# block 1

### Pin placement, block 1

Scale: 4 px per µm. Pins as bars across the die edge, other pins in grey.
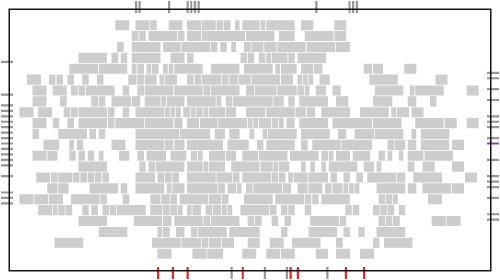
### Routed metal, one colour a layer, block 1

Scale: 3 px per µm. Two of the layers only.
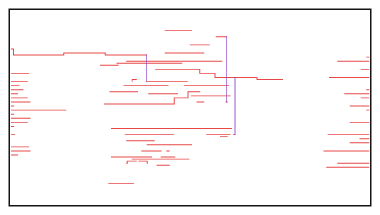
--- config.mk ---
export PLATFORM = sky130hd
export DESIGN_NAME = input_setup
export DESIGN_NICKNAME = d
export VERILOG_FILES = /design/src/rtl/tiny_tpu_pkg.sv /design/src/rtl/input_setup.sv
export SDC_FILE = /design/constraint.sdc
export NUM_CORES = 1
export LEC_CHECK = 0
export ABC_CLOCK_PERIOD_IN_PS = 1310
export CORE_AREA = 2 2 118 63
export CTS_BUF_LIST = sky130_fd_sc_hd__clkbuf_4 sky130_fd_sc_hd__clkbuf_8
export DETAILED_ROUTE_END_ITERATION = 10
export DIE_AREA = 0 0 120 65
export PLACE_DENSITY = 0.77
export SLEW_MARGIN = 20
export SYNTH_ARGS = -nofsm -noshare
export SYNTH_HDL_FRONTEND = slang
export SYNTH_SLANG_ARGS = --single-unit
--- constraint.sdc ---
create_clock -name clk -period 1.31 [get_ports clk]
set_input_delay 0.262 -clock clk [delete_from_list [all_inputs] [get_ports clk]]
set_output_delay 0.262 -clock clk [all_outputs]
set_load 0.02 [all_outputs]
--- src/rtl/tiny_tpu_pkg.sv ---
// Shared types for the tiny TPU datapath: element width, skew FSM states, 2x2 tile layout.
package tiny_tpu_pkg;

  localparam int DATA_WIDTH = 8;

  typedef enum logic [1:0] {
    IDLE  = 2'd0,
    FEED0 = 2'd1,
    FEED1 = 2'd2,
    FEED2 = 2'd3
  } setup_state_t;

  typedef struct packed {
    logic [DATA_WIDTH-1:0] t00;
    logic [DATA_WIDTH-1:0] t01;
    logic [DATA_WIDTH-1:0] t10;
    logic [DATA_WIDTH-1:0] t11;
  } tile_t;

endpackage

--- src/rtl/input_setup.sv ---
// Double-buffered diagonal skew of a 2x2 tile into the systolic row inputs over 3 cycles.
// Optional INPUT_SETUP_TRANSPOSE_EN swaps t01/t10 on capture; DATA_WIDTH must equal the package width.
module input_setup
  import tiny_tpu_pkg::*;
#(
  parameter int DATA_WIDTH = tiny_tpu_pkg::DATA_WIDTH
) (
  input  logic                  clk,
  input  logic                  reset,
  input  logic                  capture,
  input  logic [DATA_WIDTH-1:0] in_00,
  input  logic [DATA_WIDTH-1:0] in_01,
  input  logic [DATA_WIDTH-1:0] in_10,
  input  logic [DATA_WIDTH-1:0] in_11,
  output logic                  ready,
  output logic [DATA_WIDTH-1:0] a_row0,
  output logic [DATA_WIDTH-1:0] a_row1,
  output logic                  valid_row0,
  output logic                  valid_row1,
  output logic                  busy,
  output logic                  tile_done,
  output logic                  overrun
);

  setup_state_t state, next_state;
  tile_t        staging, active, next_active, cap_tile;
  logic         staged_valid;
  logic         launch;

  logic [DATA_WIDTH-1:0] nxt_a_row0, nxt_a_row1;
  logic                  nxt_valid_row0, nxt_valid_row1, nxt_busy, nxt_tile_done;

  always_comb begin
    cap_tile.t00 = in_00;
    cap_tile.t11 = in_11;
`ifdef INPUT_SETUP_TRANSPOSE_EN
    cap_tile.t01 = in_10;
    cap_tile.t10 = in_01;
`else
    cap_tile.t01 = in_01;
    cap_tile.t10 = in_10;
`endif
  end

  // A new tile may launch from IDLE or on the last feed cycle, which is what makes streaming gapless.
  assign launch = staged_valid && (state == IDLE || state == FEED2);
  assign ready  = !staged_valid || launch;

  always_comb begin
    next_state  = state;
    next_active = active;
    if (launch) begin
      next_state  = FEED0;
      next_active = staging;
    end else begin
      case (state)
        FEED0:   next_state = FEED1;
        FEED1:   next_state = FEED2;
        FEED2:   next_state = IDLE;
        default: next_state = IDLE;
      endcase
    end
  end

  // Outputs are decoded from the next state so they line up with the state register.
  always_comb begin
    nxt_a_row0     = '0;
    nxt_a_row1     = '0;
    nxt_valid_row0 = 1'b0;
    nxt_valid_row1 = 1'b0;
    nxt_tile_done  = 1'b0;
    nxt_busy       = (next_state != IDLE);
    case (next_state)
      FEED0: begin
        nxt_valid_row0 = 1'b1;
        nxt_a_row0     = next_active.t00;
      end
      FEED1: begin
        nxt_valid_row0 = 1'b1;
        nxt_a_row0     = next_active.t01;
        nxt_valid_row1 = 1'b1;
        nxt_a_row1     = next_active.t10;
      end
      FEED2: begin
        nxt_valid_row1 = 1'b1;
        nxt_a_row1     = next_active.t11;
        nxt_tile_done  = 1'b1;
      end
      default: ;
    endcase
  end

  always_ff @(posedge clk) begin
    if (reset) begin
      state        <= IDLE;
      staging      <= '0;
      active       <= '0;
      staged_valid <= 1'b0;
      overrun      <= 1'b0;
      a_row0       <= '0;
      a_row1       <= '0;
      valid_row0   <= 1'b0;
      valid_row1   <= 1'b0;
      busy         <= 1'b0;
      tile_done    <= 1'b0;
    end else begin
      state        <= next_state;
      active       <= next_active;
      staged_valid <= (capture && ready) || (staged_valid && !launch);
      if (capture && ready) staging <= cap_tile;
      if (capture && !ready) overrun <= 1'b1;
      a_row0       <= nxt_a_row0;
      a_row1       <= nxt_a_row1;
      valid_row0   <= nxt_valid_row0;
      valid_row1   <= nxt_valid_row1;
      busy         <= nxt_busy;
      tile_done    <= nxt_tile_done;
    end
  end

endmodule

==> summary.txt <==
The layout was made with Yosys and OpenROAD.

The post-CTS setup-driven buffer insertion count is 5. Once layout is complete, the cells apart from fillers number 516. The number of warnings the tools reported is 29. Once synthesis finished, the tally of register bits stood at 80. The clock tree from TritonCTS is yes.

The fraction of cell area in multi-input combinational cells is reported as 32.34%. In this run the critical path is formed by inv_2 -> ha_4 -> buf_4 -> and2_4 -> buf_12 -> nand3_2 -> a31oi_4. The tree is rooted in a clkbuf_8. met2 is the most crowded layer.

For this block, wires on met1 add up to 3956 µm. The flip-flop count of the largest register, all copies and words added is 32. The dominant power group in this design is registers. The critical-path cell with the highest stage delay is dfxtp_2.

The synthesized area per cell is 8.285 µm². The total clock network power is 1.97 mW. The final core utilization is 60.81%.

Looking at the max-slew report, the worst-margin pin has a slew of 0.3655 ns. The number of antenna-violating nets in the routed design is 0. The checks that failed: negative setup slack.

The mapped netlist covers 0.002933 mm². The family with the most delay on the worst path is flip-flops. The final estimated routing congestion in global placement is 0.8023. The clock tree buffer count of the final layout is 9.

The antenna diode count is 0. The clock network contribution to total cell area is 5.241%. The floorplan has 22 rows. The flow ran to the end, but the final reports show violations. The final worst slack is -0.2028 ns. The area share of and-or/or-and cells after synthesis is 19.28%. After synthesis, the netlist uses 22 different library cells. The power share of the sequential group is 46.7%. After floorplanning, the die was sized to cover 0.007800 mm². The total global routing overflow is 0. The highest clock rate this design can be run at is 661.0 MHz. The setup violation total in the final timing report is 75. The minimum period implied by the final worst setup slack is 1.513 ns. The hold buffer count at CTS is 0. Per STA, the endpoint of the critical path is a_row0[6]. The floorplan step records an initial core utilization of 42.45%. The first-iteration detailed-routing DRC count is 277.
About 'Pin placement' of block 1:
- purple: `reset` (pins 1; direction input; edge right)
- red: `in_00` (pins 8; direction input; edge bottom)
- all pins by edge: 18 left, 16 right, 12 bottom, 11 top

About 'Routed metal, one colour a layer' of block 1:
- red: M3 (wire length 646 µm)
- purple: M4 (wire length 49.6 µm)
wire length reported by the detailed router: 8146 µm
WL/cell: 15.79 µm
Total GRT Usage: 21.30%


# block 2

### Routed metal, one colour a layer, block 2

Scale: 4 px per µm. Two of the layers only.
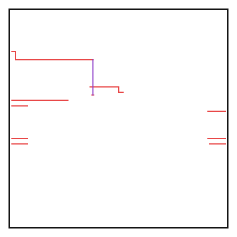
### Routed clock nets over the placement, block 2

Scale: 8 px per µm.
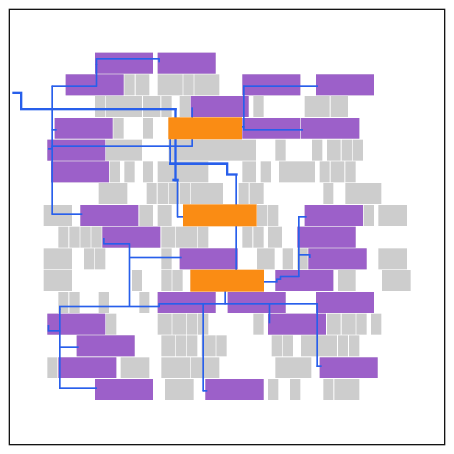
### Logic cells by family, block 2

Scale: 6 px per µm.
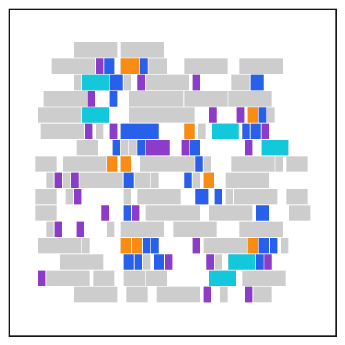
### config.mk
export PLATFORM = sky130hd
export DESIGN_NAME = button_conditioner
export DESIGN_NICKNAME = d
export VERILOG_FILES = /design/src/rtl/button_conditioner.sv
export SDC_FILE = /design/constraint.sdc
export NUM_CORES = 1
export LEC_CHECK = 0
export ABC_AREA = 1
export CAP_MARGIN = 20
export CORE_MARGIN = 4
export CORE_UTILIZATION = 49
export CTS_BUF_LIST = sky130_fd_sc_hd__clkbuf_16
export CTS_CLUSTER_SIZE = 28
export DETAILED_ROUTE_END_ITERATION = 10
export HOLD_SLACK_MARGIN = 0.15
export PLACE_DENSITY_LB_ADDON = 0.2
export SLEW_MARGIN = 20
export SYNTH_ARGS = -nofsm -noshare
export SYNTH_HDL_FRONTEND = slang
export SYNTH_SLANG_ARGS = --single-unit
### constraint.sdc
create_clock -name clk -period 1.8 [get_ports clk]
set_input_delay 0.36 -clock clk [delete_from_list [all_inputs] [get_ports clk]]
set_output_delay 0.36 -clock clk [all_outputs]
set_load 0.01 [all_outputs]
### src/rtl/button_conditioner.sv
// button_conditioner: 2-flop sync, debounce and press pulse for buttons A/B/C.
// Define BTN_COND_LOCKOUT_EN to suppress presses while another button is held.
module button_conditioner #(
    parameter int DEBOUNCE_CYCLES = 16,
    parameter int CNT_W           = 5
) (
    input  logic       clk,
    input  logic       rst,
    input  logic [2:0] btn_raw,
    output logic       p0,
    output logic       p1,
    output logic       p2,
    output logic [2:0] held,
    output logic       any_pulse
);

    localparam logic [CNT_W-1:0] CNT_MAX = CNT_W'(DEBOUNCE_CYCLES - 1);

    logic [2:0]       s1;
    logic [2:0]       s2;
    logic [2:0]       deb;
    logic [2:0]       deb_nxt;
    logic [2:0]       rise;
    logic [2:0]       fire;
    logic [2:0]       pulse;
    logic             any_r;
    logic [CNT_W-1:0] cnt     [3];
    logic [CNT_W-1:0] cnt_nxt [3];

    always_comb begin
        for (int i = 0; i < 3; i++) begin
            deb_nxt[i] = deb[i];
            cnt_nxt[i] = '0;
            if (s2[i] != deb[i]) begin
                if (cnt[i] == CNT_MAX) begin
                    deb_nxt[i] = s2[i];
                end else begin
                    cnt_nxt[i] = cnt[i] + 1'b1;
                end
            end
        end
    end

    assign rise = deb_nxt & ~deb;

`ifdef BTN_COND_LOCKOUT_EN
    // A press only counts if neither other button is (or becomes) held.
    always_comb begin
        fire    = '0;
        fire[0] = rise[0] & ~deb_nxt[1] & ~deb_nxt[2];
        fire[1] = rise[1] & ~deb_nxt[0] & ~deb_nxt[2];
        fire[2] = rise[2] & ~deb_nxt[0] & ~deb_nxt[1];
    end
`else
    assign fire = rise;
`endif

    always_ff @(posedge clk) begin
        if (rst) begin
            s1    <= '0;
            s2    <= '0;
            deb   <= '0;
            pulse <= '0;
            any_r <= 1'b0;
            for (int i = 0; i < 3; i++) begin
                cnt[i] <= '0;
            end
        end else begin
            s1    <= btn_raw;
            s2    <= s1;
            deb   <= deb_nxt;
            pulse <= fire;
            any_r <= |fire;
            for (int i = 0; i < 3; i++) begin
                cnt[i] <= cnt_nxt[i];
            end
        end
    end

    assign p0        = pulse[0];
    assign p1        = pulse[1];
    assign p2        = pulse[2];
    assign held      = deb;
    assign any_pulse = any_r;

endmodule

==> summary.txt <==
The layout was made with Yosys and OpenROAD.

The area of the core region is 0.002002 mm². Among all stages on the critical path, the maximum delay recorded is 0.56 ns. The start point of the critical path is held[2]. For the sequential group, total power comes out at 0.632 mW. VDD sags by at most 0.5855 mV. The first-pass GRT wire length is 2822 µm.

The sum of negative setup slack is 0 ns. The worst path arrival time is 1.20 ns. The top metal layer carrying routed signals is met4. The total clock sinks is 28. The final core utilization is 64.56%. The final instance area is 0.001292 mm². The tightest slew margin relative to the limit is 81.28%.

In the final report, the number of endpoints failing setup comes to 0. The flow ran to the end, and the final reports show no timing, DRC or antenna violations. The DRC violation total left in the routed layout is recorded as 0.

The placement stage leaves a total instance area of 0.001187 mm². Entering global routing, the biggest net connects 17 pins. Per the placement report, the placed cell count is 161. The number of distinct library cell variants in the gate-level netlist after synthesis is 15.

The net switching power figure is 0.2109 mW. In the CTS report, the clock slew at the register clock pins of the worst setup and hold paths is listed as 0.06 ns. The combinational logic power is 0.0323 mW. After synthesis the netlist holds a flip-flop and latch count of 28.

The met3 track utilization from global routing is 4.632%. Of all flip-flops after synthesis, the portion carrying an async set or reset was 0%. Per the STA report, the cell with the highest stage delay on the worst path is clkdlybuf4s50_1. Compared with the post-synthesis result, the final layout area differs by 23.42%. The pin closest to its max-slew limit shows a slew of 0.2798 ns. The number of antenna violations at the first check in global routing is 0.

Setup repair after global routing left no endpoint under its margin. The flow inserted 27 tap cells. The top cell type's share of synthesized area is 53.52%.

After synthesis, the most frequently instantiated cells are dfxtp_1, nor2_1, inv_1, nand2_1, nand3_1. The most common logic cells in the final layout are dfxtp_1, nor2_1, inv_1, nand2_1, clkdlybuf4s50_1. The share of synthesized cell area in and, or, nand and nor gates is 22.82%. After layout, the design draws a total of 1.296 mW. The count of sequential standard cells is 28. The area recorded from the Yosys report for this design is 0.001047 mm². The family with the most delay on the worst path is buffers and inverters.

The area share of and-or/or-and cells after synthesis is 4.659%. Wire segments on met2 add up to 687 µm in the final route. The top achievable clock speed is 640.9 MHz. The synthesized netlist was found by Yosys to have 123 cells.

Post-CTS repair ended up resizing 0 cells. By area the synthesized netlist is led by dfxtp_1, nor2_1, inv_1, ha_1, nand2_1. The number of buffers added by the clock tree synthesis step is 3. The number of pins with negative max-slew slack in the final report is 0.

In the final layout, flip-flops and latches occupy 560.5 µm². In this run, the combinational gates consume 2.5% of the power. The most instantiated flip-flop cell in the synthesis netlist is dfxtp_1.

The endpoint of the most critical setup path is held[2]. The synthesized netlist devotes 2.509% of its cell area to XOR and XNOR gates. The post-route report lists met1 wire length as 738 µm.

STA classifies the critical path startpoint as a flip-flop. The final worst slack is 0.2397 ns. The post-CTS setup-driven buffer insertion count is 0. The overall die area is 0.002941 mm². Detailed-route iteration 0 reported a violation count of 7. Averaged over all synthesized cells, the footprint is 8.514 µm². For hold timing, the worst endpoint is s2[2]. The startpoint of the most critical hold path is s1[2].
About 'Routed metal, one colour a layer' of block 2:
- purple: M4 (wire length 8.80 µm)
- red: M3 (wire length 70.6 µm)
Total GRT Usage: 13.58%
wire length reported by the detailed router: 1505 µm
WL/cell: 9.121 µm
count of vias placed by the detailed router: 730

About 'Routed clock nets over the placement' of block 2:
- purple: flip-flops (count 28)
- blue: clock wires (length 267 µm)
- orange: clock-net drivers (count 3)
- routed clock nets: 4

About 'Logic cells by family' of block 2:
- purple: nor cells (cells 26; most used nor2_1)
- orange: aoi and oai cells (cells 9; most used a21oi_1)
- blue: nand cells (cells 27; most used nand2_1)
- cyan: fa/ha/maj cells (cells 6; most used ha_1)


# block 3

### Routed metal, one colour a layer, block 3

Scale: 3 px per µm. Two of the layers only.
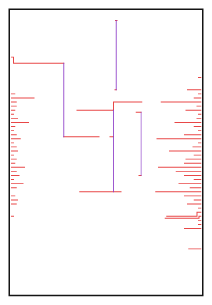
### Logic cells by family, block 3

Scale: 4 px per µm.
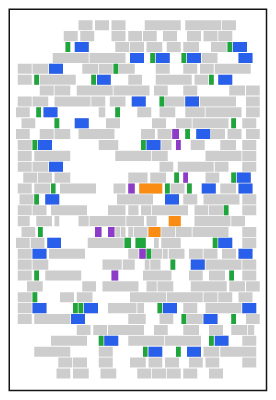
### Routed clock nets over the placement, block 3

Scale: 4 px per µm.
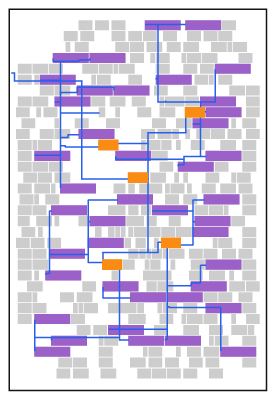
--- src/rtl/reg_write_arbiter.sv ---
// -----------------------------------------------------------------------------
// reg_write_arbiter
//   Shares the register file's single write port between two writeback
//   sources. Port 0 (ALU/execute) has priority over port 1 (load return);
//   a starvation guard force-grants port 1 after MAX_WAIT consecutive lost
//   cycles. The register file write is presented one cycle after the
//   handshake, from registered outputs.
//
//   Optional feature macro: REG_WRITE_ARB_RR_EN
//     defined   -> contended cycles alternate round-robin (1-bit pointer),
//                  no starve counter, o_starved tied 0.
//     undefined -> fixed priority with starvation guard.
//
// Ports:
//   i_clk, i_rst_n                   clock, async active-low reset
//   i_valid0/i_rd0/i_data0           port 0 write request (high priority)
//   o_ready0                         port 0 accepted this cycle (comb)
//   i_valid1/i_rd1/i_data1           port 1 write request (low priority)
//   o_ready1                         port 1 accepted this cycle (comb)
//   o_reg_write                      register file write enable (reg)
//   o_write_rd / o_write_data        register file destination / data (reg)
//   o_starved                        port 1 grant this cycle was forced (comb)
// -----------------------------------------------------------------------------
module reg_write_arbiter #(
    parameter int unsigned DATA_W   = 32,
    parameter int unsigned ADDR_W   = 5,
    parameter int unsigned MAX_WAIT = 4
) (
    input  logic              i_clk,
    input  logic              i_rst_n,
    input  logic              i_valid0,
    input  logic [ADDR_W-1:0] i_rd0,
    input  logic [DATA_W-1:0] i_data0,
    output logic              o_ready0,
    input  logic              i_valid1,
    input  logic [ADDR_W-1:0] i_rd1,
    input  logic [DATA_W-1:0] i_data1,
    output logic              o_ready1,
    output logic              o_reg_write,
    output logic [ADDR_W-1:0] o_write_rd,
    output logic [DATA_W-1:0] o_write_data,
    output logic              o_starved
);

    typedef struct packed {
        logic [ADDR_W-1:0] rd;
        logic [DATA_W-1:0] data;
    } wr_req_t;

    if (MAX_WAIT < 1 || MAX_WAIT > 15) begin : g_bad_max_wait
        $error("reg_write_arbiter: MAX_WAIT must be in 1..15");
    end

    logic    grant0_c;
    logic    grant1_c;
    logic    starved_c;
    wr_req_t req0_c;
    wr_req_t req1_c;
    wr_req_t sel_c;

    assign req0_c = {i_rd0, i_data0};
    assign req1_c = {i_rd1, i_data1};

`ifdef REG_WRITE_ARB_RR_EN
    // Round-robin pointer: names the port that wins the next contended cycle.
    logic rr_ptr_q;
    logic rr_ptr_d;

    // Grant selection; only contended grants advance the pointer.
    always_comb begin
        grant0_c = 1'b0;
        grant1_c = 1'b0;
        rr_ptr_d = rr_ptr_q;
        if (i_valid0 && i_valid1) begin
            grant0_c = ~rr_ptr_q;
            grant1_c = rr_ptr_q;
            rr_ptr_d = ~rr_ptr_q;
        end else begin
            grant0_c = i_valid0;
            grant1_c = i_valid1;
        end
    end

    assign starved_c = 1'b0;

    // Pointer register.
    always_ff @(posedge i_clk or negedge i_rst_n) begin
        if (!i_rst_n) begin
            rr_ptr_q <= 1'b0;
        end else begin
            rr_ptr_q <= rr_ptr_d;
        end
    end
`else
    localparam int unsigned     CNT_W      = 4;
    localparam logic [CNT_W-1:0] WAIT_LIMIT = CNT_W'(MAX_WAIT);

    // Consecutive cycles port 1 has been waiting without a grant.
    logic [CNT_W-1:0] starve_q;
    logic [CNT_W-1:0] starve_d;

    // Fixed-priority grant with starvation override; counter saturates.
    always_comb begin
        grant0_c  = 1'b0;
        grant1_c  = 1'b0;
        starved_c = 1'b0;
        starve_d  = '0;
        if (i_valid0 && i_valid1) begin
            if (starve_q == WAIT_LIMIT) begin
                grant1_c  = 1'b1;
                starved_c = 1'b1;
            end else begin
                grant0_c  = 1'b1;
            end
        end else begin
            grant0_c = i_valid0;
            grant1_c = i_valid1;
        end
        if (i_valid1 && !grant1_c) begin
            starve_d = (starve_q == WAIT_LIMIT) ? starve_q : starve_q + CNT_W'(1);
        end
    end

    // Starve counter register.
    always_ff @(posedge i_clk or negedge i_rst_n) begin
        if (!i_rst_n) begin
            starve_q <= '0;
        end else begin
            starve_q <= starve_d;
        end
    end
`endif

    // Readies depend only on valids and arbiter state, never on o_reg_write.
    assign o_ready0  = grant0_c;
    assign o_ready1  = grant1_c;
    assign o_starved = starved_c;

    logic              we_q;
    logic              we_d;
    logic [ADDR_W-1:0] rd_q;
    logic [ADDR_W-1:0] rd_d;
    logic [DATA_W-1:0] data_q;
    logic [DATA_W-1:0] data_d;

    // Write-port next state: capture the granted payload; x0 is never enabled.
    always_comb begin
        sel_c  = grant1_c ? req1_c : req0_c;
        we_d   = 1'b0;
        rd_d   = rd_q;
        data_d = data_q;
        if (grant0_c || grant1_c) begin
            we_d   = (sel_c.rd != '0);
            rd_d   = sel_c.rd;
            data_d = sel_c.data;
        end
    end

    // Write-port registers; reset drops any write not yet presented.
    always_ff @(posedge i_clk or negedge i_rst_n) begin
        if (!i_rst_n) begin
            we_q   <= 1'b0;
            rd_q   <= '0;
            data_q <= '0;
        end else begin
            we_q   <= we_d;
            rd_q   <= rd_d;
            data_q <= data_d;
        end
    end

    assign o_reg_write  = we_q;
    assign o_write_rd   = rd_q;
    assign o_write_data = data_q;

endmodule
--- config.mk ---
export PLATFORM = sky130hd
export DESIGN_NAME = reg_write_arbiter
export DESIGN_NICKNAME = d
export VERILOG_FILES = /design/src/rtl/reg_write_arbiter.sv
export SDC_FILE = /design/constraint.sdc
export NUM_CORES = 1
export LEC_CHECK = 0
export CORE_ASPECT_RATIO = 1.5
export CORE_MARGIN = 1
export CORE_UTILIZATION = 39
export DETAILED_ROUTE_END_ITERATION = 12
export PLACE_DENSITY = 0.8
export SYNTH_ARGS = -nofsm -noshare
export SYNTH_HDL_FRONTEND = slang
export SYNTH_SLANG_ARGS = --single-unit
--- constraint.sdc ---
create_clock -name i_clk -period 2.1 [get_ports i_clk]
set_clock_uncertainty 0.15 [all_clocks]
set_input_delay 0.21 -clock i_clk [delete_from_list [all_inputs] [get_ports i_clk]]
set_output_delay 0.21 -clock i_clk [all_outputs]
set_load 0.005 [all_outputs]
==> summary.txt <==
The layout was made with Yosys and OpenROAD.

The run finished with clean final reports. The power report lists cell-internal power as 1.546 mW. Per the final report, the share of cell area in clock cells is 2.529%. The share of synthesized cell area in and, or, nand and nor gates is 9.471%. The worst-margin pin slew is 0.5273 ns.

The count of non-CTS inverters in the layout is 6. In the synthesis report, Yosys lists the chip area as 0.002246 mm². Looking at the cell usage after synthesis, the top flip-flop cell is dfrtp_1. The combinational gate area is 0.001077 mm². Across all stage logs, warnings added up to 27. The startpoint of the most critical register-to-register path is starve_q[0].

The number of global-route vias before repair is 2179. Of all nets on the critical path, the largest fanout is 2. The routed metal-1 wirelength is 2671 µm. The hold violation total from the final report is 0. The final layout report lists a filler cell count of 448. The library cell used as clock root buffer is clkbuf_8. By area the synthesized netlist is led by dfrtp_1, mux2i_1, o221a_2, nand2_1, o221a_1. The clock net in this run drives a total of 42 sinks. The largest power group is registers. In the detailed route, the total length drawn on met3 is 320 µm. Of the post-synthesis cell area, the part taken by muxes is 16.49%. Per the cell usage report, the commonest logic cells after layout are clkdlybuf4s50_1, dfrtp_1, nand2_1, mux2i_1, o221a_2. The kind of start point of the critical path is a flip-flop. The number of cells on the worst hold path is 4.
## Picture notes: 'Routed metal, one colour a layer' of block 3
- purple: M4 (wire length 95.9 µm)
- red: M3 (wire length 321 µm)
wire length reported by the detailed router: 6360 µm
Total GRT Usage: 21.92%
WL/cell: 16.43 µm

## Picture notes: 'Logic cells by family' of block 3
- green: nand cells (cells 41; most used nand2_1; where all over the die)
- purple: nor cells (cells 8; most used nor3_1; where middle)
- blue: mux cells (cells 37; most used mux2i_1; where all over the die)
- orange: aoi and oai cells (cells 3)
tally of non-filler cells in the final layout: 387
fraction of area in multi-input gates: 29.82%
leading cell type in the layout, fill and taps excluded: clkdlybuf4s50_1

## Picture notes: 'Routed clock nets over the placement' of block 3
- orange: clock-net drivers (count 5)
- blue: clock wires (length 558 µm)
- purple: flip-flops (count 42)
- flops lie: all over the die
insertion delay of the later-clocked pin in the worst-skew pair: 0.29 ns
clock share of power: 26.2%
clock network power: 0.545 mW


# block 4

### Routed clock nets over the placement, block 4

Scale: 6 px per µm.
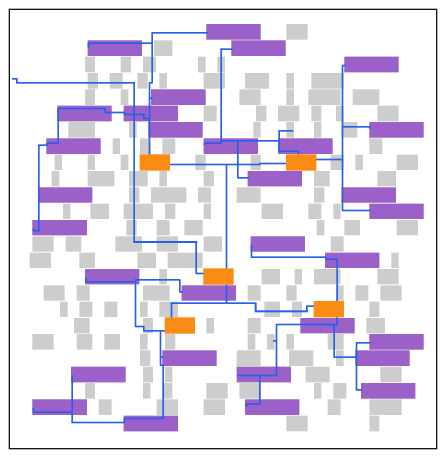
### Clock nets, block 4

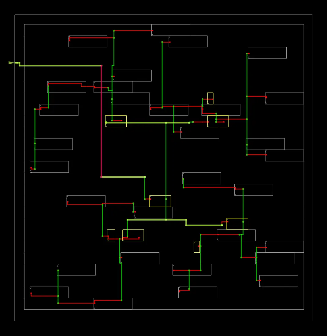
==> src/rtl/mux_scan_pkg.sv <==
// Shared types and sizing for the mux scan sequencer.
// Optional feature macro used by the top: SCAN_PARITY_EN.
package mux_scan_pkg;

  typedef enum logic [1:0] {
    ST_IDLE,
    ST_SCAN,
    ST_DONE
  } state_t;

  localparam int unsigned SEL_W_DEFAULT = 3;
  localparam int unsigned NBITS_DEFAULT = 2 ** SEL_W_DEFAULT;

  // Number of mux inputs addressed by a selector of the given width.
  function automatic int unsigned nbits(input int unsigned sel_w);
    return 32'd1 << sel_w;
  endfunction

endpackage

==> src/rtl/scan_prescaler.sv <==
// Step-rate prescaler: counts 0..DIV while enabled and flags the last cycle of each step.
module scan_prescaler #(
  parameter int unsigned DIV = 0
) (
  input  logic clk,
  input  logic rst,
  input  logic en,
  output logic step_c
);

  localparam int unsigned CNT_W = 8;

  logic [CNT_W-1:0] cnt;
  logic             at_end_c;

  assign at_end_c = (cnt == CNT_W'(DIV));
  assign step_c   = en && at_end_c;

  // Counter parks at zero whenever the sequencer is not scanning.
  always_ff @(posedge clk or posedge rst) begin
    if (rst) begin
      cnt <= '0;
    end else if (!en || at_end_c) begin
      cnt <= '0;
    end else begin
      cnt <= cnt + CNT_W'(1);
    end
  end

endmodule

==> src/rtl/mux_scan_sequencer.sv <==
// Walks the bit-select mux selector across all inputs and presents the captured word on valid/ack.
// Define SCAN_PARITY_EN to add a registered parity output (XOR of data_out).
module mux_scan_sequencer
  import mux_scan_pkg::*;
#(
  parameter  int unsigned SEL_W = SEL_W_DEFAULT,
  parameter  int unsigned DIV   = 0,
  localparam int unsigned NBITS = nbits(SEL_W)
) (
  input  logic             clk,
  input  logic             rst,
  input  logic             start,
  input  logic             bit_in,
  output logic [SEL_W-1:0] sel,
  output logic             busy,
  output logic [NBITS-1:0] data_out,
  output logic             valid,
  input  logic             ack
`ifdef SCAN_PARITY_EN
  ,
  output logic             parity
`endif
);

  localparam logic [SEL_W-1:0] SEL_LAST = SEL_W'(NBITS - 1);

  state_t           state;
  logic [NBITS-1:0] shift_q;
  logic [NBITS-1:0] word_c;
  logic             step_c;
  logic             scanning_c;
  logic             complete_c;

  assign scanning_c = (state == ST_SCAN);
  assign complete_c = scanning_c && step_c && (sel == SEL_LAST);

  scan_prescaler #(
    .DIV(DIV)
  ) u_prescaler (
    .clk   (clk),
    .rst   (rst),
    .en    (scanning_c),
    .step_c(step_c)
  );

  // Shift register image including the bit being sampled this cycle.
  always_comb begin
    word_c      = shift_q;
    word_c[sel] = bit_in;
  end

  always_ff @(posedge clk or posedge rst) begin
    if (rst) begin
      state    <= ST_IDLE;
      sel      <= '0;
      busy     <= 1'b0;
      valid    <= 1'b0;
      data_out <= '0;
      shift_q  <= '0;
    end else begin
      case (state)
        ST_IDLE: begin
          if (start) begin
            state <= ST_SCAN;
            sel   <= '0;
            busy  <= 1'b1;
          end
        end
        ST_SCAN: begin
          if (step_c) begin
            shift_q <= word_c;
            if (sel == SEL_LAST) begin
              data_out <= word_c;
              sel      <= '0;
              valid    <= 1'b1;
              busy     <= 1'b0;
              state    <= ST_DONE;
            end else begin
              sel <= sel + SEL_W'(1);
            end
          end
        end
        ST_DONE: begin
          // A start that arrives with ack launches the next scan without an idle cycle.
          if (ack) begin
            valid <= 1'b0;
            if (start) begin
              state <= ST_SCAN;
              sel   <= '0;
              busy  <= 1'b1;
            end else begin
              state <= ST_IDLE;
            end
          end
        end
        default: begin
          state <= ST_IDLE;
        end
      endcase
    end
  end

`ifdef SCAN_PARITY_EN
  always_ff @(posedge clk or posedge rst) begin
    if (rst) begin
      parity <= 1'b0;
    end else if (complete_c) begin
      parity <= ^word_c;
    end
  end
`endif

endmodule

==> config.mk <==
export PLATFORM = sky130hd
export DESIGN_NAME = mux_scan_sequencer
export DESIGN_NICKNAME = d
export VERILOG_FILES = /design/src/rtl/mux_scan_pkg.sv /design/src/rtl/scan_prescaler.sv /design/src/rtl/mux_scan_sequencer.sv
export SDC_FILE = /design/constraint.sdc
export NUM_CORES = 1
export LEC_CHECK = 0
export CAP_MARGIN = 20
export CELL_PAD_IN_SITES_DETAIL_PLACEMENT = 2
export CELL_PAD_IN_SITES_GLOBAL_PLACEMENT = 2
export CORE_AREA = 2 2 69 71
export DETAILED_ROUTE_END_ITERATION = 8
export DIE_AREA = 0 0 71 73
export GPL_TIMING_DRIVEN = 1
export HOLD_SLACK_MARGIN = 0.12
export MAX_ROUTING_LAYER = met4
export PLACE_DENSITY_LB_ADDON = 0.15
export SLEW_MARGIN = 10
export SYNTH_ARGS = -nofsm -noshare
export SYNTH_HDL_FRONTEND = slang
export SYNTH_HIERARCHICAL = 1
export SYNTH_SLANG_ARGS = --single-unit
export TNS_END_PERCENT = 5
==> constraint.sdc <==
create_clock -name clk -period 6.6 [get_ports clk]
set_input_delay 0.99 -clock clk [delete_from_list [all_inputs] [get_ports clk]]
set_output_delay 0.99 -clock clk [all_outputs]
set_load 0.01 [all_outputs]
==> summary.txt <==
The layout was made with Yosys and OpenROAD.

The cell type with the highest aggregate area in the netlist is dfrtp_1. Cells with a size suffix above 1 make up 12.57% of the layout. The internal portion of the total power is 0.5073 mW. The fraction of power consumed by the clock network is 17.8%.

In this run the tightest slew margin relative to its limit is 36.16%. STA reports a reg2reg setup slack of 3.50 ns. The global-route usage over all layers is 17.99%.

The flow ran to the end, and the final reports show no timing, DRC or antenna violations. The worst-case clock buffer depth is 2. The final report gives the standard cell area, fillers excluded, as 0.001891 mm².

The largest cell class by area is sequential cells. The post-CTS setup-driven buffer insertion count is 0. The worst setup path is captured at a flip-flop.

The number of antenna violations at the first check in global routing is 0. The combinational logic power is 0.328 mW. Max fanout on the critical path was recorded as 19. The worst hold path begins at valid. Across all stage logs, warnings added up to 27. In the synthesized netlist the dominant register cell turns out to be dfrtp_1. Leaving out the clock tree, the finished layout contains an inverter count of 8. On the reported timing paths, the clock transition at the registers reads 0.07 ns. The final core utilization is 41.68%. On the worst path, the slowest cell contributes a delay of 0.82 ns. The count of plain and timing-repair buffers in the layout is 17. Per the detail_route log, the uppermost layer with routed signals is met4. The critical register-to-register path endpoint is data_out[2].

The area added between synthesis and finish is 16.32%. Per the synth log, the flip-flop and latch total comes to 31. The combinational gate count is 111.

The clock insertion delay at the later pin of the skew report is 0.28 ns. The worst path arrival time is 3.27 ns. The hold buffer count at CTS is 0. In this run the critical path is formed by inv_1 -> ha_1 -> or4b_4 -> nor3_1 -> and4b_1 -> o31ai_1 -> o22a_1. The cell total in the yosys stat output is 158. TritonRoute output was used to compute an average wire per cell of 17.26 µm.

For this design the ratio of total power to cell area is 427.7 mW/mm². The level count of the clock H-tree is 2. In the final layout, flip-flops and latches take up 41.03% of the cell area. The number of distinct library cell variants in the gate-level netlist after synthesis is 42. The area taken by flip-flops and latches is 775.7 µm². The startpoint of the most critical register-to-register path is u_prescaler/cnt[0]. The power report puts the leakage power at 0.7799 nW.

In this build the clock could be raised as far as 322.5 MHz. The commonest cells after synthesis are dfrtp_1, nand2_1, nor2_1, inv_1, o21ai_0. After detailed routing, the met2 layer carries 2033 µm of wire. Per the post-route antenna check, the number of violating nets is 0. The finished design was reported to have a net count of 183. The initial core utilization is 35.83%.

OpenSTA, run right after detailed placement, puts the worst setup slack at 3.500 ns. Pin placement for this block handled 18 I/O pins. The detailed-placement wirelength estimate is 2862 µm. The met1 track demand over resource in global routing is 20.80%. The antenna diode count is 0. The start point of the critical path is u_prescaler/cnt[0]. The required time of the critical path is 6.77 ns.

The width of the die is 71 µm. The chip area line in the Yosys stat output reads 0.001625 mm². Per the synth stats, the proportion of register bits with asynchronous set or reset is 100.0%. The number of cells on the worst hold path is 1. TritonRoute reported its final design rule violation total as 0. By area, the combinational part of the netlist is dominated by simple AND/OR/NAND/NOR gates. The floorplan has 25 rows. The final power report lists total power as 0.8086 mW.

The flow reports power dissipated in sequential cells as 0.337 mW. The number of global-route vias before repair is 1393. After layout, the setup clock skew is reported as 0.002242 ns.

The number of buffers added by the clock tree synthesis step is 5. Per the synthesis report, the single largest cell type by area occupies 47.73% of cell area.
Notes on 'Routed clock nets over the placement' of block 4 above:
- purple: flip-flops (count 31)
- blue: clock wires (length 487 µm)
- orange: clock-net drivers (count 5)
- routed clock nets: 6

Notes on 'Clock nets' of block 4 above:
clock network power: 0.144 mW
layout sequential cell count: 31


# block 5

$ cat src/rtl/tx_deframer.sv
// Rebuilds interleaved 16-bit channel words from the TX FIFO into parallel frames of 1..8 channels,
// one frame per strobe. Define TX_DEFRAMER_UNDERRUN_HOLD_EN to hold dout on underrun instead of zeroing.
module tx_deframer #(
  parameter logic [15:0] DATA_TAG     = 16'h4000,
  parameter int unsigned MAX_CHANNELS = 8
) (
  input  logic        clk,
  input  logic        reset,
  input  logic        enable,
  input  logic        strobe,
  input  logic [3:0]  channels,
  input  logic        clear_status,
  input  logic [15:0] fifo_data,
  input  logic        fifo_empty,
  output logic        fifo_rdreq,
  output logic [15:0] dout0,
  output logic [15:0] dout1,
  output logic [15:0] dout2,
  output logic [15:0] dout3,
  output logic [15:0] dout4,
  output logic [15:0] dout5,
  output logic [15:0] dout6,
  output logic [15:0] dout7,
  output logic        sample_valid,
  output logic        window_start,
  output logic        underrun,
  output logic        sync_error
);

  typedef enum logic [1:0] {StIdle, StFill, StReady} state_e;

  state_e      state_q, state_d;
  logic [2:0]  idx_q, idx_d;
  logic [3:0]  nch_q, nch_d, nch_eff, ch_sat;
  logic [15:0] shadow_q [8];
  logic [15:0] shadow_d [8];
  logic [15:0] dout_q [8];
  logic [15:0] dout_d [8];
  logic        tag_pending_q, tag_pending_d;
  logic        sample_valid_q, sample_valid_d;
  logic        window_start_q, window_start_d;
  logic        underrun_q, underrun_d;
  logic        sync_error_q, sync_error_d;

  always_comb begin
    if (channels == 4'd0) begin
      ch_sat = 4'd1;
    end else if (channels > 4'(MAX_CHANNELS)) begin
      ch_sat = 4'(MAX_CHANNELS);
    end else begin
      ch_sat = channels;
    end
    // The channel count stays live until the first word of a frame is written.
    nch_eff = (state_q == StFill && idx_q == 3'd0) ? ch_sat : nch_q;
  end

  always_comb begin
    state_d        = state_q;
    idx_d          = idx_q;
    nch_d          = nch_q;
    shadow_d       = shadow_q;
    dout_d         = dout_q;
    tag_pending_d  = tag_pending_q;
    sample_valid_d = 1'b0;
    window_start_d = 1'b0;
    underrun_d     = underrun_q & ~clear_status;
    sync_error_d   = sync_error_q & ~clear_status;
    fifo_rdreq     = 1'b0;

    if (!enable) begin
      state_d       = StIdle;
      idx_d         = 3'd0;
      tag_pending_d = 1'b0;
    end else begin
      unique case (state_q)
        StIdle: begin
          state_d = StFill;
          idx_d   = 3'd0;
        end
        StFill: begin
          fifo_rdreq = ~fifo_empty;
          nch_d      = nch_eff;
          if (!fifo_empty) begin
            if (fifo_data == DATA_TAG) begin
              if (idx_q != 3'd0) begin
                sync_error_d = 1'b1;
              end
              tag_pending_d = 1'b1;
              idx_d         = 3'd0;
            end else begin
              shadow_d[idx_q] = fifo_data;
              if ({1'b0, idx_q} == nch_eff - 4'd1) begin
                state_d = StReady;
                idx_d   = 3'd0;
              end else begin
                idx_d = idx_q + 3'd1;
              end
            end
          end
        end
        StReady: begin
          if (strobe) begin
            for (int i = 0; i < 8; i++) begin
              dout_d[i] = (i < int'(nch_q)) ? shadow_q[i] : 16'h0000;
            end
            sample_valid_d = 1'b1;
            window_start_d = tag_pending_q;
            tag_pending_d  = 1'b0;
            state_d        = StFill;
            idx_d          = 3'd0;
          end
        end
        default: state_d = StIdle;
      endcase

      if (strobe && state_q != StReady) begin
        underrun_d     = 1'b1;
        sample_valid_d = 1'b1;
`ifdef TX_DEFRAMER_UNDERRUN_HOLD_EN
        dout_d         = dout_q;
`else
        for (int i = 0; i < 8; i++) begin
          dout_d[i] = 16'h0000;
        end
`endif
      end
    end

    if (reset) begin
      fifo_rdreq = 1'b0;
    end
  end

  always_ff @(posedge clk) begin
    if (reset) begin
      state_q        <= StIdle;
      idx_q          <= 3'd0;
      nch_q          <= 4'd1;
      tag_pending_q  <= 1'b0;
      sample_valid_q <= 1'b0;
      window_start_q <= 1'b0;
      underrun_q     <= 1'b0;
      sync_error_q   <= 1'b0;
      for (int i = 0; i < 8; i++) begin
        shadow_q[i] <= 16'h0000;
        dout_q[i]   <= 16'h0000;
      end
    end else begin
      state_q        <= state_d;
      idx_q          <= idx_d;
      nch_q          <= nch_d;
      tag_pending_q  <= tag_pending_d;
      sample_valid_q <= sample_valid_d;
      window_start_q <= window_start_d;
      underrun_q     <= underrun_d;
      sync_error_q   <= sync_error_d;
      for (int i = 0; i < 8; i++) begin
        shadow_q[i] <= shadow_d[i];
        dout_q[i]   <= dout_d[i];
      end
    end
  end

  assign dout0        = dout_q[0];
  assign dout1        = dout_q[1];
  assign dout2        = dout_q[2];
  assign dout3        = dout_q[3];
  assign dout4        = dout_q[4];
  assign dout5        = dout_q[5];
  assign dout6        = dout_q[6];
  assign dout7        = dout_q[7];
  assign sample_valid = sample_valid_q;
  assign window_start = window_start_q;
  assign underrun     = underrun_q;
  assign sync_error   = sync_error_q;

endmodule

$ cat config.mk
export PLATFORM = sky130hd
export DESIGN_NAME = tx_deframer
export DESIGN_NICKNAME = d
export VERILOG_FILES = /design/src/rtl/tx_deframer.sv
export SDC_FILE = /design/constraint.sdc
export NUM_CORES = 1
export LEC_CHECK = 0
export CORE_ASPECT_RATIO = 0.75
export CORE_MARGIN = 1
export CORE_UTILIZATION = 45
export CTS_CLUSTER_SIZE = 40
export DETAILED_ROUTE_END_ITERATION = 7
export PLACE_DENSITY = 0.74
export SYNTH_ARGS = -nofsm -noshare
export SYNTH_HDL_FRONTEND = slang
export SYNTH_SLANG_ARGS = --single-unit
$ cat constraint.sdc
create_clock -name clk -period 7.2 [get_ports clk]
set_clock_uncertainty 0.2 [all_clocks]
set_input_delay 1.44 -clock clk [delete_from_list [all_inputs] [get_ports clk]]
set_output_delay 1.44 -clock clk [all_outputs]
set_load 0.005 [all_outputs]
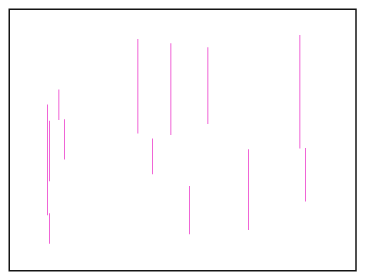
*Signal wires on met4, block 5*
Scale: 2 px per µm.
- longest straight run: 56.4 µm
- share of all routed wire: 1.7%
wire length reported by the detailed router: 25590 µm
count of vias placed by the detailed router: 7611

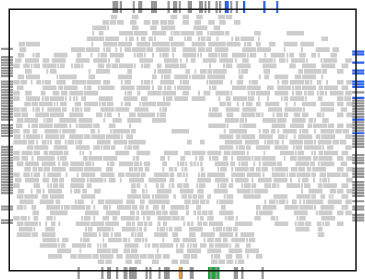
*Pin placement, block 5*
Scale: 2 px per µm. Pins as bars across the die edge, other pins in grey.
- green: `channels` (pins 4; direction input; edge bottom)
- blue: `dout7` (pins 16; direction output; edge 11 right, 5 top)
- orange: `reset` (pins 1; direction input; edge bottom)

==> summary.txt <==
The layout was made with Yosys and OpenROAD.

The most critical min-delay path falls under flip-flop to flip-flop. The number of vias per cell after detailed routing is 5.433. The tool warning count for the run is 31.

The final timing report lists a hold violation count of 0. Of the total standard cell area in the layout, the multi-input combinational portion is 32.27%. Yosys mapped the design onto 46 distinct sky130hd cell types.

The run finished with clean final reports. The count of plain and timing-repair buffers in the layout is 171. The routed wirelength normalized by instance count is 18.26 µm. For this run, the script counts the antenna cells in the layout as 0.

The combinational gate area is 0.003968 mm². The library cell used as clock root buffer is clkbuf_16. Leaving out fill and tap cells, the most frequent cells in the layout are nor2_1, dfxtp_1, clkdlybuf4s50_1, mux2i_1, a22oi_1. The clock tree buffer count of the final layout is 40. For reference, the critical path cell chain is clkdlybuf4s50_1 -> nand3b_2 -> or2_0 -> nor2_1 -> clkdlybuf4s50_1.

Measured against its own limit, the worst slew margin works out to 19.23%. In the final layout, flip-flops and latches take up 43.96% of the cell area. After detailed routing, the number of remaining DRC violations is 0. The first global-routing pass estimated 38940 µm of wire.

Across all hold checks on the routed design, the worst slack comes to 0.2406 ns. The number of global-route vias before repair is 6813.

# block 6

### Clock nets, block 6

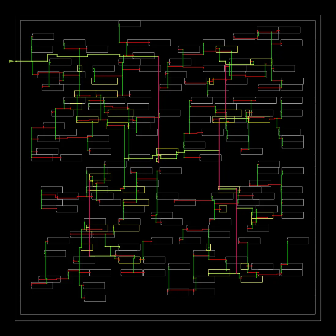
### Routed metal, one colour a layer, block 6

Scale: 2 px per µm. Two of the layers only.
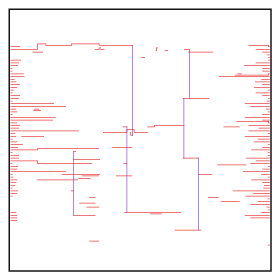
**config.mk**
```make
export PLATFORM = sky130hd
export DESIGN_NAME = alu_mul_sequencer
export DESIGN_NICKNAME = d
export VERILOG_FILES = /design/src/rtl/alu_pkg.sv /design/src/rtl/alu_mul_sequencer.sv
export SDC_FILE = /design/constraint.sdc
export NUM_CORES = 1
export LEC_CHECK = 0
export ABC_AREA = 1
export CAP_MARGIN = 40
export CORE_MARGIN = 2
export CORE_UTILIZATION = 40
export CTS_CLUSTER_DIAMETER = 120
export DETAILED_ROUTE_END_ITERATION = 7
export GPL_TIMING_DRIVEN = 0
export MAX_ROUTING_LAYER = met4
export PLACE_DENSITY = 0.71
export SYNTH_ARGS = -nofsm -noshare
export SYNTH_HDL_FRONTEND = slang
export SYNTH_SLANG_ARGS = --single-unit
```
**constraint.sdc**
```tcl
create_clock -name clk -period 2.1 [get_ports clk]
set_input_delay 0.315 -clock clk [delete_from_list [all_inputs] [get_ports clk]]
set_output_delay 0.315 -clock clk [all_outputs]
set_load 0.05 [all_outputs]
```
**src/rtl/alu_pkg.sv**
```systemverilog
// Shared ALU definitions: control codes for the execute-stage ALU and the
// state type of the multi-cycle multiply sequencer that borrows it.
package alu_pkg;

    localparam logic [3:0] ALU_ADD   = 4'b0010;
    localparam logic [3:0] ALU_SUB   = 4'b0110;
    localparam logic [3:0] ALU_AND   = 4'b0000;
    localparam logic [3:0] ALU_OR    = 4'b0001;
    localparam logic [3:0] ALU_XOR   = 4'b0011;
    localparam logic [3:0] ALU_NOR   = 4'b1100;
    localparam logic [3:0] ALU_SLT   = 4'b0111;
    localparam logic [3:0] ALU_SLL   = 4'b1000;
    localparam logic [3:0] ALU_SRL   = 4'b1001;
    localparam logic [3:0] ALU_UNDEF = 4'b1111;

    typedef enum logic [1:0] {
        SEQ_IDLE = 2'd0,
        SEQ_ITER = 2'd1,
        SEQ_DONE = 2'd2
    } seq_state_t;

endpackage

```
**src/rtl/alu_mul_sequencer.sv**
```systemverilog
// Shift-and-add multiplier that reuses the shared ALU for its additions.
// Produces the low WIDTH bits of op_a * op_b; terminates early once the
// remaining multiplier bits are all zero.
module alu_mul_sequencer
    import alu_pkg::*;
#(
    parameter int WIDTH = 32,
    parameter int CNT_W = 6
) (
    input  logic             clk,
    input  logic             rst_n,
    input  logic             start,
    input  logic [WIDTH-1:0] op_a,
    input  logic [WIDTH-1:0] op_b,
    input  logic [WIDTH-1:0] alu_result,
    output logic [3:0]       alu_ctrl,
    output logic [WIDTH-1:0] alu_a,
    output logic [WIDTH-1:0] alu_b,
    output logic             busy,
    output logic             done,
    output logic [WIDTH-1:0] result
);

    localparam logic [CNT_W-1:0] LAST_CNT = CNT_W'(WIDTH - 1);

    seq_state_t       state;
    logic [WIDTH-1:0] acc;
    logic [WIDTH-1:0] mcand;
    logic [WIDTH-1:0] mplier;
    logic [CNT_W-1:0] cnt;
    logic             iter_last;

    // Final iteration: no multiplier bits left after this shift, or all WIDTH bits consumed
    assign iter_last = ((mplier >> 1) == '0) || (cnt == LAST_CNT);

    // Sequencer FSM with datapath registers and registered busy/done flags.
    // The result register takes alu_result on the edge entering DONE, which is
    // the same value acc takes on that edge, so result is valid while done=1.
    always_ff @(posedge clk or negedge rst_n) begin
        if (!rst_n) begin
            state  <= SEQ_IDLE;
            acc    <= '0;
            mcand  <= '0;
            mplier <= '0;
            cnt    <= '0;
            result <= '0;
            busy   <= 1'b0;
            done   <= 1'b0;
        end else begin
            case (state)
                SEQ_IDLE: begin
                    done <= 1'b0;
                    if (start) begin
                        acc    <= '0;
                        mcand  <= op_a;
                        mplier <= op_b;
                        cnt    <= '0;
                        if (op_b == '0) begin
                            state  <= SEQ_DONE;
                            result <= '0;
                            done   <= 1'b1;
                        end else begin
                            state <= SEQ_ITER;
                            busy  <= 1'b1;
                        end
                    end
                end
                SEQ_ITER: begin
                    acc    <= alu_result;
                    mcand  <= mcand << 1;
                    mplier <= mplier >> 1;
                    cnt    <= cnt + 1'b1;
                    if (iter_last) begin
                        state  <= SEQ_DONE;
                        result <= alu_result;
                        busy   <= 1'b0;
                        done   <= 1'b1;
                    end
                end
                SEQ_DONE: begin
                    state <= SEQ_IDLE;
                    done  <= 1'b0;
                end
                default: begin
                    state <= SEQ_IDLE;
                    busy  <= 1'b0;
                    done  <= 1'b0;
                end
            endcase
        end
    end

    // ALU operand/control drive: ADD of acc and the gated multiplicand while iterating
    always_comb begin
        alu_ctrl = ALU_AND;
        alu_a    = '0;
        alu_b    = '0;
        if (state == SEQ_ITER) begin
            alu_ctrl = ALU_ADD;
            alu_a    = acc;
            alu_b    = mplier[0] ? mcand : '0;
        end
    end

endmodule

```
==> summary.txt <==
The layout was made with Yosys and OpenROAD.

The flow ran to the end, and the final reports show no timing, DRC or antenna violations. The overall die area is 0.01694 mm². The violation tally recorded at the end of detailed-routing iteration 0 is 362.

The CTS log lists the clock sinks for this run as 138. By startpoint and endpoint, the worst setup path is classified as flip-flop to output port. The count of flip-flops with a built-in enable after synthesis is 0. For reference, the mux area share after synthesis is 0%. The final timing report lists clock skew as 0.007887 ns. The clock passes through at most 2 buffers. The leakage component of the power was reported as 4.434 nW. The first-pass GRT wire length is 28670 µm. The pre-CTS worst setup slack is -0.7208 ns. The routed metal-1 wirelength is 8308 µm.

The clock network contribution to total cell area is 7.013%. The capturing element type of the critical path is an output port. The proportion of cell area occupied by multi-input gates is 24.83%. The global-route usage over all layers is 22.45%. The count of plain and timing-repair buffers in the layout is 251.

Before antenna repair, the detailed router went through 5 iterations. The area added between synthesis and finish is 45.71%. The final timing report counts setup violations totalling 0.

The data arrival time reported for the critical path is 1.73 ns. In the floorplan report the effective utilization is 40.52%. The total power draw is 17.45 mW. The number of buffers added by the clock tree synthesis step is 17. The sum of negative setup slack is 0 ns. In this run the cell area of the synthesized design comes to 0.006367 mm². The number of antenna violations at the first check in global routing is 0. Setup repair after global routing could not meet its margin everywhere. The critical register-to-register path endpoint is result[31]. The worst-case reg-to-reg path depth is 9.

The wire length recorded after detailed routing is 18080 µm. The start point of the critical path is state[1]. Entering global routing, the biggest net connects 71 pins. The number of flip-flops and latches in the synthesized netlist is 138.

The final core utilization is 59.05%. Summed over all nets, the switching power comes to 8.286 mW. The kind of start point of the critical path is a flip-flop. For the worst-skew pair, the clock arrives at the later sink with an insertion delay of 0.42 ns. The number of global-route vias before repair is 5724. The flow reported a cell area power density of 1880 mW/mm².
## Picture notes: 'Clock nets' of block 6
layout sequential cell count: 138
count of clock buffers in the final design: 19

## Picture notes: 'Routed metal, one colour a layer' of block 6
- red: M3 (wire length 1170 µm)
- purple: M4 (wire length 209 µm)


# block 7

===== src/rtl/sd_clk_ctrl.sv =====
// rtl/sd_clk_ctrl.sv - SD clock PLL sequencer with lock debounce and glitch-free slow/fast mux switching
module sd_clk_ctrl #(
    parameter int RST_CYCLES   = 16,
    parameter int LOCK_STABLE  = 64,
    parameter int LOCK_TIMEOUT = 4096,
    parameter int SWITCH_GAP   = 8,
    parameter int CNT_W        = 13
) (
    input  logic       clk_i,
    input  logic       rstn_i,
    input  logic       pll_lock_i,
    input  logic       fast_req_i,
    output logic       pll_rst_o,
    output logic       clk_en_o,
    output logic       clk_sel_o,
    output logic       ready_o,
    output logic       sd_rstn_o,
    output logic [3:0] relock_cnt_o
);

    typedef enum logic [2:0] {
        PLL_RST,
        WAIT_LOCK,
        STABLE,
        SET_SEL,
        RUN,
        GATE_OFF
    } state_t;

    localparam logic [CNT_W-1:0] RST_LOAD     = CNT_W'(RST_CYCLES - 1);
    localparam logic [CNT_W-1:0] TIMEOUT_LOAD = CNT_W'(LOCK_TIMEOUT - 1);
    localparam logic [CNT_W-1:0] STABLE_LOAD  = CNT_W'(LOCK_STABLE - 1);
    localparam logic [CNT_W-1:0] GAP_LOAD     = CNT_W'(SWITCH_GAP - 1);

    state_t           state_q, state_d;
    logic [CNT_W-1:0] cnt_q, cnt_d;
    logic             lock_meta, lock_s;
    logic             cnt_zero;
    logic             go_rst, go_sel;
    logic             pll_rst_d, clk_en_d, clk_sel_d, ready_d, sd_rstn_d;
    logic [3:0]       relock_d, relock_sat;

    assign cnt_zero   = (cnt_q == '0);
    assign relock_sat = (relock_cnt_o == 4'hf) ? relock_cnt_o : relock_cnt_o + 4'h1;

    always_ff @(posedge clk_i or negedge rstn_i) begin
        if (!rstn_i) begin
            lock_meta <= 1'b0;
            lock_s    <= 1'b0;
        end else begin
            lock_meta <= pll_lock_i;
            lock_s    <= lock_meta;
        end
    end

    always_ff @(posedge clk_i or negedge rstn_i) begin
        if (!rstn_i) begin
            state_q      <= PLL_RST;
            cnt_q        <= RST_LOAD;
            pll_rst_o    <= 1'b1;
            clk_en_o     <= 1'b0;
            clk_sel_o    <= 1'b0;
            ready_o      <= 1'b0;
            sd_rstn_o    <= 1'b0;
            relock_cnt_o <= 4'h0;
        end else begin
            state_q      <= state_d;
            cnt_q        <= cnt_d;
            pll_rst_o    <= pll_rst_d;
            clk_en_o     <= clk_en_d;
            clk_sel_o    <= clk_sel_d;
            ready_o      <= ready_d;
            sd_rstn_o    <= sd_rstn_d;
            relock_cnt_o <= relock_d;
        end
    end

    always_comb begin
        state_d   = state_q;
        cnt_d     = cnt_zero ? cnt_q : cnt_q - CNT_W'(1);
        pll_rst_d = pll_rst_o;
        clk_en_d  = clk_en_o;
        clk_sel_d = clk_sel_o;
        ready_d   = ready_o;
        sd_rstn_d = sd_rstn_o;
        relock_d  = relock_cnt_o;
        go_rst    = 1'b0;
        go_sel    = 1'b0;

        case (state_q)
            PLL_RST: begin
                if (cnt_zero) begin
                    state_d   = WAIT_LOCK;
                    cnt_d     = TIMEOUT_LOAD;
                    pll_rst_d = 1'b0;
                end
            end
            WAIT_LOCK: begin
                if (lock_s) begin
                    state_d = STABLE;
                    cnt_d   = STABLE_LOAD;
                end else if (cnt_zero) begin
                    go_rst = 1'b1;
                end
            end
            STABLE: begin
                if (!lock_s) begin
                    state_d = WAIT_LOCK;
                    cnt_d   = TIMEOUT_LOAD;
                end else if (cnt_zero) begin
                    go_sel    = 1'b1;
                    sd_rstn_d = 1'b1;
                end
            end
            SET_SEL: begin
                if (!lock_s) begin
                    go_rst = 1'b1;
                end else if (cnt_zero) begin
                    state_d  = RUN;
                    clk_en_d = 1'b1;
                    ready_d  = 1'b1;
                end
            end
            RUN: begin
                if (!lock_s) begin
                    go_rst = 1'b1;
                end else if (fast_req_i != clk_sel_o) begin
                    state_d  = GATE_OFF;
                    cnt_d    = GAP_LOAD;
                    clk_en_d = 1'b0;
                    ready_d  = 1'b0;
                end
            end
            GATE_OFF: begin
                if (!lock_s) begin
                    go_rst = 1'b1;
                end else if (cnt_zero) begin
                    go_sel = 1'b1;
                end
            end
            default: begin
                state_d   = PLL_RST;
                cnt_d     = RST_LOAD;
                pll_rst_d = 1'b1;
                clk_en_d  = 1'b0;
                ready_d   = 1'b0;
            end
        endcase

        if (go_sel) begin
            state_d   = SET_SEL;
            cnt_d     = GAP_LOAD;
            clk_sel_d = fast_req_i;
        end

        if (go_rst) begin
            state_d   = PLL_RST;
            cnt_d     = RST_LOAD;
            pll_rst_d = 1'b1;
            clk_en_d  = 1'b0;
            ready_d   = 1'b0;
            relock_d  = relock_sat;
        end
    end

endmodule


===== config.mk =====
export PLATFORM = sky130hd
export DESIGN_NAME = sd_clk_ctrl
export DESIGN_NICKNAME = d
export VERILOG_FILES = /design/src/rtl/sd_clk_ctrl.sv
export SDC_FILE = /design/constraint.sdc
export NUM_CORES = 1
export LEC_CHECK = 0
export CAP_MARGIN = 20
export CORE_MARGIN = 1
export CORE_UTILIZATION = 52
export CTS_CLUSTER_SIZE = 10
export DETAILED_ROUTE_END_ITERATION = 16
export GPL_TIMING_DRIVEN = 0
export PLACE_DENSITY = 0.72
export SYNTH_ARGS = -nofsm -noshare
export SYNTH_HDL_FRONTEND = slang
export SYNTH_SLANG_ARGS = --single-unit

===== constraint.sdc =====
create_clock -name clk_i -period 2.1 [get_ports clk_i]
set_input_delay 0.21 -clock clk_i [delete_from_list [all_inputs] [get_ports clk_i]]
set_output_delay 0.21 -clock clk_i [all_outputs]
set_load 0.05 [all_outputs]

==> summary.txt <==
The layout was made with Yosys and OpenROAD.

The run finished, with violations left. The final reports fail on negative setup slack. The met3 track utilization from global routing is 4.329%.

Per the STA report, the cell with the highest stage delay on the worst path is dfstp_2. The sum of negative setup slack is -0.005009 ns. After detailed routing, the total wire length is 4213 µm. The design has 26 sequential cells. The end-of-flow timing check tallies setup violations at 1. The peak ir drop on the vdd network is 0.5492 mV. The post-synth register bit count is 26. The count of plain and timing-repair buffers in the layout is 36. The startpoint-to-endpoint class of the critical path is flip-flop to flip-flop. Global routing used 41.11% of the available met2 tracks.

In the power breakdown, the biggest contributor is registers. The top cell type's share of synthesized area is 30.09%. The number of instances resized during post-cts repair is 3.

The number of clock buffers added by TritonCTS is 3. The post-synth area from yosys stat is 0.001747 mm². Summing over every cut layer, the via total after detailed routing is 1626. The cell-mix breakdown from Yosys lists the simple-gate area share as 29.15%.

The fraction of synthesized cell area in xor and xnor cells is 1.504%. The power share of the sequential group is 45.8%. After layout, the worst setup slack is -0.005009 ns.

Counting the inverters off the clock network in the layout gives 4. The post-route fraction of the period consumed by the critical path is 100.2%. The pre-CTS worst setup slack is -0.1845 ns.

The required time of the critical path is 2.37 ns. Cell internal power was estimated by the tool at 1.119 mW. The level count of the clock H-tree is 1.
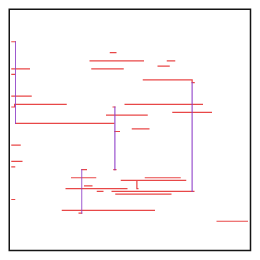
*Routed metal, one colour a layer, block 7*
Scale: 4 px per µm. Two of the layers only.
- red: M3 (wire length 259 µm)
- purple: M4 (wire length 74.1 µm)


# block 8

### Routed clock nets over the placement, block 8

Scale: 6 px per µm.
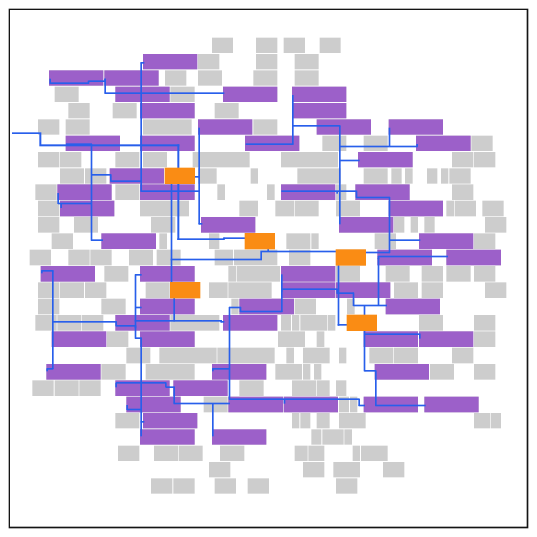
### Routed metal, one colour a layer, block 8

Scale: 3 px per µm. Two of the layers only.
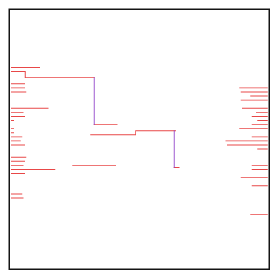
[src/rtl/addsub_pkg.sv]
// Shared encodings for the nibble-serial add/subtract controller and its 4-bit slice.
package addsub_pkg;
   localparam int NIBBLE_W = 4;

   typedef enum logic [1:0] {
      ST_IDLE = 2'd0,
      ST_RUN  = 2'd1,
      ST_DONE = 2'd2
   } state_e;
endpackage

[src/rtl/addsub_slice4.sv]
// Combinational 4-bit ripple adder slice; also exposes the carry into bit 3 for overflow.
module addsub_slice4
   import addsub_pkg::*;
(
   input  logic [NIBBLE_W-1:0] a,
   input  logic [NIBBLE_W-1:0] b,
   input  logic                cin,
   output logic [NIBBLE_W-1:0] s,
   output logic                c3,
   output logic                cout
);
   logic [NIBBLE_W:0] c;

   assign c[0] = cin;

   generate
      for (genvar gi = 0; gi < NIBBLE_W; gi++) begin : g_bit
         assign s[gi]   = a[gi] ^ b[gi] ^ c[gi];
         assign c[gi+1] = (a[gi] & b[gi]) | (a[gi] & c[gi]) | (b[gi] & c[gi]);
      end
   endgenerate

   assign c3   = c[NIBBLE_W-1];
   assign cout = c[NIBBLE_W];
endmodule

[src/rtl/serial_addsub_ctrl.sv]
// Runs WIDTH-bit add/sub through one shared 4-bit slice, LSB nibble first, one nibble per clock.
module serial_addsub_ctrl
   import addsub_pkg::*;
#(
   parameter int WIDTH = 16
) (
   input  logic             clk,
   input  logic             rst_n,
   input  logic             start,
   input  logic             sub,
   input  logic [WIDTH-1:0] x,
   input  logic [WIDTH-1:0] y,
   output logic             ready,
   output logic             busy,
   output logic             done,
   output logic [WIDTH-1:0] result,
   output logic             carry_out,
   output logic             overflow
);
   localparam int NIBBLES = WIDTH / NIBBLE_W;
   localparam int CNT_W   = $clog2(NIBBLES);

   state_e                state_reg, state_next;
   logic [CNT_W-1:0]      cnt_reg;
   logic [WIDTH-1:0]      x_reg, y_reg;
   logic                  sub_reg, carry_reg;
   logic [NIBBLE_W-1:0]   res_nib_reg [NIBBLES];
   logic                  carry_out_reg, overflow_reg;

   logic [NIBBLE_W-1:0]   x_nib [NIBBLES];
   logic [NIBBLE_W-1:0]   y_nib [NIBBLES];
   logic [NIBBLE_W-1:0]   slice_a, slice_b, slice_s;
   logic                  slice_c3, slice_cout;
   logic                  last_nib;

   generate
      for (genvar gi = 0; gi < NIBBLES; gi++) begin : g_nib
         assign x_nib[gi] = x_reg[gi*NIBBLE_W +: NIBBLE_W];
         assign y_nib[gi] = y_reg[gi*NIBBLE_W +: NIBBLE_W];
         assign result[gi*NIBBLE_W +: NIBBLE_W] = res_nib_reg[gi];
      end
   endgenerate

   // Subtraction inverts B here so the slice's carry-in is just the registered carry.
   assign slice_a  = x_nib[cnt_reg];
   assign slice_b  = y_nib[cnt_reg] ^ {NIBBLE_W{sub_reg}};
   assign last_nib = (cnt_reg == CNT_W'(NIBBLES - 1));

   addsub_slice4 u_slice (
      .a    (slice_a),
      .b    (slice_b),
      .cin  (carry_reg),
      .s    (slice_s),
      .c3   (slice_c3),
      .cout (slice_cout)
   );

   always_comb begin
      state_next = state_reg;
      ready      = 1'b0;
      busy       = 1'b0;
      done       = 1'b0;
      case (state_reg)
         ST_IDLE: begin
            ready = 1'b1;
            if (start) state_next = ST_RUN;
         end
         ST_RUN: begin
            busy = 1'b1;
            if (last_nib) state_next = ST_DONE;
         end
         ST_DONE: begin
            busy       = 1'b1;
            done       = 1'b1;
            state_next = ST_IDLE;
         end
         default: state_next = ST_IDLE;
      endcase
   end

   always_ff @(posedge clk or negedge rst_n) begin
      if (!rst_n) begin
         state_reg     <= ST_IDLE;
         cnt_reg       <= '0;
         x_reg         <= '0;
         y_reg         <= '0;
         sub_reg       <= 1'b0;
         carry_reg     <= 1'b0;
         carry_out_reg <= 1'b0;
         overflow_reg  <= 1'b0;
         for (int i = 0; i < NIBBLES; i++) res_nib_reg[i] <= '0;
      end else begin
         state_reg <= state_next;
         if (state_reg == ST_IDLE && start) begin
            x_reg     <= x;
            y_reg     <= y;
            sub_reg   <= sub;
            carry_reg <= sub;
            cnt_reg   <= '0;
         end else if (state_reg == ST_RUN) begin
            res_nib_reg[cnt_reg] <= slice_s;
            carry_reg            <= slice_cout;
            if (last_nib) begin
               cnt_reg       <= '0;
               carry_out_reg <= slice_cout;
               overflow_reg  <= slice_c3 ^ slice_cout;
            end else begin
               cnt_reg <= cnt_reg + CNT_W'(1);
            end
         end
      end
   end

   assign carry_out = carry_out_reg;
   assign overflow  = overflow_reg;
endmodule

[config.mk]
export PLATFORM = sky130hd
export DESIGN_NAME = serial_addsub_ctrl
export DESIGN_NICKNAME = d
export VERILOG_FILES = /design/src/rtl/addsub_pkg.sv /design/src/rtl/addsub_slice4.sv /design/src/rtl/serial_addsub_ctrl.sv
export SDC_FILE = /design/constraint.sdc
export NUM_CORES = 1
export LEC_CHECK = 0
export CAP_MARGIN = 20
export CORE_MARGIN = 3
export CORE_UTILIZATION = 40
export DETAILED_ROUTE_END_ITERATION = 8
export PLACE_DENSITY = 0.69
export SLEW_MARGIN = 10
export SYNTH_ARGS = -nofsm -noshare
export SYNTH_HDL_FRONTEND = slang
export SYNTH_SLANG_ARGS = --single-unit
[constraint.sdc]
create_clock -name clk -period 8.29 [get_ports clk]
set_input_delay 0.829 -clock clk [delete_from_list [all_inputs] [get_ports clk]]
set_output_delay 0.829 -clock clk [all_outputs]
set_load 0.02 [all_outputs]
==> summary.txt <==
The layout was made with Yosys and OpenROAD.

The flow ran to the end, and the final reports show no timing, DRC or antenna violations. The smallest clock period supported by the final layout is computed as 3.475 ns. Looking at the gate-level netlist, the highest instance count belongs to dfrtp_1. Looking at area per cell type in the netlist, the leader is dfrtp_1. The clock network contribution to total cell area is 2.386%. Looking at the worst setup and hold paths, the clock pins of their registers show a slew of 0.09 ns.

The leakage power in the latest report is 1.375 nW. The post-synthesis instance total is 171. The number of buffers and inverters on the critical path is 2. STA puts the critical path data required time at 8.47 ns. The worst-case reg-to-reg path depth is 10.

The detailed router reports a met2 wire length of 2046 µm. In this run the horizontal extent of the chip is 86.14 µm. The clock tree from TritonCTS is yes.

The critical path depth is 10. Yosys reports that the most numerous cell types are dfrtp_1, mux2_2, inv_1, nand2_1, ha_1. Multi-input logic gates represent a cell area share of 32.91%. The total overflow left after global routing is 0. The analysis attributes to net switching a power of 0.5234 mW. Per the synth stats, the flop cell with the highest instance count is dfrtp_1.

The worst hold path class is flip-flop to flip-flop. The endpoint of the most critical setup path is overflow. STA classifies the critical path endpoint as a flip-flop. Switching power as a fraction of the total was reported as 36.97%.

The number of flip-flops and latches in the synthesized netlist is 56. The fraction of synthesized cell area in xor and xnor cells is 1.705%. The area share of and-or/or-and cells after synthesis is 1.948%. After clock tree synthesis, the flow added hold-fix buffers numbering 0. The area taken by flip-flops and latches is 0.001401 mm². The pre-CTS worst setup slack is 4.811 ns. The clock tree buffer count of the final layout is 6. For this block, the initial DRC count from the detailed router was 57. After clock tree synthesis, the setup repair step added 0 buffers. The combinational logic power is 0.778 mW. With fillers left out, the area of the finished cells amounts to 0.003251 mm².

Entering global routing, the biggest net connects 57 pins. Final hold analysis gives a worst-case slack of 0.4894 ns. Setup repair after global routing left no endpoint under its margin.

The final worst slack is 4.815 ns. The finished design was reported to have a net count of 276. The detailed router reports a met3 wire length of 308 µm. The critical register-to-register path endpoint is overflow. The worst path arrival time is 3.66 ns.

In the synthesis report, Yosys lists the chip area as 0.002569 mm². The register share of the cell area is 43.11%. The top achievable clock speed is 287.7 MHz. The proportion of synthesized area in mux cells is 28.98%. The number of pins with negative max-slew slack in the final report is 0. After the flow finishes, the layout carries non-filler instances totaling 304. The most common logic cells in the final layout are dfrtp_1, clkdlybuf4s50_1, mux2_2, inv_1, nand2_1.
## Picture notes: 'Routed clock nets over the placement' of block 8
- blue: clock wires (length 597 µm)
- purple: flip-flops (count 56)
- orange: clock-net drivers (count 5)
- routed clock nets: 6
clock network power: 0.138 mW
clock share of power: 9.7%
insertion delay of the later-clocked pin in the worst-skew pair: 0.30 ns
clock tree skew after final layout: 0.009974 ns

## Picture notes: 'Routed metal, one colour a layer' of block 8
- purple: M4 (wire length 27.9 µm)
- red: M3 (wire length 309 µm)
WL/cell: 14.61 µm
Total GRT Usage: 13.21%
count of vias placed by the detailed router: 1511
wire length reported by the detailed router: 4442 µm


# block 9

### Routed metal, one colour a layer, block 9

Scale: 2 px per µm. Two of the layers only.
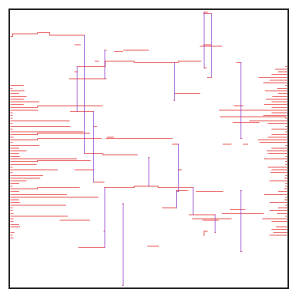
### src/rtl/stage_memory_lsu_pkg.sv
// Shared core definitions for the memory stage: FSM states, funct3 access codes
// and the access-size decode shared by the LSU and its load aligner.
package core_pkg;

    typedef enum logic [1:0] {
        IDLE,
        REQ,
        WAIT
    } mem_state_t;

    localparam logic [2:0] F3_B  = 3'b000;
    localparam logic [2:0] F3_H  = 3'b001;
    localparam logic [2:0] F3_W  = 3'b010;
    localparam logic [2:0] F3_D  = 3'b011;
    localparam logic [2:0] F3_BU = 3'b100;
    localparam logic [2:0] F3_HU = 3'b101;
    localparam logic [2:0] F3_WU = 3'b110;

    // log2 of the access size in bytes; unknown or unsupported codes mean full width
    function automatic logic [1:0] access_size(input logic [2:0] f3, input int xlen);
        case (f3)
            F3_B, F3_BU: access_size = 2'd0;
            F3_H, F3_HU: access_size = 2'd1;
            F3_W, F3_WU: access_size = 2'd2;
            default:     access_size = (xlen == 64) ? 2'd3 : 2'd2;
        endcase
    endfunction

endpackage

### src/rtl/stage_memory_lsu_if.sv
// Data-memory req/gnt/rvalid bus between the memory stage (master) and memory (slave).
interface stage_memory_lsu_if #(
    parameter int XLEN = 32
) ();
    logic              dmem_req;
    logic              dmem_we;
    logic [XLEN-1:0]   dmem_addr;
    logic [XLEN/8-1:0] dmem_be;
    logic [XLEN-1:0]   dmem_wdata;
    logic              dmem_gnt;
    logic              dmem_rvalid;
    logic [XLEN-1:0]   dmem_rdata;

    modport master (
        output dmem_req, dmem_we, dmem_addr, dmem_be, dmem_wdata,
        input  dmem_gnt, dmem_rvalid, dmem_rdata
    );

    modport slave (
        input  dmem_req, dmem_we, dmem_addr, dmem_be, dmem_wdata,
        output dmem_gnt, dmem_rvalid, dmem_rdata
    );
endinterface

### src/rtl/stage_memory_lsu_load_align.sv
// Load aligner: shifts the addressed bytes down to bit 0 and sign/zero-extends them.
module load_align
    import core_pkg::*;
#(
    parameter int XLEN = 32
) (
    input  logic [XLEN-1:0]              rdata,
    input  logic [$clog2(XLEN/8)-1:0]    offset,
    input  logic [2:0]                   funct3,
    output logic [XLEN-1:0]              result
);
    logic [XLEN-1:0] shifted;
    logic [XLEN-1:0] low_mask;
    logic            sign_bit;
    int              nbits;

    always_comb begin
        shifted  = rdata >> {offset, 3'b000};
        nbits    = 8 << access_size(funct3, XLEN);
        low_mask = ~({XLEN{1'b1}} << nbits);
        // MSB of the accessed field; a full-width access has nothing to extend into
        sign_bit = ~funct3[2] & (|(shifted & low_mask & ~(low_mask >> 1)));
        result   = (shifted & low_mask) | (sign_bit ? ~low_mask : '0);
    end
endmodule

### src/rtl/stage_memory_lsu.sv
// Memory pipeline stage / load-store unit between execute and writeback.
// Optional feature macro MEM_MISALIGN_TRAP_EN: trap misaligned accesses instead of aligning them.
module stage_memory_lsu
    import core_pkg::*;
#(
    parameter int XLEN       = 32,
    parameter int REG_ADDR_W = 5
) (
    input  logic                  clk,
    input  logic                  rst,
    input  logic                  ex_valid,
    input  logic [REG_ADDR_W-1:0] ex_rd,
    input  logic [XLEN-1:0]       ex_alu_result,
    input  logic [XLEN-1:0]       ex_store_data,
    input  logic                  ex_mem_read,
    input  logic                  ex_mem_write,
    input  logic [2:0]            ex_funct3,
    input  logic                  ex_wr_enable,
    input  logic                  flush,
    output logic                  mem_stall,
    stage_memory_lsu_if.master    dmem,
    output logic                  wb_valid,
    output logic [REG_ADDR_W-1:0] wb_rd,
    output logic [XLEN-1:0]       wb_result,
    output logic                  wb_wr_enable,
    output logic                  misalign
);
    localparam int BE_W  = XLEN / 8;
    localparam int OFF_W = $clog2(BE_W);

    mem_state_t            state, state_next;
    logic                  ld_load, ld_wr, killed;
    logic [REG_ADDR_W-1:0] ld_rd;
    logic [2:0]            ld_f3;
    logic [OFF_W-1:0]      ld_off;
    logic [1:0]            sz;
    logic [XLEN-1:0]       align_mask, addr_aligned, wdata_rep, load_result;
    logic [BE_W-1:0]       be_calc;
    logic                  is_mem, trap;
    logic                  accept_mem, accept_alu, take_trap, drop_req, retire;

    always_comb begin
        sz           = access_size(ex_funct3, XLEN);
        align_mask   = XLEN'((1 << sz) - 1);
        addr_aligned = ex_alu_result & ~align_mask;
        be_calc      = BE_W'(((1 << (1 << sz)) - 1) << addr_aligned[OFF_W-1:0]);
        case (sz)
            2'd0:    wdata_rep = {BE_W{ex_store_data[7:0]}};
            2'd1:    wdata_rep = {(BE_W/2){ex_store_data[15:0]}};
            2'd2:    wdata_rep = {(XLEN/32){ex_store_data[31:0]}};
            default: wdata_rep = ex_store_data;
        endcase
    end

    assign is_mem = ex_mem_read | ex_mem_write;
`ifdef MEM_MISALIGN_TRAP_EN
    assign trap = is_mem & (|(ex_alu_result & align_mask));
`else
    assign trap = 1'b0;
`endif

    assign mem_stall = (state != IDLE);

    load_align #(.XLEN(XLEN)) u_load_align (
        .rdata  (dmem.dmem_rdata),
        .offset (ld_off),
        .funct3 (ld_f3),
        .result (load_result)
    );

    always_comb begin
        state_next = state;
        accept_mem = 1'b0;
        accept_alu = 1'b0;
        take_trap  = 1'b0;
        drop_req   = 1'b0;
        retire     = 1'b0;
        case (state)
            IDLE: begin
                if (ex_valid && !flush) begin
                    if (!is_mem) begin
                        accept_alu = 1'b1;
                    end else if (trap) begin
                        take_trap = 1'b1;
                    end else begin
                        accept_mem = 1'b1;
                        state_next = REQ;
                    end
                end
            end
            REQ: begin
                if (dmem.dmem_gnt) begin
                    drop_req = 1'b1;
                    if (ld_load) begin
                        state_next = WAIT;
                    end else begin
                        state_next = IDLE;
                        retire     = !flush;
                    end
                end else if (flush) begin
                    drop_req   = 1'b1;
                    state_next = IDLE;
                end
            end
            WAIT: begin
                if (dmem.dmem_rvalid) begin
                    state_next = IDLE;
                    retire     = !(killed || flush);
                end
            end
            default: state_next = IDLE;
        endcase
    end

    always_ff @(posedge clk) begin
        if (rst) begin
            state           <= IDLE;
            dmem.dmem_req   <= 1'b0;
            dmem.dmem_we    <= 1'b0;
            dmem.dmem_addr  <= '0;
            dmem.dmem_be    <= '0;
            dmem.dmem_wdata <= '0;
            wb_valid        <= 1'b0;
            wb_rd           <= '0;
            wb_result       <= '0;
            wb_wr_enable    <= 1'b0;
            misalign        <= 1'b0;
            ld_load         <= 1'b0;
            ld_wr           <= 1'b0;
            ld_rd           <= '0;
            ld_f3           <= '0;
            ld_off          <= '0;
            killed          <= 1'b0;
        end else begin
            state        <= state_next;
            wb_valid     <= 1'b0;
            wb_wr_enable <= 1'b0;
            misalign     <= take_trap;
            if (accept_alu) begin
                wb_valid     <= 1'b1;
                wb_rd        <= ex_rd;
                wb_result    <= ex_alu_result;
                wb_wr_enable <= ex_wr_enable;
            end
            if (accept_mem) begin
                dmem.dmem_req   <= 1'b1;
                dmem.dmem_we    <= ex_mem_write;
                dmem.dmem_addr  <= addr_aligned;
                dmem.dmem_be    <= be_calc;
                dmem.dmem_wdata <= wdata_rep;
                ld_load         <= ex_mem_read;
                ld_wr           <= ex_wr_enable;
                ld_rd           <= ex_rd;
                ld_f3           <= ex_funct3;
                ld_off          <= addr_aligned[OFF_W-1:0];
                killed          <= 1'b0;
            end
            if (drop_req) begin
                dmem.dmem_req <= 1'b0;
                dmem.dmem_we  <= 1'b0;
            end
            // a load killed at or after grant still has to drain its response
            if (flush && ((state == REQ && dmem.dmem_gnt) || state == WAIT)) begin
                killed <= 1'b1;
            end
            if (retire) begin
                wb_valid     <= 1'b1;
                wb_rd        <= ld_rd;
                wb_wr_enable <= ld_load & ld_wr;
                if (ld_load) begin
                    wb_result <= load_result;
                end
            end
        end
    end
endmodule

### src/flat_wrapper.sv
// flat-port wrapper written by rule: the top's interface ports become plain ports
module stage_memory_lsu_flat import core_pkg::*;
#(
    parameter int XLEN       = 32,
    parameter int REG_ADDR_W = 5
)
  (clk, rst, ex_valid, ex_rd, ex_alu_result, ex_store_data, ex_mem_read, ex_mem_write, ex_funct3, ex_wr_enable, flush, mem_stall, wb_valid, wb_rd, wb_result, wb_wr_enable, misalign, dmem_dmem_req, dmem_dmem_we, dmem_dmem_addr, dmem_dmem_be, dmem_dmem_wdata, dmem_dmem_gnt, dmem_dmem_rvalid, dmem_dmem_rdata);
  stage_memory_lsu_if #(.XLEN(XLEN)) dmem_i ();
  input  logic clk;
  input  logic rst;
  input  logic ex_valid;
  input  logic [REG_ADDR_W-1:0] ex_rd;
  input  logic [XLEN-1:0] ex_alu_result;
  input  logic [XLEN-1:0] ex_store_data;
  input  logic ex_mem_read;
  input  logic ex_mem_write;
  input  logic [2:0] ex_funct3;
  input  logic ex_wr_enable;
  input  logic flush;
  output logic mem_stall;
  output logic wb_valid;
  output logic [REG_ADDR_W-1:0] wb_rd;
  output logic [XLEN-1:0] wb_result;
  output logic wb_wr_enable;
  output logic misalign;
  output wire logic [$bits(dmem_i.dmem_req)-1:0] dmem_dmem_req;
  output wire logic [$bits(dmem_i.dmem_we)-1:0] dmem_dmem_we;
  output wire logic [$bits(dmem_i.dmem_addr)-1:0] dmem_dmem_addr;
  output wire logic [$bits(dmem_i.dmem_be)-1:0] dmem_dmem_be;
  output wire logic [$bits(dmem_i.dmem_wdata)-1:0] dmem_dmem_wdata;
  input wire logic [$bits(dmem_i.dmem_gnt)-1:0] dmem_dmem_gnt;
  input wire logic [$bits(dmem_i.dmem_rvalid)-1:0] dmem_dmem_rvalid;
  input wire logic [$bits(dmem_i.dmem_rdata)-1:0] dmem_dmem_rdata;
  assign dmem_dmem_req = dmem_i.dmem_req;
  assign dmem_dmem_we = dmem_i.dmem_we;
  assign dmem_dmem_addr = dmem_i.dmem_addr;
  assign dmem_dmem_be = dmem_i.dmem_be;
  assign dmem_dmem_wdata = dmem_i.dmem_wdata;
  assign dmem_i.dmem_gnt = dmem_dmem_gnt;
  assign dmem_i.dmem_rvalid = dmem_dmem_rvalid;
  assign dmem_i.dmem_rdata = dmem_dmem_rdata;
  stage_memory_lsu #(.XLEN(XLEN), .REG_ADDR_W(REG_ADDR_W)) u_core (.clk(clk), .rst(rst), .ex_valid(ex_valid), .ex_rd(ex_rd), .ex_alu_result(ex_alu_result), .ex_store_data(ex_store_data), .ex_mem_read(ex_mem_read), .ex_mem_write(ex_mem_write), .ex_funct3(ex_funct3), .ex_wr_enable(ex_wr_enable), .flush(flush), .mem_stall(mem_stall), .dmem(dmem_i), .wb_valid(wb_valid), .wb_rd(wb_rd), .wb_result(wb_result), .wb_wr_enable(wb_wr_enable), .misalign(misalign));
endmodule
### config.mk
export PLATFORM = sky130hd
export DESIGN_NAME = stage_memory_lsu_flat
export DESIGN_NICKNAME = d
export VERILOG_FILES = /design/src/rtl/stage_memory_lsu_pkg.sv /design/src/rtl/stage_memory_lsu_if.sv /design/src/rtl/stage_memory_lsu_load_align.sv /design/src/rtl/stage_memory_lsu.sv /design/src/flat_wrapper.sv
export SDC_FILE = /design/constraint.sdc
export NUM_CORES = 1
export LEC_CHECK = 0
export CELL_PAD_IN_SITES_DETAIL_PLACEMENT = 0
export CELL_PAD_IN_SITES_GLOBAL_PLACEMENT = 1
export CORE_MARGIN = 4
export CORE_UTILIZATION = 34
export CTS_CLUSTER_DIAMETER = 50
export DETAILED_ROUTE_END_ITERATION = 12
export PLACE_DENSITY_LB_ADDON = 0.1
export SKIP_LAST_GASP = 1
export SYNTH_ARGS = -nofsm -noshare
export SYNTH_HDL_FRONTEND = slang
export SYNTH_SLANG_ARGS = --single-unit
### constraint.sdc
create_clock -name clk -period 3.3 [get_ports clk]
set_clock_uncertainty 0.05 [all_clocks]
set_input_delay 0.495 -clock clk [delete_from_list [all_inputs] [get_ports clk]]
set_output_delay 0.495 -clock clk [all_outputs]
set_load 0.1 [all_outputs]
==> summary.txt <==
The layout was made with Yosys and OpenROAD.

In the setup report, the worst path falls into the class flip-flop to output port. The number of warnings the tools reported is 28. The most heavily used metal layer in global routing is met2. The worst hold path class is flip-flop to flip-flop. The required time of the critical path is 2.75 ns. The final worst slack is 0.8050 ns.

Per the CTS log, the buffer count on the longest clock path is 2. Leaving out buffers and inverters, the combinational logic in the layout accounts for 0.002968 mm². The number of antenna violations at the first check in global routing was 0. Per the detail_route log, met2 wirelength is 9282 µm. After legalization and detailed placement, the total HPWL measured 14720 µm. Looking at the power breakdown, sequential logic takes 33.6% of the total.

For reference, simple AND, OR, NAND and NOR cells occupy 20.15% of the area reported after synthesis. The worst-case reg-to-reg path depth is 4. Per the synthesis report, the XOR/XNOR share of the synthesized area is 0%.

The net switching fraction of the power is 28.66%. Post-synth the commonest register cell is dfxtp_1. The post-synthesis adder-cell area fraction is 0.6457%.

The area share of and-or/or-and cells after synthesis is 22.66%. The cell area power density is 538.3 mW/mm². The global routing usage on met2 is 32.63%. The total power draw is 4.666 mW. The first-iteration detailed-routing DRC count is 273. From synthesis to final layout, the design area changed by 49.12%. Entering global routing, the biggest net connects 80 pins. The row count is 47.

Per the run summary, max-cap violations total 0. The run finished with clean final reports. The leakage power of the design is 3.233 nW. The synthesis run identifies the leading combinational cell family as AND-OR/OR-AND gates. The worst setup path is captured at an output port.
Notes on 'Routed metal, one colour a layer' of block 9 above:
- purple: M4 (wire length 419 µm)
- red: M3 (wire length 1620 µm)
wire length reported by the detailed router: 20110 µm
WL/cell: 17.87 µm
Total GRT Usage: 20.47%
count of vias placed by the detailed router: 5822


# block 10

File: config.mk
export PLATFORM = sky130hd
export DESIGN_NAME = flag_update_unit_flat
export DESIGN_NICKNAME = d
export VERILOG_FILES = /design/src/rtl/flag_update_if.sv /design/src/rtl/flag_update_unit.sv /design/src/flat_wrapper.sv
export SDC_FILE = /design/constraint.sdc
export NUM_CORES = 1
export LEC_CHECK = 0
export CAP_MARGIN = 20
export CORE_MARGIN = 1.5
export CORE_UTILIZATION = 29
export DETAILED_ROUTE_END_ITERATION = 12
export PLACE_DENSITY = 0.92
export RECOVER_POWER = 25
export SKIP_LAST_GASP = 1
export SLEW_MARGIN = 20
export SYNTH_ARGS = -nofsm -noshare
export SYNTH_HDL_FRONTEND = slang
export SYNTH_SLANG_ARGS = --single-unit
File: constraint.sdc
create_clock -name clk -period 1.8 [get_ports clk]
set_input_delay 0.27 -clock clk [delete_from_list [all_inputs] [get_ports clk]]
set_output_delay 0.27 -clock clk [all_outputs]
set_load 0.02 [all_outputs]
File: src/rtl/flag_update_if.sv
// Purpose : NZCV producer/consumer bus between the EX stage and flag_update_unit.
// Signals : EX-stage capture inputs (valid_i, s_i, cond_pass_i, stall_i, flush_i,
//           exe_cmd_i, result_i, alu_c_i, alu_v_i, shift_c_i), direct status-register
//           write (sr_wr_en_i, sr_wr_data_i) and flag outputs (sr_o, sr_eff_o,
//           flags_pending_o).
// Modports: master = pipeline side driving the inputs, slave = flag_update_unit.
interface flag_update_if #(
  parameter int unsigned DATA_W = 32
);
  logic              valid_i;
  logic              s_i;
  logic              cond_pass_i;
  logic              stall_i;
  logic              flush_i;
  logic [3:0]        exe_cmd_i;
  logic [DATA_W-1:0] result_i;
  logic              alu_c_i;
  logic              alu_v_i;
  logic              shift_c_i;
  logic              sr_wr_en_i;
  logic [3:0]        sr_wr_data_i;
  logic [3:0]        sr_o;
  logic [3:0]        sr_eff_o;
  logic              flags_pending_o;

  modport master (
    output valid_i, s_i, cond_pass_i, stall_i, flush_i, exe_cmd_i, result_i,
           alu_c_i, alu_v_i, shift_c_i, sr_wr_en_i, sr_wr_data_i,
    input  sr_o, sr_eff_o, flags_pending_o
  );

  modport slave (
    input  valid_i, s_i, cond_pass_i, stall_i, flush_i, exe_cmd_i, result_i,
           alu_c_i, alu_v_i, shift_c_i, sr_wr_en_i, sr_wr_data_i,
    output sr_o, sr_eff_o, flags_pending_o
  );
endinterface

File: src/rtl/flag_update_unit.sv
// Purpose : Computes NZCV from the EX-stage ALU result, stages it for one cycle and
//           commits it to the architectural status register. A direct write from
//           the MSR/exception-restore path overrides a staged commit.
// Ports   : clk, rst_n (async active-low), bus (flag_update_if.slave):
//           inputs  valid_i, s_i, cond_pass_i, stall_i, flush_i, exe_cmd_i,
//                   result_i, alu_c_i, alu_v_i, shift_c_i, sr_wr_en_i, sr_wr_data_i
//           outputs sr_o (committed {N,Z,C,V}), sr_eff_o (flags for condition
//                   check), flags_pending_o (staged update not yet committed)
// Options : FLAG_FORWARD_EN - when defined, sr_eff_o forwards the staged flags;
//           otherwise sr_eff_o is the committed register.
module flag_update_unit #(
  parameter int unsigned DATA_W = 32,
  parameter logic [3:0]  SR_RST = 4'b0000
) (
  input logic         clk,
  input logic         rst_n,
  flag_update_if.slave bus
);

  localparam int unsigned FLAG_W  = 4;
  localparam logic [3:0]  CMD_ADD = 4'b0010;
  localparam logic [3:0]  CMD_ADC = 4'b0011;
  localparam logic [3:0]  CMD_SUB = 4'b0100;
  localparam logic [3:0]  CMD_SBC = 4'b0101;

  logic [FLAG_W-1:0] r_sr;
  logic              r_pend_vld;
  logic [FLAG_W-1:0] r_pend_nzcv;

  logic              w_cap;
  logic              w_arith;
  logic              w_eff_v;
  logic [FLAG_W-1:0] w_nzcv;

  assign w_cap = bus.valid_i & bus.s_i & bus.cond_pass_i & ~bus.stall_i & ~bus.flush_i;

  assign w_arith = (bus.exe_cmd_i == CMD_ADD) || (bus.exe_cmd_i == CMD_ADC) ||
                   (bus.exe_cmd_i == CMD_SUB) || (bus.exe_cmd_i == CMD_SBC);

  // Logical ops keep V; the in-flight staged value is newer than the committed one.
  assign w_eff_v = r_pend_vld ? r_pend_nzcv[0] : r_sr[0];

  // New flags {N,Z,C,V}
  always_comb begin
    w_nzcv    = '0;
    w_nzcv[3] = bus.result_i[DATA_W-1];
    w_nzcv[2] = (bus.result_i == '0);
    w_nzcv[1] = w_arith ? bus.alu_c_i : bus.shift_c_i;
    w_nzcv[0] = w_arith ? bus.alu_v_i : w_eff_v;
  end

  // Stage register: each capture occupies the stage for exactly one cycle
  always_ff @(posedge clk or negedge rst_n) begin
    if (!rst_n) begin
      r_pend_vld  <= 1'b0;
      r_pend_nzcv <= '0;
    end else begin
      r_pend_vld <= w_cap;
      if (w_cap) begin
        r_pend_nzcv <= w_nzcv;
      end
    end
  end

  // Commit: direct write wins over a staged update, which is then dropped
  always_ff @(posedge clk or negedge rst_n) begin
    if (!rst_n) begin
      r_sr <= SR_RST;
    end else if (bus.sr_wr_en_i) begin
      r_sr <= bus.sr_wr_data_i;
    end else if (r_pend_vld) begin
      r_sr <= r_pend_nzcv;
    end
  end

  assign bus.sr_o            = r_sr;
  assign bus.flags_pending_o = r_pend_vld;

`ifdef FLAG_FORWARD_EN
  assign bus.sr_eff_o = r_pend_vld ? r_pend_nzcv : r_sr;
`else
  assign bus.sr_eff_o = r_sr;
`endif

endmodule

File: src/flat_wrapper.sv
// flat-port wrapper written by rule: the top's interface ports become plain ports
module flag_update_unit_flat 
#(
  parameter int unsigned DATA_W = 32,
  parameter logic [3:0]  SR_RST = 4'b0000
)
  (clk, rst_n, bus_valid_i, bus_s_i, bus_cond_pass_i, bus_stall_i, bus_flush_i, bus_exe_cmd_i, bus_result_i, bus_alu_c_i, bus_alu_v_i, bus_shift_c_i, bus_sr_wr_en_i, bus_sr_wr_data_i, bus_sr_o, bus_sr_eff_o, bus_flags_pending_o);
  flag_update_if #(.DATA_W(DATA_W)) bus_i ();
  input logic clk;
  input logic rst_n;
  input wire logic [$bits(bus_i.valid_i)-1:0] bus_valid_i;
  input wire logic [$bits(bus_i.s_i)-1:0] bus_s_i;
  input wire logic [$bits(bus_i.cond_pass_i)-1:0] bus_cond_pass_i;
  input wire logic [$bits(bus_i.stall_i)-1:0] bus_stall_i;
  input wire logic [$bits(bus_i.flush_i)-1:0] bus_flush_i;
  input wire logic [$bits(bus_i.exe_cmd_i)-1:0] bus_exe_cmd_i;
  input wire logic [$bits(bus_i.result_i)-1:0] bus_result_i;
  input wire logic [$bits(bus_i.alu_c_i)-1:0] bus_alu_c_i;
  input wire logic [$bits(bus_i.alu_v_i)-1:0] bus_alu_v_i;
  input wire logic [$bits(bus_i.shift_c_i)-1:0] bus_shift_c_i;
  input wire logic [$bits(bus_i.sr_wr_en_i)-1:0] bus_sr_wr_en_i;
  input wire logic [$bits(bus_i.sr_wr_data_i)-1:0] bus_sr_wr_data_i;
  output wire logic [$bits(bus_i.sr_o)-1:0] bus_sr_o;
  output wire logic [$bits(bus_i.sr_eff_o)-1:0] bus_sr_eff_o;
  output wire logic [$bits(bus_i.flags_pending_o)-1:0] bus_flags_pending_o;
  assign bus_i.valid_i = bus_valid_i;
  assign bus_i.s_i = bus_s_i;
  assign bus_i.cond_pass_i = bus_cond_pass_i;
  assign bus_i.stall_i = bus_stall_i;
  assign bus_i.flush_i = bus_flush_i;
  assign bus_i.exe_cmd_i = bus_exe_cmd_i;
  assign bus_i.result_i = bus_result_i;
  assign bus_i.alu_c_i = bus_alu_c_i;
  assign bus_i.alu_v_i = bus_alu_v_i;
  assign bus_i.shift_c_i = bus_shift_c_i;
  assign bus_i.sr_wr_en_i = bus_sr_wr_en_i;
  assign bus_i.sr_wr_data_i = bus_sr_wr_data_i;
  assign bus_sr_o = bus_i.sr_o;
  assign bus_sr_eff_o = bus_i.sr_eff_o;
  assign bus_flags_pending_o = bus_i.flags_pending_o;
  flag_update_unit #(.DATA_W(DATA_W), .SR_RST(SR_RST)) u_core (.clk(clk), .rst_n(rst_n), .bus(bus_i));
endmodule
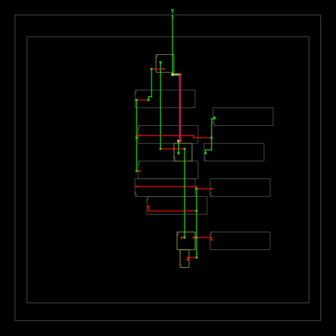
*Clock nets, block 10*
# clock sinks: 9
count of clock buffers in the final design: 4
number of buffers inserted during clock tree synthesis: 3

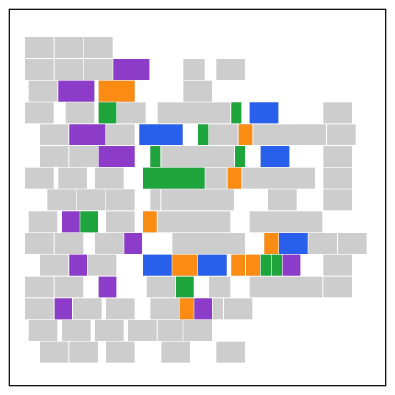
*Logic cells by family, block 10*
Scale: 8 px per µm.
- blue: mux cells (cells 6; most used mux2i_1)
- purple: nor cells (cells 11)
- green: nand cells (cells 10; most used nand2_1)
- orange: aoi and oai cells (cells 9; most used o21ai_0)

==> summary.txt <==
The layout was made with Yosys and OpenROAD.

The data-path buffer share of cell area in the final layout is 50.33%. The library cell used as clock root buffer is clkbuf_4. Setup repair after global routing left no endpoint under its margin.

The run finished with clean final reports. The count of sequential standard cells is 9. The clock tree from TritonCTS is yes. In the final routed layout, each cell accounts on average for 11.15 µm. The total clock network power is 0.153 mW. The register share of the cell area is 19.52%. The post-route fraction of the period consumed by the critical path is 94.49%. Summed over its instances, the top area cell type makes up 40.36% of the synthesized netlist area. The library cells used most frequently in the layout, excluding fill and tap cells, are clkdlybuf4s50_1, dfrtp_1, nand2_1, mux2i_1. The share of synthesized cell area in and, or, nand and nor gates is 28.03%. The required time at the worst endpoint is listed as 1.53 ns. Looking at the clock tree report, the H-tree level count equals 1. STA classifies the critical path startpoint as a flip-flop. The first-iteration detailed-routing DRC count is 4. The power report shows net switching accounting for 25.20% of the total. The layout has 144 filler cells. For this run, global-route usage on met1 was measured as 17.06%. Overall power consumption after layout is estimated at 0.6155 mW.

The cell-internal power is 0.4604 mW. The startpoint-to-endpoint class of the critical path is flip-flop to output port. The top achievable clock speed is 587.9 MHz. The critical path goes through clkdlybuf4s50_1. The post-synth net total is 104. Per report_power, the combinational group accounts for 35.7% of the total. STA lists the startpoint of the worst register-to-register path as u_core.bus.flags_pending_o. The script logs the ratio of routed vias to standard cells as 4.627.

The CTS clock-pin slew for the worst setup and hold paths is 0.06 ns. The y dimension of the die is 46.87 µm.
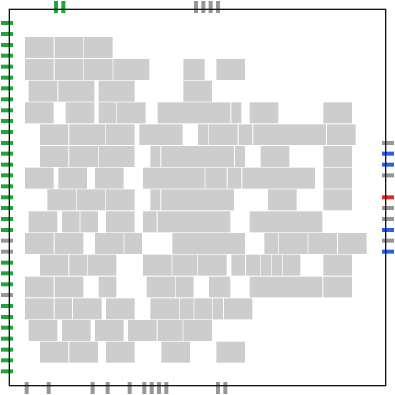
*Pin placement, block 10*
Scale: 8 px per µm. Pins as bars across the die edge, other pins in grey.
- red: `rst_n` (pins 1; direction input; edge right)
- blue: `bus_sr_o` (pins 4; direction output; edge right)
- green: `bus_result_i` (pins 32; direction input; edge 30 left, 2 top)
- all pins by edge: 33 left, 11 bottom, 10 right, 6 top


# block 11

==> config.mk <==
export PLATFORM = sky130hd
export DESIGN_NAME = johnson_counter
export DESIGN_NICKNAME = d
export VERILOG_FILES = /design/src/rtl/johnson_counter.sv
export SDC_FILE = /design/constraint.sdc
export NUM_CORES = 1
export LEC_CHECK = 0
export CAP_MARGIN = 20
export CORE_AREA = 2 2 39 41
export DETAILED_ROUTE_END_ITERATION = 8
export DIE_AREA = 0 0 41 43
export GPL_ROUTABILITY_DRIVEN = 0
export HOLD_SLACK_MARGIN = 0.12
export PLACE_DENSITY_LB_ADDON = 0.25
export SETUP_SLACK_MARGIN = 0.4
export SLEW_MARGIN = 40
export SYNTH_ARGS = -nofsm -noshare
export SYNTH_HDL_FRONTEND = slang
export SYNTH_SLANG_ARGS = --single-unit
==> constraint.sdc <==
create_clock -name clock -period 2 [get_ports clock]
set_input_delay 0.2 -clock clock [delete_from_list [all_inputs] [get_ports clock]]
set_output_delay 0.2 -clock clock [all_outputs]
set_load 0.02 [all_outputs]
==> src/rtl/johnson_counter.sv <==
// W-bit Johnson (twisted-ring) counter with parallel seed load and optional
// one-cycle recovery from illegal states back to the all-zeros legal state.
module johnson_counter #(
    parameter int W            = 4,
    parameter bit SELF_CORRECT = 1'b1
) (
    input  logic         clock,
    input  logic         clear,
    input  logic [W-1:0] seq,
    output logic [W-1:0] dout
);

    localparam logic [W-2:0] ONE = (W-1)'(1);

    logic [W-1:0] cnt_q;
    logic [W-1:0] cnt_d;
    logic [W-2:0] bit_edges;
    logic         illegal;

    // A legal Johnson state has at most one boundary between adjacent bits,
    // so the adjacent-bit difference vector must be zero or one-hot.
    assign bit_edges = cnt_q[W-2:0] ^ cnt_q[W-1:1];
    assign illegal   = (bit_edges & (bit_edges - ONE)) != '0;

    always_comb begin
        cnt_d = {cnt_q[W-2:0], ~cnt_q[W-1]};
        if (seq != '0) begin
            cnt_d = seq;
        end else if (SELF_CORRECT && illegal) begin
            cnt_d = '0;
        end
    end

    always_ff @(posedge clock or negedge clear) begin
        if (!clear) begin
            cnt_q <= '0;
        end else begin
            cnt_q <= cnt_d;
        end
    end

    assign dout = cnt_q;

endmodule

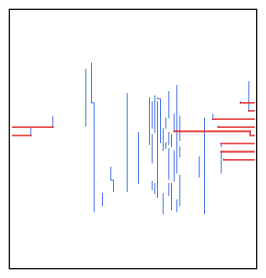
*Routed metal, one colour a layer, block 11*
Scale: 6 px per µm. Two of the layers only.
- red: M3 (wire length 55.0 µm)
- blue: M2 (wire length 215 µm)
count of vias placed by the detailed router: 189
Total GRT Usage: 7.654%

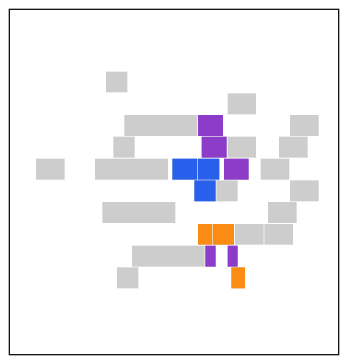
*Logic cells by family, block 11*
Scale: 8 px per µm.
- blue: non-inverting ao/oa cells (cells 3; most used a21o_1)
- orange: aoi and oai cells (cells 3; most used a21oi_1)
- purple: nor cells (cells 5; most used nor4b_1)

==> summary.txt <==
The layout was made with Yosys and OpenROAD.

The run finished with clean final reports. The synthesized netlist devotes 0% of its cell area to XOR and XNOR gates. Looking at the clock tree report, the root buffer type is clkbuf_4. In this run the count of I/O pins placed on the die edge is 10. The total power draw is 0.2325 mW.

The analysis attributes to net switching a power of 0.05513 mW. The number of filler cells placed in the layout is 152. The worst VDD IR drop from the latest analysis is 0.1929 mV. The number of vias per cell after detailed routing is 4.200. The synthesis stats list as the most numerous cell dfrtp_1. The row count is 14. The largest power group is the clock network.

The share of the Yosys chip area taken by registers is 51.95%. The met1 track demand over resource in global routing is 9.416%. The top cell type by area accounts for 51.95% of the synthesized area. The detailed placer reported the number of placed instances as 42. The first global-routing pass estimated 869 µm of wire.

Counting both buffers and inverters, the worst setup path holds a total of 1. The level count of the clock H-tree is 1. The cell total in the yosys stat output is 17.

The area share of and-or/or-and cells after synthesis is 21.43%. The clock tree buffer count of the final layout is 3. TritonCTS built the clock tree. The internal portion of the total power is 0.1774 mW. The worst setup path is launched from a flip-flop.

After detailed routing, no signal wire sits above met3. The register with the most flip-flops in the layout has 4 of them. The routed wirelength normalized by instance count is 11.07 µm. The number of antenna violations at the first check in global routing is 0. Summing all flip-flop and latch instances after layout gives 100.1 µm². The final timing report lists a hold violation count of 0. The script computed a power per unit cell area of 714.8 mW/mm². Counting I/O delays and the setup requirement, the final critical path takes 1.486 ns. According to the floorplan report, the placeable core area is 0.001384 mm². On the worst setup and hold paths after CTS, the clock-pin slew comes to 0.04 ns. Yosys reports the multiplexer fraction of the synthesized area as 5.195%.

The cell type with the highest aggregate area in the netlist is dfrtp_1. Multi-input logic gates represent a cell area share of 28.46%. The post-synth net total is 23. In this run the critical path is formed by clkdlybuf4s50_1. Per the synth stats, the flop cell with the highest instance count is dfrtp_1. No sink is reached through more buffers than the 2 on the longest clock path. The tightest slew margin relative to the limit is 82.31%.

Setup violations remaining at the end of the flow were counted as 0. For this run, the post-layout net count is 37.
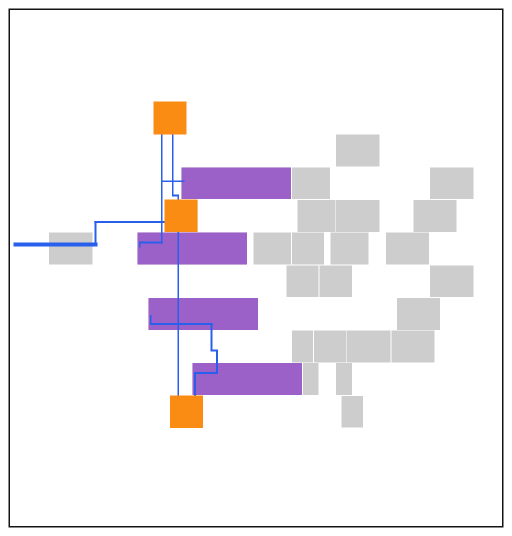
*Routed clock nets over the placement, block 11*
Scale: 12 px per µm.
- blue: clock wires (length 70.6 µm)
- orange: clock-net drivers (count 3)
- purple: flip-flops (count 4)
- routed clock nets: 4
- flops lie: middle
clock tree skew after final layout: 0.0006267 ns
clock network power: 0.0974 mW
insertion delay of the later-clocked pin in the worst-skew pair: 0.23 ns
clock share of power: 41.9%


# block 12

<file path="src/rtl/uart_cmd_ctrl.sv">
// uart_cmd_ctrl: command sequencer sitting between the uart FIFOs and program memory.
// Pops command bytes from the RX FIFO, loads 32-bit words into memory ('L'),
// reads single words back through the TX FIFO ('R'), and halts the CPU whenever
// it owns the memory port.
//
//   state   | meaning
//   --------+-----------------------------------------------------------
//   IDLE    | waiting for a command byte; only state that decodes commands
//   LD_CNT  | popping the word count N of a load
//   LD_BYTE | popping data byte k of the current word (little-endian)
//   LD_WR   | one-cycle memory write of the assembled word
//   RD_ADDR | popping the word address of a read
//   RD_REQ  | one-cycle memory read strobe
//   RD_LAT  | memory read data valid, captured into the shift register
//   RD_SEND | pushing the four read-data bytes, LSB first
//   RSP     | pushing a single ACK/NAK response byte
module uart_cmd_ctrl #(
    parameter int                   DATA_BITS = 8,
    parameter int                   WORD_BITS = 32,
    parameter int                   ADDR_BITS = 8,
    parameter logic [DATA_BITS-1:0] CMD_LOAD  = 8'h4C,
    parameter logic [DATA_BITS-1:0] CMD_READ  = 8'h52,
    parameter logic [DATA_BITS-1:0] RSP_ACK   = 8'h06,
    parameter logic [DATA_BITS-1:0] RSP_NAK   = 8'h15
) (
    input  logic                 clk,
    input  logic                 reset,
    input  logic                 rx_empty,
    input  logic [DATA_BITS-1:0] r_data,
    output logic                 rd_uart,
    input  logic                 tx_full,
    output logic [DATA_BITS-1:0] w_data,
    output logic                 wr_uart,
    output logic                 mem_we,
    output logic                 mem_re,
    output logic [ADDR_BITS-1:0] mem_addr,
    output logic [WORD_BITS-1:0] mem_wdata,
    input  logic [WORD_BITS-1:0] mem_rdata,
    output logic                 cpu_halt,
    output logic                 busy
);

    typedef enum logic [3:0] {
        IDLE,
        LD_CNT,
        LD_BYTE,
        LD_WR,
        RD_ADDR,
        RD_REQ,
        RD_LAT,
        RD_SEND,
        RSP
    } state_t;

    state_t               state;
    logic [7:0]           cnt;
    logic [7:0]           idx;
    logic [1:0]           k;
    logic [WORD_BITS-1:0] shift;
    logic                 consuming;
    logic                 sending;

    // Classify states that pop the RX FIFO or push the TX FIFO.
    always_comb begin
        consuming = (state == IDLE) || (state == LD_CNT) ||
                    (state == LD_BYTE) || (state == RD_ADDR);
        sending   = (state == RD_SEND) || (state == RSP);
    end

    // FIFO handshakes are combinational so a byte moves in the same cycle the FIFO allows it.
    assign rd_uart  = reset & consuming & ~rx_empty;
    assign wr_uart  = reset & sending & ~tx_full;
    // Both read data and response bytes leave through the low byte of the shift register.
    assign w_data   = sending ? shift[DATA_BITS-1:0] : '0;
    assign cpu_halt = (state != IDLE);
    assign busy     = cpu_halt;

    // Command sequencing FSM with registered memory strobes, address and write data.
    always_ff @(posedge clk or negedge reset) begin
        if (!reset) begin
            state     <= IDLE;
            cnt       <= '0;
            idx       <= '0;
            k         <= '0;
            shift     <= '0;
            mem_we    <= 1'b0;
            mem_re    <= 1'b0;
            mem_addr  <= '0;
            mem_wdata <= '0;
        end else begin
            mem_we <= 1'b0;
            mem_re <= 1'b0;
            case (state)
                IDLE: begin
                    if (rd_uart) begin
                        if (r_data == CMD_LOAD) begin
                            state <= LD_CNT;
                        end else if (r_data == CMD_READ) begin
                            state <= RD_ADDR;
                        end else begin
                            shift <= WORD_BITS'(RSP_NAK);
                            state <= RSP;
                        end
                    end
                end
                LD_CNT: begin
                    if (rd_uart) begin
                        cnt <= 8'(r_data);
                        idx <= '0;
                        k   <= '0;
                        if (r_data == '0) begin
                            shift <= WORD_BITS'(RSP_ACK);
                            state <= RSP;
                        end else begin
                            state <= LD_BYTE;
                        end
                    end
                end
                LD_BYTE: begin
                    if (rd_uart) begin
                        shift[int'(k)*DATA_BITS +: DATA_BITS] <= r_data;
                        if (k == 2'd3) begin
                            // The last byte goes straight into the write data so the strobe follows next cycle.
                            mem_we    <= 1'b1;
                            mem_addr  <= ADDR_BITS'(idx);
                            mem_wdata <= {r_data, shift[WORD_BITS-DATA_BITS-1:0]};
                            state     <= LD_WR;
                        end else begin
                            k <= k + 2'd1;
                        end
                    end
                end
                LD_WR: begin
                    idx <= idx + 8'd1;
                    k   <= '0;
                    if ((idx + 8'd1) == cnt) begin
                        shift <= WORD_BITS'(RSP_ACK);
                        state <= RSP;
                    end else begin
                        state <= LD_BYTE;
                    end
                end
                RD_ADDR: begin
                    if (rd_uart) begin
                        mem_addr <= ADDR_BITS'(r_data);
                        mem_re   <= 1'b1;
                        state    <= RD_REQ;
                    end
                end
                RD_REQ: begin
                    state <= RD_LAT;
                end
                RD_LAT: begin
                    shift <= mem_rdata;
                    k     <= '0;
                    state <= RD_SEND;
                end
                RD_SEND: begin
                    if (wr_uart) begin
                        shift <= shift >> DATA_BITS;
                        k     <= k + 2'd1;
                        if (k == 2'd3) begin
                            state <= IDLE;
                        end
                    end
                end
                RSP: begin
                    if (wr_uart) begin
                        shift <= '0;
                        state <= IDLE;
                    end
                end
                default: begin
                    state <= IDLE;
                end
            endcase
        end
    end

endmodule

</file>
<file path="config.mk">
export PLATFORM = sky130hd
export DESIGN_NAME = uart_cmd_ctrl
export DESIGN_NICKNAME = d
export VERILOG_FILES = /design/src/rtl/uart_cmd_ctrl.sv
export SDC_FILE = /design/constraint.sdc
export NUM_CORES = 1
export LEC_CHECK = 0
export CAP_MARGIN = 20
export CORE_UTILIZATION = 57
export DETAILED_ROUTE_END_ITERATION = 16
export GPL_ROUTABILITY_DRIVEN = 1
export HOLD_SLACK_MARGIN = 0.05
export PLACE_DENSITY = 0.84
export SYNTH_ARGS = -nofsm -noshare
export SYNTH_HDL_FRONTEND = slang
export SYNTH_SLANG_ARGS = --single-unit
</file>
<file path="constraint.sdc">
create_clock -name clk -period 3.5 [get_ports clk]
set_input_delay 0.7 -clock clk [delete_from_list [all_inputs] [get_ports clk]]
set_output_delay 0.7 -clock clk [all_outputs]
set_load 0.005 [all_outputs]
</file>
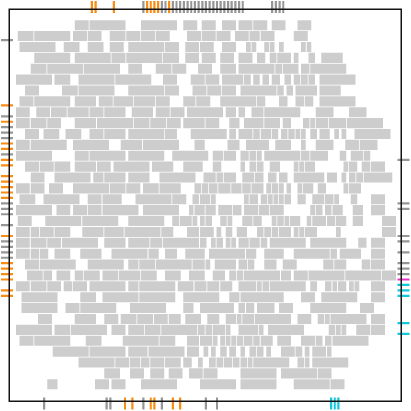
*Pin placement, block 12*
Scale: 4 px per µm. Pins as bars across the die edge, other pins in grey.
- cyan: `mem_addr` (pins 8; direction output; edge 5 right, 3 bottom)
- orange: `mem_wdata` (pins 32; direction output; edge 18 left, 8 top, 6 bottom)
- magenta: `mem_re` (pins 1; direction output; edge right)
- all pins by edge: 35 top, 32 left, 16 bottom, 15 right
Die Span X: 97.64 µm
overall die height: 97.64 µm

==> summary.txt <==
The layout was made with Yosys and OpenROAD.

The flow ran to the end, but the final reports show violations. The checks that failed: design-rule violations. Per STA, the startpoint of the critical path is state[2]. The post-route fraction of the period consumed by the critical path is 86.90%. The CTS clock-pin slew for the worst setup and hold paths is 0.10 ns. Summed over all layers, the global routing overflow is 0. The pin count of the biggest net entering global routing is 77.

The total power draw is 4.613 mW. The internal reg-to-reg setup slack is 0.60 ns. The capturing element type of the critical path is an output port. Across all hold checks on the routed design, the worst slack comes to 0.2060 ns. The power report puts the leakage power at 2.755 nW. The hold buffer count at CTS is 0. The detailed router reports a met2 wire length of 6507 µm. The final antenna diode tally reported by the flow is 0. The critical register-to-register path endpoint is shift[7]. The final instance area is 0.006559 mm². TritonRoute reported its final design rule violation total as 6.
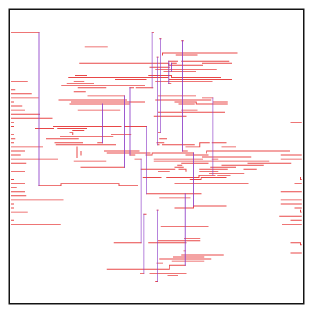
*Routed metal, one colour a layer, block 12*
Scale: 3 px per µm. Two of the layers only.
- purple: M4 (wire length 397 µm)
- red: M3 (wire length 1480 µm)


# block 13

### Pin placement, block 13

Scale: 2 px per µm. Pins as bars across the die edge, other pins in grey.
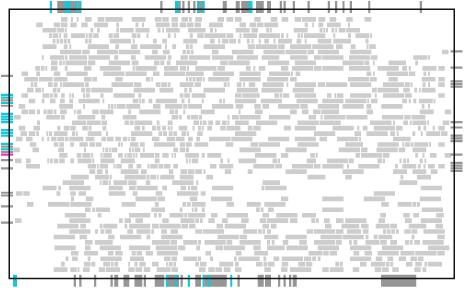
### Clock nets, block 13

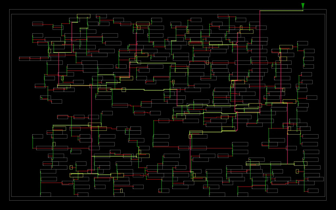
### Logic cells by family, block 13

Scale: 2 px per µm.
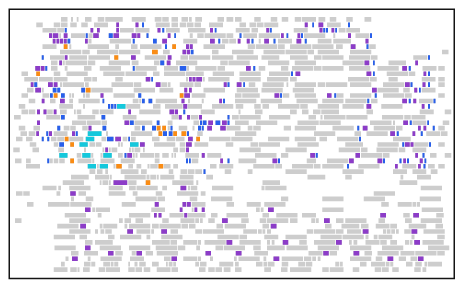
### config.mk
export PLATFORM = sky130hd
export DESIGN_NAME = rvx_core_fetch_stage
export DESIGN_NICKNAME = d
export VERILOG_FILES = /design/src/rtl/rvx_core_fetch_stage_pkg.sv /design/src/rtl/rvx_core_fetch_buffer.sv /design/src/rtl/rvx_core_fetch_stage.sv
export SDC_FILE = /design/constraint.sdc
export NUM_CORES = 1
export LEC_CHECK = 0
export CAP_MARGIN = 20
export CORE_ASPECT_RATIO = 0.6
export CORE_UTILIZATION = 40
export CTS_CLUSTER_SIZE = 30
export DETAILED_ROUTE_END_ITERATION = 10
export PLACE_DENSITY_LB_ADDON = 0.2
export SETUP_SLACK_MARGIN = 0.15
export SLEW_MARGIN = 20
export SYNTH_ARGS = -nofsm -noshare
export SYNTH_HDL_FRONTEND = slang
export SYNTH_SLANG_ARGS = --single-unit
### constraint.sdc
create_clock -name clock -period 4.85 [get_ports clock]
set_input_delay 0.97 -clock clock [delete_from_list [all_inputs] [get_ports clock]]
set_output_delay 0.97 -clock clock [all_outputs]
set_load 0.03 [all_outputs]
### src/rtl/rvx_core_fetch_stage_pkg.sv
// Shared types and constants for the RVX fetch stage and its word buffer.
// The NOP constant is also used by decode for bubble insertion.
package rvx_core_fetch_stage_pkg;

    localparam logic [31:0] RVX_NOP_INSTRUCTION = 32'h0000_0013;

    typedef logic [1:0] fetch_count_t;

    typedef struct packed {
        logic [31:0] pc;
        logic [31:0] instruction;
    } fetch_entry_t;

    // Stale responses still awaiting discard hold a credit, so they count twice.
    function automatic logic fetch_credit_available(
        input fetch_count_t outstanding,
        input fetch_count_t buffered,
        input fetch_count_t discard
    );
        logic [2:0] total;
        total = {1'b0, outstanding} + {1'b0, buffered} + {1'b0, discard};
        return total < 3'd2;
    endfunction

endpackage

### src/rtl/rvx_core_fetch_buffer.sv
// Two-entry FIFO of {pc, instruction} between the memory response and stage 1.
// Push and pop may coincide; clear empties the buffer in a single cycle.
module rvx_core_fetch_buffer
    import rvx_core_fetch_stage_pkg::*;
(
    input  logic         i_clock,
    input  logic         i_reset_n,
    input  logic         i_push,
    input  fetch_entry_t i_push_entry,
    input  logic         i_pop,
    input  logic         i_clear,
    output fetch_count_t o_count,
    output fetch_entry_t o_head
);

    fetch_entry_t r_entries [2];
    logic         r_rd_ptr;
    logic         r_wr_ptr;
    fetch_count_t r_count;

    always_ff @(posedge i_clock) begin
        if (!i_reset_n || i_clear) begin
            r_rd_ptr <= 1'b0;
            r_wr_ptr <= 1'b0;
            r_count  <= '0;
        end else begin
            if (i_push) begin
                r_wr_ptr <= ~r_wr_ptr;
            end
            if (i_pop) begin
                r_rd_ptr <= ~r_rd_ptr;
            end
            r_count <= r_count + fetch_count_t'(i_push) - fetch_count_t'(i_pop);
        end
    end

    always_ff @(posedge i_clock) begin
        if (i_push && !i_clear) begin
            r_entries[r_wr_ptr] <= i_push_entry;
        end
    end

    assign o_count = r_count;
    assign o_head  = r_entries[r_rd_ptr];

endmodule

### src/rtl/rvx_core_fetch_stage.sv
// RVX instruction fetch: owns the PC, keeps up to two word fetches in flight,
// and feeds decode through the stage-1 instruction/PC registers.
module rvx_core_fetch_stage
    import rvx_core_fetch_stage_pkg::*;
#(
    parameter logic [31:0] BOOT_ADDRESS = 32'h0000_0000
) (
    input  logic        clock,
    input  logic        reset_n,
    output logic [31:0] fetch_address,
    output logic        fetch_request,
    input  logic        fetch_ready,
    input  logic [31:0] fetch_rdata,
    input  logic        fetch_rvalid,
    input  logic        stall_s1,
    input  logic        flush,
    input  logic [31:0] flush_target,
    output logic [31:0] instruction_s1,
    output logic [31:0] program_counter_s1,
    output logic        instruction_valid_s1
);

    logic [31:0]  r_pc;
    fetch_count_t r_outstanding;
    fetch_count_t r_discard;
    logic [31:0]  r_tag [2];
    logic [31:0]  r_instruction_s1;
    logic [31:0]  r_program_counter_s1;
    logic         r_valid_s1;

    fetch_count_t w_fifo_count;
    fetch_entry_t w_fifo_head;
    fetch_entry_t w_push_entry;
    logic         w_accept;
    logic         w_response;
    logic         w_keep;
    logic         w_bypass;
    logic         w_push;
    logic         w_pop;
    logic         w_tag_wr_idx;

    assign fetch_request = reset_n && !flush
                           && fetch_credit_available(r_outstanding, w_fifo_count, r_discard);
    assign fetch_address = r_pc;
    assign w_accept      = fetch_request && fetch_ready;

    // With nothing outstanding, a response can only be a leftover from before reset.
    assign w_response   = fetch_rvalid && (r_outstanding != '0);
    assign w_keep       = w_response && (r_discard == '0) && !flush;
    assign w_bypass     = w_keep && (w_fifo_count == '0) && !stall_s1;
    assign w_push       = w_keep && !w_bypass;
    assign w_pop        = !flush && !stall_s1 && (w_fifo_count != '0);
    assign w_push_entry = '{pc: r_tag[0], instruction: fetch_rdata};
    assign w_tag_wr_idx = (r_outstanding - fetch_count_t'(w_response)) != '0;

    rvx_core_fetch_buffer u_buffer (
        .i_clock      (clock),
        .i_reset_n    (reset_n),
        .i_push       (w_push),
        .i_push_entry (w_push_entry),
        .i_pop        (w_pop),
        .i_clear      (flush),
        .o_count      (w_fifo_count),
        .o_head       (w_fifo_head)
    );

    always_ff @(posedge clock) begin
        if (!reset_n) begin
            r_pc          <= BOOT_ADDRESS;
            r_outstanding <= '0;
            r_discard     <= '0;
        end else begin
            r_outstanding <= r_outstanding + fetch_count_t'(w_accept) - fetch_count_t'(w_response);
            if (flush) begin
                r_pc      <= flush_target & ~32'd3;
                r_discard <= r_outstanding - fetch_count_t'(w_response);
            end else begin
                if (w_accept) begin
                    r_pc <= r_pc + 32'd4;
                end
                if (w_response && (r_discard != '0)) begin
                    r_discard <= r_discard - 2'd1;
                end
            end
        end
    end

    // Tag slot 0 always holds the address of the oldest in-flight request.
    always_ff @(posedge clock) begin
        if (w_response) begin
            r_tag[0] <= r_tag[1];
        end
        if (w_accept) begin
            r_tag[w_tag_wr_idx] <= r_pc;
        end
    end

    always_ff @(posedge clock) begin
        if (!reset_n) begin
            r_instruction_s1     <= RVX_NOP_INSTRUCTION;
            r_program_counter_s1 <= BOOT_ADDRESS;
            r_valid_s1           <= 1'b0;
        end else if (flush) begin
            r_instruction_s1 <= RVX_NOP_INSTRUCTION;
            r_valid_s1       <= 1'b0;
        end else if (!stall_s1) begin
            if (w_fifo_count != '0) begin
                r_instruction_s1     <= w_fifo_head.instruction;
                r_program_counter_s1 <= w_fifo_head.pc;
                r_valid_s1           <= 1'b1;
            end else if (w_bypass) begin
                r_instruction_s1     <= fetch_rdata;
                r_program_counter_s1 <= r_tag[0];
                r_valid_s1           <= 1'b1;
            end else begin
                r_instruction_s1 <= RVX_NOP_INSTRUCTION;
                r_valid_s1       <= 1'b0;
            end
        end
    end

    assign instruction_s1       = r_instruction_s1;
    assign program_counter_s1   = r_program_counter_s1;
    assign instruction_valid_s1 = r_valid_s1;

endmodule
==> summary.txt <==
The layout was made with Yosys and OpenROAD.

The detailed-placement wirelength estimate is 18590 µm. Measured on the final layout, the clock distribution area share stands at 5.684%. Overall power consumption after layout is estimated at 5.639 mW.

The count of flip-flops with a built-in enable after synthesis is 184. The post-synth area from yosys stat is 0.01160 mm². In this run the VDD rail shows a maximum IR drop of 0.2238 mV.

The pre-CTS worst setup slack is 1.116 ns. The family with the most delay on the worst path is buffers and inverters. The timing report gives the clock slew at the launch and capture registers of the worst setup and hold paths as 0.06 ns. After Yosys synthesis, full adders, half adders and majority gates account for 1.144% of the synthesized area. The met1 track demand over resource in global routing is 29.49%. The hold violation total from the final report is 0. The mapped netlist covers 0.01160 mm². The layout contains a multi-input combinational cell count of 542. The first-pass GRT wire length is 44710 µm. In this run the maximum-capacitance check reported violations numbering 0.

The fraction of final layout cells sized beyond drive strength 1 is 12.38%. The sequential-to-total area share from yosys stat is 65.26%. The critical register-to-register path endpoint is r_outstanding[1]. The combinational gate area is 0.003724 mm². The run finished with clean final reports.

The leakage component of the power was reported as 4.638 nW. For reference, the top logic cell family by area is simple AND/OR/NAND/NOR gates. The wire length on met2 is 12450 µm. Yosys reports that the most numerous cell types are edfxtp_1, dfxtp_1, nand2_1, mux2_2, a21oi_1. The count of non-CTS inverters in the layout is 17. The top cell type's share of synthesized area is 47.65%.

The post-CTS setup-driven buffer insertion count is 0. The via count is 7750. The combinational fraction of design power is 12.5%. After routing the design area is 0.01440 mm². The cell-internal power is 4.190 mW. In the Yosys stats the netlist draws on 57 distinct library cells. The total global routing overflow is 0.

The number of port buffers is 161. The clock network consumes a total of 2.00 mW. The net switching power figure is 1.450 mW. By area, sequential cells come first. Per the OpenROAD floorplan log, the area of the die is 0.02970 mm².

The routed metal-1 wirelength is 14340 µm. The pin count of the biggest net entering global routing is 71. The antenna diode count is 0. The register with the most flip-flops in the layout has 124 of them. For met2 alone, demand over resource in global routing was 29.37%.

Final hold analysis gives a worst-case slack of 0.4531 ns. The synthesized netlist was found by Yosys to have 910 cells. The net switching fraction of the power is 25.71%. Gates resized during post-CTS repair numbered 0.

STA shows the worst min-delay path finishing at program_counter_s1[5]. The critical path runs through a total of 7 cells. The area added between synthesis and finish is 24.14%.

The largest power group is registers. The worst path arrival time is 2.52 ns. The cell area power density is 391.8 mW/mm². The instance area after placement is 0.01357 mm².

Nets still carrying antenna violations after routing amount to 0. The iteration count recorded for the first detailed-route pass is 5.
## Picture notes: 'Pin placement' of block 13
- cyan: `flush_target` (pins 32; direction input; edge 12 left, 12 top, 8 bottom)
- magenta: `fetch_rvalid` (pins 1; direction input; edge left)
- all pins by edge: 78 bottom, 51 top, 24 left, 15 right

## Picture notes: 'Clock nets' of block 13
layout sequential cell count: 286
clock tree skew after final layout: 0.01648 ns
number of buffers inserted during clock tree synthesis: 27
# clock sinks: 286

## Picture notes: 'Logic cells by family' of block 13
- orange: and/or cells (cells 20; most used and3_1)
- blue: nand cells (cells 118; most used nand2_1)
- purple: aoi and oai cells (cells 170; most used a21oi_1; where all over the die)
- cyan: fa/ha/maj cells (cells 10; most used ha_1; where left middle)


# block 14

### Logic cells by family, block 14

Scale: 2 px per µm.
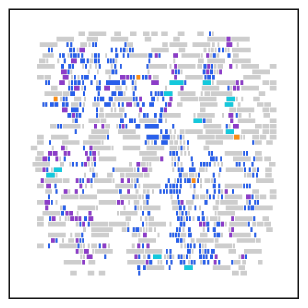
### Clock nets, block 14

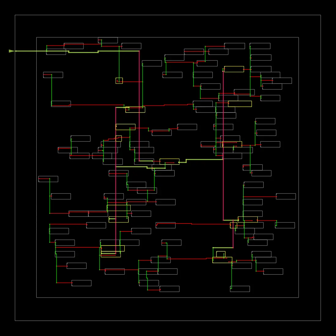
[config.mk]
export PLATFORM = sky130hd
export DESIGN_NAME = stepper_ctrl_v2
export DESIGN_NICKNAME = d
export VERILOG_FILES = /design/src/rtl/stepper_ctrl_v2.sv
export SDC_FILE = /design/constraint.sdc
export NUM_CORES = 1
export LEC_CHECK = 0
export ABC_AREA = 1
export ABC_CLOCK_PERIOD_IN_PS = 5550
export CORE_MARGIN = 10
export CORE_UTILIZATION = 41
export DETAILED_ROUTE_END_ITERATION = 7
export PLACE_DENSITY_LB_ADDON = 0.05
export SYNTH_ARGS = -nofsm -noshare
export SYNTH_HDL_FRONTEND = slang
export SYNTH_SLANG_ARGS = --single-unit
[constraint.sdc]
create_clock -name clk -period 5.55 [get_ports clk]
set_input_delay 1.11 -clock clk [delete_from_list [all_inputs] [get_ports clk]]
set_output_delay 1.11 -clock clk [all_outputs]
set_load 0.05 [all_outputs]
[src/rtl/stepper_ctrl_v2.sv]
`default_nettype none
// ============================================================================
// Module   : stepper_ctrl_v2
// Purpose  : Two-coil stepper controller for an H-bridge driver. Provides
//            wave/full/half stepping from a synchronised external step input
//            or from a command-driven move engine (step count + period).
//            Tracks a signed position and drops VREF to a hold level after
//            an idle period.
// Ports    : clk, rst_n               clock, async active-low reset
//            i_module_enable          0 = driver off, steps/commands ignored
//            i_step_mode[1:0]         0 wave, 1 full, 2/3 half
//            i_ext_step, i_ext_dir    async step pulse and its direction
//            i_cmd_valid/o_cmd_ready  move request handshake
//            i_cmd_steps, i_cmd_dir   move length and direction
//            i_step_period            clk cycles per step (0 -> 1)
//            i_abort                  stop the current move
//            i_run_level/hold_level   VREF duty when active / idle
//            o_ina1..o_inb2           coil bridge controls
//            o_stanby, o_vref_pwm     driver standby, current reference PWM
//            o_position               signed step position (wraps)
//            o_busy, o_step_strobe    move in progress, 1-cycle step pulse
// Revision : 1.0 - initial release
// ============================================================================
module stepper_ctrl_v2 #(
  parameter int PWM_W       = 4,
  parameter int POS_W       = 16,
  parameter int CNT_W       = 16,
  parameter int DIV_W       = 16,
  parameter int HOLD_CYCLES = 1000
) (
  input  logic                    clk,
  input  logic                    rst_n,
  input  logic                    i_module_enable,
  input  logic [1:0]              i_step_mode,
  input  logic                    i_ext_step,
  input  logic                    i_ext_dir,
  input  logic                    i_cmd_valid,
  output logic                    o_cmd_ready,
  input  logic [CNT_W-1:0]        i_cmd_steps,
  input  logic                    i_cmd_dir,
  input  logic [DIV_W-1:0]        i_step_period,
  input  logic                    i_abort,
  input  logic [PWM_W-1:0]        i_run_level,
  input  logic [PWM_W-1:0]        i_hold_level,
  output logic                    o_ina1,
  output logic                    o_ina2,
  output logic                    o_inb1,
  output logic                    o_inb2,
  output logic                    o_stanby,
  output logic                    o_vref_pwm,
  output logic signed [POS_W-1:0] o_position,
  output logic                    o_busy,
  output logic                    o_step_strobe
);

  localparam int HT_W = $clog2(HOLD_CYCLES + 1);
  localparam logic [HT_W-1:0] c_hold = HT_W'(HOLD_CYCLES);

  typedef enum logic [0:0] {S_IDLE = 1'b0, S_RUN = 1'b1} state_t;

  state_t                  r_state;
  logic [CNT_W-1:0]        r_remaining;
  logic [DIV_W-1:0]        r_period;
  logic [DIV_W-1:0]        r_div;
  logic                    r_dir;
  logic [2:0]              r_idx;
  logic signed [POS_W-1:0] r_position;
  logic                    r_step_strobe;
  logic                    r_step_s1, r_step_s2, r_step_s3;
  logic                    r_dir_s1, r_dir_s2;
  logic [HT_W-1:0]         r_hold;
  logic [PWM_W-1:0]        r_pwm_cnt;
  logic [3:0]              r_coil;
  logic                    r_stanby;
  logic                    r_vref;

  // Coil pattern {A1,A2,B1,B2} for each phase index.
  function automatic logic [3:0] coil_of(input logic [2:0] idx);
    case (idx)
      3'd0:    coil_of = 4'b1000;
      3'd1:    coil_of = 4'b1010;
      3'd2:    coil_of = 4'b0010;
      3'd3:    coil_of = 4'b0110;
      3'd4:    coil_of = 4'b0100;
      3'd5:    coil_of = 4'b0101;
      3'd6:    coil_of = 4'b0001;
      default: coil_of = 4'b1001;
    endcase
  endfunction

  logic                 w_ext_fire, w_run_fire, w_step, w_dir, w_big;
  logic [2:0]           w_delta, w_idx_next;
  logic [DIV_W-1:0]     w_period;
  logic [PWM_W-1:0]     w_level;

  assign o_cmd_ready = (r_state == S_IDLE) && i_module_enable;
  assign o_busy      = (r_state == S_RUN);

  assign w_period   = (i_step_period == '0) ? DIV_W'(1) : i_step_period;
  assign w_ext_fire = r_step_s2 && !r_step_s3 && i_module_enable && (r_state == S_IDLE);
  // Abort has priority over a terminal-count step.
  assign w_run_fire = (r_state == S_RUN) && i_module_enable && !i_abort &&
                      (r_remaining != '0) && (r_div == r_period - DIV_W'(1));
  assign w_step     = w_ext_fire || w_run_fire;
  assign w_dir      = w_run_fire ? r_dir : r_dir_s2;

  // Full mode parks on odd indices, wave mode on even ones; a step from the
  // wrong parity moves by one to realign, otherwise by two.
  assign w_big      = !i_step_mode[1] && (r_idx[0] == (i_step_mode == 2'd1));
  assign w_delta    = w_big ? 3'd2 : 3'd1;
  assign w_idx_next = w_dir ? (r_idx + w_delta) : (r_idx - w_delta);

  assign w_level = (o_busy || (r_hold < c_hold)) ? i_run_level : i_hold_level;

  // External step synchroniser; ext_dir travels alongside so it stays aligned.
  always_ff @(posedge clk or negedge rst_n) begin
    if (!rst_n) begin
      r_step_s1 <= 1'b0;
      r_step_s2 <= 1'b0;
      r_step_s3 <= 1'b0;
      r_dir_s1  <= 1'b0;
      r_dir_s2  <= 1'b0;
    end else begin
      r_step_s1 <= i_ext_step;
      r_step_s2 <= r_step_s1;
      r_step_s3 <= r_step_s2;
      r_dir_s1  <= i_ext_dir;
      r_dir_s2  <= r_dir_s1;
    end
  end

  // Move engine, phase index and position.
  always_ff @(posedge clk or negedge rst_n) begin
    if (!rst_n) begin
      r_state       <= S_IDLE;
      r_remaining   <= '0;
      r_period      <= DIV_W'(1);
      r_div         <= '0;
      r_dir         <= 1'b0;
      r_idx         <= 3'd0;
      r_position    <= '0;
      r_step_strobe <= 1'b0;
    end else begin
      case (r_state)
        S_IDLE: begin
          if (i_cmd_valid && i_module_enable) begin
            r_state     <= S_RUN;
            r_remaining <= i_cmd_steps;
            r_dir       <= i_cmd_dir;
            r_period    <= w_period;
            r_div       <= '0;
          end
        end
        S_RUN: begin
          if (i_abort || !i_module_enable || (r_remaining == '0)) begin
            r_state <= S_IDLE;
          end else if (r_div == r_period - DIV_W'(1)) begin
            r_div       <= '0;
            r_remaining <= r_remaining - CNT_W'(1);
            if (r_remaining == CNT_W'(1)) begin
              r_state <= S_IDLE;
            end
          end else begin
            r_div <= r_div + DIV_W'(1);
          end
        end
        default: r_state <= S_IDLE;
      endcase

      r_step_strobe <= w_step;
      if (w_step) begin
        r_idx      <= w_idx_next;
        r_position <= w_dir ? (r_position + POS_W'(1)) : (r_position - POS_W'(1));
      end
    end
  end

  // Hold timer, PWM and registered driver pins.
  always_ff @(posedge clk or negedge rst_n) begin
    if (!rst_n) begin
      r_hold    <= c_hold;
      r_pwm_cnt <= '0;
      r_coil    <= 4'b0000;
      r_stanby  <= 1'b0;
      r_vref    <= 1'b0;
    end else begin
      r_pwm_cnt <= r_pwm_cnt + PWM_W'(1);
      if (w_step) begin
        r_hold <= '0;
      end else if (r_hold < c_hold) begin
        r_hold <= r_hold + HT_W'(1);
      end
      r_stanby <= i_module_enable;
      r_coil   <= i_module_enable ? coil_of(r_idx) : 4'b0000;
      r_vref   <= i_module_enable && (r_pwm_cnt < w_level);
    end
  end

  assign {o_ina1, o_ina2, o_inb1, o_inb2} = r_coil;
  assign o_stanby      = r_stanby;
  assign o_vref_pwm    = r_vref;
  assign o_position    = r_position;
  assign o_step_strobe = r_step_strobe;

endmodule
`default_nettype wire
==> summary.txt <==
The layout was made with Yosys and OpenROAD.

The first-pass GRT wire length is 27210 µm. The final timing report counts setup violations totalling 0. The number of top-level pins is 75. The inserted tap cell count is 188. The area taken by sequential standard cells is reported as 0.002386 mm². After routing, the total negative slack on setup checks comes to 0 ns.

The global routing usage on met2 is 23.77%. The startpoint of the most critical hold path is r_step_s1. The post-synthesis adder-cell area fraction is 2.310%. Together, buffers and inverters on the worst path number 3. The cell count after synthesis came out at 876. The switching portion of total power comes to 42.84%.

The worst-case clock buffer depth is 2. The cell total in the yosys stat output is 876. The sequential-to-total area share from yosys stat is 37.98%. The worst-case max-slew headroom was logged as 44.36%. In this run, the synthesized area fraction spent on xor and xnor cells is recorded as 5.099%. Looking at the max-slew report, the worst-margin pin has a slew of 0.8346 ns. Multi-input gates account for 45.22% of the area. For reference, the top cells by area after synthesis are dfrtp_1, nand2_1, inv_1, nor2_1, nand3_1.

Grouping stages by cell kind, the critical path spends the most delay in buffers and inverters. The most used cell along the critical path is clkdlybuf4s50_1. The area added between synthesis and finish is 20.27%. Before any placement, the netlist area is recorded as 0.006282 mm². The flow ran to the end, and the final reports show no timing, DRC or antenna violations. The synthesis report lists the Yosys warning total as 0. The critical register-to-register path endpoint is o_position[8].

The script extracted a net switching power of 1.303 mW. The detailed-placement wirelength estimate is 12190 µm. The max-cap violation count is 0. Sorting the synthesized cells by how often they occur yields nand2_1, inv_1, nor2_1, dfrtp_1, nand3_1. Wires add up to 16170 µm.

Summing all placed instances gives a cell area of 0.007204 mm². CTS saw 95 sinks. The routed design shows a via density per instance of 5.081. The clock tree buffer count of the final layout is 9.

The leakage power in the latest report is 3.527 nW. The proportion of synthesized area in mux cells is 0.4780%. STA shows the worst reg2reg path with a cell count of 16. A synthesized cell averages 7.172 µm². The kind of start point of the critical path is an input port. The post-CTS setup-driven buffer insertion count is 0.

Per the final report, max-transition violations number 0. The number of nets in the finished design is 1009.
## Picture notes: 'Logic cells by family' of block 14
- cyan: fa/ha/maj cells (cells 11; most used ha_1)
- orange: and/or cells (cells 4)
- blue: nand cells (cells 361; most used nand2_1)
- purple: aoi and oai cells (cells 106; most used o21ai_0)

## Picture notes: 'Clock nets' of block 14
layout sequential cell count: 95
clock network power: 0.746 mW
clock tree skew after final layout: 0.01163 ns


# block 15

### Routed metal, one colour a layer, block 15

Scale: 3 px per µm. Two of the layers only.
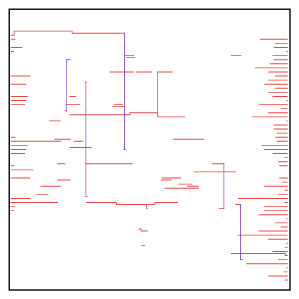
$ cat src/rtl/hazard_pkg.sv
// Shared encodings for the hazard unit: operand-forward selects and MDU tracker states.
package hazard_pkg;

  typedef enum logic [1:0] {
    FWD_RF  = 2'b00,
    FWD_WB  = 2'b01,
    FWD_MEM = 2'b10
  } fwd_sel_e;

  typedef enum logic {
    IDLE = 1'b0,
    BUSY = 1'b1
  } mdu_state_e;

endpackage

$ cat src/rtl/hazard_sat_counter.sv
// Saturating event counter: counts inc cycles, sticks at all-ones, clr wins over inc.
// One-cycle update latency; no backpressure.
module hazard_sat_counter #(
  parameter int W = 32
) (
  input  logic         clk,
  input  logic         rst_n,
  input  logic         clr,
  input  logic         inc,
  output logic [W-1:0] count
);

  always_ff @(posedge clk or negedge rst_n) begin
    if (!rst_n) begin
      count <= '0;
    end else if (clr) begin
      count <= '0;
    end else if (inc && (count != {W{1'b1}})) begin
      count <= count + W'(1);
    end
  end

endmodule

$ cat src/rtl/hazard_ctrl.sv
// Pipeline hazard unit: forwarding, load-use/MDU stalls, branch flushes, perf counters.
// Controls are combinational from current inputs; only MDU tracking and counters are registered.
module hazard_ctrl
  import hazard_pkg::*;
#(
  parameter int REG_AW = 5,
  parameter int CNT_W  = 32
) (
  input  logic              clk,
  input  logic              rst_n,
  input  logic [REG_AW-1:0] rs1_d,
  input  logic [REG_AW-1:0] rs2_d,
  input  logic [REG_AW-1:0] rd_d,
  input  logic              mdu_op_d,
  input  logic [REG_AW-1:0] rs1_e,
  input  logic [REG_AW-1:0] rs2_e,
  input  logic [REG_AW-1:0] rd_e,
  input  logic              pc_src_e,
  input  logic              result_src_e,
  input  logic              mdu_start_e,
  input  logic [REG_AW-1:0] rd_m,
  input  logic [REG_AW-1:0] rd_w,
  input  logic              regwrite_m,
  input  logic              regwrite_w,
  input  logic              mdu_done,
  input  logic [REG_AW-1:0] mdu_rd,
  input  logic              cnt_clr,
  output logic              stall_f,
  output logic              stall_d,
  output logic              flush_d,
  output logic              flush_e,
  output logic [1:0]        forward_ae,
  output logic [1:0]        forward_be,
  output logic              mdu_busy,
  output logic [CNT_W-1:0]  stall_cnt,
  output logic [CNT_W-1:0]  flush_cnt
);

  mdu_state_e        state, stateNext;
  logic [REG_AW-1:0] pendRd, pendRdNext;
  logic              mduWait;
  logic              loadStall, rawStall, structStall, dStall;

  function automatic logic [1:0] fwdSel(
    input logic [REG_AW-1:0] rs,
    input logic [REG_AW-1:0] rdM,
    input logic [REG_AW-1:0] rdW,
    input logic              wrM,
    input logic              wrW
  );
    if (wrM && (rs != '0) && (rs == rdM)) return FWD_MEM;
    if (wrW && (rs != '0) && (rs == rdW)) return FWD_WB;
    return FWD_RF;
  endfunction

  assign forward_ae = fwdSel(rs1_e, rd_m, rd_w, regwrite_m, regwrite_w);
  assign forward_be = fwdSel(rs2_e, rd_m, rd_w, regwrite_m, regwrite_w);

  always_ff @(posedge clk or negedge rst_n) begin
    if (!rst_n) begin
      state  <= IDLE;
      pendRd <= '0;
    end else begin
      state  <= stateNext;
      pendRd <= pendRdNext;
    end
  end

  // A new issue always retargets the tracker, even when it lands on the completing cycle.
  always_comb begin
    stateNext  = state;
    pendRdNext = pendRd;
    case (state)
      IDLE: begin
        if (mdu_start_e) begin
          stateNext  = BUSY;
          pendRdNext = rd_e;
        end
      end
      BUSY: begin
        if (mdu_start_e) begin
          pendRdNext = rd_e;
        end else if (mdu_done) begin
          stateNext = IDLE;
        end
      end
    endcase
  end

  always_comb begin
    mdu_busy = (state == BUSY);
  end

  // Write-through regfile: the completing cycle already delivers the result, so no stall.
  assign mduWait     = mdu_busy & ~mdu_done;
  assign loadStall   = result_src_e & (rd_e != '0) & ((rs1_d == rd_e) | (rs2_d == rd_e));
  assign rawStall    = mduWait & (pendRd != '0) &
                       ((rs1_d == pendRd) | (rs2_d == pendRd) | (rd_d == pendRd));
  assign structStall = mdu_op_d & (mduWait | mdu_start_e);
  assign dStall      = loadStall | rawStall | structStall;

  assign stall_f = dStall & ~pc_src_e;
  assign stall_d = dStall & ~pc_src_e;
  assign flush_d = pc_src_e;
  assign flush_e = pc_src_e | dStall;

  hazard_sat_counter #(.W(CNT_W)) uStallCnt (
    .clk   (clk),
    .rst_n (rst_n),
    .clr   (cnt_clr),
    .inc   (stall_d),
    .count (stall_cnt)
  );

  hazard_sat_counter #(.W(CNT_W)) uFlushCnt (
    .clk   (clk),
    .rst_n (rst_n),
    .clr   (cnt_clr),
    .inc   (pc_src_e),
    .count (flush_cnt)
  );

  // The reported completion must belong to the operation being tracked.
  mduRdMatch: assert property (@(posedge clk) disable iff (!rst_n)
    (mdu_done && mdu_busy) |-> (mdu_rd == pendRd));

endmodule

$ cat config.mk
export PLATFORM = sky130hd
export DESIGN_NAME = hazard_ctrl
export DESIGN_NICKNAME = d
export VERILOG_FILES = /design/src/rtl/hazard_pkg.sv /design/src/rtl/hazard_sat_counter.sv /design/src/rtl/hazard_ctrl.sv
export SDC_FILE = /design/constraint.sdc
export NUM_CORES = 1
export LEC_CHECK = 0
export CAP_MARGIN = 20
export CORE_UTILIZATION = 52
export DETAILED_ROUTE_END_ITERATION = 6
export GPL_ROUTABILITY_DRIVEN = 0
export PLACE_DENSITY_LB_ADDON = 0.25
export REMOVE_ABC_BUFFERS = 1
export SLEW_MARGIN = 20
export SYNTH_ARGS = -nofsm -noshare
export SYNTH_HDL_FRONTEND = slang
export SYNTH_SLANG_ARGS = --single-unit
$ cat constraint.sdc
create_clock -name clk -period 3.65 [get_ports clk]
set_input_delay 0.365 -clock clk [delete_from_list [all_inputs] [get_ports clk]]
set_output_delay 0.365 -clock clk [all_outputs]
set_load 0.01 [all_outputs]
==> summary.txt <==
The layout was made with Yosys and OpenROAD.

The required time of the critical path is 3.28 ns. The floorplan step records an initial core utilization of 54.68%. The worst hold path class is input port to async pin. The fraction of cell area in multi-input combinational cells is reported as 41.96%. The layout has 125 buffers outside the clock class. The count of sequential standard cells is 70. The critical path goes through clkdlybuf4s50_1 -> or4_1 -> nor2_1 -> nor4_1 -> nor4_1 -> clkdlybuf4s50_1.

Summing the areas of all and, or, nand and nor instances in the mapped netlist gives 29.85% of the synthesized area. The overall die area is 0.008662 mm². The CTS clock-pin slew for the worst setup and hold paths is 0.07 ns. The cell type with the highest aggregate area in the netlist is dfrtp_1. The top metal layer carrying routed signals is met4. With fillers left out, the area of the finished cells amounts to 0.005786 mm². In this run, placement finished with an instance count of 687.

The worst setup path is captured at an output port. The combinational gate area is 0.002427 mm². The post-synth area from yosys stat is 0.004313 mm². The tool warning count for the run is 30. The critical path in the final layout is reported with a setup slack of 0.7990 ns. For the worst-skew pair, the clock arrives at the later sink with an insertion delay of 0.35 ns.

The layout has 571 filler cells. In the final layout, the share of cells above drive strength 1 is 7.155%. The number of pins with negative max-slew slack in the final report is 0. In the final layout, non-clock buffers account for 21.32% of the cell area. The top cell type's share of synthesized area is 40.62%. The run finished with clean final reports. The floorplan report lists the tap cell count as 102. Per the cell usage report, the commonest logic cells after layout are clkdlybuf4s50_1, dfrtp_1, nor2_1, xnor2_1, xor2_1. The fraction of power consumed by the clock network is 40.1%. The count of non-CTS inverters in the layout is 8. The sequential power is 0.801 mW. The family with the most delay on the worst path is buffers and inverters. The number of cells in the finished layout apart from fillers is 703.

For this run, the detailed router reports a per-instance via density of 5.760.
Notes on 'Routed metal, one colour a layer' of block 15 above:
- purple: M4 (wire length 141 µm)
- red: M3 (wire length 673 µm)
wire length reported by the detailed router: 10690 µm
count of vias placed by the detailed router: 4049
WL/cell: 15.21 µm
Total GRT Usage: 25.43%


# block 16

### Routed metal, one colour a layer, block 16

Scale: 2 px per µm. Two of the layers only.
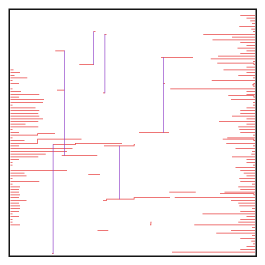
<file path="src/rtl/id_pkg.sv">
// -----------------------------------------------------------------------------
// id_pkg
// Shared definitions for the ID hazard stage: decoded-control struct, operand
// forwarding select encodings, hazard-stage FSM states and the bubble (NOP)
// control word.
// Build option: ID_FORWARD_EN (see hazard_unit) changes behaviour only, not
// anything declared here.
// -----------------------------------------------------------------------------
package id_pkg;

    // Decoded control word produced by the ID control unit (20 bits total).
    typedef struct packed {
        logic [3:0] alu_op;
        logic       alu_src;
        logic       mem_read;
        logic       mem_write;
        logic       reg_write;
        logic       mem_to_reg;
        logic       branch;
        logic       jump;
        logic [2:0] imm_sel;
        logic [1:0] wb_sel;
        logic [3:0] rsvd;
    } ctrl_t;

    // All-zero control: no register write, no memory access.
    localparam ctrl_t CTRL_NOP = '0;

    // Operand source selects presented to EX.
    localparam logic [1:0] FWD_RF  = 2'b00;
    localparam logic [1:0] FWD_EX  = 2'b01;
    localparam logic [1:0] FWD_MEM = 2'b10;

    typedef enum logic [0:0] {
        ST_RUN      = 1'b0,
        ST_MUL_WAIT = 1'b1
    } state_e;

endpackage

</file>
<file path="src/rtl/id_hazard_stage_hazard_unit.sv">
// -----------------------------------------------------------------------------
// hazard_unit
// Combinational RAW detection between the instruction in ID and the writers in
// EX and MEM. Produces a stall request and per-operand forwarding selects.
// Build option: ID_FORWARD_EN
//   defined   : only a load in EX feeding ID stalls; other matches forward,
//               EX has priority over MEM.
//   undefined : any EX/MEM match stalls; forwarding selects are tied to FWD_RF.
// Ports:
//   use_rs1_i/use_rs2_i, rs1_i/rs2_i : ID source usage and specifiers
//   ex_rd_i, ex_regwrite_i, ex_load_i: writer in EX
//   mem_rd_i, mem_regwrite_i         : writer in MEM
//   hazard_o                         : ID must not advance this cycle
//   fwd_a_o, fwd_b_o                 : operand source selects
// -----------------------------------------------------------------------------
module hazard_unit
    import id_pkg::*;
#(
    parameter int REG_ADDR_W = 5
) (
    input  logic                  use_rs1_i,
    input  logic                  use_rs2_i,
    input  logic [REG_ADDR_W-1:0] rs1_i,
    input  logic [REG_ADDR_W-1:0] rs2_i,
    input  logic [REG_ADDR_W-1:0] ex_rd_i,
    input  logic                  ex_regwrite_i,
    input  logic                  ex_load_i,
    input  logic [REG_ADDR_W-1:0] mem_rd_i,
    input  logic                  mem_regwrite_i,
    output logic                  hazard_o,
    output logic [1:0]            fwd_a_o,
    output logic [1:0]            fwd_b_o
);

    logic ex_m1, ex_m2, mem_m1, mem_m2, load_use;

    // r0 is hard-wired zero, so it never creates a dependency.
    assign ex_m1  = use_rs1_i && (rs1_i != '0) && ex_regwrite_i  && (rs1_i == ex_rd_i);
    assign ex_m2  = use_rs2_i && (rs2_i != '0) && ex_regwrite_i  && (rs2_i == ex_rd_i);
    assign mem_m1 = use_rs1_i && (rs1_i != '0) && mem_regwrite_i && (rs1_i == mem_rd_i);
    assign mem_m2 = use_rs2_i && (rs2_i != '0) && mem_regwrite_i && (rs2_i == mem_rd_i);

    assign load_use = ex_load_i && (ex_m1 || ex_m2);

`ifdef ID_FORWARD_EN
    assign hazard_o = load_use;
    assign fwd_a_o  = ex_m1 ? FWD_EX : (mem_m1 ? FWD_MEM : FWD_RF);
    assign fwd_b_o  = ex_m2 ? FWD_EX : (mem_m2 ? FWD_MEM : FWD_RF);
`else
    // load_use is a subset of the EX matches; OR-ing it in is logically redundant.
    assign hazard_o = load_use || ex_m1 || ex_m2 || mem_m1 || mem_m2;
    assign fwd_a_o  = FWD_RF;
    assign fwd_b_o  = FWD_RF;
`endif

endmodule

</file>
<file path="src/rtl/id_hazard_stage.sv">
// -----------------------------------------------------------------------------
// id_hazard_stage
// ID/EX pipeline register with RAW hazard stalls, branch flush squashing and a
// multi-cycle multiply occupancy wait.
//
//   state       | meaning
//   ------------+----------------------------------------------------------
//   ST_RUN      | ID/EX loads each cycle (instruction or bubble)
//   ST_MUL_WAIT | multiply holds EX; ID/EX and front end frozen, counter runs
//
// Build option: ID_FORWARD_EN enables operand forwarding (see hazard_unit).
// Ports:
//   clk, reset (async, active-high)
//   valid_in, nextPC_in, busA_in, busB_in, ctrl_in, rs*/rd_in, use_rs*, is_mul
//                : instruction in IF/ID
//   ex_*, mem_*  : downstream writer info
//   flush        : taken branch/jump squashes ID
//   stall_out    : hold PC and IF/ID
//   valid_out, nextPC_out, busA_out, busB_out, ctrl_out, rd_out, fwdA_sel,
//   fwdB_sel     : ID/EX register contents
//   mul_busy     : multiply occupying EX
// -----------------------------------------------------------------------------
module id_hazard_stage
    import id_pkg::*;
#(
    parameter int SIZE       = 32,
    parameter int REG_ADDR_W = 5,
    parameter int CTRL_W     = 20,
    parameter int MUL_CYCLES = 4
) (
    input  logic                  clk,
    input  logic                  reset,
    input  logic                  valid_in,
    input  logic [SIZE-1:0]       nextPC_in,
    input  logic [SIZE-1:0]       busA_in,
    input  logic [SIZE-1:0]       busB_in,
    input  logic [CTRL_W-1:0]     ctrl_in,
    input  logic [REG_ADDR_W-1:0] rs1_in,
    input  logic [REG_ADDR_W-1:0] rs2_in,
    input  logic [REG_ADDR_W-1:0] rd_in,
    input  logic                  use_rs1,
    input  logic                  use_rs2,
    input  logic                  is_mul,
    input  logic [REG_ADDR_W-1:0] ex_rd,
    input  logic [REG_ADDR_W-1:0] mem_rd,
    input  logic                  ex_regwrite,
    input  logic                  ex_load,
    input  logic                  mem_regwrite,
    input  logic                  flush,
    output logic                  stall_out,
    output logic                  valid_out,
    output logic [SIZE-1:0]       nextPC_out,
    output logic [SIZE-1:0]       busA_out,
    output logic [SIZE-1:0]       busB_out,
    output logic [CTRL_W-1:0]     ctrl_out,
    output logic [REG_ADDR_W-1:0] rd_out,
    output logic [1:0]            fwdA_sel,
    output logic [1:0]            fwdB_sel,
    output logic                  mul_busy
);

    localparam logic [3:0] MUL_INIT = 4'(MUL_CYCLES - 1);

    state_e     state_q, state_d;
    logic [3:0] cnt_q, cnt_d;
    logic       pend_q, pend_d;
    logic       load, bubble, stall_int, hazard;
    logic [1:0] fwd_a, fwd_b;

    hazard_unit #(.REG_ADDR_W(REG_ADDR_W)) u_hazard (
        .use_rs1_i      (use_rs1),
        .use_rs2_i      (use_rs2),
        .rs1_i          (rs1_in),
        .rs2_i          (rs2_in),
        .ex_rd_i        (ex_rd),
        .ex_regwrite_i  (ex_regwrite),
        .ex_load_i      (ex_load),
        .mem_rd_i       (mem_rd),
        .mem_regwrite_i (mem_regwrite),
        .hazard_o       (hazard),
        .fwd_a_o        (fwd_a),
        .fwd_b_o        (fwd_b)
    );

    always_comb begin
        state_d   = state_q;
        cnt_d     = cnt_q;
        pend_d    = pend_q;
        load      = 1'b0;
        bubble    = 1'b0;
        stall_int = 1'b0;
        case (state_q)
            ST_RUN: begin
                // A flush seen during the multiply wait squashes the
                // instruction that was parked in IF/ID, exactly like a live flush.
                if (flush || pend_q) begin
                    bubble = 1'b1;
                    pend_d = 1'b0;
                end else if (!valid_in) begin
                    bubble = 1'b1;
                end else if (hazard) begin
                    bubble    = 1'b1;
                    stall_int = 1'b1;
                end else begin
                    load = 1'b1;
                    if (is_mul) begin
                        state_d = ST_MUL_WAIT;
                        cnt_d   = MUL_INIT;
                    end
                end
            end
            ST_MUL_WAIT: begin
                stall_int = 1'b1;
                cnt_d     = cnt_q - 4'd1;
                if (flush) pend_d = 1'b1;
                if (cnt_q <= 4'd1) begin
                    state_d = ST_RUN;
                    cnt_d   = '0;
                end
            end
            default: state_d = ST_RUN;
        endcase
    end

    always_ff @(posedge clk or posedge reset) begin
        if (reset) begin
            state_q    <= ST_RUN;
            cnt_q      <= '0;
            pend_q     <= 1'b0;
            valid_out  <= 1'b0;
            nextPC_out <= '0;
            busA_out   <= '0;
            busB_out   <= '0;
            ctrl_out   <= '0;
            rd_out     <= '0;
            fwdA_sel   <= FWD_RF;
            fwdB_sel   <= FWD_RF;
        end else begin
            state_q <= state_d;
            cnt_q   <= cnt_d;
            pend_q  <= pend_d;
            if (load) begin
                valid_out  <= 1'b1;
                nextPC_out <= nextPC_in;
                busA_out   <= busA_in;
                busB_out   <= busB_in;
                ctrl_out   <= ctrl_in;
                rd_out     <= rd_in;
                fwdA_sel   <= fwd_a;
                fwdB_sel   <= fwd_b;
            end else if (bubble) begin
                // Data buses are don't-care in a bubble; leaving them avoids toggling.
                valid_out <= 1'b0;
                ctrl_out  <= CTRL_W'(CTRL_NOP);
                rd_out    <= '0;
                fwdA_sel  <= FWD_RF;
                fwdB_sel  <= FWD_RF;
            end
        end
    end

    // Gated by reset so an abort mid-multiply releases the front end at once.
    assign stall_out = stall_int && !reset;
    assign mul_busy  = (state_q == ST_MUL_WAIT) && !reset;

endmodule

</file>
<file path="config.mk">
export PLATFORM = sky130hd
export DESIGN_NAME = id_hazard_stage
export DESIGN_NICKNAME = d
export VERILOG_FILES = /design/src/rtl/id_pkg.sv /design/src/rtl/id_hazard_stage_hazard_unit.sv /design/src/rtl/id_hazard_stage.sv
export SDC_FILE = /design/constraint.sdc
export NUM_CORES = 1
export LEC_CHECK = 0
export CORE_MARGIN = 4
export CORE_UTILIZATION = 40
export DETAILED_ROUTE_END_ITERATION = 8
export GPL_ROUTABILITY_DRIVEN = 0
export PLACE_DENSITY_LB_ADDON = 0.25
export SLEW_MARGIN = 20
export SYNTH_ARGS = -nofsm -noshare
export SYNTH_HDL_FRONTEND = slang
export SYNTH_HIERARCHICAL = 1
export SYNTH_SLANG_ARGS = --single-unit
</file>
<file path="constraint.sdc">
create_clock -name clk -period 9.4 [get_ports clk]
set_input_delay 1.41 -clock clk [delete_from_list [all_inputs] [get_ports clk]]
set_output_delay 1.41 -clock clk [all_outputs]
set_load 0.02 [all_outputs]
</file>
==> summary.txt <==
The layout was made with Yosys and OpenROAD.

The flow ran to the end, and the final reports show no timing, DRC or antenna violations. The most heavily used metal layer in global routing is met2. The level count of the clock H-tree is 4.

According to the Yosys statistics, the synthesized design has a chip area of 0.005265 mm². In the final layout, the registers with the most flip-flops are busA_out (32), busB_out (32), nextPC_out (32). Of the total synthesized cell area, the portion taken by full adders, half adders and majority gates is 0.4753%. The number of top-level pins is 279. The pin count of the biggest net entering global routing is 83.

The synthesized netlist devotes 7.058% of its cell area to compound gates. Counting the warning lines in the Yosys log gives 6. The instance count after placement with tap cells included is 778.

The startpoint-to-endpoint class of the critical path is input port to output port. The peak ir drop on the vdd network is 0.1368 mV. The cell area power density is 326.5 mW/mm². The count of non-CTS inverters in the layout is 6. Adding up every negative setup slack in the final design gives 0 ns.

Per the timing report, the achievable frequency comes out to 196.0 MHz. The class occupying the most area after layout is reported as sequential cells. The met3 track utilization from global routing is 8.157%. After synthesis the netlist holds a flip-flop and latch count of 132. The total global routing overflow is 0.

The final max-slew violation count recorded for this run is 0. In this run the clock root is driven by a clkbuf_16. TritonCTS built the clock tree.

The final report gives the core utilization as 68.69%. The number of instances resized during post-cts repair is 0. The combinational logic power is 1.23 mW. Per the final timing report, the hold violations number 0. The critical path ends at stall_out. The largest power group is combinational logic.

The number of remaining DRC errors is 0. The area taken by flip-flops and latches is 0.003303 mm². The number of antenna violations at the first check in global routing is 0.

The critical-path cell with the highest stage delay is clkdlybuf4s50_1. The worst-margin pin slew is 0.9728 ns. The number of buffers added by the clock tree synthesis step is 17. In this run, power in the clock network comes to 0.696 mW. The detailed-placement wirelength estimate is 10880 µm. The synthesized netlist devotes 2.662% of its cell area to simple gates. The worst hold path class is flip-flop to flip-flop.

Routed signal wires occupy layers up through met4. The startpoint of the most critical hold path is nextPC_out[25]. In this run, synthesis inferred 0 flip-flops with an integrated enable. The count of sequential standard cells is 132.

The cell sequence reported for the critical path is clkdlybuf4s50_1 -> xor2_1 -> nor4_1 -> a32oi_1 -> o22ai_1 -> a31oi_1 -> nor2_1 -> clkdlybuf4s50_1. The minimum period implied by the final worst setup slack is 5.102 ns. The longest individual stage delay on the worst path is 0.61 ns. The y dimension of the die is 122.7 µm. No sink is reached through more buffers than the 2 on the longest clock path.

The final instance area is 0.008775 mm². The tree built by TritonCTS fans out to 132 sinks. In this run the worst path has a maximum fanout of 3. The critical register-to-register path endpoint is nextPC_out[22].

The worst path arrival time is 3.69 ns. dfrtp_1 is the most common cell in the netlist. Before placement the cells fill 41.22% of the core. The width of the die is 122.7 µm.
About 'Routed metal, one colour a layer' of block 16:
- purple: M4 (wire length 216 µm)
- red: M3 (wire length 1430 µm)
Total GRT Usage: 18.99%
WL/cell: 17.79 µm
count of vias placed by the detailed router: 3931
wire length reported by the detailed router: 14410 µm


# block 17

### Logic cells by family, block 17

Scale: 3 px per µm.
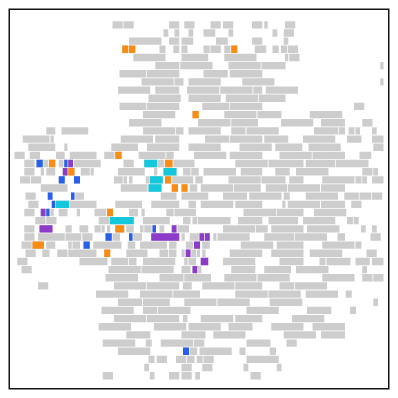
### Pin placement, block 17

Scale: 3 px per µm. Pins as bars across the die edge, other pins in grey.
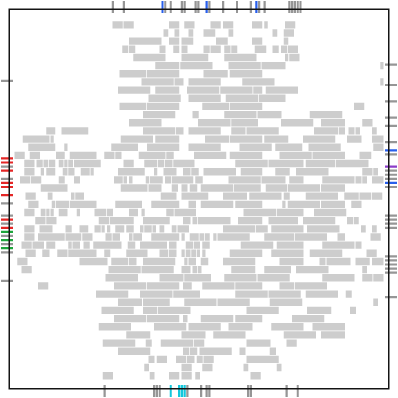
## config.mk

```make
export PLATFORM = sky130hd
export DESIGN_NAME = instr_encoder_flat
export DESIGN_NICKNAME = d
export VERILOG_FILES = /design/src/rtl/instr_encoder_if.sv /design/src/rtl/instr_encoder.sv /design/src/flat_wrapper.sv
export SDC_FILE = /design/constraint.sdc
export NUM_CORES = 1
export LEC_CHECK = 0
export ABC_CLOCK_PERIOD_IN_PS = 2300
export CORE_UTILIZATION = 33
export DETAILED_ROUTE_END_ITERATION = 10
export HOLD_SLACK_MARGIN = 0.15
export PLACE_DENSITY = 0.62
export SETUP_SLACK_MARGIN = 0.3
export SLEW_MARGIN = 20
export SYNTH_ARGS = -nofsm -noshare
export SYNTH_HDL_FRONTEND = slang
export SYNTH_SLANG_ARGS = --single-unit
export TNS_END_PERCENT = 10
```

## constraint.sdc

```tcl
create_clock -name clk -period 2.3 [get_ports clk]
set_input_delay 0.23 -clock clk [delete_from_list [all_inputs] [get_ports clk]]
set_output_delay 0.23 -clock clk [all_outputs]
set_load 0.01 [all_outputs]
```

## src/rtl/instr_encoder_if.sv

```systemverilog
// Request/write-port bundle for instr_encoder: ALU-op requests in, encoded words out.
// err_cnt is present only when ENC_ERR_CNT_EN is defined.
interface instr_encoder_if #(
  parameter int DEPTH = 4,
  parameter int AW    = 8
);
  localparam int LW = $clog2(DEPTH) + 1;

  logic          flush;
  logic          req_valid;
  logic          req_ready;
  logic          req_imm;
  logic [3:0]    req_alu;
  logic [4:0]    req_rd;
  logic [4:0]    req_rs1;
  logic [4:0]    req_rs2;
  logic [11:0]   req_imm12;
  logic          wr_valid;
  logic          wr_ready;
  logic [AW-1:0] wr_addr;
  logic [31:0]   wr_data;
  logic          err;
  logic [LW-1:0] level;
`ifdef ENC_ERR_CNT_EN
  logic [7:0]    err_cnt;
`endif

  modport master (
    output flush, req_valid, req_imm, req_alu, req_rd, req_rs1, req_rs2, req_imm12, wr_ready,
    input  req_ready, wr_valid, wr_addr, wr_data, err, level
`ifdef ENC_ERR_CNT_EN
    , input err_cnt
`endif
  );

  modport slave (
    input  flush, req_valid, req_imm, req_alu, req_rd, req_rs1, req_rs2, req_imm12, wr_ready,
    output req_ready, wr_valid, wr_addr, wr_data, err, level
`ifdef ENC_ERR_CNT_EN
    , output err_cnt
`endif
  );
endinterface

```

## src/rtl/instr_encoder.sv

```systemverilog
// Packs ALU-op requests into RV32 R/I-type words, buffers them in a FIFO and streams them
// to an instruction-memory write port. Optional saturating error counter: ENC_ERR_CNT_EN.
module instr_encoder #(
  parameter int DEPTH = 4,
  parameter int AW    = 8
) (
  input logic            clk,
  input logic            rst_n,
  instr_encoder_if.slave bus
);
  localparam int PW = $clog2(DEPTH);
  localparam int LW = PW + 1;
  localparam logic [6:0] OP_R = 7'b0110011;
  localparam logic [6:0] OP_I = 7'b0010011;

  logic [31:0]   mem [DEPTH];
  logic [PW-1:0] wr_ptr;
  logic [PW-1:0] rd_ptr;
  logic [LW-1:0] level_q;
  logic [AW-1:0] addr_q;
  logic          err_q;

  logic          full;
  logic          empty;
  logic          req_fire;
  logic          push;
  logic          pop;
  logic          enc_ok;
  logic          is_shift;
  logic [2:0]    f3;
  logic [6:0]    f7;
  logic [11:0]   imm_field;
  logic [31:0]   enc_word;

  always_comb begin
    f3       = 3'd0;
    f7       = 7'd0;
    enc_ok   = 1'b1;
    is_shift = 1'b0;
    case (bus.req_alu)
      4'b0000: f3 = 3'd7;
      4'b0001: f3 = 3'd6;
      4'b0010: f3 = 3'd0;
      4'b0100: begin
        f7     = 7'b0100000;
        enc_ok = !bus.req_imm;
      end
      4'b0011: begin
        f3       = 3'd1;
        is_shift = 1'b1;
      end
      4'b0101: begin
        f3       = 3'd5;
        is_shift = 1'b1;
      end
      4'b0111: f3 = 3'd4;
      default: enc_ok = 1'b0;
    endcase
    // Shift immediates carry only the shamt; the upper immediate bits must be zero.
    imm_field = is_shift ? {7'd0, bus.req_imm12[4:0]} : bus.req_imm12;
    enc_word  = bus.req_imm ? {imm_field, bus.req_rs1, f3, bus.req_rd, OP_I}
                            : {f7, bus.req_rs2, bus.req_rs1, f3, bus.req_rd, OP_R};
  end

  assign full     = (level_q == LW'(DEPTH));
  assign empty    = (level_q == '0);
  assign req_fire = bus.req_valid && !full;
  assign push     = req_fire && enc_ok;
  assign pop      = !empty && bus.wr_ready;

  always_ff @(posedge clk) begin
    if (push && !bus.flush) mem[wr_ptr] <= enc_word;
  end

  always_ff @(posedge clk or negedge rst_n) begin
    if (!rst_n) begin
      wr_ptr  <= '0;
      rd_ptr  <= '0;
      level_q <= '0;
      addr_q  <= '0;
      err_q   <= 1'b0;
    end else if (bus.flush) begin
      wr_ptr  <= '0;
      rd_ptr  <= '0;
      level_q <= '0;
      addr_q  <= '0;
      err_q   <= 1'b0;
    end else begin
      if (push) wr_ptr <= wr_ptr + PW'(1);
      if (pop) begin
        rd_ptr <= rd_ptr + PW'(1);
        addr_q <= addr_q + AW'(1);
      end
      case ({push, pop})
        2'b10:   level_q <= level_q + LW'(1);
        2'b01:   level_q <= level_q - LW'(1);
        default: level_q <= level_q;
      endcase
      err_q <= req_fire && !enc_ok;
    end
  end

`ifdef ENC_ERR_CNT_EN
  logic [7:0] err_cnt_q;

  always_ff @(posedge clk or negedge rst_n) begin
    if (!rst_n)                                        err_cnt_q <= 8'd0;
    else if (bus.flush)                                err_cnt_q <= 8'd0;
    else if (req_fire && !enc_ok && err_cnt_q != 8'hFF) err_cnt_q <= err_cnt_q + 8'd1;
  end

  assign bus.err_cnt = err_cnt_q;
`endif

  assign bus.req_ready = !full;
  assign bus.wr_valid  = !empty;
  assign bus.wr_addr   = addr_q;
  // Storage is not reset, so the head word is masked to zero while the FIFO is empty.
  assign bus.wr_data   = empty ? 32'd0 : mem[rd_ptr];
  assign bus.err       = err_q;
  assign bus.level     = level_q;
endmodule

```

## src/flat_wrapper.sv

```systemverilog
// flat-port wrapper written by rule: the top's interface ports become plain ports
module instr_encoder_flat 
#(
  parameter int DEPTH = 4,
  parameter int AW    = 8
)
  (clk, rst_n, bus_flush, bus_req_valid, bus_req_imm, bus_req_alu, bus_req_rd, bus_req_rs1, bus_req_rs2, bus_req_imm12, bus_wr_ready, bus_req_ready, bus_wr_valid, bus_wr_addr, bus_wr_data, bus_err, bus_level);
  instr_encoder_if #(.DEPTH(DEPTH), .AW(AW)) bus_i ();
  input logic clk;
  input logic rst_n;
  input wire logic [$bits(bus_i.flush)-1:0] bus_flush;
  input wire logic [$bits(bus_i.req_valid)-1:0] bus_req_valid;
  input wire logic [$bits(bus_i.req_imm)-1:0] bus_req_imm;
  input wire logic [$bits(bus_i.req_alu)-1:0] bus_req_alu;
  input wire logic [$bits(bus_i.req_rd)-1:0] bus_req_rd;
  input wire logic [$bits(bus_i.req_rs1)-1:0] bus_req_rs1;
  input wire logic [$bits(bus_i.req_rs2)-1:0] bus_req_rs2;
  input wire logic [$bits(bus_i.req_imm12)-1:0] bus_req_imm12;
  input wire logic [$bits(bus_i.wr_ready)-1:0] bus_wr_ready;
  output wire logic [$bits(bus_i.req_ready)-1:0] bus_req_ready;
  output wire logic [$bits(bus_i.wr_valid)-1:0] bus_wr_valid;
  output wire logic [$bits(bus_i.wr_addr)-1:0] bus_wr_addr;
  output wire logic [$bits(bus_i.wr_data)-1:0] bus_wr_data;
  output wire logic [$bits(bus_i.err)-1:0] bus_err;
  output wire logic [$bits(bus_i.level)-1:0] bus_level;
  assign bus_i.flush = bus_flush;
  assign bus_i.req_valid = bus_req_valid;
  assign bus_i.req_imm = bus_req_imm;
  assign bus_i.req_alu = bus_req_alu;
  assign bus_i.req_rd = bus_req_rd;
  assign bus_i.req_rs1 = bus_req_rs1;
  assign bus_i.req_rs2 = bus_req_rs2;
  assign bus_i.req_imm12 = bus_req_imm12;
  assign bus_i.wr_ready = bus_wr_ready;
  assign bus_req_ready = bus_i.req_ready;
  assign bus_wr_valid = bus_i.wr_valid;
  assign bus_wr_addr = bus_i.wr_addr;
  assign bus_wr_data = bus_i.wr_data;
  assign bus_err = bus_i.err;
  assign bus_level = bus_i.level;
  instr_encoder #(.DEPTH(DEPTH), .AW(AW)) u_core (.clk(clk), .rst_n(rst_n), .bus(bus_i));
endmodule
```

==> summary.txt <==
The layout was made with Yosys and OpenROAD.

Per Yosys stat, the portion of area used by sequential elements is 69.46%. The pre-CTS worst setup slack is -0.02530 ns. The family with the most delay on the worst path is multiplexers.

Clock-pin slew was measured on the worst setup and hold paths at 0.06 ns. Max-cap violations in this run came to 0. The worst-margin pin slew is 0.7474 ns.

Note that the worst hold path type here is input port to async pin. The number of flip-flops and latches in the synthesized netlist is 120. The run finished with clean final reports.

The required time of the critical path is 2.07 ns. The script extracted a total leakage power of 2.566 nW. Row generation in the floorplan step produced 44 rows. The number of vias per cell after detailed routing is 4.722.

The instance area after placement is 0.006251 mm². The post-synth area from yosys stat is 0.005072 mm². The count of non-CTS inverters in the layout is 7. In the routed design, unresolved DRC markers number 0. In the synthesized netlist, the cells that appear most often are edfxtp_1, nor2b_1, mux4_2, dfrtp_1, nor2_1. The top cell type's share of synthesized area is 61.57%. The startpoint of the most critical register-to-register path is u_core.bus.level[2]. The via count is 2866. Per the cell usage report, the commonest logic cells after layout are edfxtp_1, clkdlybuf4s50_1, mux4_2, nor2b_1, buf_4. The layer flagged by global routing as most heavily used is met2.
Notes on 'Logic cells by family' of block 17 above:
- cyan: fa/ha/maj cells (cells 6; most used ha_1)
- blue: nand cells (cells 13; most used nand2_1; where left middle)
- orange: and/or cells (cells 15; most used and2_1)
- purple: aoi and oai cells (cells 12)

Notes on 'Pin placement' of block 17 above:
- blue: `bus_req_rs2` (pins 5; direction input; edge 3 top, 2 right)
- purple: `bus_req_imm` (pins 1; direction input; edge right)
- cyan: `bus_req_alu` (pins 4; direction input; edge bottom)
- red: `bus_wr_addr` (pins 8; direction output; edge left)
- green: `bus_level` (pins 3; direction output; edge left)
- all pins by edge: 24 right, 22 top, 21 left, 16 bottom
Die Span X: 126.0 µm
overall die height: 126.0 µm
Port Buffer Count: 79


# block 18

### Clock nets, block 18

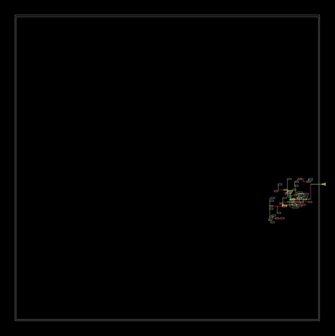
### Routed metal, one colour a layer, block 18

Scale: 1 px per µm. Two of the layers only.
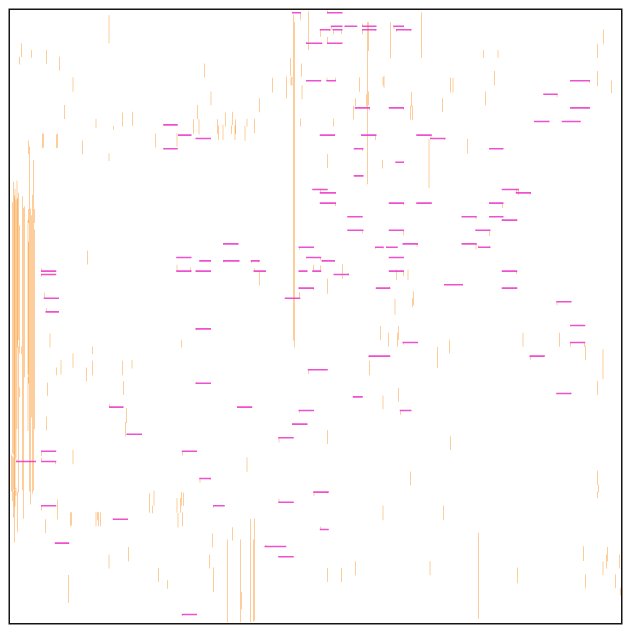
===== config.mk =====
export PLATFORM = sky130hd
export DESIGN_NAME = nv_nvdla_sdp_wdma_arb
export DESIGN_NICKNAME = d
export VERILOG_FILES = /design/src/rtl/nv_nvdla_sdp_wdma_arb_pkg.sv /design/src/rtl/nv_nvdla_sdp_wdma_arb_idfifo.sv /design/src/rtl/nv_nvdla_sdp_wdma_arb.sv
export SDC_FILE = /design/constraint.sdc
export NUM_CORES = 1
export LEC_CHECK = 0
export CORE_AREA = 2 2 609 611
export CTS_CLUSTER_DIAMETER = 200
export DETAILED_ROUTE_END_ITERATION = 16
export DIE_AREA = 0 0 611 613
export SKIP_LAST_GASP = 1
export SYNTH_ARGS = -nofsm -noshare
export SYNTH_HDL_FRONTEND = slang
export SYNTH_SLANG_ARGS = --single-unit

===== constraint.sdc =====
create_clock -name nvdla_core_clk -period 2.5 [get_ports nvdla_core_clk]
set_input_delay 0.375 -clock nvdla_core_clk [delete_from_list [all_inputs] [get_ports nvdla_core_clk]]
set_output_delay 0.375 -clock nvdla_core_clk [all_outputs]
set_load 0.01 [all_outputs]

===== src/rtl/nv_nvdla_sdp_wdma_arb_pkg.sv =====
// Shared types and defaults for the SDP write-DMA request arbiter.
// Holds the FSM encoding, packet-type codes and the size-to-beats conversion.
package nv_nvdla_sdp_wdma_arb_pkg;

    typedef enum logic [1:0] {
        ST_IDLE = 2'd0,
        ST_CMD  = 2'd1,
        ST_DATA = 2'd2
    } arb_state_e;

    localparam logic PKT_CMD  = 1'b0;
    localparam logic PKT_DATA = 1'b1;

    localparam int unsigned DEF_SIZE_LSB = 64;
    localparam int unsigned DEF_SIZE_W   = 13;
    localparam int unsigned DEF_ACK_BIT  = 77;

    // size counts 32B atoms minus one; one 64B beat carries two atoms
    function automatic logic [31:0] size_to_beats(input logic [31:0] size);
        return (size >> 1) + 32'd1;
    endfunction

endpackage


===== src/rtl/nv_nvdla_sdp_wdma_arb_idfifo.sv =====
// Small flop FIFO of client ids awaiting a write-complete acknowledgement.
// A pop on empty is ignored; push while full is accepted only alongside a pop.
module nv_nvdla_sdp_wdma_arb_idfifo #(
    parameter int unsigned DEPTH = 8,
    parameter int unsigned W     = 1
) (
    input  logic         clk,
    input  logic         rst,
    input  logic         push,
    input  logic [W-1:0] push_id,
    input  logic         pop,
    output logic [W-1:0] pop_id,
    output logic         full,
    output logic         empty
);

    localparam int unsigned AW = (DEPTH > 1) ? $clog2(DEPTH) : 1;

    logic [W-1:0]  mem [DEPTH];
    logic [AW-1:0] wr_ptr;
    logic [AW-1:0] rd_ptr;
    logic [AW:0]   count;
    logic          do_push;
    logic          do_pop;

    always_comb begin
        empty   = (count == '0);
        full    = (count == (AW+1)'(DEPTH));
        do_pop  = pop & ~empty;
        do_push = push & (~full | do_pop);
        pop_id  = mem[rd_ptr];
    end

    always_ff @(posedge clk) begin
        if (rst) begin
            wr_ptr <= '0;
            rd_ptr <= '0;
            count  <= '0;
        end else begin
            if (do_push) begin
                mem[wr_ptr] <= push_id;
                wr_ptr      <= wr_ptr + 1'b1;
            end
            if (do_pop) begin
                rd_ptr <= rd_ptr + 1'b1;
            end
            case ({do_push, do_pop})
                2'b10:   count <= count + 1'b1;
                2'b01:   count <= count - 1'b1;
                default: count <= count;
            endcase
        end
    end

endmodule


===== src/rtl/nv_nvdla_sdp_wdma_arb.sv =====
// Packet-atomic round-robin arbiter for the SDP write-DMA request channel.
// Grant is held from a client's command through its last data beat; ack owners are queued for complete routing.
module nv_nvdla_sdp_wdma_arb
    import nv_nvdla_sdp_wdma_arb_pkg::*;
#(
    parameter int unsigned NREQ      = 2,
    parameter int unsigned PD_W      = 514,
    parameter int unsigned ACK_DEPTH = 8,
    parameter int unsigned SIZE_LSB  = DEF_SIZE_LSB,
    parameter int unsigned SIZE_W    = DEF_SIZE_W,
    parameter int unsigned ACK_BIT   = DEF_ACK_BIT
) (
    input  logic                 nvdla_core_clk,
    input  logic                 nvdla_core_rst,
    input  logic [NREQ-1:0]      req_vld,
    output logic [NREQ-1:0]      req_rdy,
    input  logic [NREQ-1:0]      req_type,
    input  logic [NREQ*PD_W-1:0] req_pd,
    output logic                 dma_wr_req_vld,
    input  logic                 dma_wr_req_rdy,
    output logic                 dma_wr_req_type,
    output logic [PD_W-1:0]      dma_wr_req_pd,
    input  logic                 wr_rsp_complete,
    output logic [NREQ-1:0]      client_complete,
    output logic                 arb_busy,
    output logic                 err_proto
);

    localparam int unsigned IDW = (NREQ > 1) ? $clog2(NREQ) : 1;

    arb_state_e        state;
    arb_state_e        state_nxt;
    logic [IDW-1:0]    owner;
    logic [IDW-1:0]    rr_ptr;
    logic [IDW-1:0]    winner;
    logic [IDW-1:0]    cand;
    logic              win_found;
    logic [NREQ-1:0]   eligible;
    logic [SIZE_W-1:0] beat_cnt;
    logic [SIZE_W-1:0] cmd_size;

    logic              own_vld;
    logic              own_type;
    logic [PD_W-1:0]   own_pd;

    logic              grant;
    logic              cmd_accept;
    logic              data_accept;
    logic              idle_err;
    logic              ack_push;
    logic              fifo_full;
    logic              fifo_empty;
    logic [IDW-1:0]    head_id;

    always_comb begin
        own_vld  = req_vld[owner];
        own_type = req_type[owner];
        own_pd   = req_pd[owner*PD_W +: PD_W];
        cmd_size = own_pd[SIZE_LSB +: SIZE_W];
        eligible = req_vld & ~req_type;
    end

    // First eligible client at or after rr_ptr, searching cyclically
    always_comb begin
        win_found = 1'b0;
        winner    = '0;
        cand      = '0;
        for (int unsigned k = 0; k < NREQ; k++) begin
            cand = IDW'((32'(rr_ptr) + k) % NREQ);
            if (!win_found && eligible[cand]) begin
                win_found = 1'b1;
                winner    = cand;
            end
        end
    end

    always_comb begin
        grant    = (state == ST_IDLE) & win_found & ~fifo_full;
        idle_err = (state == ST_IDLE) & req_vld[rr_ptr] & (req_type[rr_ptr] == PKT_DATA);
        arb_busy = (state != ST_IDLE) | ~fifo_empty;
    end

    always_ff @(posedge nvdla_core_clk) begin
        if (nvdla_core_rst) begin
            state <= ST_IDLE;
        end else begin
            state <= state_nxt;
        end
    end

    always_comb begin
        state_nxt       = state;
        req_rdy         = '0;
        dma_wr_req_vld  = 1'b0;
        dma_wr_req_type = PKT_CMD;
        dma_wr_req_pd   = '0;
        cmd_accept      = 1'b0;
        data_accept     = 1'b0;
        case (state)
            ST_IDLE: begin
                if (grant) begin
                    state_nxt = ST_CMD;
                end
            end
            ST_CMD: begin
                dma_wr_req_vld  = own_vld;
                dma_wr_req_type = own_type;
                dma_wr_req_pd   = own_pd;
                req_rdy[owner]  = dma_wr_req_rdy;
                if (own_vld && dma_wr_req_rdy && own_type == PKT_CMD) begin
                    cmd_accept = 1'b1;
                    state_nxt  = ST_DATA;
                end
            end
            ST_DATA: begin
                dma_wr_req_vld  = own_vld;
                dma_wr_req_type = own_type;
                dma_wr_req_pd   = own_pd;
                req_rdy[owner]  = dma_wr_req_rdy;
                if (own_vld && dma_wr_req_rdy) begin
                    data_accept = 1'b1;
                    if (beat_cnt == SIZE_W'(1)) begin
                        state_nxt = ST_IDLE;
                    end
                end
            end
            default: state_nxt = ST_IDLE;
        endcase
    end

    // Packet boundary comes only from beat_cnt, whatever type the beats carry
    always_ff @(posedge nvdla_core_clk) begin
        if (nvdla_core_rst) begin
            owner    <= '0;
            rr_ptr   <= '0;
            beat_cnt <= '0;
        end else begin
            if (grant) begin
                owner <= winner;
            end
            if (cmd_accept) begin
                beat_cnt <= SIZE_W'(size_to_beats(32'(cmd_size)));
            end else if (data_accept) begin
                beat_cnt <= beat_cnt - 1'b1;
            end
            if (data_accept && beat_cnt == SIZE_W'(1)) begin
                rr_ptr <= (owner == IDW'(NREQ - 1)) ? '0 : owner + 1'b1;
            end
        end
    end

    assign ack_push = cmd_accept & own_pd[ACK_BIT];

    nv_nvdla_sdp_wdma_arb_idfifo #(
        .DEPTH (ACK_DEPTH),
        .W     (IDW)
    ) u_idfifo (
        .clk     (nvdla_core_clk),
        .rst     (nvdla_core_rst),
        .push    (ack_push),
        .push_id (owner),
        .pop     (wr_rsp_complete),
        .pop_id  (head_id),
        .full    (fifo_full),
        .empty   (fifo_empty)
    );

    always_ff @(posedge nvdla_core_clk) begin
        if (nvdla_core_rst) begin
            client_complete <= '0;
            err_proto       <= 1'b0;
        end else begin
            client_complete <= '0;
            if (wr_rsp_complete && !fifo_empty) begin
                client_complete[head_id] <= 1'b1;
            end
            if ((wr_rsp_complete && fifo_empty) || idle_err) begin
                err_proto <= 1'b1;
            end
        end
    end

endmodule

==> summary.txt <==
The layout was made with Yosys and OpenROAD.

The flow ran to the end, but the final reports show violations. The checks that failed: negative setup slack. The share of async-settable or async-resettable flops after synthesis is 0%. The detailed router reports a met3 wire length of 54250 µm. The final layout report lists a filler cell count of 42130. The number of antenna-violating nets in the routed design is 0.

The fraction of synthesized cell area in xor and xnor cells is 1.781%. The clock insertion delay at the later pin of the skew report is 0.28 ns. Detailed-route iteration 0 reported a violation count of 1389.

In the detailed route, the total length drawn on met2 is 152500 µm. The endpoint of the most critical setup path is dma_wr_req_pd[313]. The largest cell class by area is non-clock buffers. The post-synth area from yosys stat is 0.01131 mm².

Global routing used 27.64% of the available met2 tracks. The top cell type's share of synthesized area is 45.92%. The final timing report derives a shortest allowable period of 2.662 ns. Entering global routing, the biggest net connects 28 pins. The initial core utilization is 3.076%.

The instance count after placement with tap cells included is 7980. The final worst slack is -0.1616 ns. The level count of the clock H-tree is 2. The number of global-route vias before repair came to 19890. The number of top-level pins is 1558. The number of cells on the worst hold path is 2.

More flip-flops sit in one register than any other, and that register is beat_cnt. The number of port buffers is 1557. The capture point of the worst register-to-register path is recorded as u_idfifo.count[2]. The number of pins with negative max-slew slack in the final report is 0. Per STA, the startpoint of the critical path is owner. The proportion of synthesized area in mux cells is 46.81%. Once synthesis finished, the tally of register bits stood at 41. Tap insertion was completed with 4837 tapcells. The final timing report counts setup violations totalling 139. The final instance area is 0.04327 mm². The largest individual stage delay along the critical path comes from the cell dfxtp_4. Across all register-to-register paths, the minimum setup slack is 0 ns. Per the GRT congestion report, total overflow comes to 0. TritonRoute reported its final design rule violation total as 0.

The cell-internal power is 15.77 mW.
About 'Clock nets' of block 18:
count of clock buffers in the final design: 6
number of buffers inserted during clock tree synthesis: 5
clock tree skew after final layout: 0.01397 ns
layout sequential cell count: 41
clock network power: 0.715 mW

About 'Routed metal, one colour a layer' of block 18:
- magenta: M5 (wire length 1460 µm)
- orange: M4 (wire length 9250 µm)
WL/cell: 42.88 µm
Total GRT Usage: 18.09%
count of vias placed by the detailed router: 21270
wire length reported by the detailed router: 356200 µm


# block 19

==> src/rtl/deploy_pkg.sv <==
// Shared types, card costs and screen geometry for the card/elixir front end.
package deploy_pkg;

  localparam int NUM_UNITS     = 3;
  localparam int START_ELIXIR  = 5;
  localparam int MAX_ELIXIR    = 10;
  localparam int ELIXIR_FRAMES = 60;

  typedef enum logic [1:0] {IDLE, HOLD, DEPLOY} fsm_t;
  typedef enum logic [1:0] {FREE_PEND, FREE, BUSY} slot_t;

  localparam logic [3:0] COST    [NUM_UNITS] = '{4'd3, 4'd3, 4'd4};
  localparam logic [9:0] CARD_Y0 [NUM_UNITS] = '{10'd137, 10'd217, 10'd297};

  localparam logic [9:0] CARD_X0  = 10'd570;
  localparam logic [9:0] CARD_X1  = 10'd601;
  localparam logic [9:0] CARD_H   = 10'd63;
  localparam logic [9:0] FIELD_X0 = 10'd20;
  localparam logic [9:0] FIELD_X1 = 10'd549;
  localparam logic [9:0] FIELD_Y0 = 10'd31;
  localparam logic [9:0] FIELD_Y1 = 10'd448;

  function automatic logic [NUM_UNITS-1:0] unit_mask(input logic [1:0] idx);
    return NUM_UNITS'(1) << idx;
  endfunction

endpackage

==> src/rtl/elixir_bank.sv <==
// Elixir accumulator: +1 every ELIXIR_FRAMES frame ticks, saturating, with a spend port.
module elixir_bank
  import deploy_pkg::*;
(
  input  logic       Clk,
  input  logic       reset,
  input  logic       frame_tick,
  input  logic       spend_en,
  input  logic [3:0] cost,
  output logic [3:0] elixir
);

  logic [5:0] frame_cnt;
  logic       wrap;
  logic [4:0] sum;

  assign wrap = frame_tick && (frame_cnt == 6'(ELIXIR_FRAMES - 1));

  // Spends are only issued when affordable, so the 5-bit sum never goes negative.
  always_comb begin
    sum = {1'b0, elixir} + {4'b0, wrap};
    if (spend_en) sum = sum - {1'b0, cost};
  end

  always_ff @(posedge Clk) begin
    if (!reset) begin
      frame_cnt <= '0;
      elixir    <= 4'(START_ELIXIR);
    end else begin
      if (frame_tick) frame_cnt <= wrap ? 6'd0 : frame_cnt + 6'd1;
      elixir <= (sum > 5'(MAX_ELIXIR)) ? 4'(MAX_ELIXIR) : sum[3:0];
    end
  end

endmodule

==> src/rtl/deploy_ctrl.sv <==
// Card column front end: click select -> field place -> deploy for one vsync, with per-slot re-arm.
module deploy_ctrl
  import deploy_pkg::*;
(
  input  logic                 Clk,
  input  logic                 reset,
  input  logic                 vsync,
  input  logic [9:0]           MouseX,
  input  logic [9:0]           MouseY,
  input  logic [1:0]           button,
  input  logic [NUM_UNITS-1:0] infield,
  input  logic                 game_over,
  output logic [NUM_UNITS-1:0] idleout,
  output logic [NUM_UNITS-1:0] instateout,
  output logic [NUM_UNITS-1:0] deployout,
  output logic [3:0]           elixir,
  output logic                 sel_valid,
  output logic [1:0]           sel_idx
);

  fsm_t                 fsm;
  slot_t                slot [NUM_UNITS];
  logic                 vsync_q;
  logic [1:0]           btn_q;
  logic [NUM_UNITS-1:0] infield_q;
  logic                 frame_tick, lclick, rclick;
  logic [NUM_UNITS-1:0] hit_card, fall;
  logic                 hit_field, card_hit, card_ok, spend_en, cancel;
  logic [1:0]           card_idx;

  assign frame_tick = vsync & ~vsync_q;
  assign lclick     = button[0] & ~btn_q[0];
  assign rclick     = button[1] & ~btn_q[1];
  assign fall       = infield_q & ~infield;
  assign hit_field  = (MouseX >= FIELD_X0) && (MouseX <= FIELD_X1) &&
                      (MouseY >= FIELD_Y0) && (MouseY <= FIELD_Y1);

  // Card hitboxes are disjoint, so at most one index can match.
  always_comb begin
    card_hit = 1'b0;
    card_ok  = 1'b0;
    card_idx = 2'd0;
    for (int i = 0; i < NUM_UNITS; i++) begin
      hit_card[i] = (MouseX >= CARD_X0) && (MouseX <= CARD_X1) &&
                    (MouseY >= CARD_Y0[i]) && (MouseY <= CARD_Y0[i] + CARD_H);
      idleout[i]  = (slot[i] == FREE_PEND);
      if (hit_card[i]) begin
        card_hit = 1'b1;
        card_idx = 2'(i);
        card_ok  = (slot[i] == FREE) && (elixir >= COST[i]) && !game_over;
      end
    end
  end

  assign cancel   = (fsm == HOLD) &&
                    (rclick || game_over || (lclick && card_hit && card_idx == sel_idx));
  assign spend_en = (fsm == HOLD) && !cancel && lclick && hit_field;

  elixir_bank u_bank (
    .Clk        (Clk),
    .reset      (reset),
    .frame_tick (frame_tick),
    .spend_en   (spend_en),
    .cost       (COST[sel_idx]),
    .elixir     (elixir)
  );

  always_ff @(posedge Clk) begin
    if (!reset) begin
      vsync_q    <= 1'b0;
      btn_q      <= '0;
      infield_q  <= '0;
      fsm        <= IDLE;
      sel_valid  <= 1'b0;
      sel_idx    <= '0;
      instateout <= '0;
      deployout  <= '0;
      for (int i = 0; i < NUM_UNITS; i++) slot[i] <= FREE_PEND;
    end else begin
      vsync_q   <= vsync;
      btn_q     <= button;
      infield_q <= infield;
      for (int i = 0; i < NUM_UNITS; i++) begin
        if (slot[i] == FREE_PEND && frame_tick) slot[i] <= FREE;
        else if (slot[i] == BUSY && fall[i])    slot[i] <= FREE_PEND;
      end
      case (fsm)
        IDLE: if (lclick && card_ok) begin
          fsm        <= HOLD;
          sel_valid  <= 1'b1;
          sel_idx    <= card_idx;
          instateout <= unit_mask(card_idx);
        end
        HOLD: if (cancel) begin
          fsm        <= IDLE;
          sel_valid  <= 1'b0;
          instateout <= '0;
        end else if (lclick && card_ok) begin
          sel_idx    <= card_idx;
          instateout <= unit_mask(card_idx);
        end else if (spend_en) begin
          fsm           <= DEPLOY;
          sel_valid     <= 1'b0;
          instateout    <= '0;
          deployout     <= unit_mask(sel_idx);
          slot[sel_idx] <= BUSY;
        end
        DEPLOY: if (frame_tick) begin
          fsm       <= IDLE;
          deployout <= '0;
        end
        default: fsm <= IDLE;
      endcase
    end
  end

endmodule
==> config.mk <==
export PLATFORM = sky130hd
export DESIGN_NAME = deploy_ctrl
export DESIGN_NICKNAME = d
export VERILOG_FILES = /design/src/rtl/deploy_pkg.sv /design/src/rtl/elixir_bank.sv /design/src/rtl/deploy_ctrl.sv
export SDC_FILE = /design/constraint.sdc
export NUM_CORES = 1
export LEC_CHECK = 0
export ABC_AREA = 1
export CORE_MARGIN = 5
export CORE_UTILIZATION = 54
export CTS_CLUSTER_DIAMETER = 150
export DETAILED_ROUTE_END_ITERATION = 8
export PLACE_DENSITY = 0.87
export SYNTH_ARGS = -nofsm -noshare
export SYNTH_HDL_FRONTEND = slang
export SYNTH_SLANG_ARGS = --single-unit
==> constraint.sdc <==
create_clock -name Clk -period 4.8 [get_ports Clk]
set_input_delay 0.96 -clock Clk [delete_from_list [all_inputs] [get_ports Clk]]
set_output_delay 0.96 -clock Clk [all_outputs]
set_load 0.05 [all_outputs]
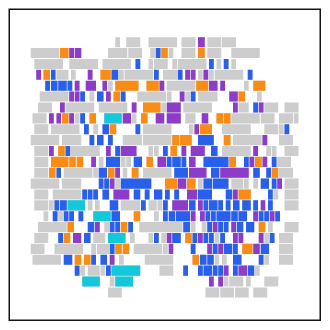
*Logic cells by family, block 19*
Scale: 4 px per µm.
- orange: aoi and oai cells (cells 49; most used a21oi_1)
- blue: nand cells (cells 135; most used nand2_1)
- purple: nor cells (cells 78; most used nor2_1)
- cyan: fa/ha/maj cells (cells 7; most used ha_1)
fraction of area in multi-input gates: 50.08%
leading cell type in the layout, fill and taps excluded: nand2_1
tally of non-filler cells in the final layout: 478

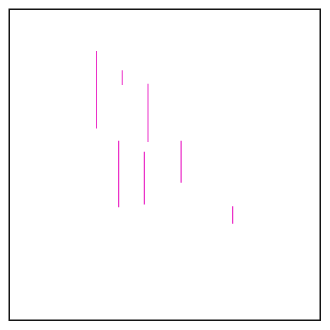
*Signal wires on met4, block 19*
Scale: 4 px per µm.
- share of all routed wire: 1.3%
- main direction: vertical
- wire length on this layer: 80.2 µm
count of vias placed by the detailed router: 2535
wire length reported by the detailed router: 6020 µm

==> summary.txt <==
The layout was made with Yosys and OpenROAD.

In this run the critical path is formed by clkdlybuf4s50_1 -> inv_1 -> nor2_1 -> nand2_1 -> nor2_1 -> ha_1 -> ha_1 -> xor2_1 -> ha_1 -> a21oi_1 -> o21ai_0 -> xnor2_1 -> inv_1 -> o21ai_1 -> o211ai_2 -> nand2_1 -> inv_1. The global route stage reports its total congestion overflow as 0. Detailed placement reports a standard cell area of 0.002922 mm².

The synthesis run identifies the leading combinational cell family as simple AND/OR/NAND/NOR gates. The register share of the cell area is 21.75%. The number of pins with negative max-slew slack in the final report is 0. The final estimated routing congestion in global placement is 0.9372. The longest individual stage delay on the worst path is 0.48 ns. The total standard cell area after synthesis is 0.002454 mm².

The flow ran to the end, and the final reports show no timing, DRC or antenna violations. The family with the most delay on the worst path is adder cells. The initial core utilization is 55.96%. The final layout contains a sequential cell count of 33.

The startpoint-to-endpoint class of the critical path is input port to flip-flop. The portion of synthesized area spent on multiplexers is 0%. The start point of the critical path is vsync. The wire length on met2 is 2888 µm.

# block 20

### Routed metal, one colour a layer, block 20

Scale: 4 px per µm. Two of the layers only.
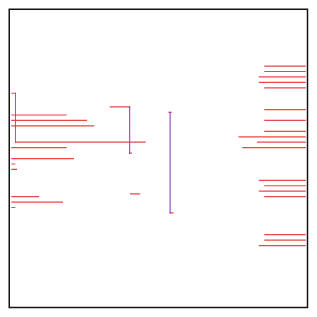
### Logic cells by family, block 20

Scale: 4 px per µm.
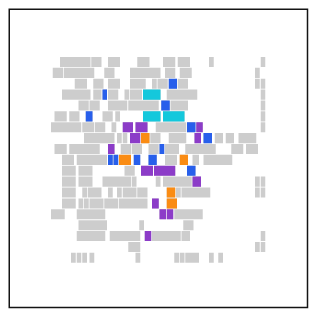
File: config.mk
export PLATFORM = sky130hd
export DESIGN_NAME = hangman_core_param
export DESIGN_NICKNAME = d
export VERILOG_FILES = /design/src/rtl/hangman_pkg.sv /design/src/rtl/hangman_lfsr.sv /design/src/rtl/hangman_core_param.sv
export SDC_FILE = /design/constraint.sdc
export NUM_CORES = 1
export LEC_CHECK = 0
export CAP_MARGIN = 5
export CORE_MARGIN = 10
export CORE_UTILIZATION = 38
export DETAILED_ROUTE_END_ITERATION = 6
export PLACE_DENSITY = 0.71
export SYNTH_ARGS = -nofsm -noshare
export SYNTH_HDL_FRONTEND = slang
export SYNTH_SLANG_ARGS = --single-unit
File: constraint.sdc
create_clock -name clk -period 1.4 [get_ports clk]
set_input_delay 0.28 -clock clk [delete_from_list [all_inputs] [get_ports clk]]
set_output_delay 0.28 -clock clk [all_outputs]
set_load 0.005 [all_outputs]
File: src/rtl/hangman_pkg.sv
// Shared types and constants for the parametrised hangman core.
package hangman_pkg;

   typedef enum logic [2:0] {
      IDLE,
      LOAD,
      GUESS,
      CHECK,
      WIN,
      LOSE
   } state_e;

   typedef enum logic [1:0] {
      RES_NONE   = 2'b00,
      RES_HIT    = 2'b01,
      RES_MISS   = 2'b10,
      RES_REPEAT = 2'b11
   } result_e;

   // 8-bit Fibonacci LFSR, taps 8,6,5,4 (bits 7,5,4,3)
   localparam int unsigned       LFSR_W    = 8;
   localparam logic [LFSR_W-1:0] LFSR_SEED = 8'h01;
   localparam logic [LFSR_W-1:0] LFSR_TAPS = 8'hB8;

endpackage

File: src/rtl/hangman_lfsr.sv
// Free-running Fibonacci LFSR; shifts left every cycle, feedback enters at bit 0.
module hangman_lfsr #(
   parameter int unsigned      WIDTH = 8,
   parameter logic [WIDTH-1:0] SEED  = WIDTH'(1),
   parameter logic [WIDTH-1:0] TAPS  = WIDTH'('hB8)
) (
   input  logic             clk,
   input  logic             reset,
   output logic [WIDTH-1:0] q
);

   logic [WIDTH-1:0] lfsr_q;

   always_ff @(posedge clk) begin
      if (reset) begin
         lfsr_q <= SEED;
      end else begin
         lfsr_q <= {lfsr_q[WIDTH-2:0], ^(lfsr_q & TAPS)};
      end
   end

   assign q = lfsr_q;

endmodule

File: src/rtl/hangman_core_param.sv
// Hangman controller/datapath: word pick from LFSR, one guess per rising edge
// of next, single-cycle multi-position match, registered status outputs.
module hangman_core_param
   import hangman_pkg::*;
#(
   parameter int unsigned WORD_LEN  = 5,
   parameter int unsigned CHAR_W    = 5,
   parameter int unsigned MAX_TRIES = 7,
   parameter int unsigned NUM_WORDS = 4,
   parameter logic [NUM_WORDS*WORD_LEN*CHAR_W-1:0] WORDS = '0,
   localparam int unsigned TRY_W = $clog2(MAX_TRIES + 1)
) (
   input  logic                       clk,
   input  logic                       reset,
   input  logic                       next,
   input  logic [CHAR_W-1:0]          guess_char,
   output logic [WORD_LEN-1:0]        guessed,
   output logic [TRY_W-1:0]           tries,
   output logic                       win,
   output logic                       lose,
   output logic [1:0]                 result,
   output logic                       busy,
   output logic [WORD_LEN*CHAR_W-1:0] word_reveal
);

   localparam int unsigned       WBITS    = WORD_LEN * CHAR_W;
   localparam logic [LFSR_W-1:0] IDX_MASK = LFSR_W'(NUM_WORDS - 1);

   state_e              state_q;
   logic                next_q;
   logic [WBITS-1:0]    word_q, reveal_q;
   logic [CHAR_W-1:0]   guess_q;
   logic [WORD_LEN-1:0] guessed_q;
   logic [TRY_W-1:0]    tries_q;
   logic                win_q, lose_q, busy_q;
   result_e             result_q;

   logic                rise_w;
   logic [LFSR_W-1:0]   lfsr_w;
   logic [31:0]         idx_w;
   logic [WBITS-1:0]    word_d;
   logic [WORD_LEN-1:0] match_w, fresh_w, merged_w;
   logic [TRY_W-1:0]    tries_inc;

   hangman_lfsr #(
      .WIDTH (LFSR_W),
      .SEED  (LFSR_SEED),
      .TAPS  (LFSR_TAPS)
   ) u_lfsr (
      .clk   (clk),
      .reset (reset),
      .q     (lfsr_w)
   );

   assign rise_w = next & ~next_q;
   assign idx_w  = 32'(lfsr_w & IDX_MASK);
   assign word_d = WORDS[idx_w*WBITS +: WBITS];

   // Guessed bit i pairs with the CHAR_W field at bit i*CHAR_W, so letter 0
   // (MS field) lands on guessed[WORD_LEN-1] without any index reversal.
   for (genvar i = 0; i < WORD_LEN; i++) begin : g_match
      assign match_w[i] = (word_q[i*CHAR_W +: CHAR_W] == guess_q);
   end

   assign fresh_w   = match_w & ~guessed_q;
   assign merged_w  = guessed_q | match_w;
   assign tries_inc = tries_q + TRY_W'(1);

   always_ff @(posedge clk) begin
      // Tracks the button even in reset, so a press held across reset release is not an edge
      next_q <= next;
      if (reset) begin
         state_q   <= IDLE;
         word_q    <= '0;
         guess_q   <= '0;
         guessed_q <= '0;
         tries_q   <= '0;
         win_q     <= 1'b0;
         lose_q    <= 1'b0;
         busy_q    <= 1'b0;
         reveal_q  <= '0;
         result_q  <= RES_NONE;
      end else begin
         case (state_q)
            IDLE: begin
               if (rise_w) begin
                  state_q <= LOAD;
                  busy_q  <= 1'b1;
               end
            end
            LOAD: begin
               word_q    <= word_d;
               guessed_q <= '0;
               tries_q   <= '0;
               win_q     <= 1'b0;
               lose_q    <= 1'b0;
               reveal_q  <= '0;
               result_q  <= RES_NONE;
               busy_q    <= 1'b0;
               state_q   <= GUESS;
            end
            GUESS: begin
               if (rise_w) begin
                  guess_q <= guess_char;
                  busy_q  <= 1'b1;
                  state_q <= CHECK;
               end
            end
            CHECK: begin
               busy_q  <= 1'b0;
               state_q <= GUESS;
               if (match_w == '0) begin
                  result_q <= RES_MISS;
                  if (tries_q != TRY_W'(MAX_TRIES)) begin
                     tries_q <= tries_inc;
                  end
                  if (tries_inc == TRY_W'(MAX_TRIES)) begin
                     lose_q   <= 1'b1;
                     reveal_q <= word_q;
                     state_q  <= LOSE;
                  end
               end else if (fresh_w == '0) begin
                  result_q <= RES_REPEAT;
               end else begin
                  guessed_q <= merged_w;
                  result_q  <= RES_HIT;
                  if (merged_w == '1) begin
                     win_q    <= 1'b1;
                     reveal_q <= word_q;
                     state_q  <= WIN;
                  end
               end
            end
            WIN, LOSE: begin
               if (rise_w) begin
                  win_q    <= 1'b0;
                  lose_q   <= 1'b0;
                  reveal_q <= '0;
                  busy_q   <= 1'b1;
                  state_q  <= LOAD;
               end
            end
            default: begin
               win_q    <= 1'b0;
               lose_q   <= 1'b0;
               busy_q   <= 1'b0;
               reveal_q <= '0;
               state_q  <= IDLE;
            end
         endcase
      end
   end

   assign guessed     = guessed_q;
   assign tries       = tries_q;
   assign win         = win_q;
   assign lose        = lose_q;
   assign result      = result_q;
   assign busy        = busy_q;
   assign word_reveal = reveal_q;

endmodule

==> summary.txt <==
The layout was made with Yosys and OpenROAD.

The worst hold path class is input port to flip-flop. In this run, the synthesized area fraction spent on and/or/nand/nor cells is recorded as 19.17%. The group that draws the most power in this run is registers. The number of port buffers is 20.

The average instance in the mapped netlist occupies 9.001 µm². The synthesized netlist handed to floorplanning was reported with a cell count of 124. The number of antenna violations at the first check in global routing is 0. The sequential cells in the finished layout cover a total of 454.2 µm². The run finished with clean final reports.

The overall die size recorded for this design is 0.005505 mm². Yosys instantiated no cell more often than buf_4. The share of async-settable or async-resettable flops after synthesis is 0%. The clock skew after layout is 0.006010 ns. In the power breakdown, the internal column shows 0.8912 mW. After detailed placement, the total cell area comes to 0.001300 mm².

The cell type with the highest aggregate area in the netlist is dfxtp_1. After detailed routing, no signal wire sits above met4. The leakage power of the design is 0.6685 nW. The CTS clock-pin slew for the worst setup and hold paths is 0.12 ns. The sequential power is 0.673 mW. The first-iteration detailed-routing DRC count is 8. Per the layout area report, the combinational fraction of cell area is 42.07%. The number of buffers added by the clock tree synthesis step is 3. The library cell used most frequently in the layout, excluding fill and tap cells, is conb_1. Data on the critical path arrives at its endpoint at 1.56 ns.

The hold path endpoint is next_q.
About 'Routed metal, one colour a layer' of block 20:
- red: M3 (wire length 347 µm)
- purple: M4 (wire length 49.0 µm)
count of vias placed by the detailed router: 868
wire length reported by the detailed router: 2454 µm
Total GRT Usage: 8.367%

About 'Logic cells by family' of block 20:
- purple: aoi and oai cells (cells 13; most used o21ai_0; where middle)
- cyan: fa/ha/maj cells (cells 3; most used ha_1)
- blue: nand cells (cells 12; where middle)
- orange: and/or cells (cells 5; most used and2_1; where middle)


# block 21

==> src/rtl/hazard_ctrl_if.sv <==
// Hazard controller signal bundle: ID/EX hazard sources in, pipeline
// stall/flush controls and mult/div sequencer status out.
interface hazard_ctrl_if #(
   parameter int unsigned CNT_W = 32
);
   logic [4:0]       id_rs;
   logic [4:0]       id_rt;
   logic             id_uses_rt;
   logic             id_hilo_use;
   logic             ex_mem_read;
   logic [4:0]       ex_rt;
   logic             ex_branch_taken;
   logic             md_start;
   logic             md_is_div;
   logic             imem_ready;
   logic             pc_stall;
   logic             if_id_stall;
   logic             if_id_flush;
   logic             id_ex_flush;
   logic             md_busy;
   logic             md_done;
   logic             md_overrun;
   logic [CNT_W-1:0] stall_count;

   // Pipeline side: supplies hazard sources, consumes controls.
   modport master (
      output id_rs, id_rt, id_uses_rt, id_hilo_use, ex_mem_read, ex_rt,
             ex_branch_taken, md_start, md_is_div, imem_ready,
      input  pc_stall, if_id_stall, if_id_flush, id_ex_flush,
             md_busy, md_done, md_overrun, stall_count
   );

   // Controller side.
   modport slave (
      input  id_rs, id_rt, id_uses_rt, id_hilo_use, ex_mem_read, ex_rt,
             ex_branch_taken, md_start, md_is_div, imem_ready,
      output pc_stall, if_id_stall, if_id_flush, id_ex_flush,
             md_busy, md_done, md_overrun, stall_count
   );
endinterface

==> src/rtl/hazard_ctrl.sv <==
// Hazard/stall controller for the 5-stage MIPS32 pipeline. Combinational
// stall/flush priority logic, a mult/div busy sequencer and a stall-cycle
// counter.
module hazard_ctrl #(
   parameter int unsigned MUL_LAT = 4,
   parameter int unsigned DIV_LAT = 32,
   parameter int unsigned CNT_W   = 32
) (
   input logic         clk,
   input logic         reset,
   hazard_ctrl_if.slave hz
);

   localparam int unsigned MAX_LAT = (MUL_LAT > DIV_LAT) ? MUL_LAT : DIV_LAT;
   localparam int unsigned CW      = (MAX_LAT > 1) ? $clog2(MAX_LAT) : 1;
   localparam logic [CW-1:0] MUL_CNT = CW'(MUL_LAT - 1);
   localparam logic [CW-1:0] DIV_CNT = CW'(DIV_LAT - 1);

   typedef enum logic [1:0] {MD_IDLE, MD_BUSY, MD_DONE} md_state_e;

   md_state_e        state_q, state_d;
   logic [CW-1:0]    cnt_q, cnt_d;
   logic             overrun_q, overrun_d;
   logic [CNT_W-1:0] stall_count_q, stall_count_d;

   logic load_use, md_hazard;
   logic pc_stall, if_id_stall, if_id_flush, id_ex_flush;

   // Stall/flush priority: reset, taken branch, data hazard, fetch wait.
   always_comb begin
      load_use  = hz.ex_mem_read && (hz.ex_rt != '0) &&
                  ((hz.ex_rt == hz.id_rs) || (hz.id_uses_rt && (hz.ex_rt == hz.id_rt)));
      md_hazard = (state_q == MD_BUSY) && hz.id_hilo_use;
      pc_stall    = 1'b0;
      if_id_stall = 1'b0;
      if_id_flush = 1'b0;
      id_ex_flush = 1'b0;
      if (!reset) begin
         pc_stall    = 1'b1;
         if_id_flush = 1'b1;
         id_ex_flush = 1'b1;
      end else if (hz.ex_branch_taken) begin
         if_id_flush = 1'b1;
         id_ex_flush = 1'b1;
      end else if (load_use || md_hazard) begin
         pc_stall    = 1'b1;
         if_id_stall = 1'b1;
         id_ex_flush = 1'b1;
      end else if (!hz.imem_ready) begin
         pc_stall    = 1'b1;
         if_id_flush = 1'b1;
      end
   end

   // Mult/div sequencer next state; a start while busy is dropped and flagged.
   always_comb begin
      state_d   = state_q;
      cnt_d     = cnt_q;
      overrun_d = overrun_q;
      case (state_q)
         MD_IDLE, MD_DONE: begin
            if (hz.md_start) begin
               state_d = MD_BUSY;
               cnt_d   = hz.md_is_div ? DIV_CNT : MUL_CNT;
            end else begin
               state_d = MD_IDLE;
            end
         end
         MD_BUSY: begin
            if (hz.md_start) overrun_d = 1'b1;
            if (cnt_q != '0) cnt_d = cnt_q - CW'(1);
            else             state_d = MD_DONE;
         end
         default: state_d = MD_IDLE;
      endcase
   end

   // Stall counter next value; wraps naturally at 2^CNT_W.
   always_comb begin
      stall_count_d = stall_count_q;
      if (pc_stall) stall_count_d = stall_count_q + CNT_W'(1);
   end

   // State, counters and sticky overrun; reset aborts any operation in flight.
   always_ff @(posedge clk or negedge reset) begin
      if (!reset) begin
         state_q       <= MD_IDLE;
         cnt_q         <= '0;
         overrun_q     <= 1'b0;
         stall_count_q <= '0;
      end else begin
         state_q       <= state_d;
         cnt_q         <= cnt_d;
         overrun_q     <= overrun_d;
         stall_count_q <= stall_count_d;
      end
   end

   assign hz.pc_stall    = pc_stall;
   assign hz.if_id_stall = if_id_stall;
   assign hz.if_id_flush = if_id_flush;
   assign hz.id_ex_flush = id_ex_flush;
   assign hz.md_busy     = (state_q == MD_BUSY);
   assign hz.md_done     = (state_q == MD_DONE);
   assign hz.md_overrun  = overrun_q;
   assign hz.stall_count = stall_count_q;

endmodule

==> src/flat_wrapper.sv <==
// flat-port wrapper written by rule: the top's interface ports become plain ports
module hazard_ctrl_flat 
#(
   parameter int unsigned MUL_LAT = 4,
   parameter int unsigned DIV_LAT = 32,
   parameter int unsigned CNT_W   = 32
)
  (clk, reset, hz_id_rs, hz_id_rt, hz_id_uses_rt, hz_id_hilo_use, hz_ex_mem_read, hz_ex_rt, hz_ex_branch_taken, hz_md_start, hz_md_is_div, hz_imem_ready, hz_pc_stall, hz_if_id_stall, hz_if_id_flush, hz_id_ex_flush, hz_md_busy, hz_md_done, hz_md_overrun, hz_stall_count);
  hazard_ctrl_if #(.CNT_W(CNT_W)) hz_i ();
  input logic clk;
  input logic reset;
  input wire logic [$bits(hz_i.id_rs)-1:0] hz_id_rs;
  input wire logic [$bits(hz_i.id_rt)-1:0] hz_id_rt;
  input wire logic [$bits(hz_i.id_uses_rt)-1:0] hz_id_uses_rt;
  input wire logic [$bits(hz_i.id_hilo_use)-1:0] hz_id_hilo_use;
  input wire logic [$bits(hz_i.ex_mem_read)-1:0] hz_ex_mem_read;
  input wire logic [$bits(hz_i.ex_rt)-1:0] hz_ex_rt;
  input wire logic [$bits(hz_i.ex_branch_taken)-1:0] hz_ex_branch_taken;
  input wire logic [$bits(hz_i.md_start)-1:0] hz_md_start;
  input wire logic [$bits(hz_i.md_is_div)-1:0] hz_md_is_div;
  input wire logic [$bits(hz_i.imem_ready)-1:0] hz_imem_ready;
  output wire logic [$bits(hz_i.pc_stall)-1:0] hz_pc_stall;
  output wire logic [$bits(hz_i.if_id_stall)-1:0] hz_if_id_stall;
  output wire logic [$bits(hz_i.if_id_flush)-1:0] hz_if_id_flush;
  output wire logic [$bits(hz_i.id_ex_flush)-1:0] hz_id_ex_flush;
  output wire logic [$bits(hz_i.md_busy)-1:0] hz_md_busy;
  output wire logic [$bits(hz_i.md_done)-1:0] hz_md_done;
  output wire logic [$bits(hz_i.md_overrun)-1:0] hz_md_overrun;
  output wire logic [$bits(hz_i.stall_count)-1:0] hz_stall_count;
  assign hz_i.id_rs = hz_id_rs;
  assign hz_i.id_rt = hz_id_rt;
  assign hz_i.id_uses_rt = hz_id_uses_rt;
  assign hz_i.id_hilo_use = hz_id_hilo_use;
  assign hz_i.ex_mem_read = hz_ex_mem_read;
  assign hz_i.ex_rt = hz_ex_rt;
  assign hz_i.ex_branch_taken = hz_ex_branch_taken;
  assign hz_i.md_start = hz_md_start;
  assign hz_i.md_is_div = hz_md_is_div;
  assign hz_i.imem_ready = hz_imem_ready;
  assign hz_pc_stall = hz_i.pc_stall;
  assign hz_if_id_stall = hz_i.if_id_stall;
  assign hz_if_id_flush = hz_i.if_id_flush;
  assign hz_id_ex_flush = hz_i.id_ex_flush;
  assign hz_md_busy = hz_i.md_busy;
  assign hz_md_done = hz_i.md_done;
  assign hz_md_overrun = hz_i.md_overrun;
  assign hz_stall_count = hz_i.stall_count;
  hazard_ctrl #(.MUL_LAT(MUL_LAT), .DIV_LAT(DIV_LAT), .CNT_W(CNT_W)) u_core (.clk(clk), .reset(reset), .hz(hz_i));
endmodule
==> config.mk <==
export PLATFORM = sky130hd
export DESIGN_NAME = hazard_ctrl_flat
export DESIGN_NICKNAME = d
export VERILOG_FILES = /design/src/rtl/hazard_ctrl_if.sv /design/src/rtl/hazard_ctrl.sv /design/src/flat_wrapper.sv
export SDC_FILE = /design/constraint.sdc
export NUM_CORES = 1
export LEC_CHECK = 0
export CORE_ASPECT_RATIO = 1.25
export CORE_MARGIN = 8
export CORE_UTILIZATION = 42
export CTS_CLUSTER_DIAMETER = 60
export DETAILED_ROUTE_END_ITERATION = 8
export PLACE_DENSITY = 0.75
export SLEW_MARGIN = 40
export SYNTH_ARGS = -nofsm -noshare
export SYNTH_HDL_FRONTEND = slang
export SYNTH_SLANG_ARGS = --single-unit
==> constraint.sdc <==
create_clock -name clk -period 1.8 [get_ports clk]
set_input_delay 0.36 -clock clk [delete_from_list [all_inputs] [get_ports clk]]
set_output_delay 0.36 -clock clk [all_outputs]
set_load 0.03 [all_outputs]
==> summary.txt <==
The layout was made with Yosys and OpenROAD.

The run finished, with violations left. The final reports fail on negative setup slack. The critical register-to-register path endpoint is u_core.hz.stall_count[8].

Measured on the final layout, buffering overhead outside the clock network stands at 29.71%. The y dimension of the die is 95.43 µm. The layout has 5 inverters outside the clock class. The synthesized instance count is 208. The final instance area is 0.003635 mm².

In the global route stage, overall resource usage came out at 17.30%. The internal reg-to-reg setup slack is -0.13 ns. Yosys mapped the design onto 43 distinct sky130hd cell types. Across the whole layout, storage elements account for 0.001018 mm².

Setup repair after global routing could not meet its margin everywhere. For reference, XOR and XNOR gates occupy 16.94% of the area reported after synthesis. The startpoint identified for the worst register-to-register timing path is u_core.state_q[1].

In this run the post-CTS setup repair buffer count came out at 5. Data arrives at the worst endpoint at 1.75 ns. Per the layout report, the design carries 322 filler cells. The final worst slack is -0.3142 ns. The tightest slew margin relative to the limit is 70.36%. The total standard cell area after synthesis is 0.002120 mm². The combinational gate count is 162. The pre-antenna-repair detailed-routing pass consisted of 4 iterations. The smallest clock period supported by the final layout is computed as 2.114 ns. The clock skew after layout is 0.005607 ns. Among all stages on the critical path, the largest delay is contributed by or4_4. The total power draw is 3.453 mW. Dividing total power by cell area gives a power density of 950.0 mW/mm². The number of cells on the worst reg-to-reg path is 9. For this sky-water flow run, the detailed-routed wirelength per cell is reported as 17.36 µm. After layout, the worst path uses 117.5% of the clock period. The count of sequential standard cells is 40. Ranked by total cell area, the synthesized netlist is headed by dfrtp_1, xnor2_1, xor2_1, nand2_1, nand4_1. The number of flip-flops and latches in the synthesized netlist is 40. The flow reports power dissipated in sequential cells as 1.26 mW. The CTS clock-pin slew for the worst setup and hold paths is 0.08 ns. Max-cap violations in this run came to 0. In the synthesized netlist, the cells that appear most often are dfrtp_1, xnor2_1, nand2_1, xor2_1. The total global routing overflow is 0.

The most used cell along the critical path is buf_6. The pin count of the biggest net entering global routing is 36. The row count is 29. The highest metal layer carrying signal wires in the routed design is met4. After detailed routing, the wire length on met1 is 2626 µm. The post-synth net total is 235.

The synthesized netlist devotes 24.44% of its cell area to simple gates. The worst-case clock buffer depth is 2. The worst-margin pin slew is 0.4446 ns. The script reports the combined buffer and inverter count of the critical path as 3.

Across all stage logs, warnings added up to 30. The setup violation total in the final timing report is 17. The combinational logic power is 1.54 mW. The clock tree from TritonCTS is yes. The family with the most delay on the worst path is AND-OR/OR-AND gates.
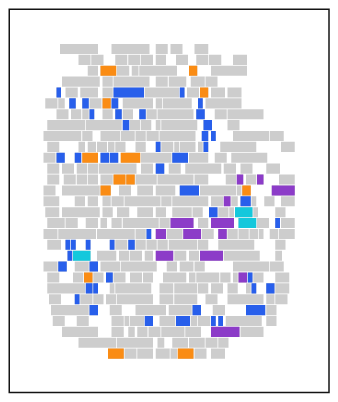
*Logic cells by family, block 21*
Scale: 4 px per µm.
- cyan: fa/ha/maj cells (cells 3; most used ha_1)
- purple: aoi and oai cells (cells 13)
- orange: and/or cells (cells 13; most used and3_1)
- blue: nand cells (cells 50; most used nand2_1)
leading cell type in the layout, fill and taps excluded: buf_4
tally of non-filler cells in the final layout: 398
fraction of area in multi-input gates: 36.49%

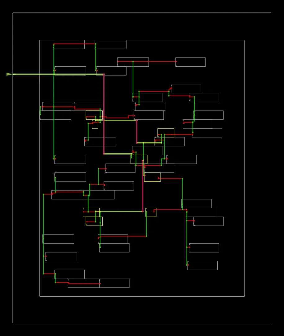
*Clock nets, block 21*
# clock sinks: 40
insertion delay of the later-clocked pin in the worst-skew pair: 0.30 ns
count of clock buffers in the final design: 6


# block 22

--- config.mk ---
export PLATFORM = sky130hd
export DESIGN_NAME = fetch_ctrl
export DESIGN_NICKNAME = d
export VERILOG_FILES = /design/src/rtl/fetch_pkg.sv /design/src/rtl/fetch_fifo.sv /design/src/rtl/fetch_ctrl.sv
export SDC_FILE = /design/constraint.sdc
export NUM_CORES = 1
export LEC_CHECK = 0
export CORE_AREA = 5 5 121 134
export CTS_BUF_LIST = sky130_fd_sc_hd__clkbuf_16
export DETAILED_ROUTE_END_ITERATION = 8
export DIE_AREA = 0 0 126 139
export PLACE_DENSITY = 0.84
export SLEW_MARGIN = 20
export SYNTH_ARGS = -nofsm -noshare
export SYNTH_HDL_FRONTEND = slang
export SYNTH_SLANG_ARGS = --single-unit
--- constraint.sdc ---
create_clock -name clk -period 7 [get_ports clk]
set_input_delay 0.7 -clock clk [delete_from_list [all_inputs] [get_ports clk]]
set_output_delay 0.7 -clock clk [all_outputs]
set_load 0.02 [all_outputs]
--- src/rtl/fetch_pkg.sv ---
// Shared types and constants for the instruction-fetch sequencer.
package fetch_pkg;

   typedef enum logic [1:0] {
      ST_BOOT = 2'd0,
      ST_RUN  = 2'd1,
      ST_HALT = 2'd2
   } fetch_state_e;

   localparam logic [31:0] PC_RESET_DEF = 32'h0000_3000;
   localparam int          ENTRY_W      = 32 + 32 + 1;

   typedef struct packed {
      logic [31:0] pc;
      logic [31:0] instr;
      logic        exc;
   } fetch_entry_t;

endpackage

--- src/rtl/fetch_fifo.sv ---
// Small synchronous FIFO for fetched entries: push/pop/flush, full/empty.
// DEPTH must be a power of 2 (>=2); pointers carry one wrap bit.
module fetch_fifo #(
   parameter int DEPTH = 2,
   parameter int W     = 65
) (
   input  logic         clk_i,
   input  logic         reset_i,
   input  logic         push_i,
   input  logic [W-1:0] din_i,
   input  logic         pop_i,
   input  logic         flush_i,
   output logic [W-1:0] dout_o,
   output logic         full_o,
   output logic         empty_o
);
   localparam int AW = $clog2(DEPTH);

   logic [W-1:0] mem_q [DEPTH];
   logic [AW:0]  wr_q, rd_q;
   logic         do_push, do_pop;

   assign full_o  = (wr_q[AW] != rd_q[AW]) && (wr_q[AW-1:0] == rd_q[AW-1:0]);
   assign empty_o = (wr_q == rd_q);
   assign do_push = push_i && !full_o && !flush_i;
   assign do_pop  = pop_i && !empty_o && !flush_i;
   assign dout_o  = mem_q[rd_q[AW-1:0]];

   // Pointer update; flush empties the queue and wins over push/pop.
   always_ff @(posedge clk_i) begin
      if (reset_i || flush_i) begin
         wr_q <= '0;
         rd_q <= '0;
      end else begin
         if (do_push) wr_q <= wr_q + 1'b1;
         if (do_pop)  rd_q <= rd_q + 1'b1;
      end
   end

   // Storage write; contents need no reset since empty masks them.
   always_ff @(posedge clk_i) begin
      if (do_push) mem_q[wr_q[AW-1:0]] <= din_i;
   end

endmodule

--- src/rtl/fetch_ctrl.sv ---
// Instruction-fetch sequencer: owns the PC, looks up IM combinationally,
// queues {pc, instr, exc} for decode, handles redirect/halt/flush.
// Optional fetch-exception checking is enabled by defining FETCH_CTRL_EXC_EN.
module fetch_ctrl
   import fetch_pkg::*;
#(
   parameter logic [31:0] PC_RESET   = PC_RESET_DEF,
   parameter int          IM_WORDS   = 4096,
   parameter int          FIFO_DEPTH = 2
) (
   input  logic        clk,
   input  logic        reset,
   output logic [31:0] im_adr,
   input  logic [31:0] im_instr,
   input  logic        redirect_valid,
   input  logic [31:0] redirect_pc,
   input  logic        halt_req,
   output logic        out_valid,
   input  logic        out_ready,
   output logic [31:0] out_pc,
   output logic [31:0] out_instr,
   output logic        out_exc,
   output logic        halted
);
   fetch_state_e state_q, state_d;
   logic [31:0]  pc_q, pc_d;
   logic         push, flush, pop, full, empty, bad_pc;
   fetch_entry_t push_entry, head;

`ifdef FETCH_CTRL_EXC_EN
   localparam logic [31:0] IM_LAST = PC_RESET + 32'(4 * IM_WORDS - 4);
   // After an exception entry is queued, fetching stalls until a redirect.
   logic exc_hold_q, exc_hold_d;
   assign bad_pc = (pc_q[1:0] != 2'b00) || (pc_q < PC_RESET) || (pc_q > IM_LAST);
`else
   assign bad_pc = 1'b0;
`endif

   assign im_adr    = pc_q;
   assign out_valid = !empty;
   assign pop       = out_valid && out_ready;
   assign halted    = (state_q == ST_HALT);
   assign out_pc    = out_valid ? head.pc    : 32'h0;
   assign out_instr = out_valid ? head.instr : 32'h0;
   assign out_exc   = out_valid && head.exc;

   assign push_entry.pc    = pc_q;
   assign push_entry.instr = bad_pc ? 32'h0 : im_instr;
   assign push_entry.exc   = bad_pc;

   // Next state: FSM, PC advance, push/flush decisions.
   always_comb begin
      state_d = state_q;
      pc_d    = pc_q;
      push    = 1'b0;
      flush   = 1'b0;
`ifdef FETCH_CTRL_EXC_EN
      exc_hold_d = exc_hold_q;
`endif
      case (state_q)
         ST_BOOT: state_d = ST_RUN;
         ST_RUN: begin
            if (redirect_valid) begin
               flush = 1'b1;
               pc_d  = redirect_pc;
`ifdef FETCH_CTRL_EXC_EN
               exc_hold_d = 1'b0;
`endif
            end else if (!halt_req && !full
`ifdef FETCH_CTRL_EXC_EN
                         && !exc_hold_q
`endif
                        ) begin
               push = 1'b1;
               if (bad_pc) begin
`ifdef FETCH_CTRL_EXC_EN
                  exc_hold_d = 1'b1;
`endif
               end else begin
                  pc_d = pc_q + 32'd4;
               end
            end
            if (halt_req) state_d = ST_HALT;
         end
         ST_HALT: state_d = ST_HALT;
         default: state_d = ST_BOOT;
      endcase
   end

   // State, PC and exception-stall registers.
   always_ff @(posedge clk) begin
      if (reset) begin
         state_q <= ST_BOOT;
         pc_q    <= PC_RESET;
`ifdef FETCH_CTRL_EXC_EN
         exc_hold_q <= 1'b0;
`endif
      end else begin
         state_q <= state_d;
         pc_q    <= pc_d;
`ifdef FETCH_CTRL_EXC_EN
         exc_hold_q <= exc_hold_d;
`endif
      end
   end

   fetch_fifo #(
      .DEPTH (FIFO_DEPTH),
      .W     (ENTRY_W)
   ) u_fifo (
      .clk_i   (clk),
      .reset_i (reset),
      .push_i  (push),
      .din_i   (push_entry),
      .pop_i   (pop),
      .flush_i (flush),
      .dout_o  (head),
      .full_o  (full),
      .empty_o (empty)
   );

endmodule

==> summary.txt <==
The layout was made with Yosys and OpenROAD.

The number of port buffers is 166. In this run the cell area measured after placement is 0.009044 mm². The most instantiated flip-flop cell in the synthesis netlist is edfxtp_1.

The startpoint of the most critical register-to-register path is state_q[1]. The post-route netlist has 6.299% of its cells at a drive strength greater than 1. The cell type with the highest aggregate area in the netlist is edfxtp_1. The cell family contributing the most delay on the critical path is buffers and inverters. The flow ran to the end, and the final reports show no timing, DRC or antenna violations. The post-synth net total is 662.

The last timing report of the flow puts the setup violation total at 0. The fraction of power consumed by the clock network is 31.4%. The routed design uses 8823 µm of met2 wire. The count of flip-flops with a built-in enable after synthesis is 128. The number of antenna violations at the first check in global routing came to 0. The clock tree buffer count of the final layout is 17. No sink is reached through more buffers than the 2 on the longest clock path. Looking at the power breakdown, combinational cells take 24.2% of the total.

The flow inserted 196 tap cells. According to the finish report, the design has a final net count of 822. The kind of start point of the critical path is an input port. The overall die area is 0.01751 mm². 378 cells are multi-input combinational gates. Sequential cells placed in the final layout were counted as 167. The final worst slack is 3.413 ns. The number of filler cells placed in the layout is 1130. The net switching power figure is 0.8747 mW. The timing report notes that buffer and inverter cells on the critical path total 3.

The synthesis stat section lists a flop and latch total of 167. Per the area breakdown, the dominant cell category is sequential cells. Counting pins that exceed their max-slew limit in the final report gives 0. Leaving out buffers and inverters, the combinational logic in the layout accounts for 0.002407 mm². Setup repair after global routing left no endpoint under its margin. The CTS clock-pin slew for the worst setup and hold paths is 0.07 ns. The most frequently used library cell after synthesis is edfxtp_1. The startpoint of the most critical hold path is im_adr[1]. The post-synthesis adder-cell area fraction is 0.6955%. The combinational logic power is 0.691 mW. The worst-case IR drop observed on VDD is 0.1577 mV.

The number of top-level pins is 168. Across the routed clock network, the largest skew measured is 0.01077 ns. In this run the static leakage power is 3.182 nW.

In the synthesized netlist, the dominant kind of combinational cell is simple AND/OR/NAND/NOR gates. The layout report lists the clock-cell share of area as 5.934%. The final estimated routing congestion in global placement is 0.8853. The number of global-route vias before repair is 5238.

Listed in order, past its start point the critical path passes clkdlybuf4s50_1 -> buf_4 -> clkinv_1 -> nor2_1 -> nor2_1 -> a211oi_1 -> nor4_1. Per the CTS log, the root buffer master is clkbuf_16. The fraction of synthesized cell area in xor and xnor cells is 0.7303%. In the routed design, unresolved DRC markers number 0. The routed metal-1 wirelength is 7067 µm. TritonCTS built the clock tree.

Per the OpenROAD floorplan log, the area of the core is 0.01482 mm². The row count is 47. The minimum period implied by the final worst setup slack is 3.587 ns. The count of non-CTS inverters in the layout is 11.

Entering global routing, the biggest net connects 66 pins. The max-cap violation count is 0. For the completed layout, the total cell area is recorded as 0.009614 mm².

Per the layout area report, the sequential fraction of cell area is 48.14%. The most used cell along the critical path is nor2_1. The worst hold path class is flip-flop to flip-flop. The antenna diode count is 0. The routed wirelength normalized by instance count is 17.93 µm. The worst-case reg-to-reg path depth is 5.

The share of synthesized cell area in and, or, nand and nor gates is 12.88%. The sequential power reported by the tool is 1.26 mW.
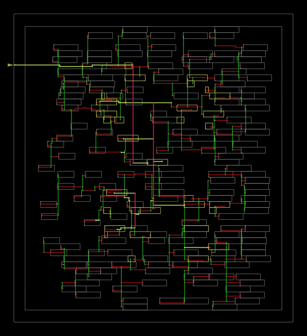
*Clock nets, block 22*
insertion delay of the later-clocked pin in the worst-skew pair: 0.41 ns
clock network power: 0.894 mW

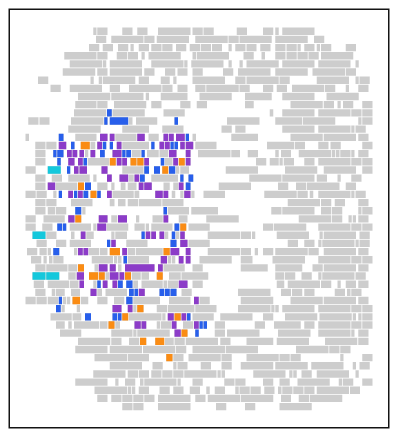
*Logic cells by family, block 22*
Scale: 3 px per µm.
- blue: nand cells (cells 63; most used nand2_1)
- purple: aoi and oai cells (cells 86; most used a21oi_1)
- orange: and/or cells (cells 26; most used and3_1)
- cyan: fa/ha/maj cells (cells 4; most used ha_1; where left middle)
fraction of area in multi-input gates: 25.04%
tally of non-filler cells in the final layout: 958
leading cell type in the layout, fill and taps excluded: clkdlybuf4s50_1


# block 23

### Pin placement, block 23

Scale: 8 px per µm. Pins as bars across the die edge, other pins in grey.
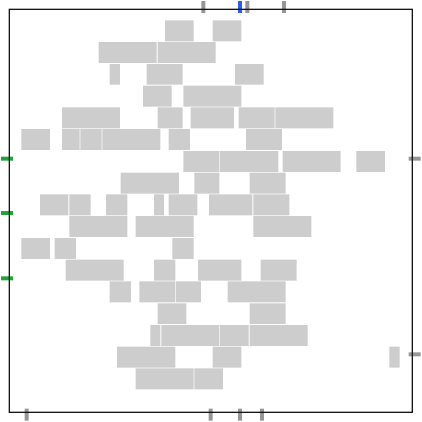
### Routed clock nets over the placement, block 23

Scale: 10 px per µm.
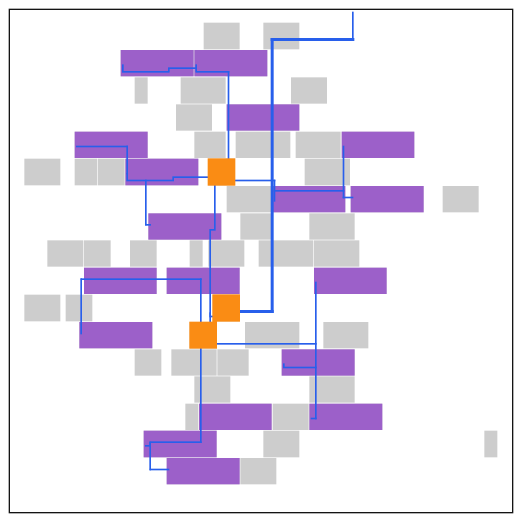
## src/rtl/sensor_cond_pkg.sv

```systemverilog
// Shared constants and types for the sensor conditioner slice.
// The optional tamper logic is selected by the SENSOR_COND_TAMPER_EN macro in sensor_conditioner.
package sensor_cond_pkg;

  localparam int NUM_CH           = 3;
  localparam int CH_ARM           = 0;
  localparam int CH_BREACH        = 1;
  localparam int CH_CONFIRM       = 2;

  localparam int DEB_CYCLES_DEF   = 4;
  localparam int GLITCH_LIMIT_DEF = 8;
  localparam int GLITCH_CNT_W     = 4;

  typedef logic [NUM_CH-1:0] ch_vec_t;

  // Debounce counter width; never narrower than one bit.
  function automatic int cnt_width(input int deb_cycles);
    return (deb_cycles <= 2) ? 1 : $clog2(deb_cycles);
  endfunction

endpackage

```

## src/rtl/sensor_cond_if.sv

```systemverilog
// Sensor conditioner signal bundle: raw sensors and clear in, conditioned levels/pulses and tamper out.
// master = sensor/host side, slave = conditioner side.
interface sensor_cond_if;
  import sensor_cond_pkg::*;

  ch_vec_t sensor_raw;
  logic    clear;
  ch_vec_t cond_level;
  ch_vec_t cond_rise;
  logic    tamper;

  modport master (
    output sensor_raw,
    output clear,
    input  cond_level,
    input  cond_rise,
    input  tamper
  );

  modport slave (
    input  sensor_raw,
    input  clear,
    output cond_level,
    output cond_rise,
    output tamper
  );

endinterface

```

## src/rtl/sensor_debounce_ch.sv

```systemverilog
// One sensor channel: 2-flop synchronizer, debounce counter with stable level,
// registered rise pulse and a combinational glitch strobe for tamper counting.
module sensor_debounce_ch
  import sensor_cond_pkg::*;
#(
  parameter int DEB_CYCLES = DEB_CYCLES_DEF
) (
  input  logic clk,
  input  logic rst,
  input  logic raw,
  output logic level,
  output logic rise,
  output logic glitch
);

  localparam int             CNT_W    = cnt_width(DEB_CYCLES);
  localparam logic [CNT_W-1:0] CNT_LAST = CNT_W'(DEB_CYCLES - 1);

  logic             sync1_reg;
  logic             sync2_reg;
  logic             stable_reg, stable_next;
  logic [CNT_W-1:0] cnt_reg, cnt_next;
  logic             rise_reg, rise_next;
  logic             differ;

  assign differ = (sync2_reg != stable_reg);

  // Qualifying compare is checked before incrementing, so the counter never wraps.
  always_comb begin
    stable_next = stable_reg;
    cnt_next    = '0;
    rise_next   = 1'b0;
    if (differ) begin
      if (cnt_reg == CNT_LAST) begin
        stable_next = sync2_reg;
        rise_next   = sync2_reg;
      end else begin
        cnt_next = cnt_reg + 1'b1;
      end
    end
  end

  always_ff @(posedge clk) begin
    if (rst) begin
      sync1_reg  <= 1'b0;
      sync2_reg  <= 1'b0;
      stable_reg <= 1'b0;
      cnt_reg    <= '0;
      rise_reg   <= 1'b0;
    end else begin
      sync1_reg  <= raw;
      sync2_reg  <= sync1_reg;
      stable_reg <= stable_next;
      cnt_reg    <= cnt_next;
      rise_reg   <= rise_next;
    end
  end

  // A glitch is an abandoned qualification: counter falls back to zero without a level change.
  assign glitch = !differ && (cnt_reg != '0);
  assign level  = stable_reg;
  assign rise   = rise_reg;

endmodule

```

## src/rtl/sensor_conditioner.sv

```systemverilog
// Debounces the arm/breach/confirm sensors and optionally flags tamper on repeated glitches.
// Define SENSOR_COND_TAMPER_EN to build the per-channel glitch counters and sticky tamper flag.
module sensor_conditioner
  import sensor_cond_pkg::*;
#(
  parameter int DEB_CYCLES   = DEB_CYCLES_DEF,
  parameter int GLITCH_LIMIT = GLITCH_LIMIT_DEF
) (
  input  logic          clk,
  input  logic          rst,
  sensor_cond_if.slave  sio
);

  localparam logic [GLITCH_CNT_W-1:0] LIMIT_V = GLITCH_CNT_W'(GLITCH_LIMIT);

  ch_vec_t level_vec;
  ch_vec_t rise_vec;
  ch_vec_t glitch_vec;

  generate
    for (genvar gi = 0; gi < NUM_CH; gi++) begin : g_ch
      sensor_debounce_ch #(
        .DEB_CYCLES (DEB_CYCLES)
      ) u_ch (
        .clk    (clk),
        .rst    (rst),
        .raw    (sio.sensor_raw[gi]),
        .level  (level_vec[gi]),
        .rise   (rise_vec[gi]),
        .glitch (glitch_vec[gi])
      );
    end
  endgenerate

  assign sio.cond_level = level_vec;
  assign sio.cond_rise  = rise_vec;

`ifdef SENSOR_COND_TAMPER_EN
  ch_vec_t at_limit;
  logic    tamper_reg, tamper_next;

  generate
    for (genvar gi = 0; gi < NUM_CH; gi++) begin : g_glitch
      logic [GLITCH_CNT_W-1:0] gcnt_reg, gcnt_next;

      // clear outranks a glitch landing in the same cycle.
      always_comb begin
        gcnt_next = gcnt_reg;
        if (sio.clear) begin
          gcnt_next = '0;
        end else if (glitch_vec[gi] && (gcnt_reg != LIMIT_V)) begin
          gcnt_next = gcnt_reg + 1'b1;
        end
      end

      always_ff @(posedge clk) begin
        if (rst) begin
          gcnt_reg <= '0;
        end else begin
          gcnt_reg <= gcnt_next;
        end
      end

      assign at_limit[gi] = (gcnt_reg == LIMIT_V);
    end
  endgenerate

  always_comb begin
    tamper_next = tamper_reg | (|at_limit);
    if (sio.clear) begin
      tamper_next = 1'b0;
    end
  end

  always_ff @(posedge clk) begin
    if (rst) begin
      tamper_reg <= 1'b0;
    end else begin
      tamper_reg <= tamper_next;
    end
  end

  assign sio.tamper = tamper_reg;
`else
  logic unused_tamper_inputs;
  assign unused_tamper_inputs = ^{glitch_vec, sio.clear, LIMIT_V};
  assign sio.tamper           = 1'b0;
`endif

endmodule
```

## src/flat_wrapper.sv

```systemverilog
// flat-port wrapper written by rule: the top's interface ports become plain ports
module sensor_conditioner_flat import sensor_cond_pkg::*;
#(
  parameter int DEB_CYCLES   = DEB_CYCLES_DEF,
  parameter int GLITCH_LIMIT = GLITCH_LIMIT_DEF
)
  (clk, rst, sio_sensor_raw, sio_clear, sio_cond_level, sio_cond_rise, sio_tamper);
  sensor_cond_if sio_i ();
  input  logic clk;
  input  logic rst;
  input wire logic [$bits(sio_i.sensor_raw)-1:0] sio_sensor_raw;
  input wire logic [$bits(sio_i.clear)-1:0] sio_clear;
  output wire logic [$bits(sio_i.cond_level)-1:0] sio_cond_level;
  output wire logic [$bits(sio_i.cond_rise)-1:0] sio_cond_rise;
  output wire logic [$bits(sio_i.tamper)-1:0] sio_tamper;
  assign sio_i.sensor_raw = sio_sensor_raw;
  assign sio_i.clear = sio_clear;
  assign sio_cond_level = sio_i.cond_level;
  assign sio_cond_rise = sio_i.cond_rise;
  assign sio_tamper = sio_i.tamper;
  sensor_conditioner #(.DEB_CYCLES(DEB_CYCLES), .GLITCH_LIMIT(GLITCH_LIMIT)) u_core (.clk(clk), .rst(rst), .sio(sio_i));
endmodule
```

## config.mk

```make
export PLATFORM = sky130hd
export DESIGN_NAME = sensor_conditioner_flat
export DESIGN_NICKNAME = d
export VERILOG_FILES = /design/src/rtl/sensor_cond_pkg.sv /design/src/rtl/sensor_cond_if.sv /design/src/rtl/sensor_debounce_ch.sv /design/src/rtl/sensor_conditioner.sv /design/src/flat_wrapper.sv
export SDC_FILE = /design/constraint.sdc
export NUM_CORES = 1
export LEC_CHECK = 0
export CAP_MARGIN = 10
export CORE_UTILIZATION = 30
export CTS_CLUSTER_DIAMETER = 80
export DETAILED_ROUTE_END_ITERATION = 10
export PLACE_DENSITY = 0.62
export SETUP_SLACK_MARGIN = 0.15
export SYNTH_ARGS = -nofsm -noshare
export SYNTH_HDL_FRONTEND = slang
export SYNTH_SLANG_ARGS = --single-unit
```

## constraint.sdc

```tcl
create_clock -name clk -period 2.55 [get_ports clk]
set_input_delay 0.3825 -clock clk [delete_from_list [all_inputs] [get_ports clk]]
set_output_delay 0.3825 -clock clk [all_outputs]
set_load 0.01 [all_outputs]
```

==> summary.txt <==
The layout was made with Yosys and OpenROAD.

Once iteration 0 of detailed routing completed, the report listed 0 DRC markers. The family with the most delay on the worst path is buffers and inverters. The number of instances resized during post-cts repair is 0. Sorting the synthesized cells by how often they occur yields dfxtp_1, buf_4, and2b_1. The area taken by multi-input combinational cells is reported as 272.8 µm². After layout, the worst path uses 63.23% of the clock period. The cell count after synthesis came out at 54. The internal portion of the total power is 0.3531 mW. Multiplexer cells account for 4.309% of the synthesized area. The area taken by flip-flops and latches is 360.3 µm². The initial core utilization is 31.81%.

The combined buffer and inverter count along the critical path is 1. The global routing usage on met2 is 11.56%. The tightest slew margin relative to the limit is 56.70%. At the later pin of the worst-skew pair, clock insertion delay measures 0.28 ns.

The number of flip-flops and latches in the synthesized netlist is 18. The antenna diode count is 0. The startpoint identified for the worst hold timing path is u_core.g_ch[2].u_ch.sync1_reg.

The flip-flop count of the largest register, all copies and words added is 6. The minimum period implied by the final worst setup slack is 1.612 ns. The run finished with clean final reports.

The finished design was reported to have a net count of 70. The number of antenna violations at the first check in global routing is 0. For reference, compound AND-OR and OR-AND cells occupy 0% of the area reported after synthesis. The clock arrives with 0.003210 ns of skew. Setup repair after global routing left no endpoint under its margin.

The hold violation total from the final report is 0. In this run the full chip footprint comes out at 0.002520 mm². The register share of the cell area is 45.57%. The post-route utilization of the core is recorded as 36.09%.

In the layout the commonest cells are dfxtp_1, clkdlybuf4s50_1, and2b_1. In this run the mean area of a mapped cell was 12.91 µm². TritonCTS created 3 clock buffers.
About 'Pin placement' of block 23:
- blue: `rst` (pins 1; direction input; edge top)
- green: `sio_sensor_raw` (pins 3; direction input; edge left)
Port Buffer Count: 10
overall die height: 50.20 µm
Die Span X: 50.20 µm

About 'Routed clock nets over the placement' of block 23:
- purple: flip-flops (count 18)
- blue: clock wires (length 201 µm)
- orange: clock-net drivers (count 3)
- routed clock nets: 4
clock network power: 0.131 mW
clock share of power: 29.8%


# block 24

`config.mk`:
```
export PLATFORM = sky130hd
export DESIGN_NAME = bubble_sort_ctrl
export DESIGN_NICKNAME = d
export VERILOG_FILES = /design/src/rtl/bubble_sort_ctrl.sv
export SDC_FILE = /design/constraint.sdc
export NUM_CORES = 1
export LEC_CHECK = 0
export CAP_MARGIN = 20
export CELL_PAD_IN_SITES_DETAIL_PLACEMENT = 0
export CELL_PAD_IN_SITES_GLOBAL_PLACEMENT = 1
export CORE_UTILIZATION = 39
export CTS_CLUSTER_SIZE = 40
export DETAILED_ROUTE_END_ITERATION = 12
export PLACE_DENSITY = 0.91
export REMOVE_ABC_BUFFERS = 1
export SLEW_MARGIN = 25
export SYNTH_ARGS = -nofsm -noshare
export SYNTH_HDL_FRONTEND = slang
export SYNTH_SLANG_ARGS = --single-unit
```
`constraint.sdc`:
```
create_clock -name clk -period 3.5 [get_ports clk]
set_input_delay 0.7 -clock clk [delete_from_list [all_inputs] [get_ports clk]]
set_output_delay 0.7 -clock clk [all_outputs]
set_load 0.1 [all_outputs]
```
`src/rtl/bubble_sort_ctrl.sv`:
```
// In-place bubble sort sequencer with early exit, driving a 32x32 register file
// that has one cycle of read latency.
module bubble_sort_ctrl #(
    parameter int DATA_W = 32,
    parameter int ADDR_W = 5,
    parameter int CNT_W  = 16
) (
    input  logic              clk,
    input  logic              rst,
    input  logic              start,
    input  logic [ADDR_W:0]   len,
    output logic              busy,
    output logic              done,
    output logic [CNT_W-1:0]  swap_count,
    output logic [ADDR_W-1:0] rf_addr,
    output logic              rf_we,
    output logic [DATA_W-1:0] rf_wdata,
    input  logic [DATA_W-1:0] rf_rdata
);

    localparam logic [2:0] S_IDLE = 3'd0;
    localparam logic [2:0] S_RD_A = 3'd1;
    localparam logic [2:0] S_RD_B = 3'd2;
    localparam logic [2:0] S_CMP  = 3'd3;
    localparam logic [2:0] S_WR_A = 3'd4;
    localparam logic [2:0] S_WR_B = 3'd5;
    localparam logic [2:0] S_NEXT = 3'd6;
    localparam logic [2:0] S_DONE = 3'd7;

    localparam logic [ADDR_W:0] DEPTH = {1'b1, {ADDR_W{1'b0}}};

    logic [2:0]        state;
    logic [ADDR_W-1:0] i;
    logic [ADDR_W:0]   limit;
    logic              swapped;
    logic [DATA_W-1:0] a_reg;

    logic [ADDR_W:0]   len_clamped;
    logic [ADDR_W-1:0] i_plus1;
    logic [ADDR_W:0]   i_plus2;

    assign len_clamped = (len > DEPTH) ? DEPTH : len;
    assign i_plus1     = i + ADDR_W'(1);
    assign i_plus2     = {1'b0, i} + (ADDR_W+1)'(2);

    assign busy = (state != S_IDLE);
    assign done = (state == S_DONE);

    // rf_addr/rf_we/rf_wdata are loaded on entry to a state so they are stable
    // for the whole cycle of that state; the element b is held in rf_wdata.
    always_ff @(posedge clk) begin
        if (!rst) begin
            state      <= S_IDLE;
            i          <= '0;
            limit      <= '0;
            swapped    <= 1'b0;
            a_reg      <= '0;
            swap_count <= '0;
            rf_addr    <= '0;
            rf_we      <= 1'b0;
            rf_wdata   <= '0;
        end else begin
            rf_we <= 1'b0;
            case (state)
                S_IDLE: begin
                    if (start) begin
                        limit      <= len_clamped;
                        i          <= '0;
                        swapped    <= 1'b0;
                        swap_count <= '0;
                        rf_addr    <= '0;
                        state      <= (len_clamped < (ADDR_W+1)'(2)) ? S_DONE : S_RD_A;
                    end
                end
                S_RD_A: begin
                    rf_addr <= i_plus1;
                    state   <= S_RD_B;
                end
                S_RD_B: begin
                    a_reg <= rf_rdata;
                    state <= S_CMP;
                end
                S_CMP: begin
                    if (a_reg > rf_rdata) begin
                        rf_we    <= 1'b1;
                        rf_addr  <= i;
                        rf_wdata <= rf_rdata;
                        state    <= S_WR_A;
                    end else begin
                        state <= S_NEXT;
                    end
                end
                S_WR_A: begin
                    rf_we    <= 1'b1;
                    rf_addr  <= i_plus1;
                    rf_wdata <= a_reg;
                    state    <= S_WR_B;
                end
                S_WR_B: begin
                    swapped <= 1'b1;
                    if (swap_count != '1)
                        swap_count <= swap_count + CNT_W'(1);
                    state <= S_NEXT;
                end
                S_NEXT: begin
                    if (i_plus2 < limit) begin
                        i       <= i_plus1;
                        rf_addr <= i_plus1;
                        state   <= S_RD_A;
                    end else if (!swapped || limit == (ADDR_W+1)'(2)) begin
                        state <= S_DONE;
                    end else begin
                        limit   <= limit - (ADDR_W+1)'(1);
                        i       <= '0;
                        swapped <= 1'b0;
                        rf_addr <= '0;
                        state   <= S_RD_A;
                    end
                end
                default: state <= S_IDLE;
            endcase
        end
    end

endmodule

```
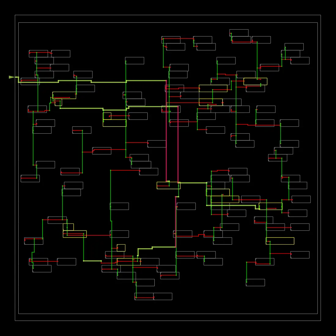
*Clock nets, block 24*
number of buffers inserted during clock tree synthesis: 9
clock network power: 1.18 mW
insertion delay of the later-clocked pin in the worst-skew pair: 0.35 ns

==> summary.txt <==
The layout was made with Yosys and OpenROAD.

The run finished with clean final reports. Detailed-route iteration 0 reported a violation count of 391. The hold path endpoint is a_reg[0]. The top cell type's share of synthesized area is 37.29%. After layout, the worst setup slack is 0.2104 ns.

The critical register-to-register path endpoint is limit[0]. The family with the most delay on the worst path is AND-OR/OR-AND gates. For this run, the number of Yosys warnings is 0. The endpoint of the most critical setup path is rf_wdata[30]. The count of sequential standard cells is 101. Across all stage logs, warnings added up to 27. The final report lists the setup-violating endpoint count as 0. According to the floorplan log, the row count is 42.

On the critical path, the stage with the largest delay is an instance of or4_4. The largest power group is registers. Yosys instantiated no cell more often than dfxtp_1. Wire segments on met3 add up to 627 µm in the final route. The script parses the final routing iteration and logs DRC violations as 0.

The multi-input combinational cells in the finished layout cover a total of 0.003048 mm². The detailed-router iteration count before antenna repair is 5. The minimum period implied by the final worst setup slack is 3.290 ns. The number of cells in the finished layout apart from fillers is 950. The pre-CTS worst setup slack is -0.1624 ns.

The capturing element type of the critical path is a flip-flop. By area, the class that comes first in the final layout consists of multi-input combinational cells. The final instance area is 0.007119 mm². For this design the top-level I/O count stands at 97. The share of synthesized cell area in and, or, nand and nor gates is 21.85%. For the final routed database, the setup TNS stands at 0 ns. On the reported timing paths, the clock transition at the registers reads 0.07 ns. The kind of start point of the critical path is an input port. The start point of the critical path is rf_rdata[25]. After floorplanning, the die was sized to cover 0.01438 mm². After Yosys synthesis, XOR and XNOR cells account for 2.584% of the synthesized area.

The post-synthesis instance total is 647. After filler insertion, the fill cell instance count of the layout stands at 1220. In this run, power in flip-flops and latches comes to 1.22 mW.

The area share of and-or/or-and cells after synthesis is 20.42%. The count of flip-flops with a built-in enable after synthesis is 0. The net switching fraction of the power is 26.95%.

The count of nets left with antenna violations once routing finished came out at 0. The highest fanout seen on the critical path is 22. STA lists the startpoint of the worst hold path as a_reg[0]. The peak ir drop on the vdd network is 0.2490 mV. The final core utilization is 53.13%. Of the total synthesized cell area, the portion taken by full adders, half adders and majority gates is 10.15%.

The y dimension of the die is 119.9 µm. The placed instances occupy a cell area of 0.006766 mm². The hold buffer count at CTS is 0. The highest metal layer carrying signal wires in the routed design is met4.

The combinational fraction of design power is 15.6%. In the global route stage, met1 resource usage came out at 24.54%. In this run, post-CTS repair resized a total of 0 instances.

The power report puts the leakage power at 2.928 nW. The largest non-sequential cell family by area is simple AND/OR/NAND/NOR gates. Per the final report, the share of cell area in clock cells is 4.938%. The proportion of synthesized area in mux cells is 1.108%. After layout the signal buffers, clock cells excluded, come to 18.31% of cell area. The total standard cell area after synthesis is 0.005423 mm². Setup repair after global routing left no endpoint under its margin. Entering global routing, the biggest net connects 33 pins. The clock skew after layout is 0.007555 ns.

The total power draw is 2.841 mW. The combined buffer and inverter count along the critical path is 3. The worst path arrival time is 3.53 ns.
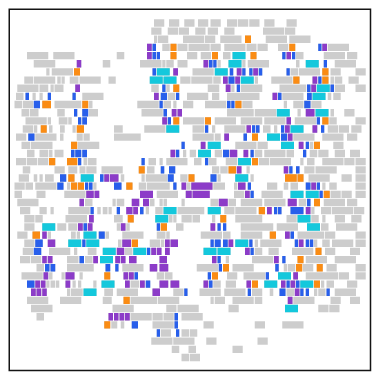
*Logic cells by family, block 24*
Scale: 3 px per µm.
- blue: nand cells (cells 131; most used nand2_1)
- purple: aoi and oai cells (cells 110; most used a21oi_1)
- cyan: fa/ha/maj cells (cells 44; most used ha_1)
- orange: and/or cells (cells 54; most used and2_1)


# block 25

### Clock nets, block 25

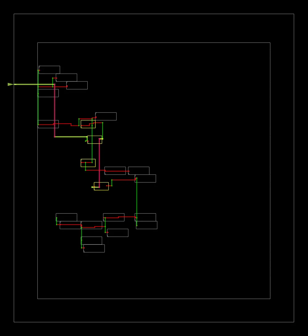
### Routed metal, one colour a layer, block 25

Scale: 2 px per µm. Two of the layers only.
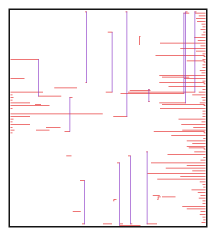
$ cat config.mk
export PLATFORM = sky130hd
export DESIGN_NAME = usxgmii_tx_arbiter
export DESIGN_NICKNAME = d
export VERILOG_FILES = /design/src/rtl/usxgmii_tx_arbiter.sv
export SDC_FILE = /design/constraint.sdc
export NUM_CORES = 1
export LEC_CHECK = 0
export CORE_AREA = 8 8 90 100
export CTS_BUF_LIST = sky130_fd_sc_hd__clkbuf_8
export CTS_CLUSTER_DIAMETER = 80
export CTS_CLUSTER_SIZE = 10
export DETAILED_ROUTE_END_ITERATION = 7
export DIE_AREA = 0 0 98 108
export PLACE_DENSITY_LB_ADDON = 0.15
export SLEW_MARGIN = 20
export SYNTH_ARGS = -nofsm -noshare
export SYNTH_HDL_FRONTEND = slang
export SYNTH_SLANG_ARGS = --single-unit
$ cat constraint.sdc
create_clock -name tx_156_25_clk -period 2.9 [get_ports tx_156_25_clk]
set_clock_uncertainty 0.05 [all_clocks]
set_input_delay 0.725 -clock tx_156_25_clk [delete_from_list [all_inputs] [get_ports tx_156_25_clk]]
set_output_delay 0.725 -clock tx_156_25_clk [all_outputs]
set_load 0.05 [all_outputs]
$ cat src/rtl/usxgmii_tx_arbiter.sv
// usxgmii_tx_arbiter: packet-granular two-port round-robin arbiter feeding the USXGMII MAC TX port
module usxgmii_tx_arbiter #(
    parameter int MAX_BEATS = 1200
) (
    input  logic        tx_156_25_clk,
    input  logic        tx_rst,
    input  logic        s0_valid,
    input  logic        s0_startofpacket,
    input  logic        s0_endofpacket,
    input  logic        s0_error,
    input  logic [63:0] s0_data,
    input  logic [2:0]  s0_empty,
    output logic        s0_ready,
    input  logic        s1_valid,
    input  logic        s1_startofpacket,
    input  logic        s1_endofpacket,
    input  logic        s1_error,
    input  logic [63:0] s1_data,
    input  logic [2:0]  s1_empty,
    output logic        s1_ready,
    output logic        mac_tx_valid,
    output logic        mac_tx_startofpacket,
    output logic        mac_tx_endofpacket,
    output logic        mac_tx_error,
    output logic [63:0] mac_tx_data,
    output logic [2:0]  mac_tx_empty,
    input  logic        mac_tx_ready,
    output logic [1:0]  grant,
    output logic        trunc_pulse,
    output logic        orphan_pulse
);
    typedef enum logic [2:0] {IDLE, GNT0, GNT1, DRAIN0, DRAIN1} state_t;
    state_t      r_state, w_next;
    logic        r_last, r_trunc, r_orphan;
    logic [11:0] r_bcnt;
    logic        w_sel, w_gnt, w_drain, w_v, w_sop, w_eop, w_err, w_wd, w_acc;
    logic        w_c0, w_c1, w_win, w_orph0, w_orph1;
    logic [63:0] w_data;
    logic [2:0]  w_empty;

    assign w_sel   = r_state == GNT1 || r_state == DRAIN1;
    assign w_gnt   = r_state == GNT0 || r_state == GNT1;
    assign w_drain = r_state == DRAIN0 || r_state == DRAIN1;
    assign w_v     = w_sel ? s1_valid : s0_valid;
    assign w_sop   = w_sel ? s1_startofpacket : s0_startofpacket;
    assign w_eop   = w_sel ? s1_endofpacket : s0_endofpacket;
    assign w_err   = w_sel ? s1_error : s0_error;
    assign w_data  = w_sel ? s1_data : s0_data;
    assign w_empty = w_sel ? s1_empty : s0_empty;
    assign w_wd    = w_gnt && r_bcnt == 12'(MAX_BEATS - 1) && !w_eop;
    assign w_acc   = w_gnt && w_v && mac_tx_ready;
    assign w_c0    = s0_valid && s0_startofpacket;
    assign w_c1    = s1_valid && s1_startofpacket;
    assign w_win   = (w_c0 && w_c1) ? !r_last : w_c1;
    assign w_orph0 = r_state == IDLE && s0_valid && !s0_startofpacket;
    assign w_orph1 = r_state == IDLE && s1_valid && !s1_startofpacket;

    // next state and the zero-latency mux; every output is forced low while reset is held
    always_comb begin
        w_next = r_state;
        s0_ready = 1'b0;
        s1_ready = 1'b0;
        grant = 2'b00;
        mac_tx_valid = 1'b0;
        mac_tx_startofpacket = 1'b0;
        mac_tx_endofpacket = 1'b0;
        mac_tx_error = 1'b0;
        mac_tx_empty = 3'd0;
        mac_tx_data = 64'd0;
        if (!tx_rst) begin
            s0_ready = w_orph0 || (!w_sel && (w_gnt ? mac_tx_ready : w_drain));
            s1_ready = w_orph1 || (w_sel && (w_gnt ? mac_tx_ready : w_drain));
            grant = (w_gnt || w_drain) ? (w_sel ? 2'b10 : 2'b01) : 2'b00;
            mac_tx_valid = w_gnt && w_v;
            if (w_gnt) begin
                mac_tx_startofpacket = w_sop;
                mac_tx_endofpacket = w_eop || w_wd;
                mac_tx_error = w_err || w_wd;
                mac_tx_empty = w_wd ? 3'd0 : w_empty;
                mac_tx_data = w_data;
            end
            if (r_state == IDLE && (w_c0 || w_c1)) w_next = w_win ? GNT1 : GNT0;
            else if (w_acc && w_eop) w_next = IDLE;
            else if (w_acc && w_wd) w_next = w_sel ? DRAIN1 : DRAIN0;
            else if (w_drain && w_v && w_eop) w_next = IDLE;
        end
    end

    // state, round-robin history, per-packet beat count and registered event pulses
    always_ff @(posedge tx_156_25_clk) begin
        if (tx_rst) begin
            r_state <= IDLE;
            r_last <= 1'b1;
            r_bcnt <= 12'd0;
            r_trunc <= 1'b0;
            r_orphan <= 1'b0;
        end else begin
            r_state <= w_next;
            if (r_state == IDLE && (w_c0 || w_c1)) r_last <= w_win;
            r_bcnt <= w_gnt ? r_bcnt + 12'(w_acc) : 12'd0;
            r_trunc <= w_acc && w_wd;
            r_orphan <= w_orph0 || w_orph1;
        end
    end

    assign trunc_pulse = r_trunc;
    assign orphan_pulse = r_orphan;
endmodule

==> summary.txt <==
The layout was made with Yosys and OpenROAD.

Non-clock buffers make up 56.87% of the layout cell area. The pin count of the biggest net entering global routing is 53. The net switching power figure is 0.8311 mW. Measured on the final layout, the clock distribution area share stands at 0.9848%. Note, the detailed placer reported a final HPWL of 10660 µm. The run finished with clean final reports.

The number of antenna-violating nets in the routed design is 0. The level count of the clock H-tree is 1. The required time of the critical path is 2.12 ns. Counting along the longest clock path gives a buffer depth of 2. The routed design could run at a clock period as short as 2.868 ns. After routing the design area is 0.005590 mm². The antenna diode count is 0.

The total global routing overflow is 0. The longest individual stage delay on the worst path is 0.52 ns. The final estimated routing congestion in global placement is 0.8402. The largest registers in the layout are r_bcnt (12), r_state (3).

The critical-path cell with the highest stage delay is clkdlybuf4s50_1. The number of nets in the finished design is 729. In this run the number of cells on the critical path is 6.

In the layout the commonest cells are nand2_1, clkdlybuf4s50_1, buf_12, a21oi_2, a21oi_1. The number of placed instances, taps included, is 662. The number of warnings the tools reported is 27.
## Picture notes: 'Clock nets' of block 25
clock network power: 0.207 mW
layout sequential cell count: 18
# clock sinks: 18
number of buffers inserted during clock tree synthesis: 3
insertion delay of the later-clocked pin in the worst-skew pair: 0.26 ns

## Picture notes: 'Routed metal, one colour a layer' of block 25
- purple: M4 (wire length 408 µm)
- red: M3 (wire length 935 µm)
wire length reported by the detailed router: 13540 µm
count of vias placed by the detailed router: 3433
WL/cell: 20.27 µm
Total GRT Usage: 23.92%


# block 26

### Routed metal, one colour a layer, block 26

Scale: 3 px per µm. Two of the layers only.
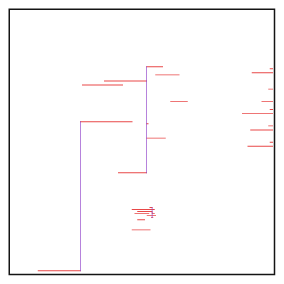
### Logic cells by family, block 26

Scale: 4 px per µm.
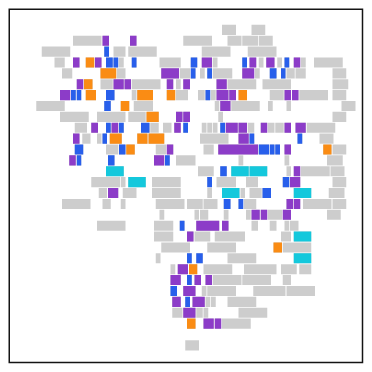
**src/rtl/oled_bus_sequencer.sv**
```systemverilog
// Owns the SSD1306 OLED bus after reset: pulses panel reset, shifts the 13-byte init sequence (SPI mode 0), then hands the bus to the CPU.
// Latency: sequencer outputs are registered; in CPU mode the oled_* pins are combinational copies of cpu_* (zero cycles).
// Backpressure: none; hand-off waits for cpu_ss=1, and a reinit seen while cpu_ss=0 is held pending until cpu_ss=1.
module oled_bus_sequencer #(
  parameter int    CLK_DIV         = 2,
  parameter int    RST_LOW_CYCLES  = 160,
  parameter int    RST_WAIT_CYCLES = 1600,
  parameter string BYPASS          = "FALSE"
) (
  input  logic sys_clk,
  input  logic rst,
  input  logic cpu_ss,
  input  logic cpu_scl,
  input  logic cpu_mosi,
  input  logic cpu_dc,
  input  logic cpu_rst_n,
  input  logic reinit,
  output logic oled_ss,
  output logic oled_scl,
  output logic oled_mosi,
  output logic oled_dc,
  output logic oled_rst_n,
  output logic cpu_grant,
  output logic busy,
  output logic done
);

  localparam bit BYP     = (BYPASS == "TRUE");
  localparam int DLY_MAX = (RST_LOW_CYCLES > RST_WAIT_CYCLES) ? RST_LOW_CYCLES : RST_WAIT_CYCLES;
  localparam int DLY_W   = ($clog2(DLY_MAX + 1) > 11) ? $clog2(DLY_MAX + 1) : 11;

  localparam logic [DLY_W-1:0] LOW_END  = DLY_W'(RST_LOW_CYCLES - 1);
  localparam logic [DLY_W-1:0] WAIT_END = DLY_W'(RST_WAIT_CYCLES - 1);
  localparam logic [DLY_W-1:0] DIV_END  = DLY_W'(CLK_DIV - 1);
  localparam logic [3:0]       LAST_BYTE = 4'd12;

  typedef enum logic [2:0] {
    S_RST_LOW,
    S_RST_WAIT,
    S_SETUP,
    S_SHIFT,
    S_HOLD,
    S_HANDOFF,
    S_CPU
  } state_t;

  state_t           state;
  logic [DLY_W-1:0] dly_cnt;
  logic [2:0]       bit_cnt;
  logic [3:0]       byte_cnt;
  logic             pending;
  logic             seq_ss;
  logic             seq_scl;
  logic             seq_mosi;
  logic             seq_rst_n;
  logic [7:0]       cur_byte;
  logic [7:0]       nxt_byte;

  // SSD1306 init command stream, all sent with D/C low.
  function automatic logic [7:0] init_byte(input logic [3:0] idx);
    case (idx)
      4'd0:    init_byte = 8'hD5;
      4'd1:    init_byte = 8'hF0;
      4'd2:    init_byte = 8'h8D;
      4'd3:    init_byte = 8'h14;
      4'd4:    init_byte = 8'hA1;
      4'd5:    init_byte = 8'hC8;
      4'd6:    init_byte = 8'h81;
      4'd7:    init_byte = 8'hCF;
      4'd8:    init_byte = 8'hD9;
      4'd9:    init_byte = 8'hF1;
      4'd10:   init_byte = 8'hAF;
      4'd11:   init_byte = 8'h20;
      default: init_byte = 8'h00;
    endcase
  endfunction

  assign cur_byte = init_byte(byte_cnt);
  assign nxt_byte = init_byte(byte_cnt + 4'd1);

  // Bus ownership mux: CPU pins pass straight through once granted.
  assign oled_ss    = cpu_grant ? cpu_ss    : seq_ss;
  assign oled_scl   = cpu_grant ? cpu_scl   : seq_scl;
  assign oled_mosi  = cpu_grant ? cpu_mosi  : seq_mosi;
  assign oled_dc    = cpu_grant ? cpu_dc    : 1'b0;
  assign oled_rst_n = cpu_grant ? cpu_rst_n : seq_rst_n;

  // Sequencer FSM with registered bus outputs, grant/busy/done and reinit tracking.
  always_ff @(posedge sys_clk) begin
    if (!rst) begin
      state     <= BYP ? S_CPU : S_RST_LOW;
      dly_cnt   <= '0;
      bit_cnt   <= '0;
      byte_cnt  <= '0;
      pending   <= 1'b0;
      seq_ss    <= 1'b1;
      seq_scl   <= 1'b0;
      seq_mosi  <= 1'b0;
      seq_rst_n <= 1'b0;
      cpu_grant <= BYP;
      busy      <= !BYP;
      done      <= 1'b0;
    end else begin
      done <= 1'b0;
      case (state)
        S_RST_LOW: begin
          if (dly_cnt == LOW_END) begin
            dly_cnt   <= '0;
            seq_rst_n <= 1'b1;
            state     <= S_RST_WAIT;
          end else begin
            dly_cnt <= dly_cnt + 1'b1;
          end
        end
        S_RST_WAIT: begin
          if (dly_cnt == WAIT_END) begin
            dly_cnt <= '0;
            seq_ss  <= 1'b0;
            state   <= S_SETUP;
          end else begin
            dly_cnt <= dly_cnt + 1'b1;
          end
        end
        S_SETUP: begin
          if (dly_cnt == DIV_END) begin
            dly_cnt  <= '0;
            bit_cnt  <= '0;
            byte_cnt <= '0;
            seq_mosi <= init_byte(4'd0) >> 7;
            state    <= S_SHIFT;
          end else begin
            dly_cnt <= dly_cnt + 1'b1;
          end
        end
        S_SHIFT: begin
          if (dly_cnt == DIV_END) begin
            dly_cnt <= '0;
            if (!seq_scl) begin
              seq_scl <= 1'b1;
            end else begin
              // Falling edge: present the next bit while scl is low.
              seq_scl <= 1'b0;
              if (bit_cnt == 3'd7) begin
                bit_cnt <= '0;
                if (byte_cnt == LAST_BYTE) begin
                  byte_cnt <= '0;
                  seq_mosi <= 1'b0;
                  state    <= S_HOLD;
                end else begin
                  byte_cnt <= byte_cnt + 4'd1;
                  seq_mosi <= nxt_byte[7];
                end
              end else begin
                bit_cnt  <= bit_cnt + 3'd1;
                seq_mosi <= cur_byte[3'd6 - bit_cnt];
              end
            end
          end else begin
            dly_cnt <= dly_cnt + 1'b1;
          end
        end
        S_HOLD: begin
          if (dly_cnt == DIV_END) begin
            dly_cnt <= '0;
            seq_ss  <= 1'b1;
            state   <= S_HANDOFF;
          end else begin
            dly_cnt <= dly_cnt + 1'b1;
          end
        end
        S_HANDOFF: begin
          // Never grant into the middle of a CPU transfer.
          if (cpu_ss) begin
            cpu_grant <= 1'b1;
            busy      <= 1'b0;
            done      <= 1'b1;
            state     <= S_CPU;
          end
        end
        default: begin
          if ((reinit || pending) && cpu_ss) begin
            pending   <= 1'b0;
            cpu_grant <= 1'b0;
            busy      <= 1'b1;
            dly_cnt   <= '0;
            bit_cnt   <= '0;
            byte_cnt  <= '0;
            seq_ss    <= 1'b1;
            seq_scl   <= 1'b0;
            seq_mosi  <= 1'b0;
            seq_rst_n <= 1'b0;
            state     <= S_RST_LOW;
          end else if (reinit) begin
            pending <= 1'b1;
          end
        end
      endcase
    end
  end

endmodule
```
**config.mk**
```make
export PLATFORM = sky130hd
export DESIGN_NAME = oled_bus_sequencer
export DESIGN_NICKNAME = d
export VERILOG_FILES = /design/src/rtl/oled_bus_sequencer.sv
export SDC_FILE = /design/constraint.sdc
export NUM_CORES = 1
export LEC_CHECK = 0
export ABC_CLOCK_PERIOD_IN_PS = 5440
export CAP_MARGIN = 20
export CORE_UTILIZATION = 30
export DETAILED_ROUTE_END_ITERATION = 6
export GPL_TIMING_DRIVEN = 1
export PLACE_DENSITY = 0.55
export SYNTH_ARGS = -nofsm -noshare
export SYNTH_HDL_FRONTEND = slang
export SYNTH_SLANG_ARGS = --single-unit
export TNS_END_PERCENT = 5
```
**constraint.sdc**
```tcl
create_clock -name sys_clk -period 5.44 [get_ports sys_clk]
set_clock_uncertainty 0.15 [all_clocks]
set_input_delay 1.088 -clock sys_clk [delete_from_list [all_inputs] [get_ports sys_clk]]
set_output_delay 1.088 -clock sys_clk [all_outputs]
set_load 0.01 [all_outputs]
```
==> summary.txt <==
The layout was made with Yosys and OpenROAD.

The flow ran to the end, and the final reports show no timing, DRC or antenna violations. By area, the combinational part of the netlist is dominated by simple AND/OR/NAND/NOR gates. Summing the areas of all fa, ha and maj instances in the mapped netlist gives 4.520% of the synthesized area.

The synth_stat.txt file lists the number of cells as 263. The instance area after placement is 0.002429 mm². The top achievable clock speed is 280.5 MHz. For reference, the most critical setup path is categorized as input port to output port. The number of multi-input combinational cells in the layout is 201. The data required time reported for the critical path is 4.20 ns. The number of instances resized during post-cts repair is 0. The area of the core region is 0.006944 mm². On the final layout, the worst hold slack is 0.3450 ns. The horizontal die dimension reported for this design is 87.92 µm. The data arrival time reported for the critical path is 2.33 ns. The number of cells on the worst hold path is listed as 2. The cell type with the highest aggregate area in the netlist is dfxtp_1. The area share of and-or/or-and cells after synthesis is 23.67%. The worst-margin pin slew is 0.7908 ns. More flip-flops sit in one register than any other, and that register is dly_cnt. The total clock sinks is 37.

The fraction of synthesized cell area in xor and xnor cells is 1.977%. Across the whole layout, storage elements account for 740.7 µm². The layout summary lists the proportion of cells stronger than drive strength 1 as 11.31%. The finished cells cover 0.002515 mm². The total of warnings raised by yosys is 0. The final estimated routing congestion in global placement is 0.8505. Per the synth log, the flip-flop and latch total comes to 37. Looking at the reg2reg group, the worst path ends at dly_cnt[5]. The largest part of the power goes to registers. The share of synthesized cell area in and, or, nand and nor gates is 24.35%.

The hold path endpoint is seq_ss. The final worst slack is 1.876 ns. The synthesized area per cell is 8.421 µm². In the final report, the number of endpoints failing setup comes to 0. The net switching fraction of the power is 27.69%. The y dimension of the die is 87.92 µm. The number of global-route vias before repair was 1699.

Entering global routing, the biggest net connects 22 pins. Pins over their slew limit in the final report were tallied at 0. Counting both buffers and inverters, the worst setup path holds a total of 2. The layout report gives the register share of total cell area as 29.45%. The share of async-settable or async-resettable flops after synthesis is 0%. The overall die area is 0.007730 mm². The later pin in the worst-skew pair is clocked with a latency of 0.29 ns. Combinational cells account for 18.5% of the total power. The slowest stage of the critical path belongs to the cell clkdlybuf4s50_1.
## Picture notes: 'Routed metal, one colour a layer' of block 26
- red: M3 (wire length 164 µm)
- purple: M4 (wire length 88.4 µm)
Total GRT Usage: 13.56%
count of vias placed by the detailed router: 1909
WL/cell: 12.79 µm
wire length reported by the detailed router: 4733 µm

## Picture notes: 'Logic cells by family' of block 26
- purple: aoi and oai cells (cells 60; most used o21ai_0)
- cyan: fa/ha/maj cells (cells 8; most used ha_1)
- orange: and/or cells (cells 17; most used and3_1)
- blue: nand cells (cells 44; most used nand2_1)



==> layout pictures side by side <==
Clock nets.
panel A
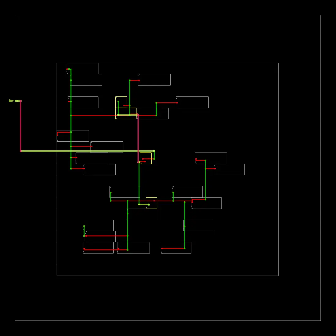
panel B
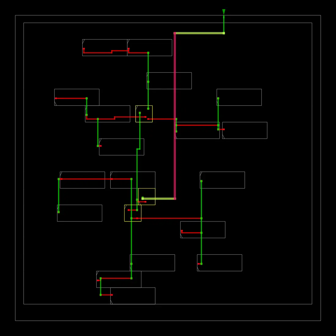
panel C
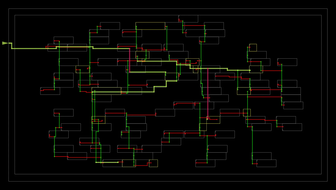
panel D
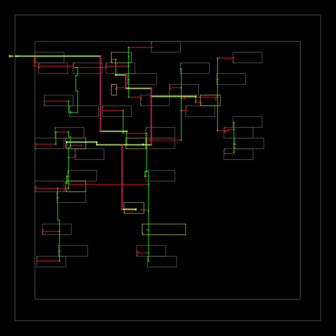
panel E
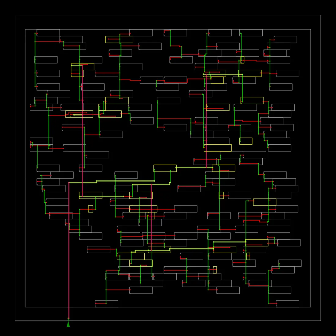
panel F
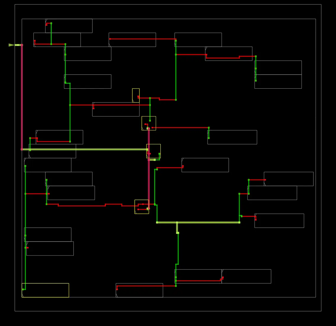
- most sequential cells: panel E
block 23 -> panel B
block 20 -> panel A
block 7 -> panel F
block 19 -> panel D
block 16 -> panel E
block 1 -> panel C


==> notes/layouts.md <==
Pictures saved along the way, in no particular order.

Signal wires on met4.
Plate I
Scale: 3 px per µm.
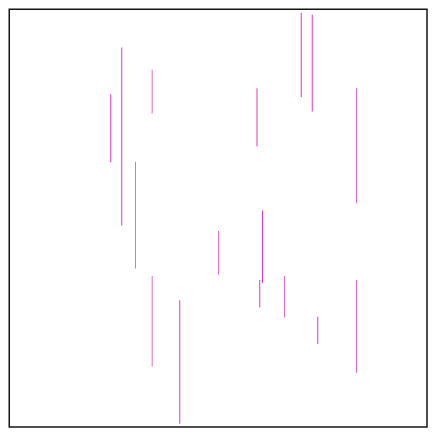
Plate II
Scale: 1 px per µm.
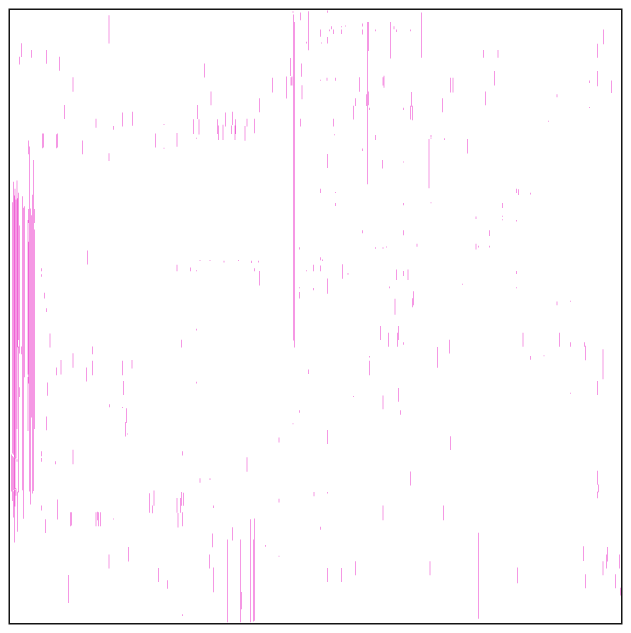
Plate III
Scale: 3 px per µm.
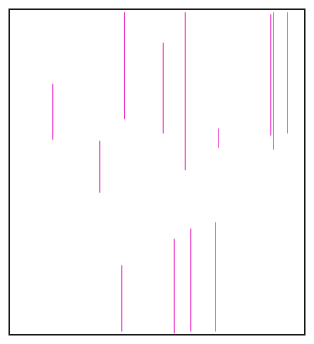
Plate IV
Scale: 2 px per µm.
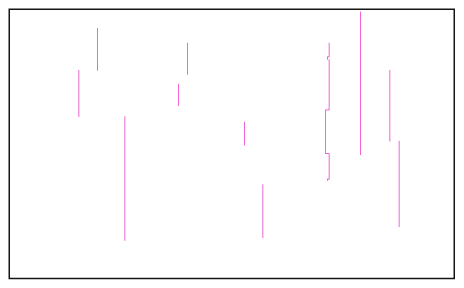
Plate V
Scale: 3 px per µm.
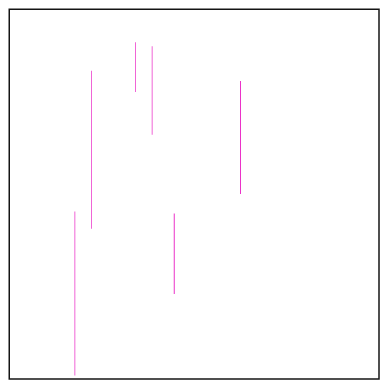
Plate VI
Scale: 4 px per µm.
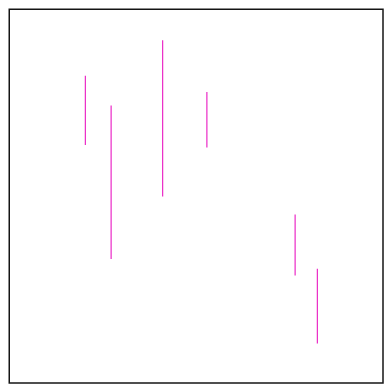
- smallest die: Plate VI
For block 25, see Plate III.
For block 9, see Plate I.
For block 15, see Plate VI.
For block 16, see Plate V.
For block 13, see Plate IV.
For block 18, see Plate II.

Key to Plate IV:
- share of all routed wire: 1.4%
- nets with wire on the layer: 4
- wire length on this layer: 395 µm
- main direction: vertical
- longest straight run: 71.4 µm

Power figures rest on the tool's default switching activity, not on a simulated workload.
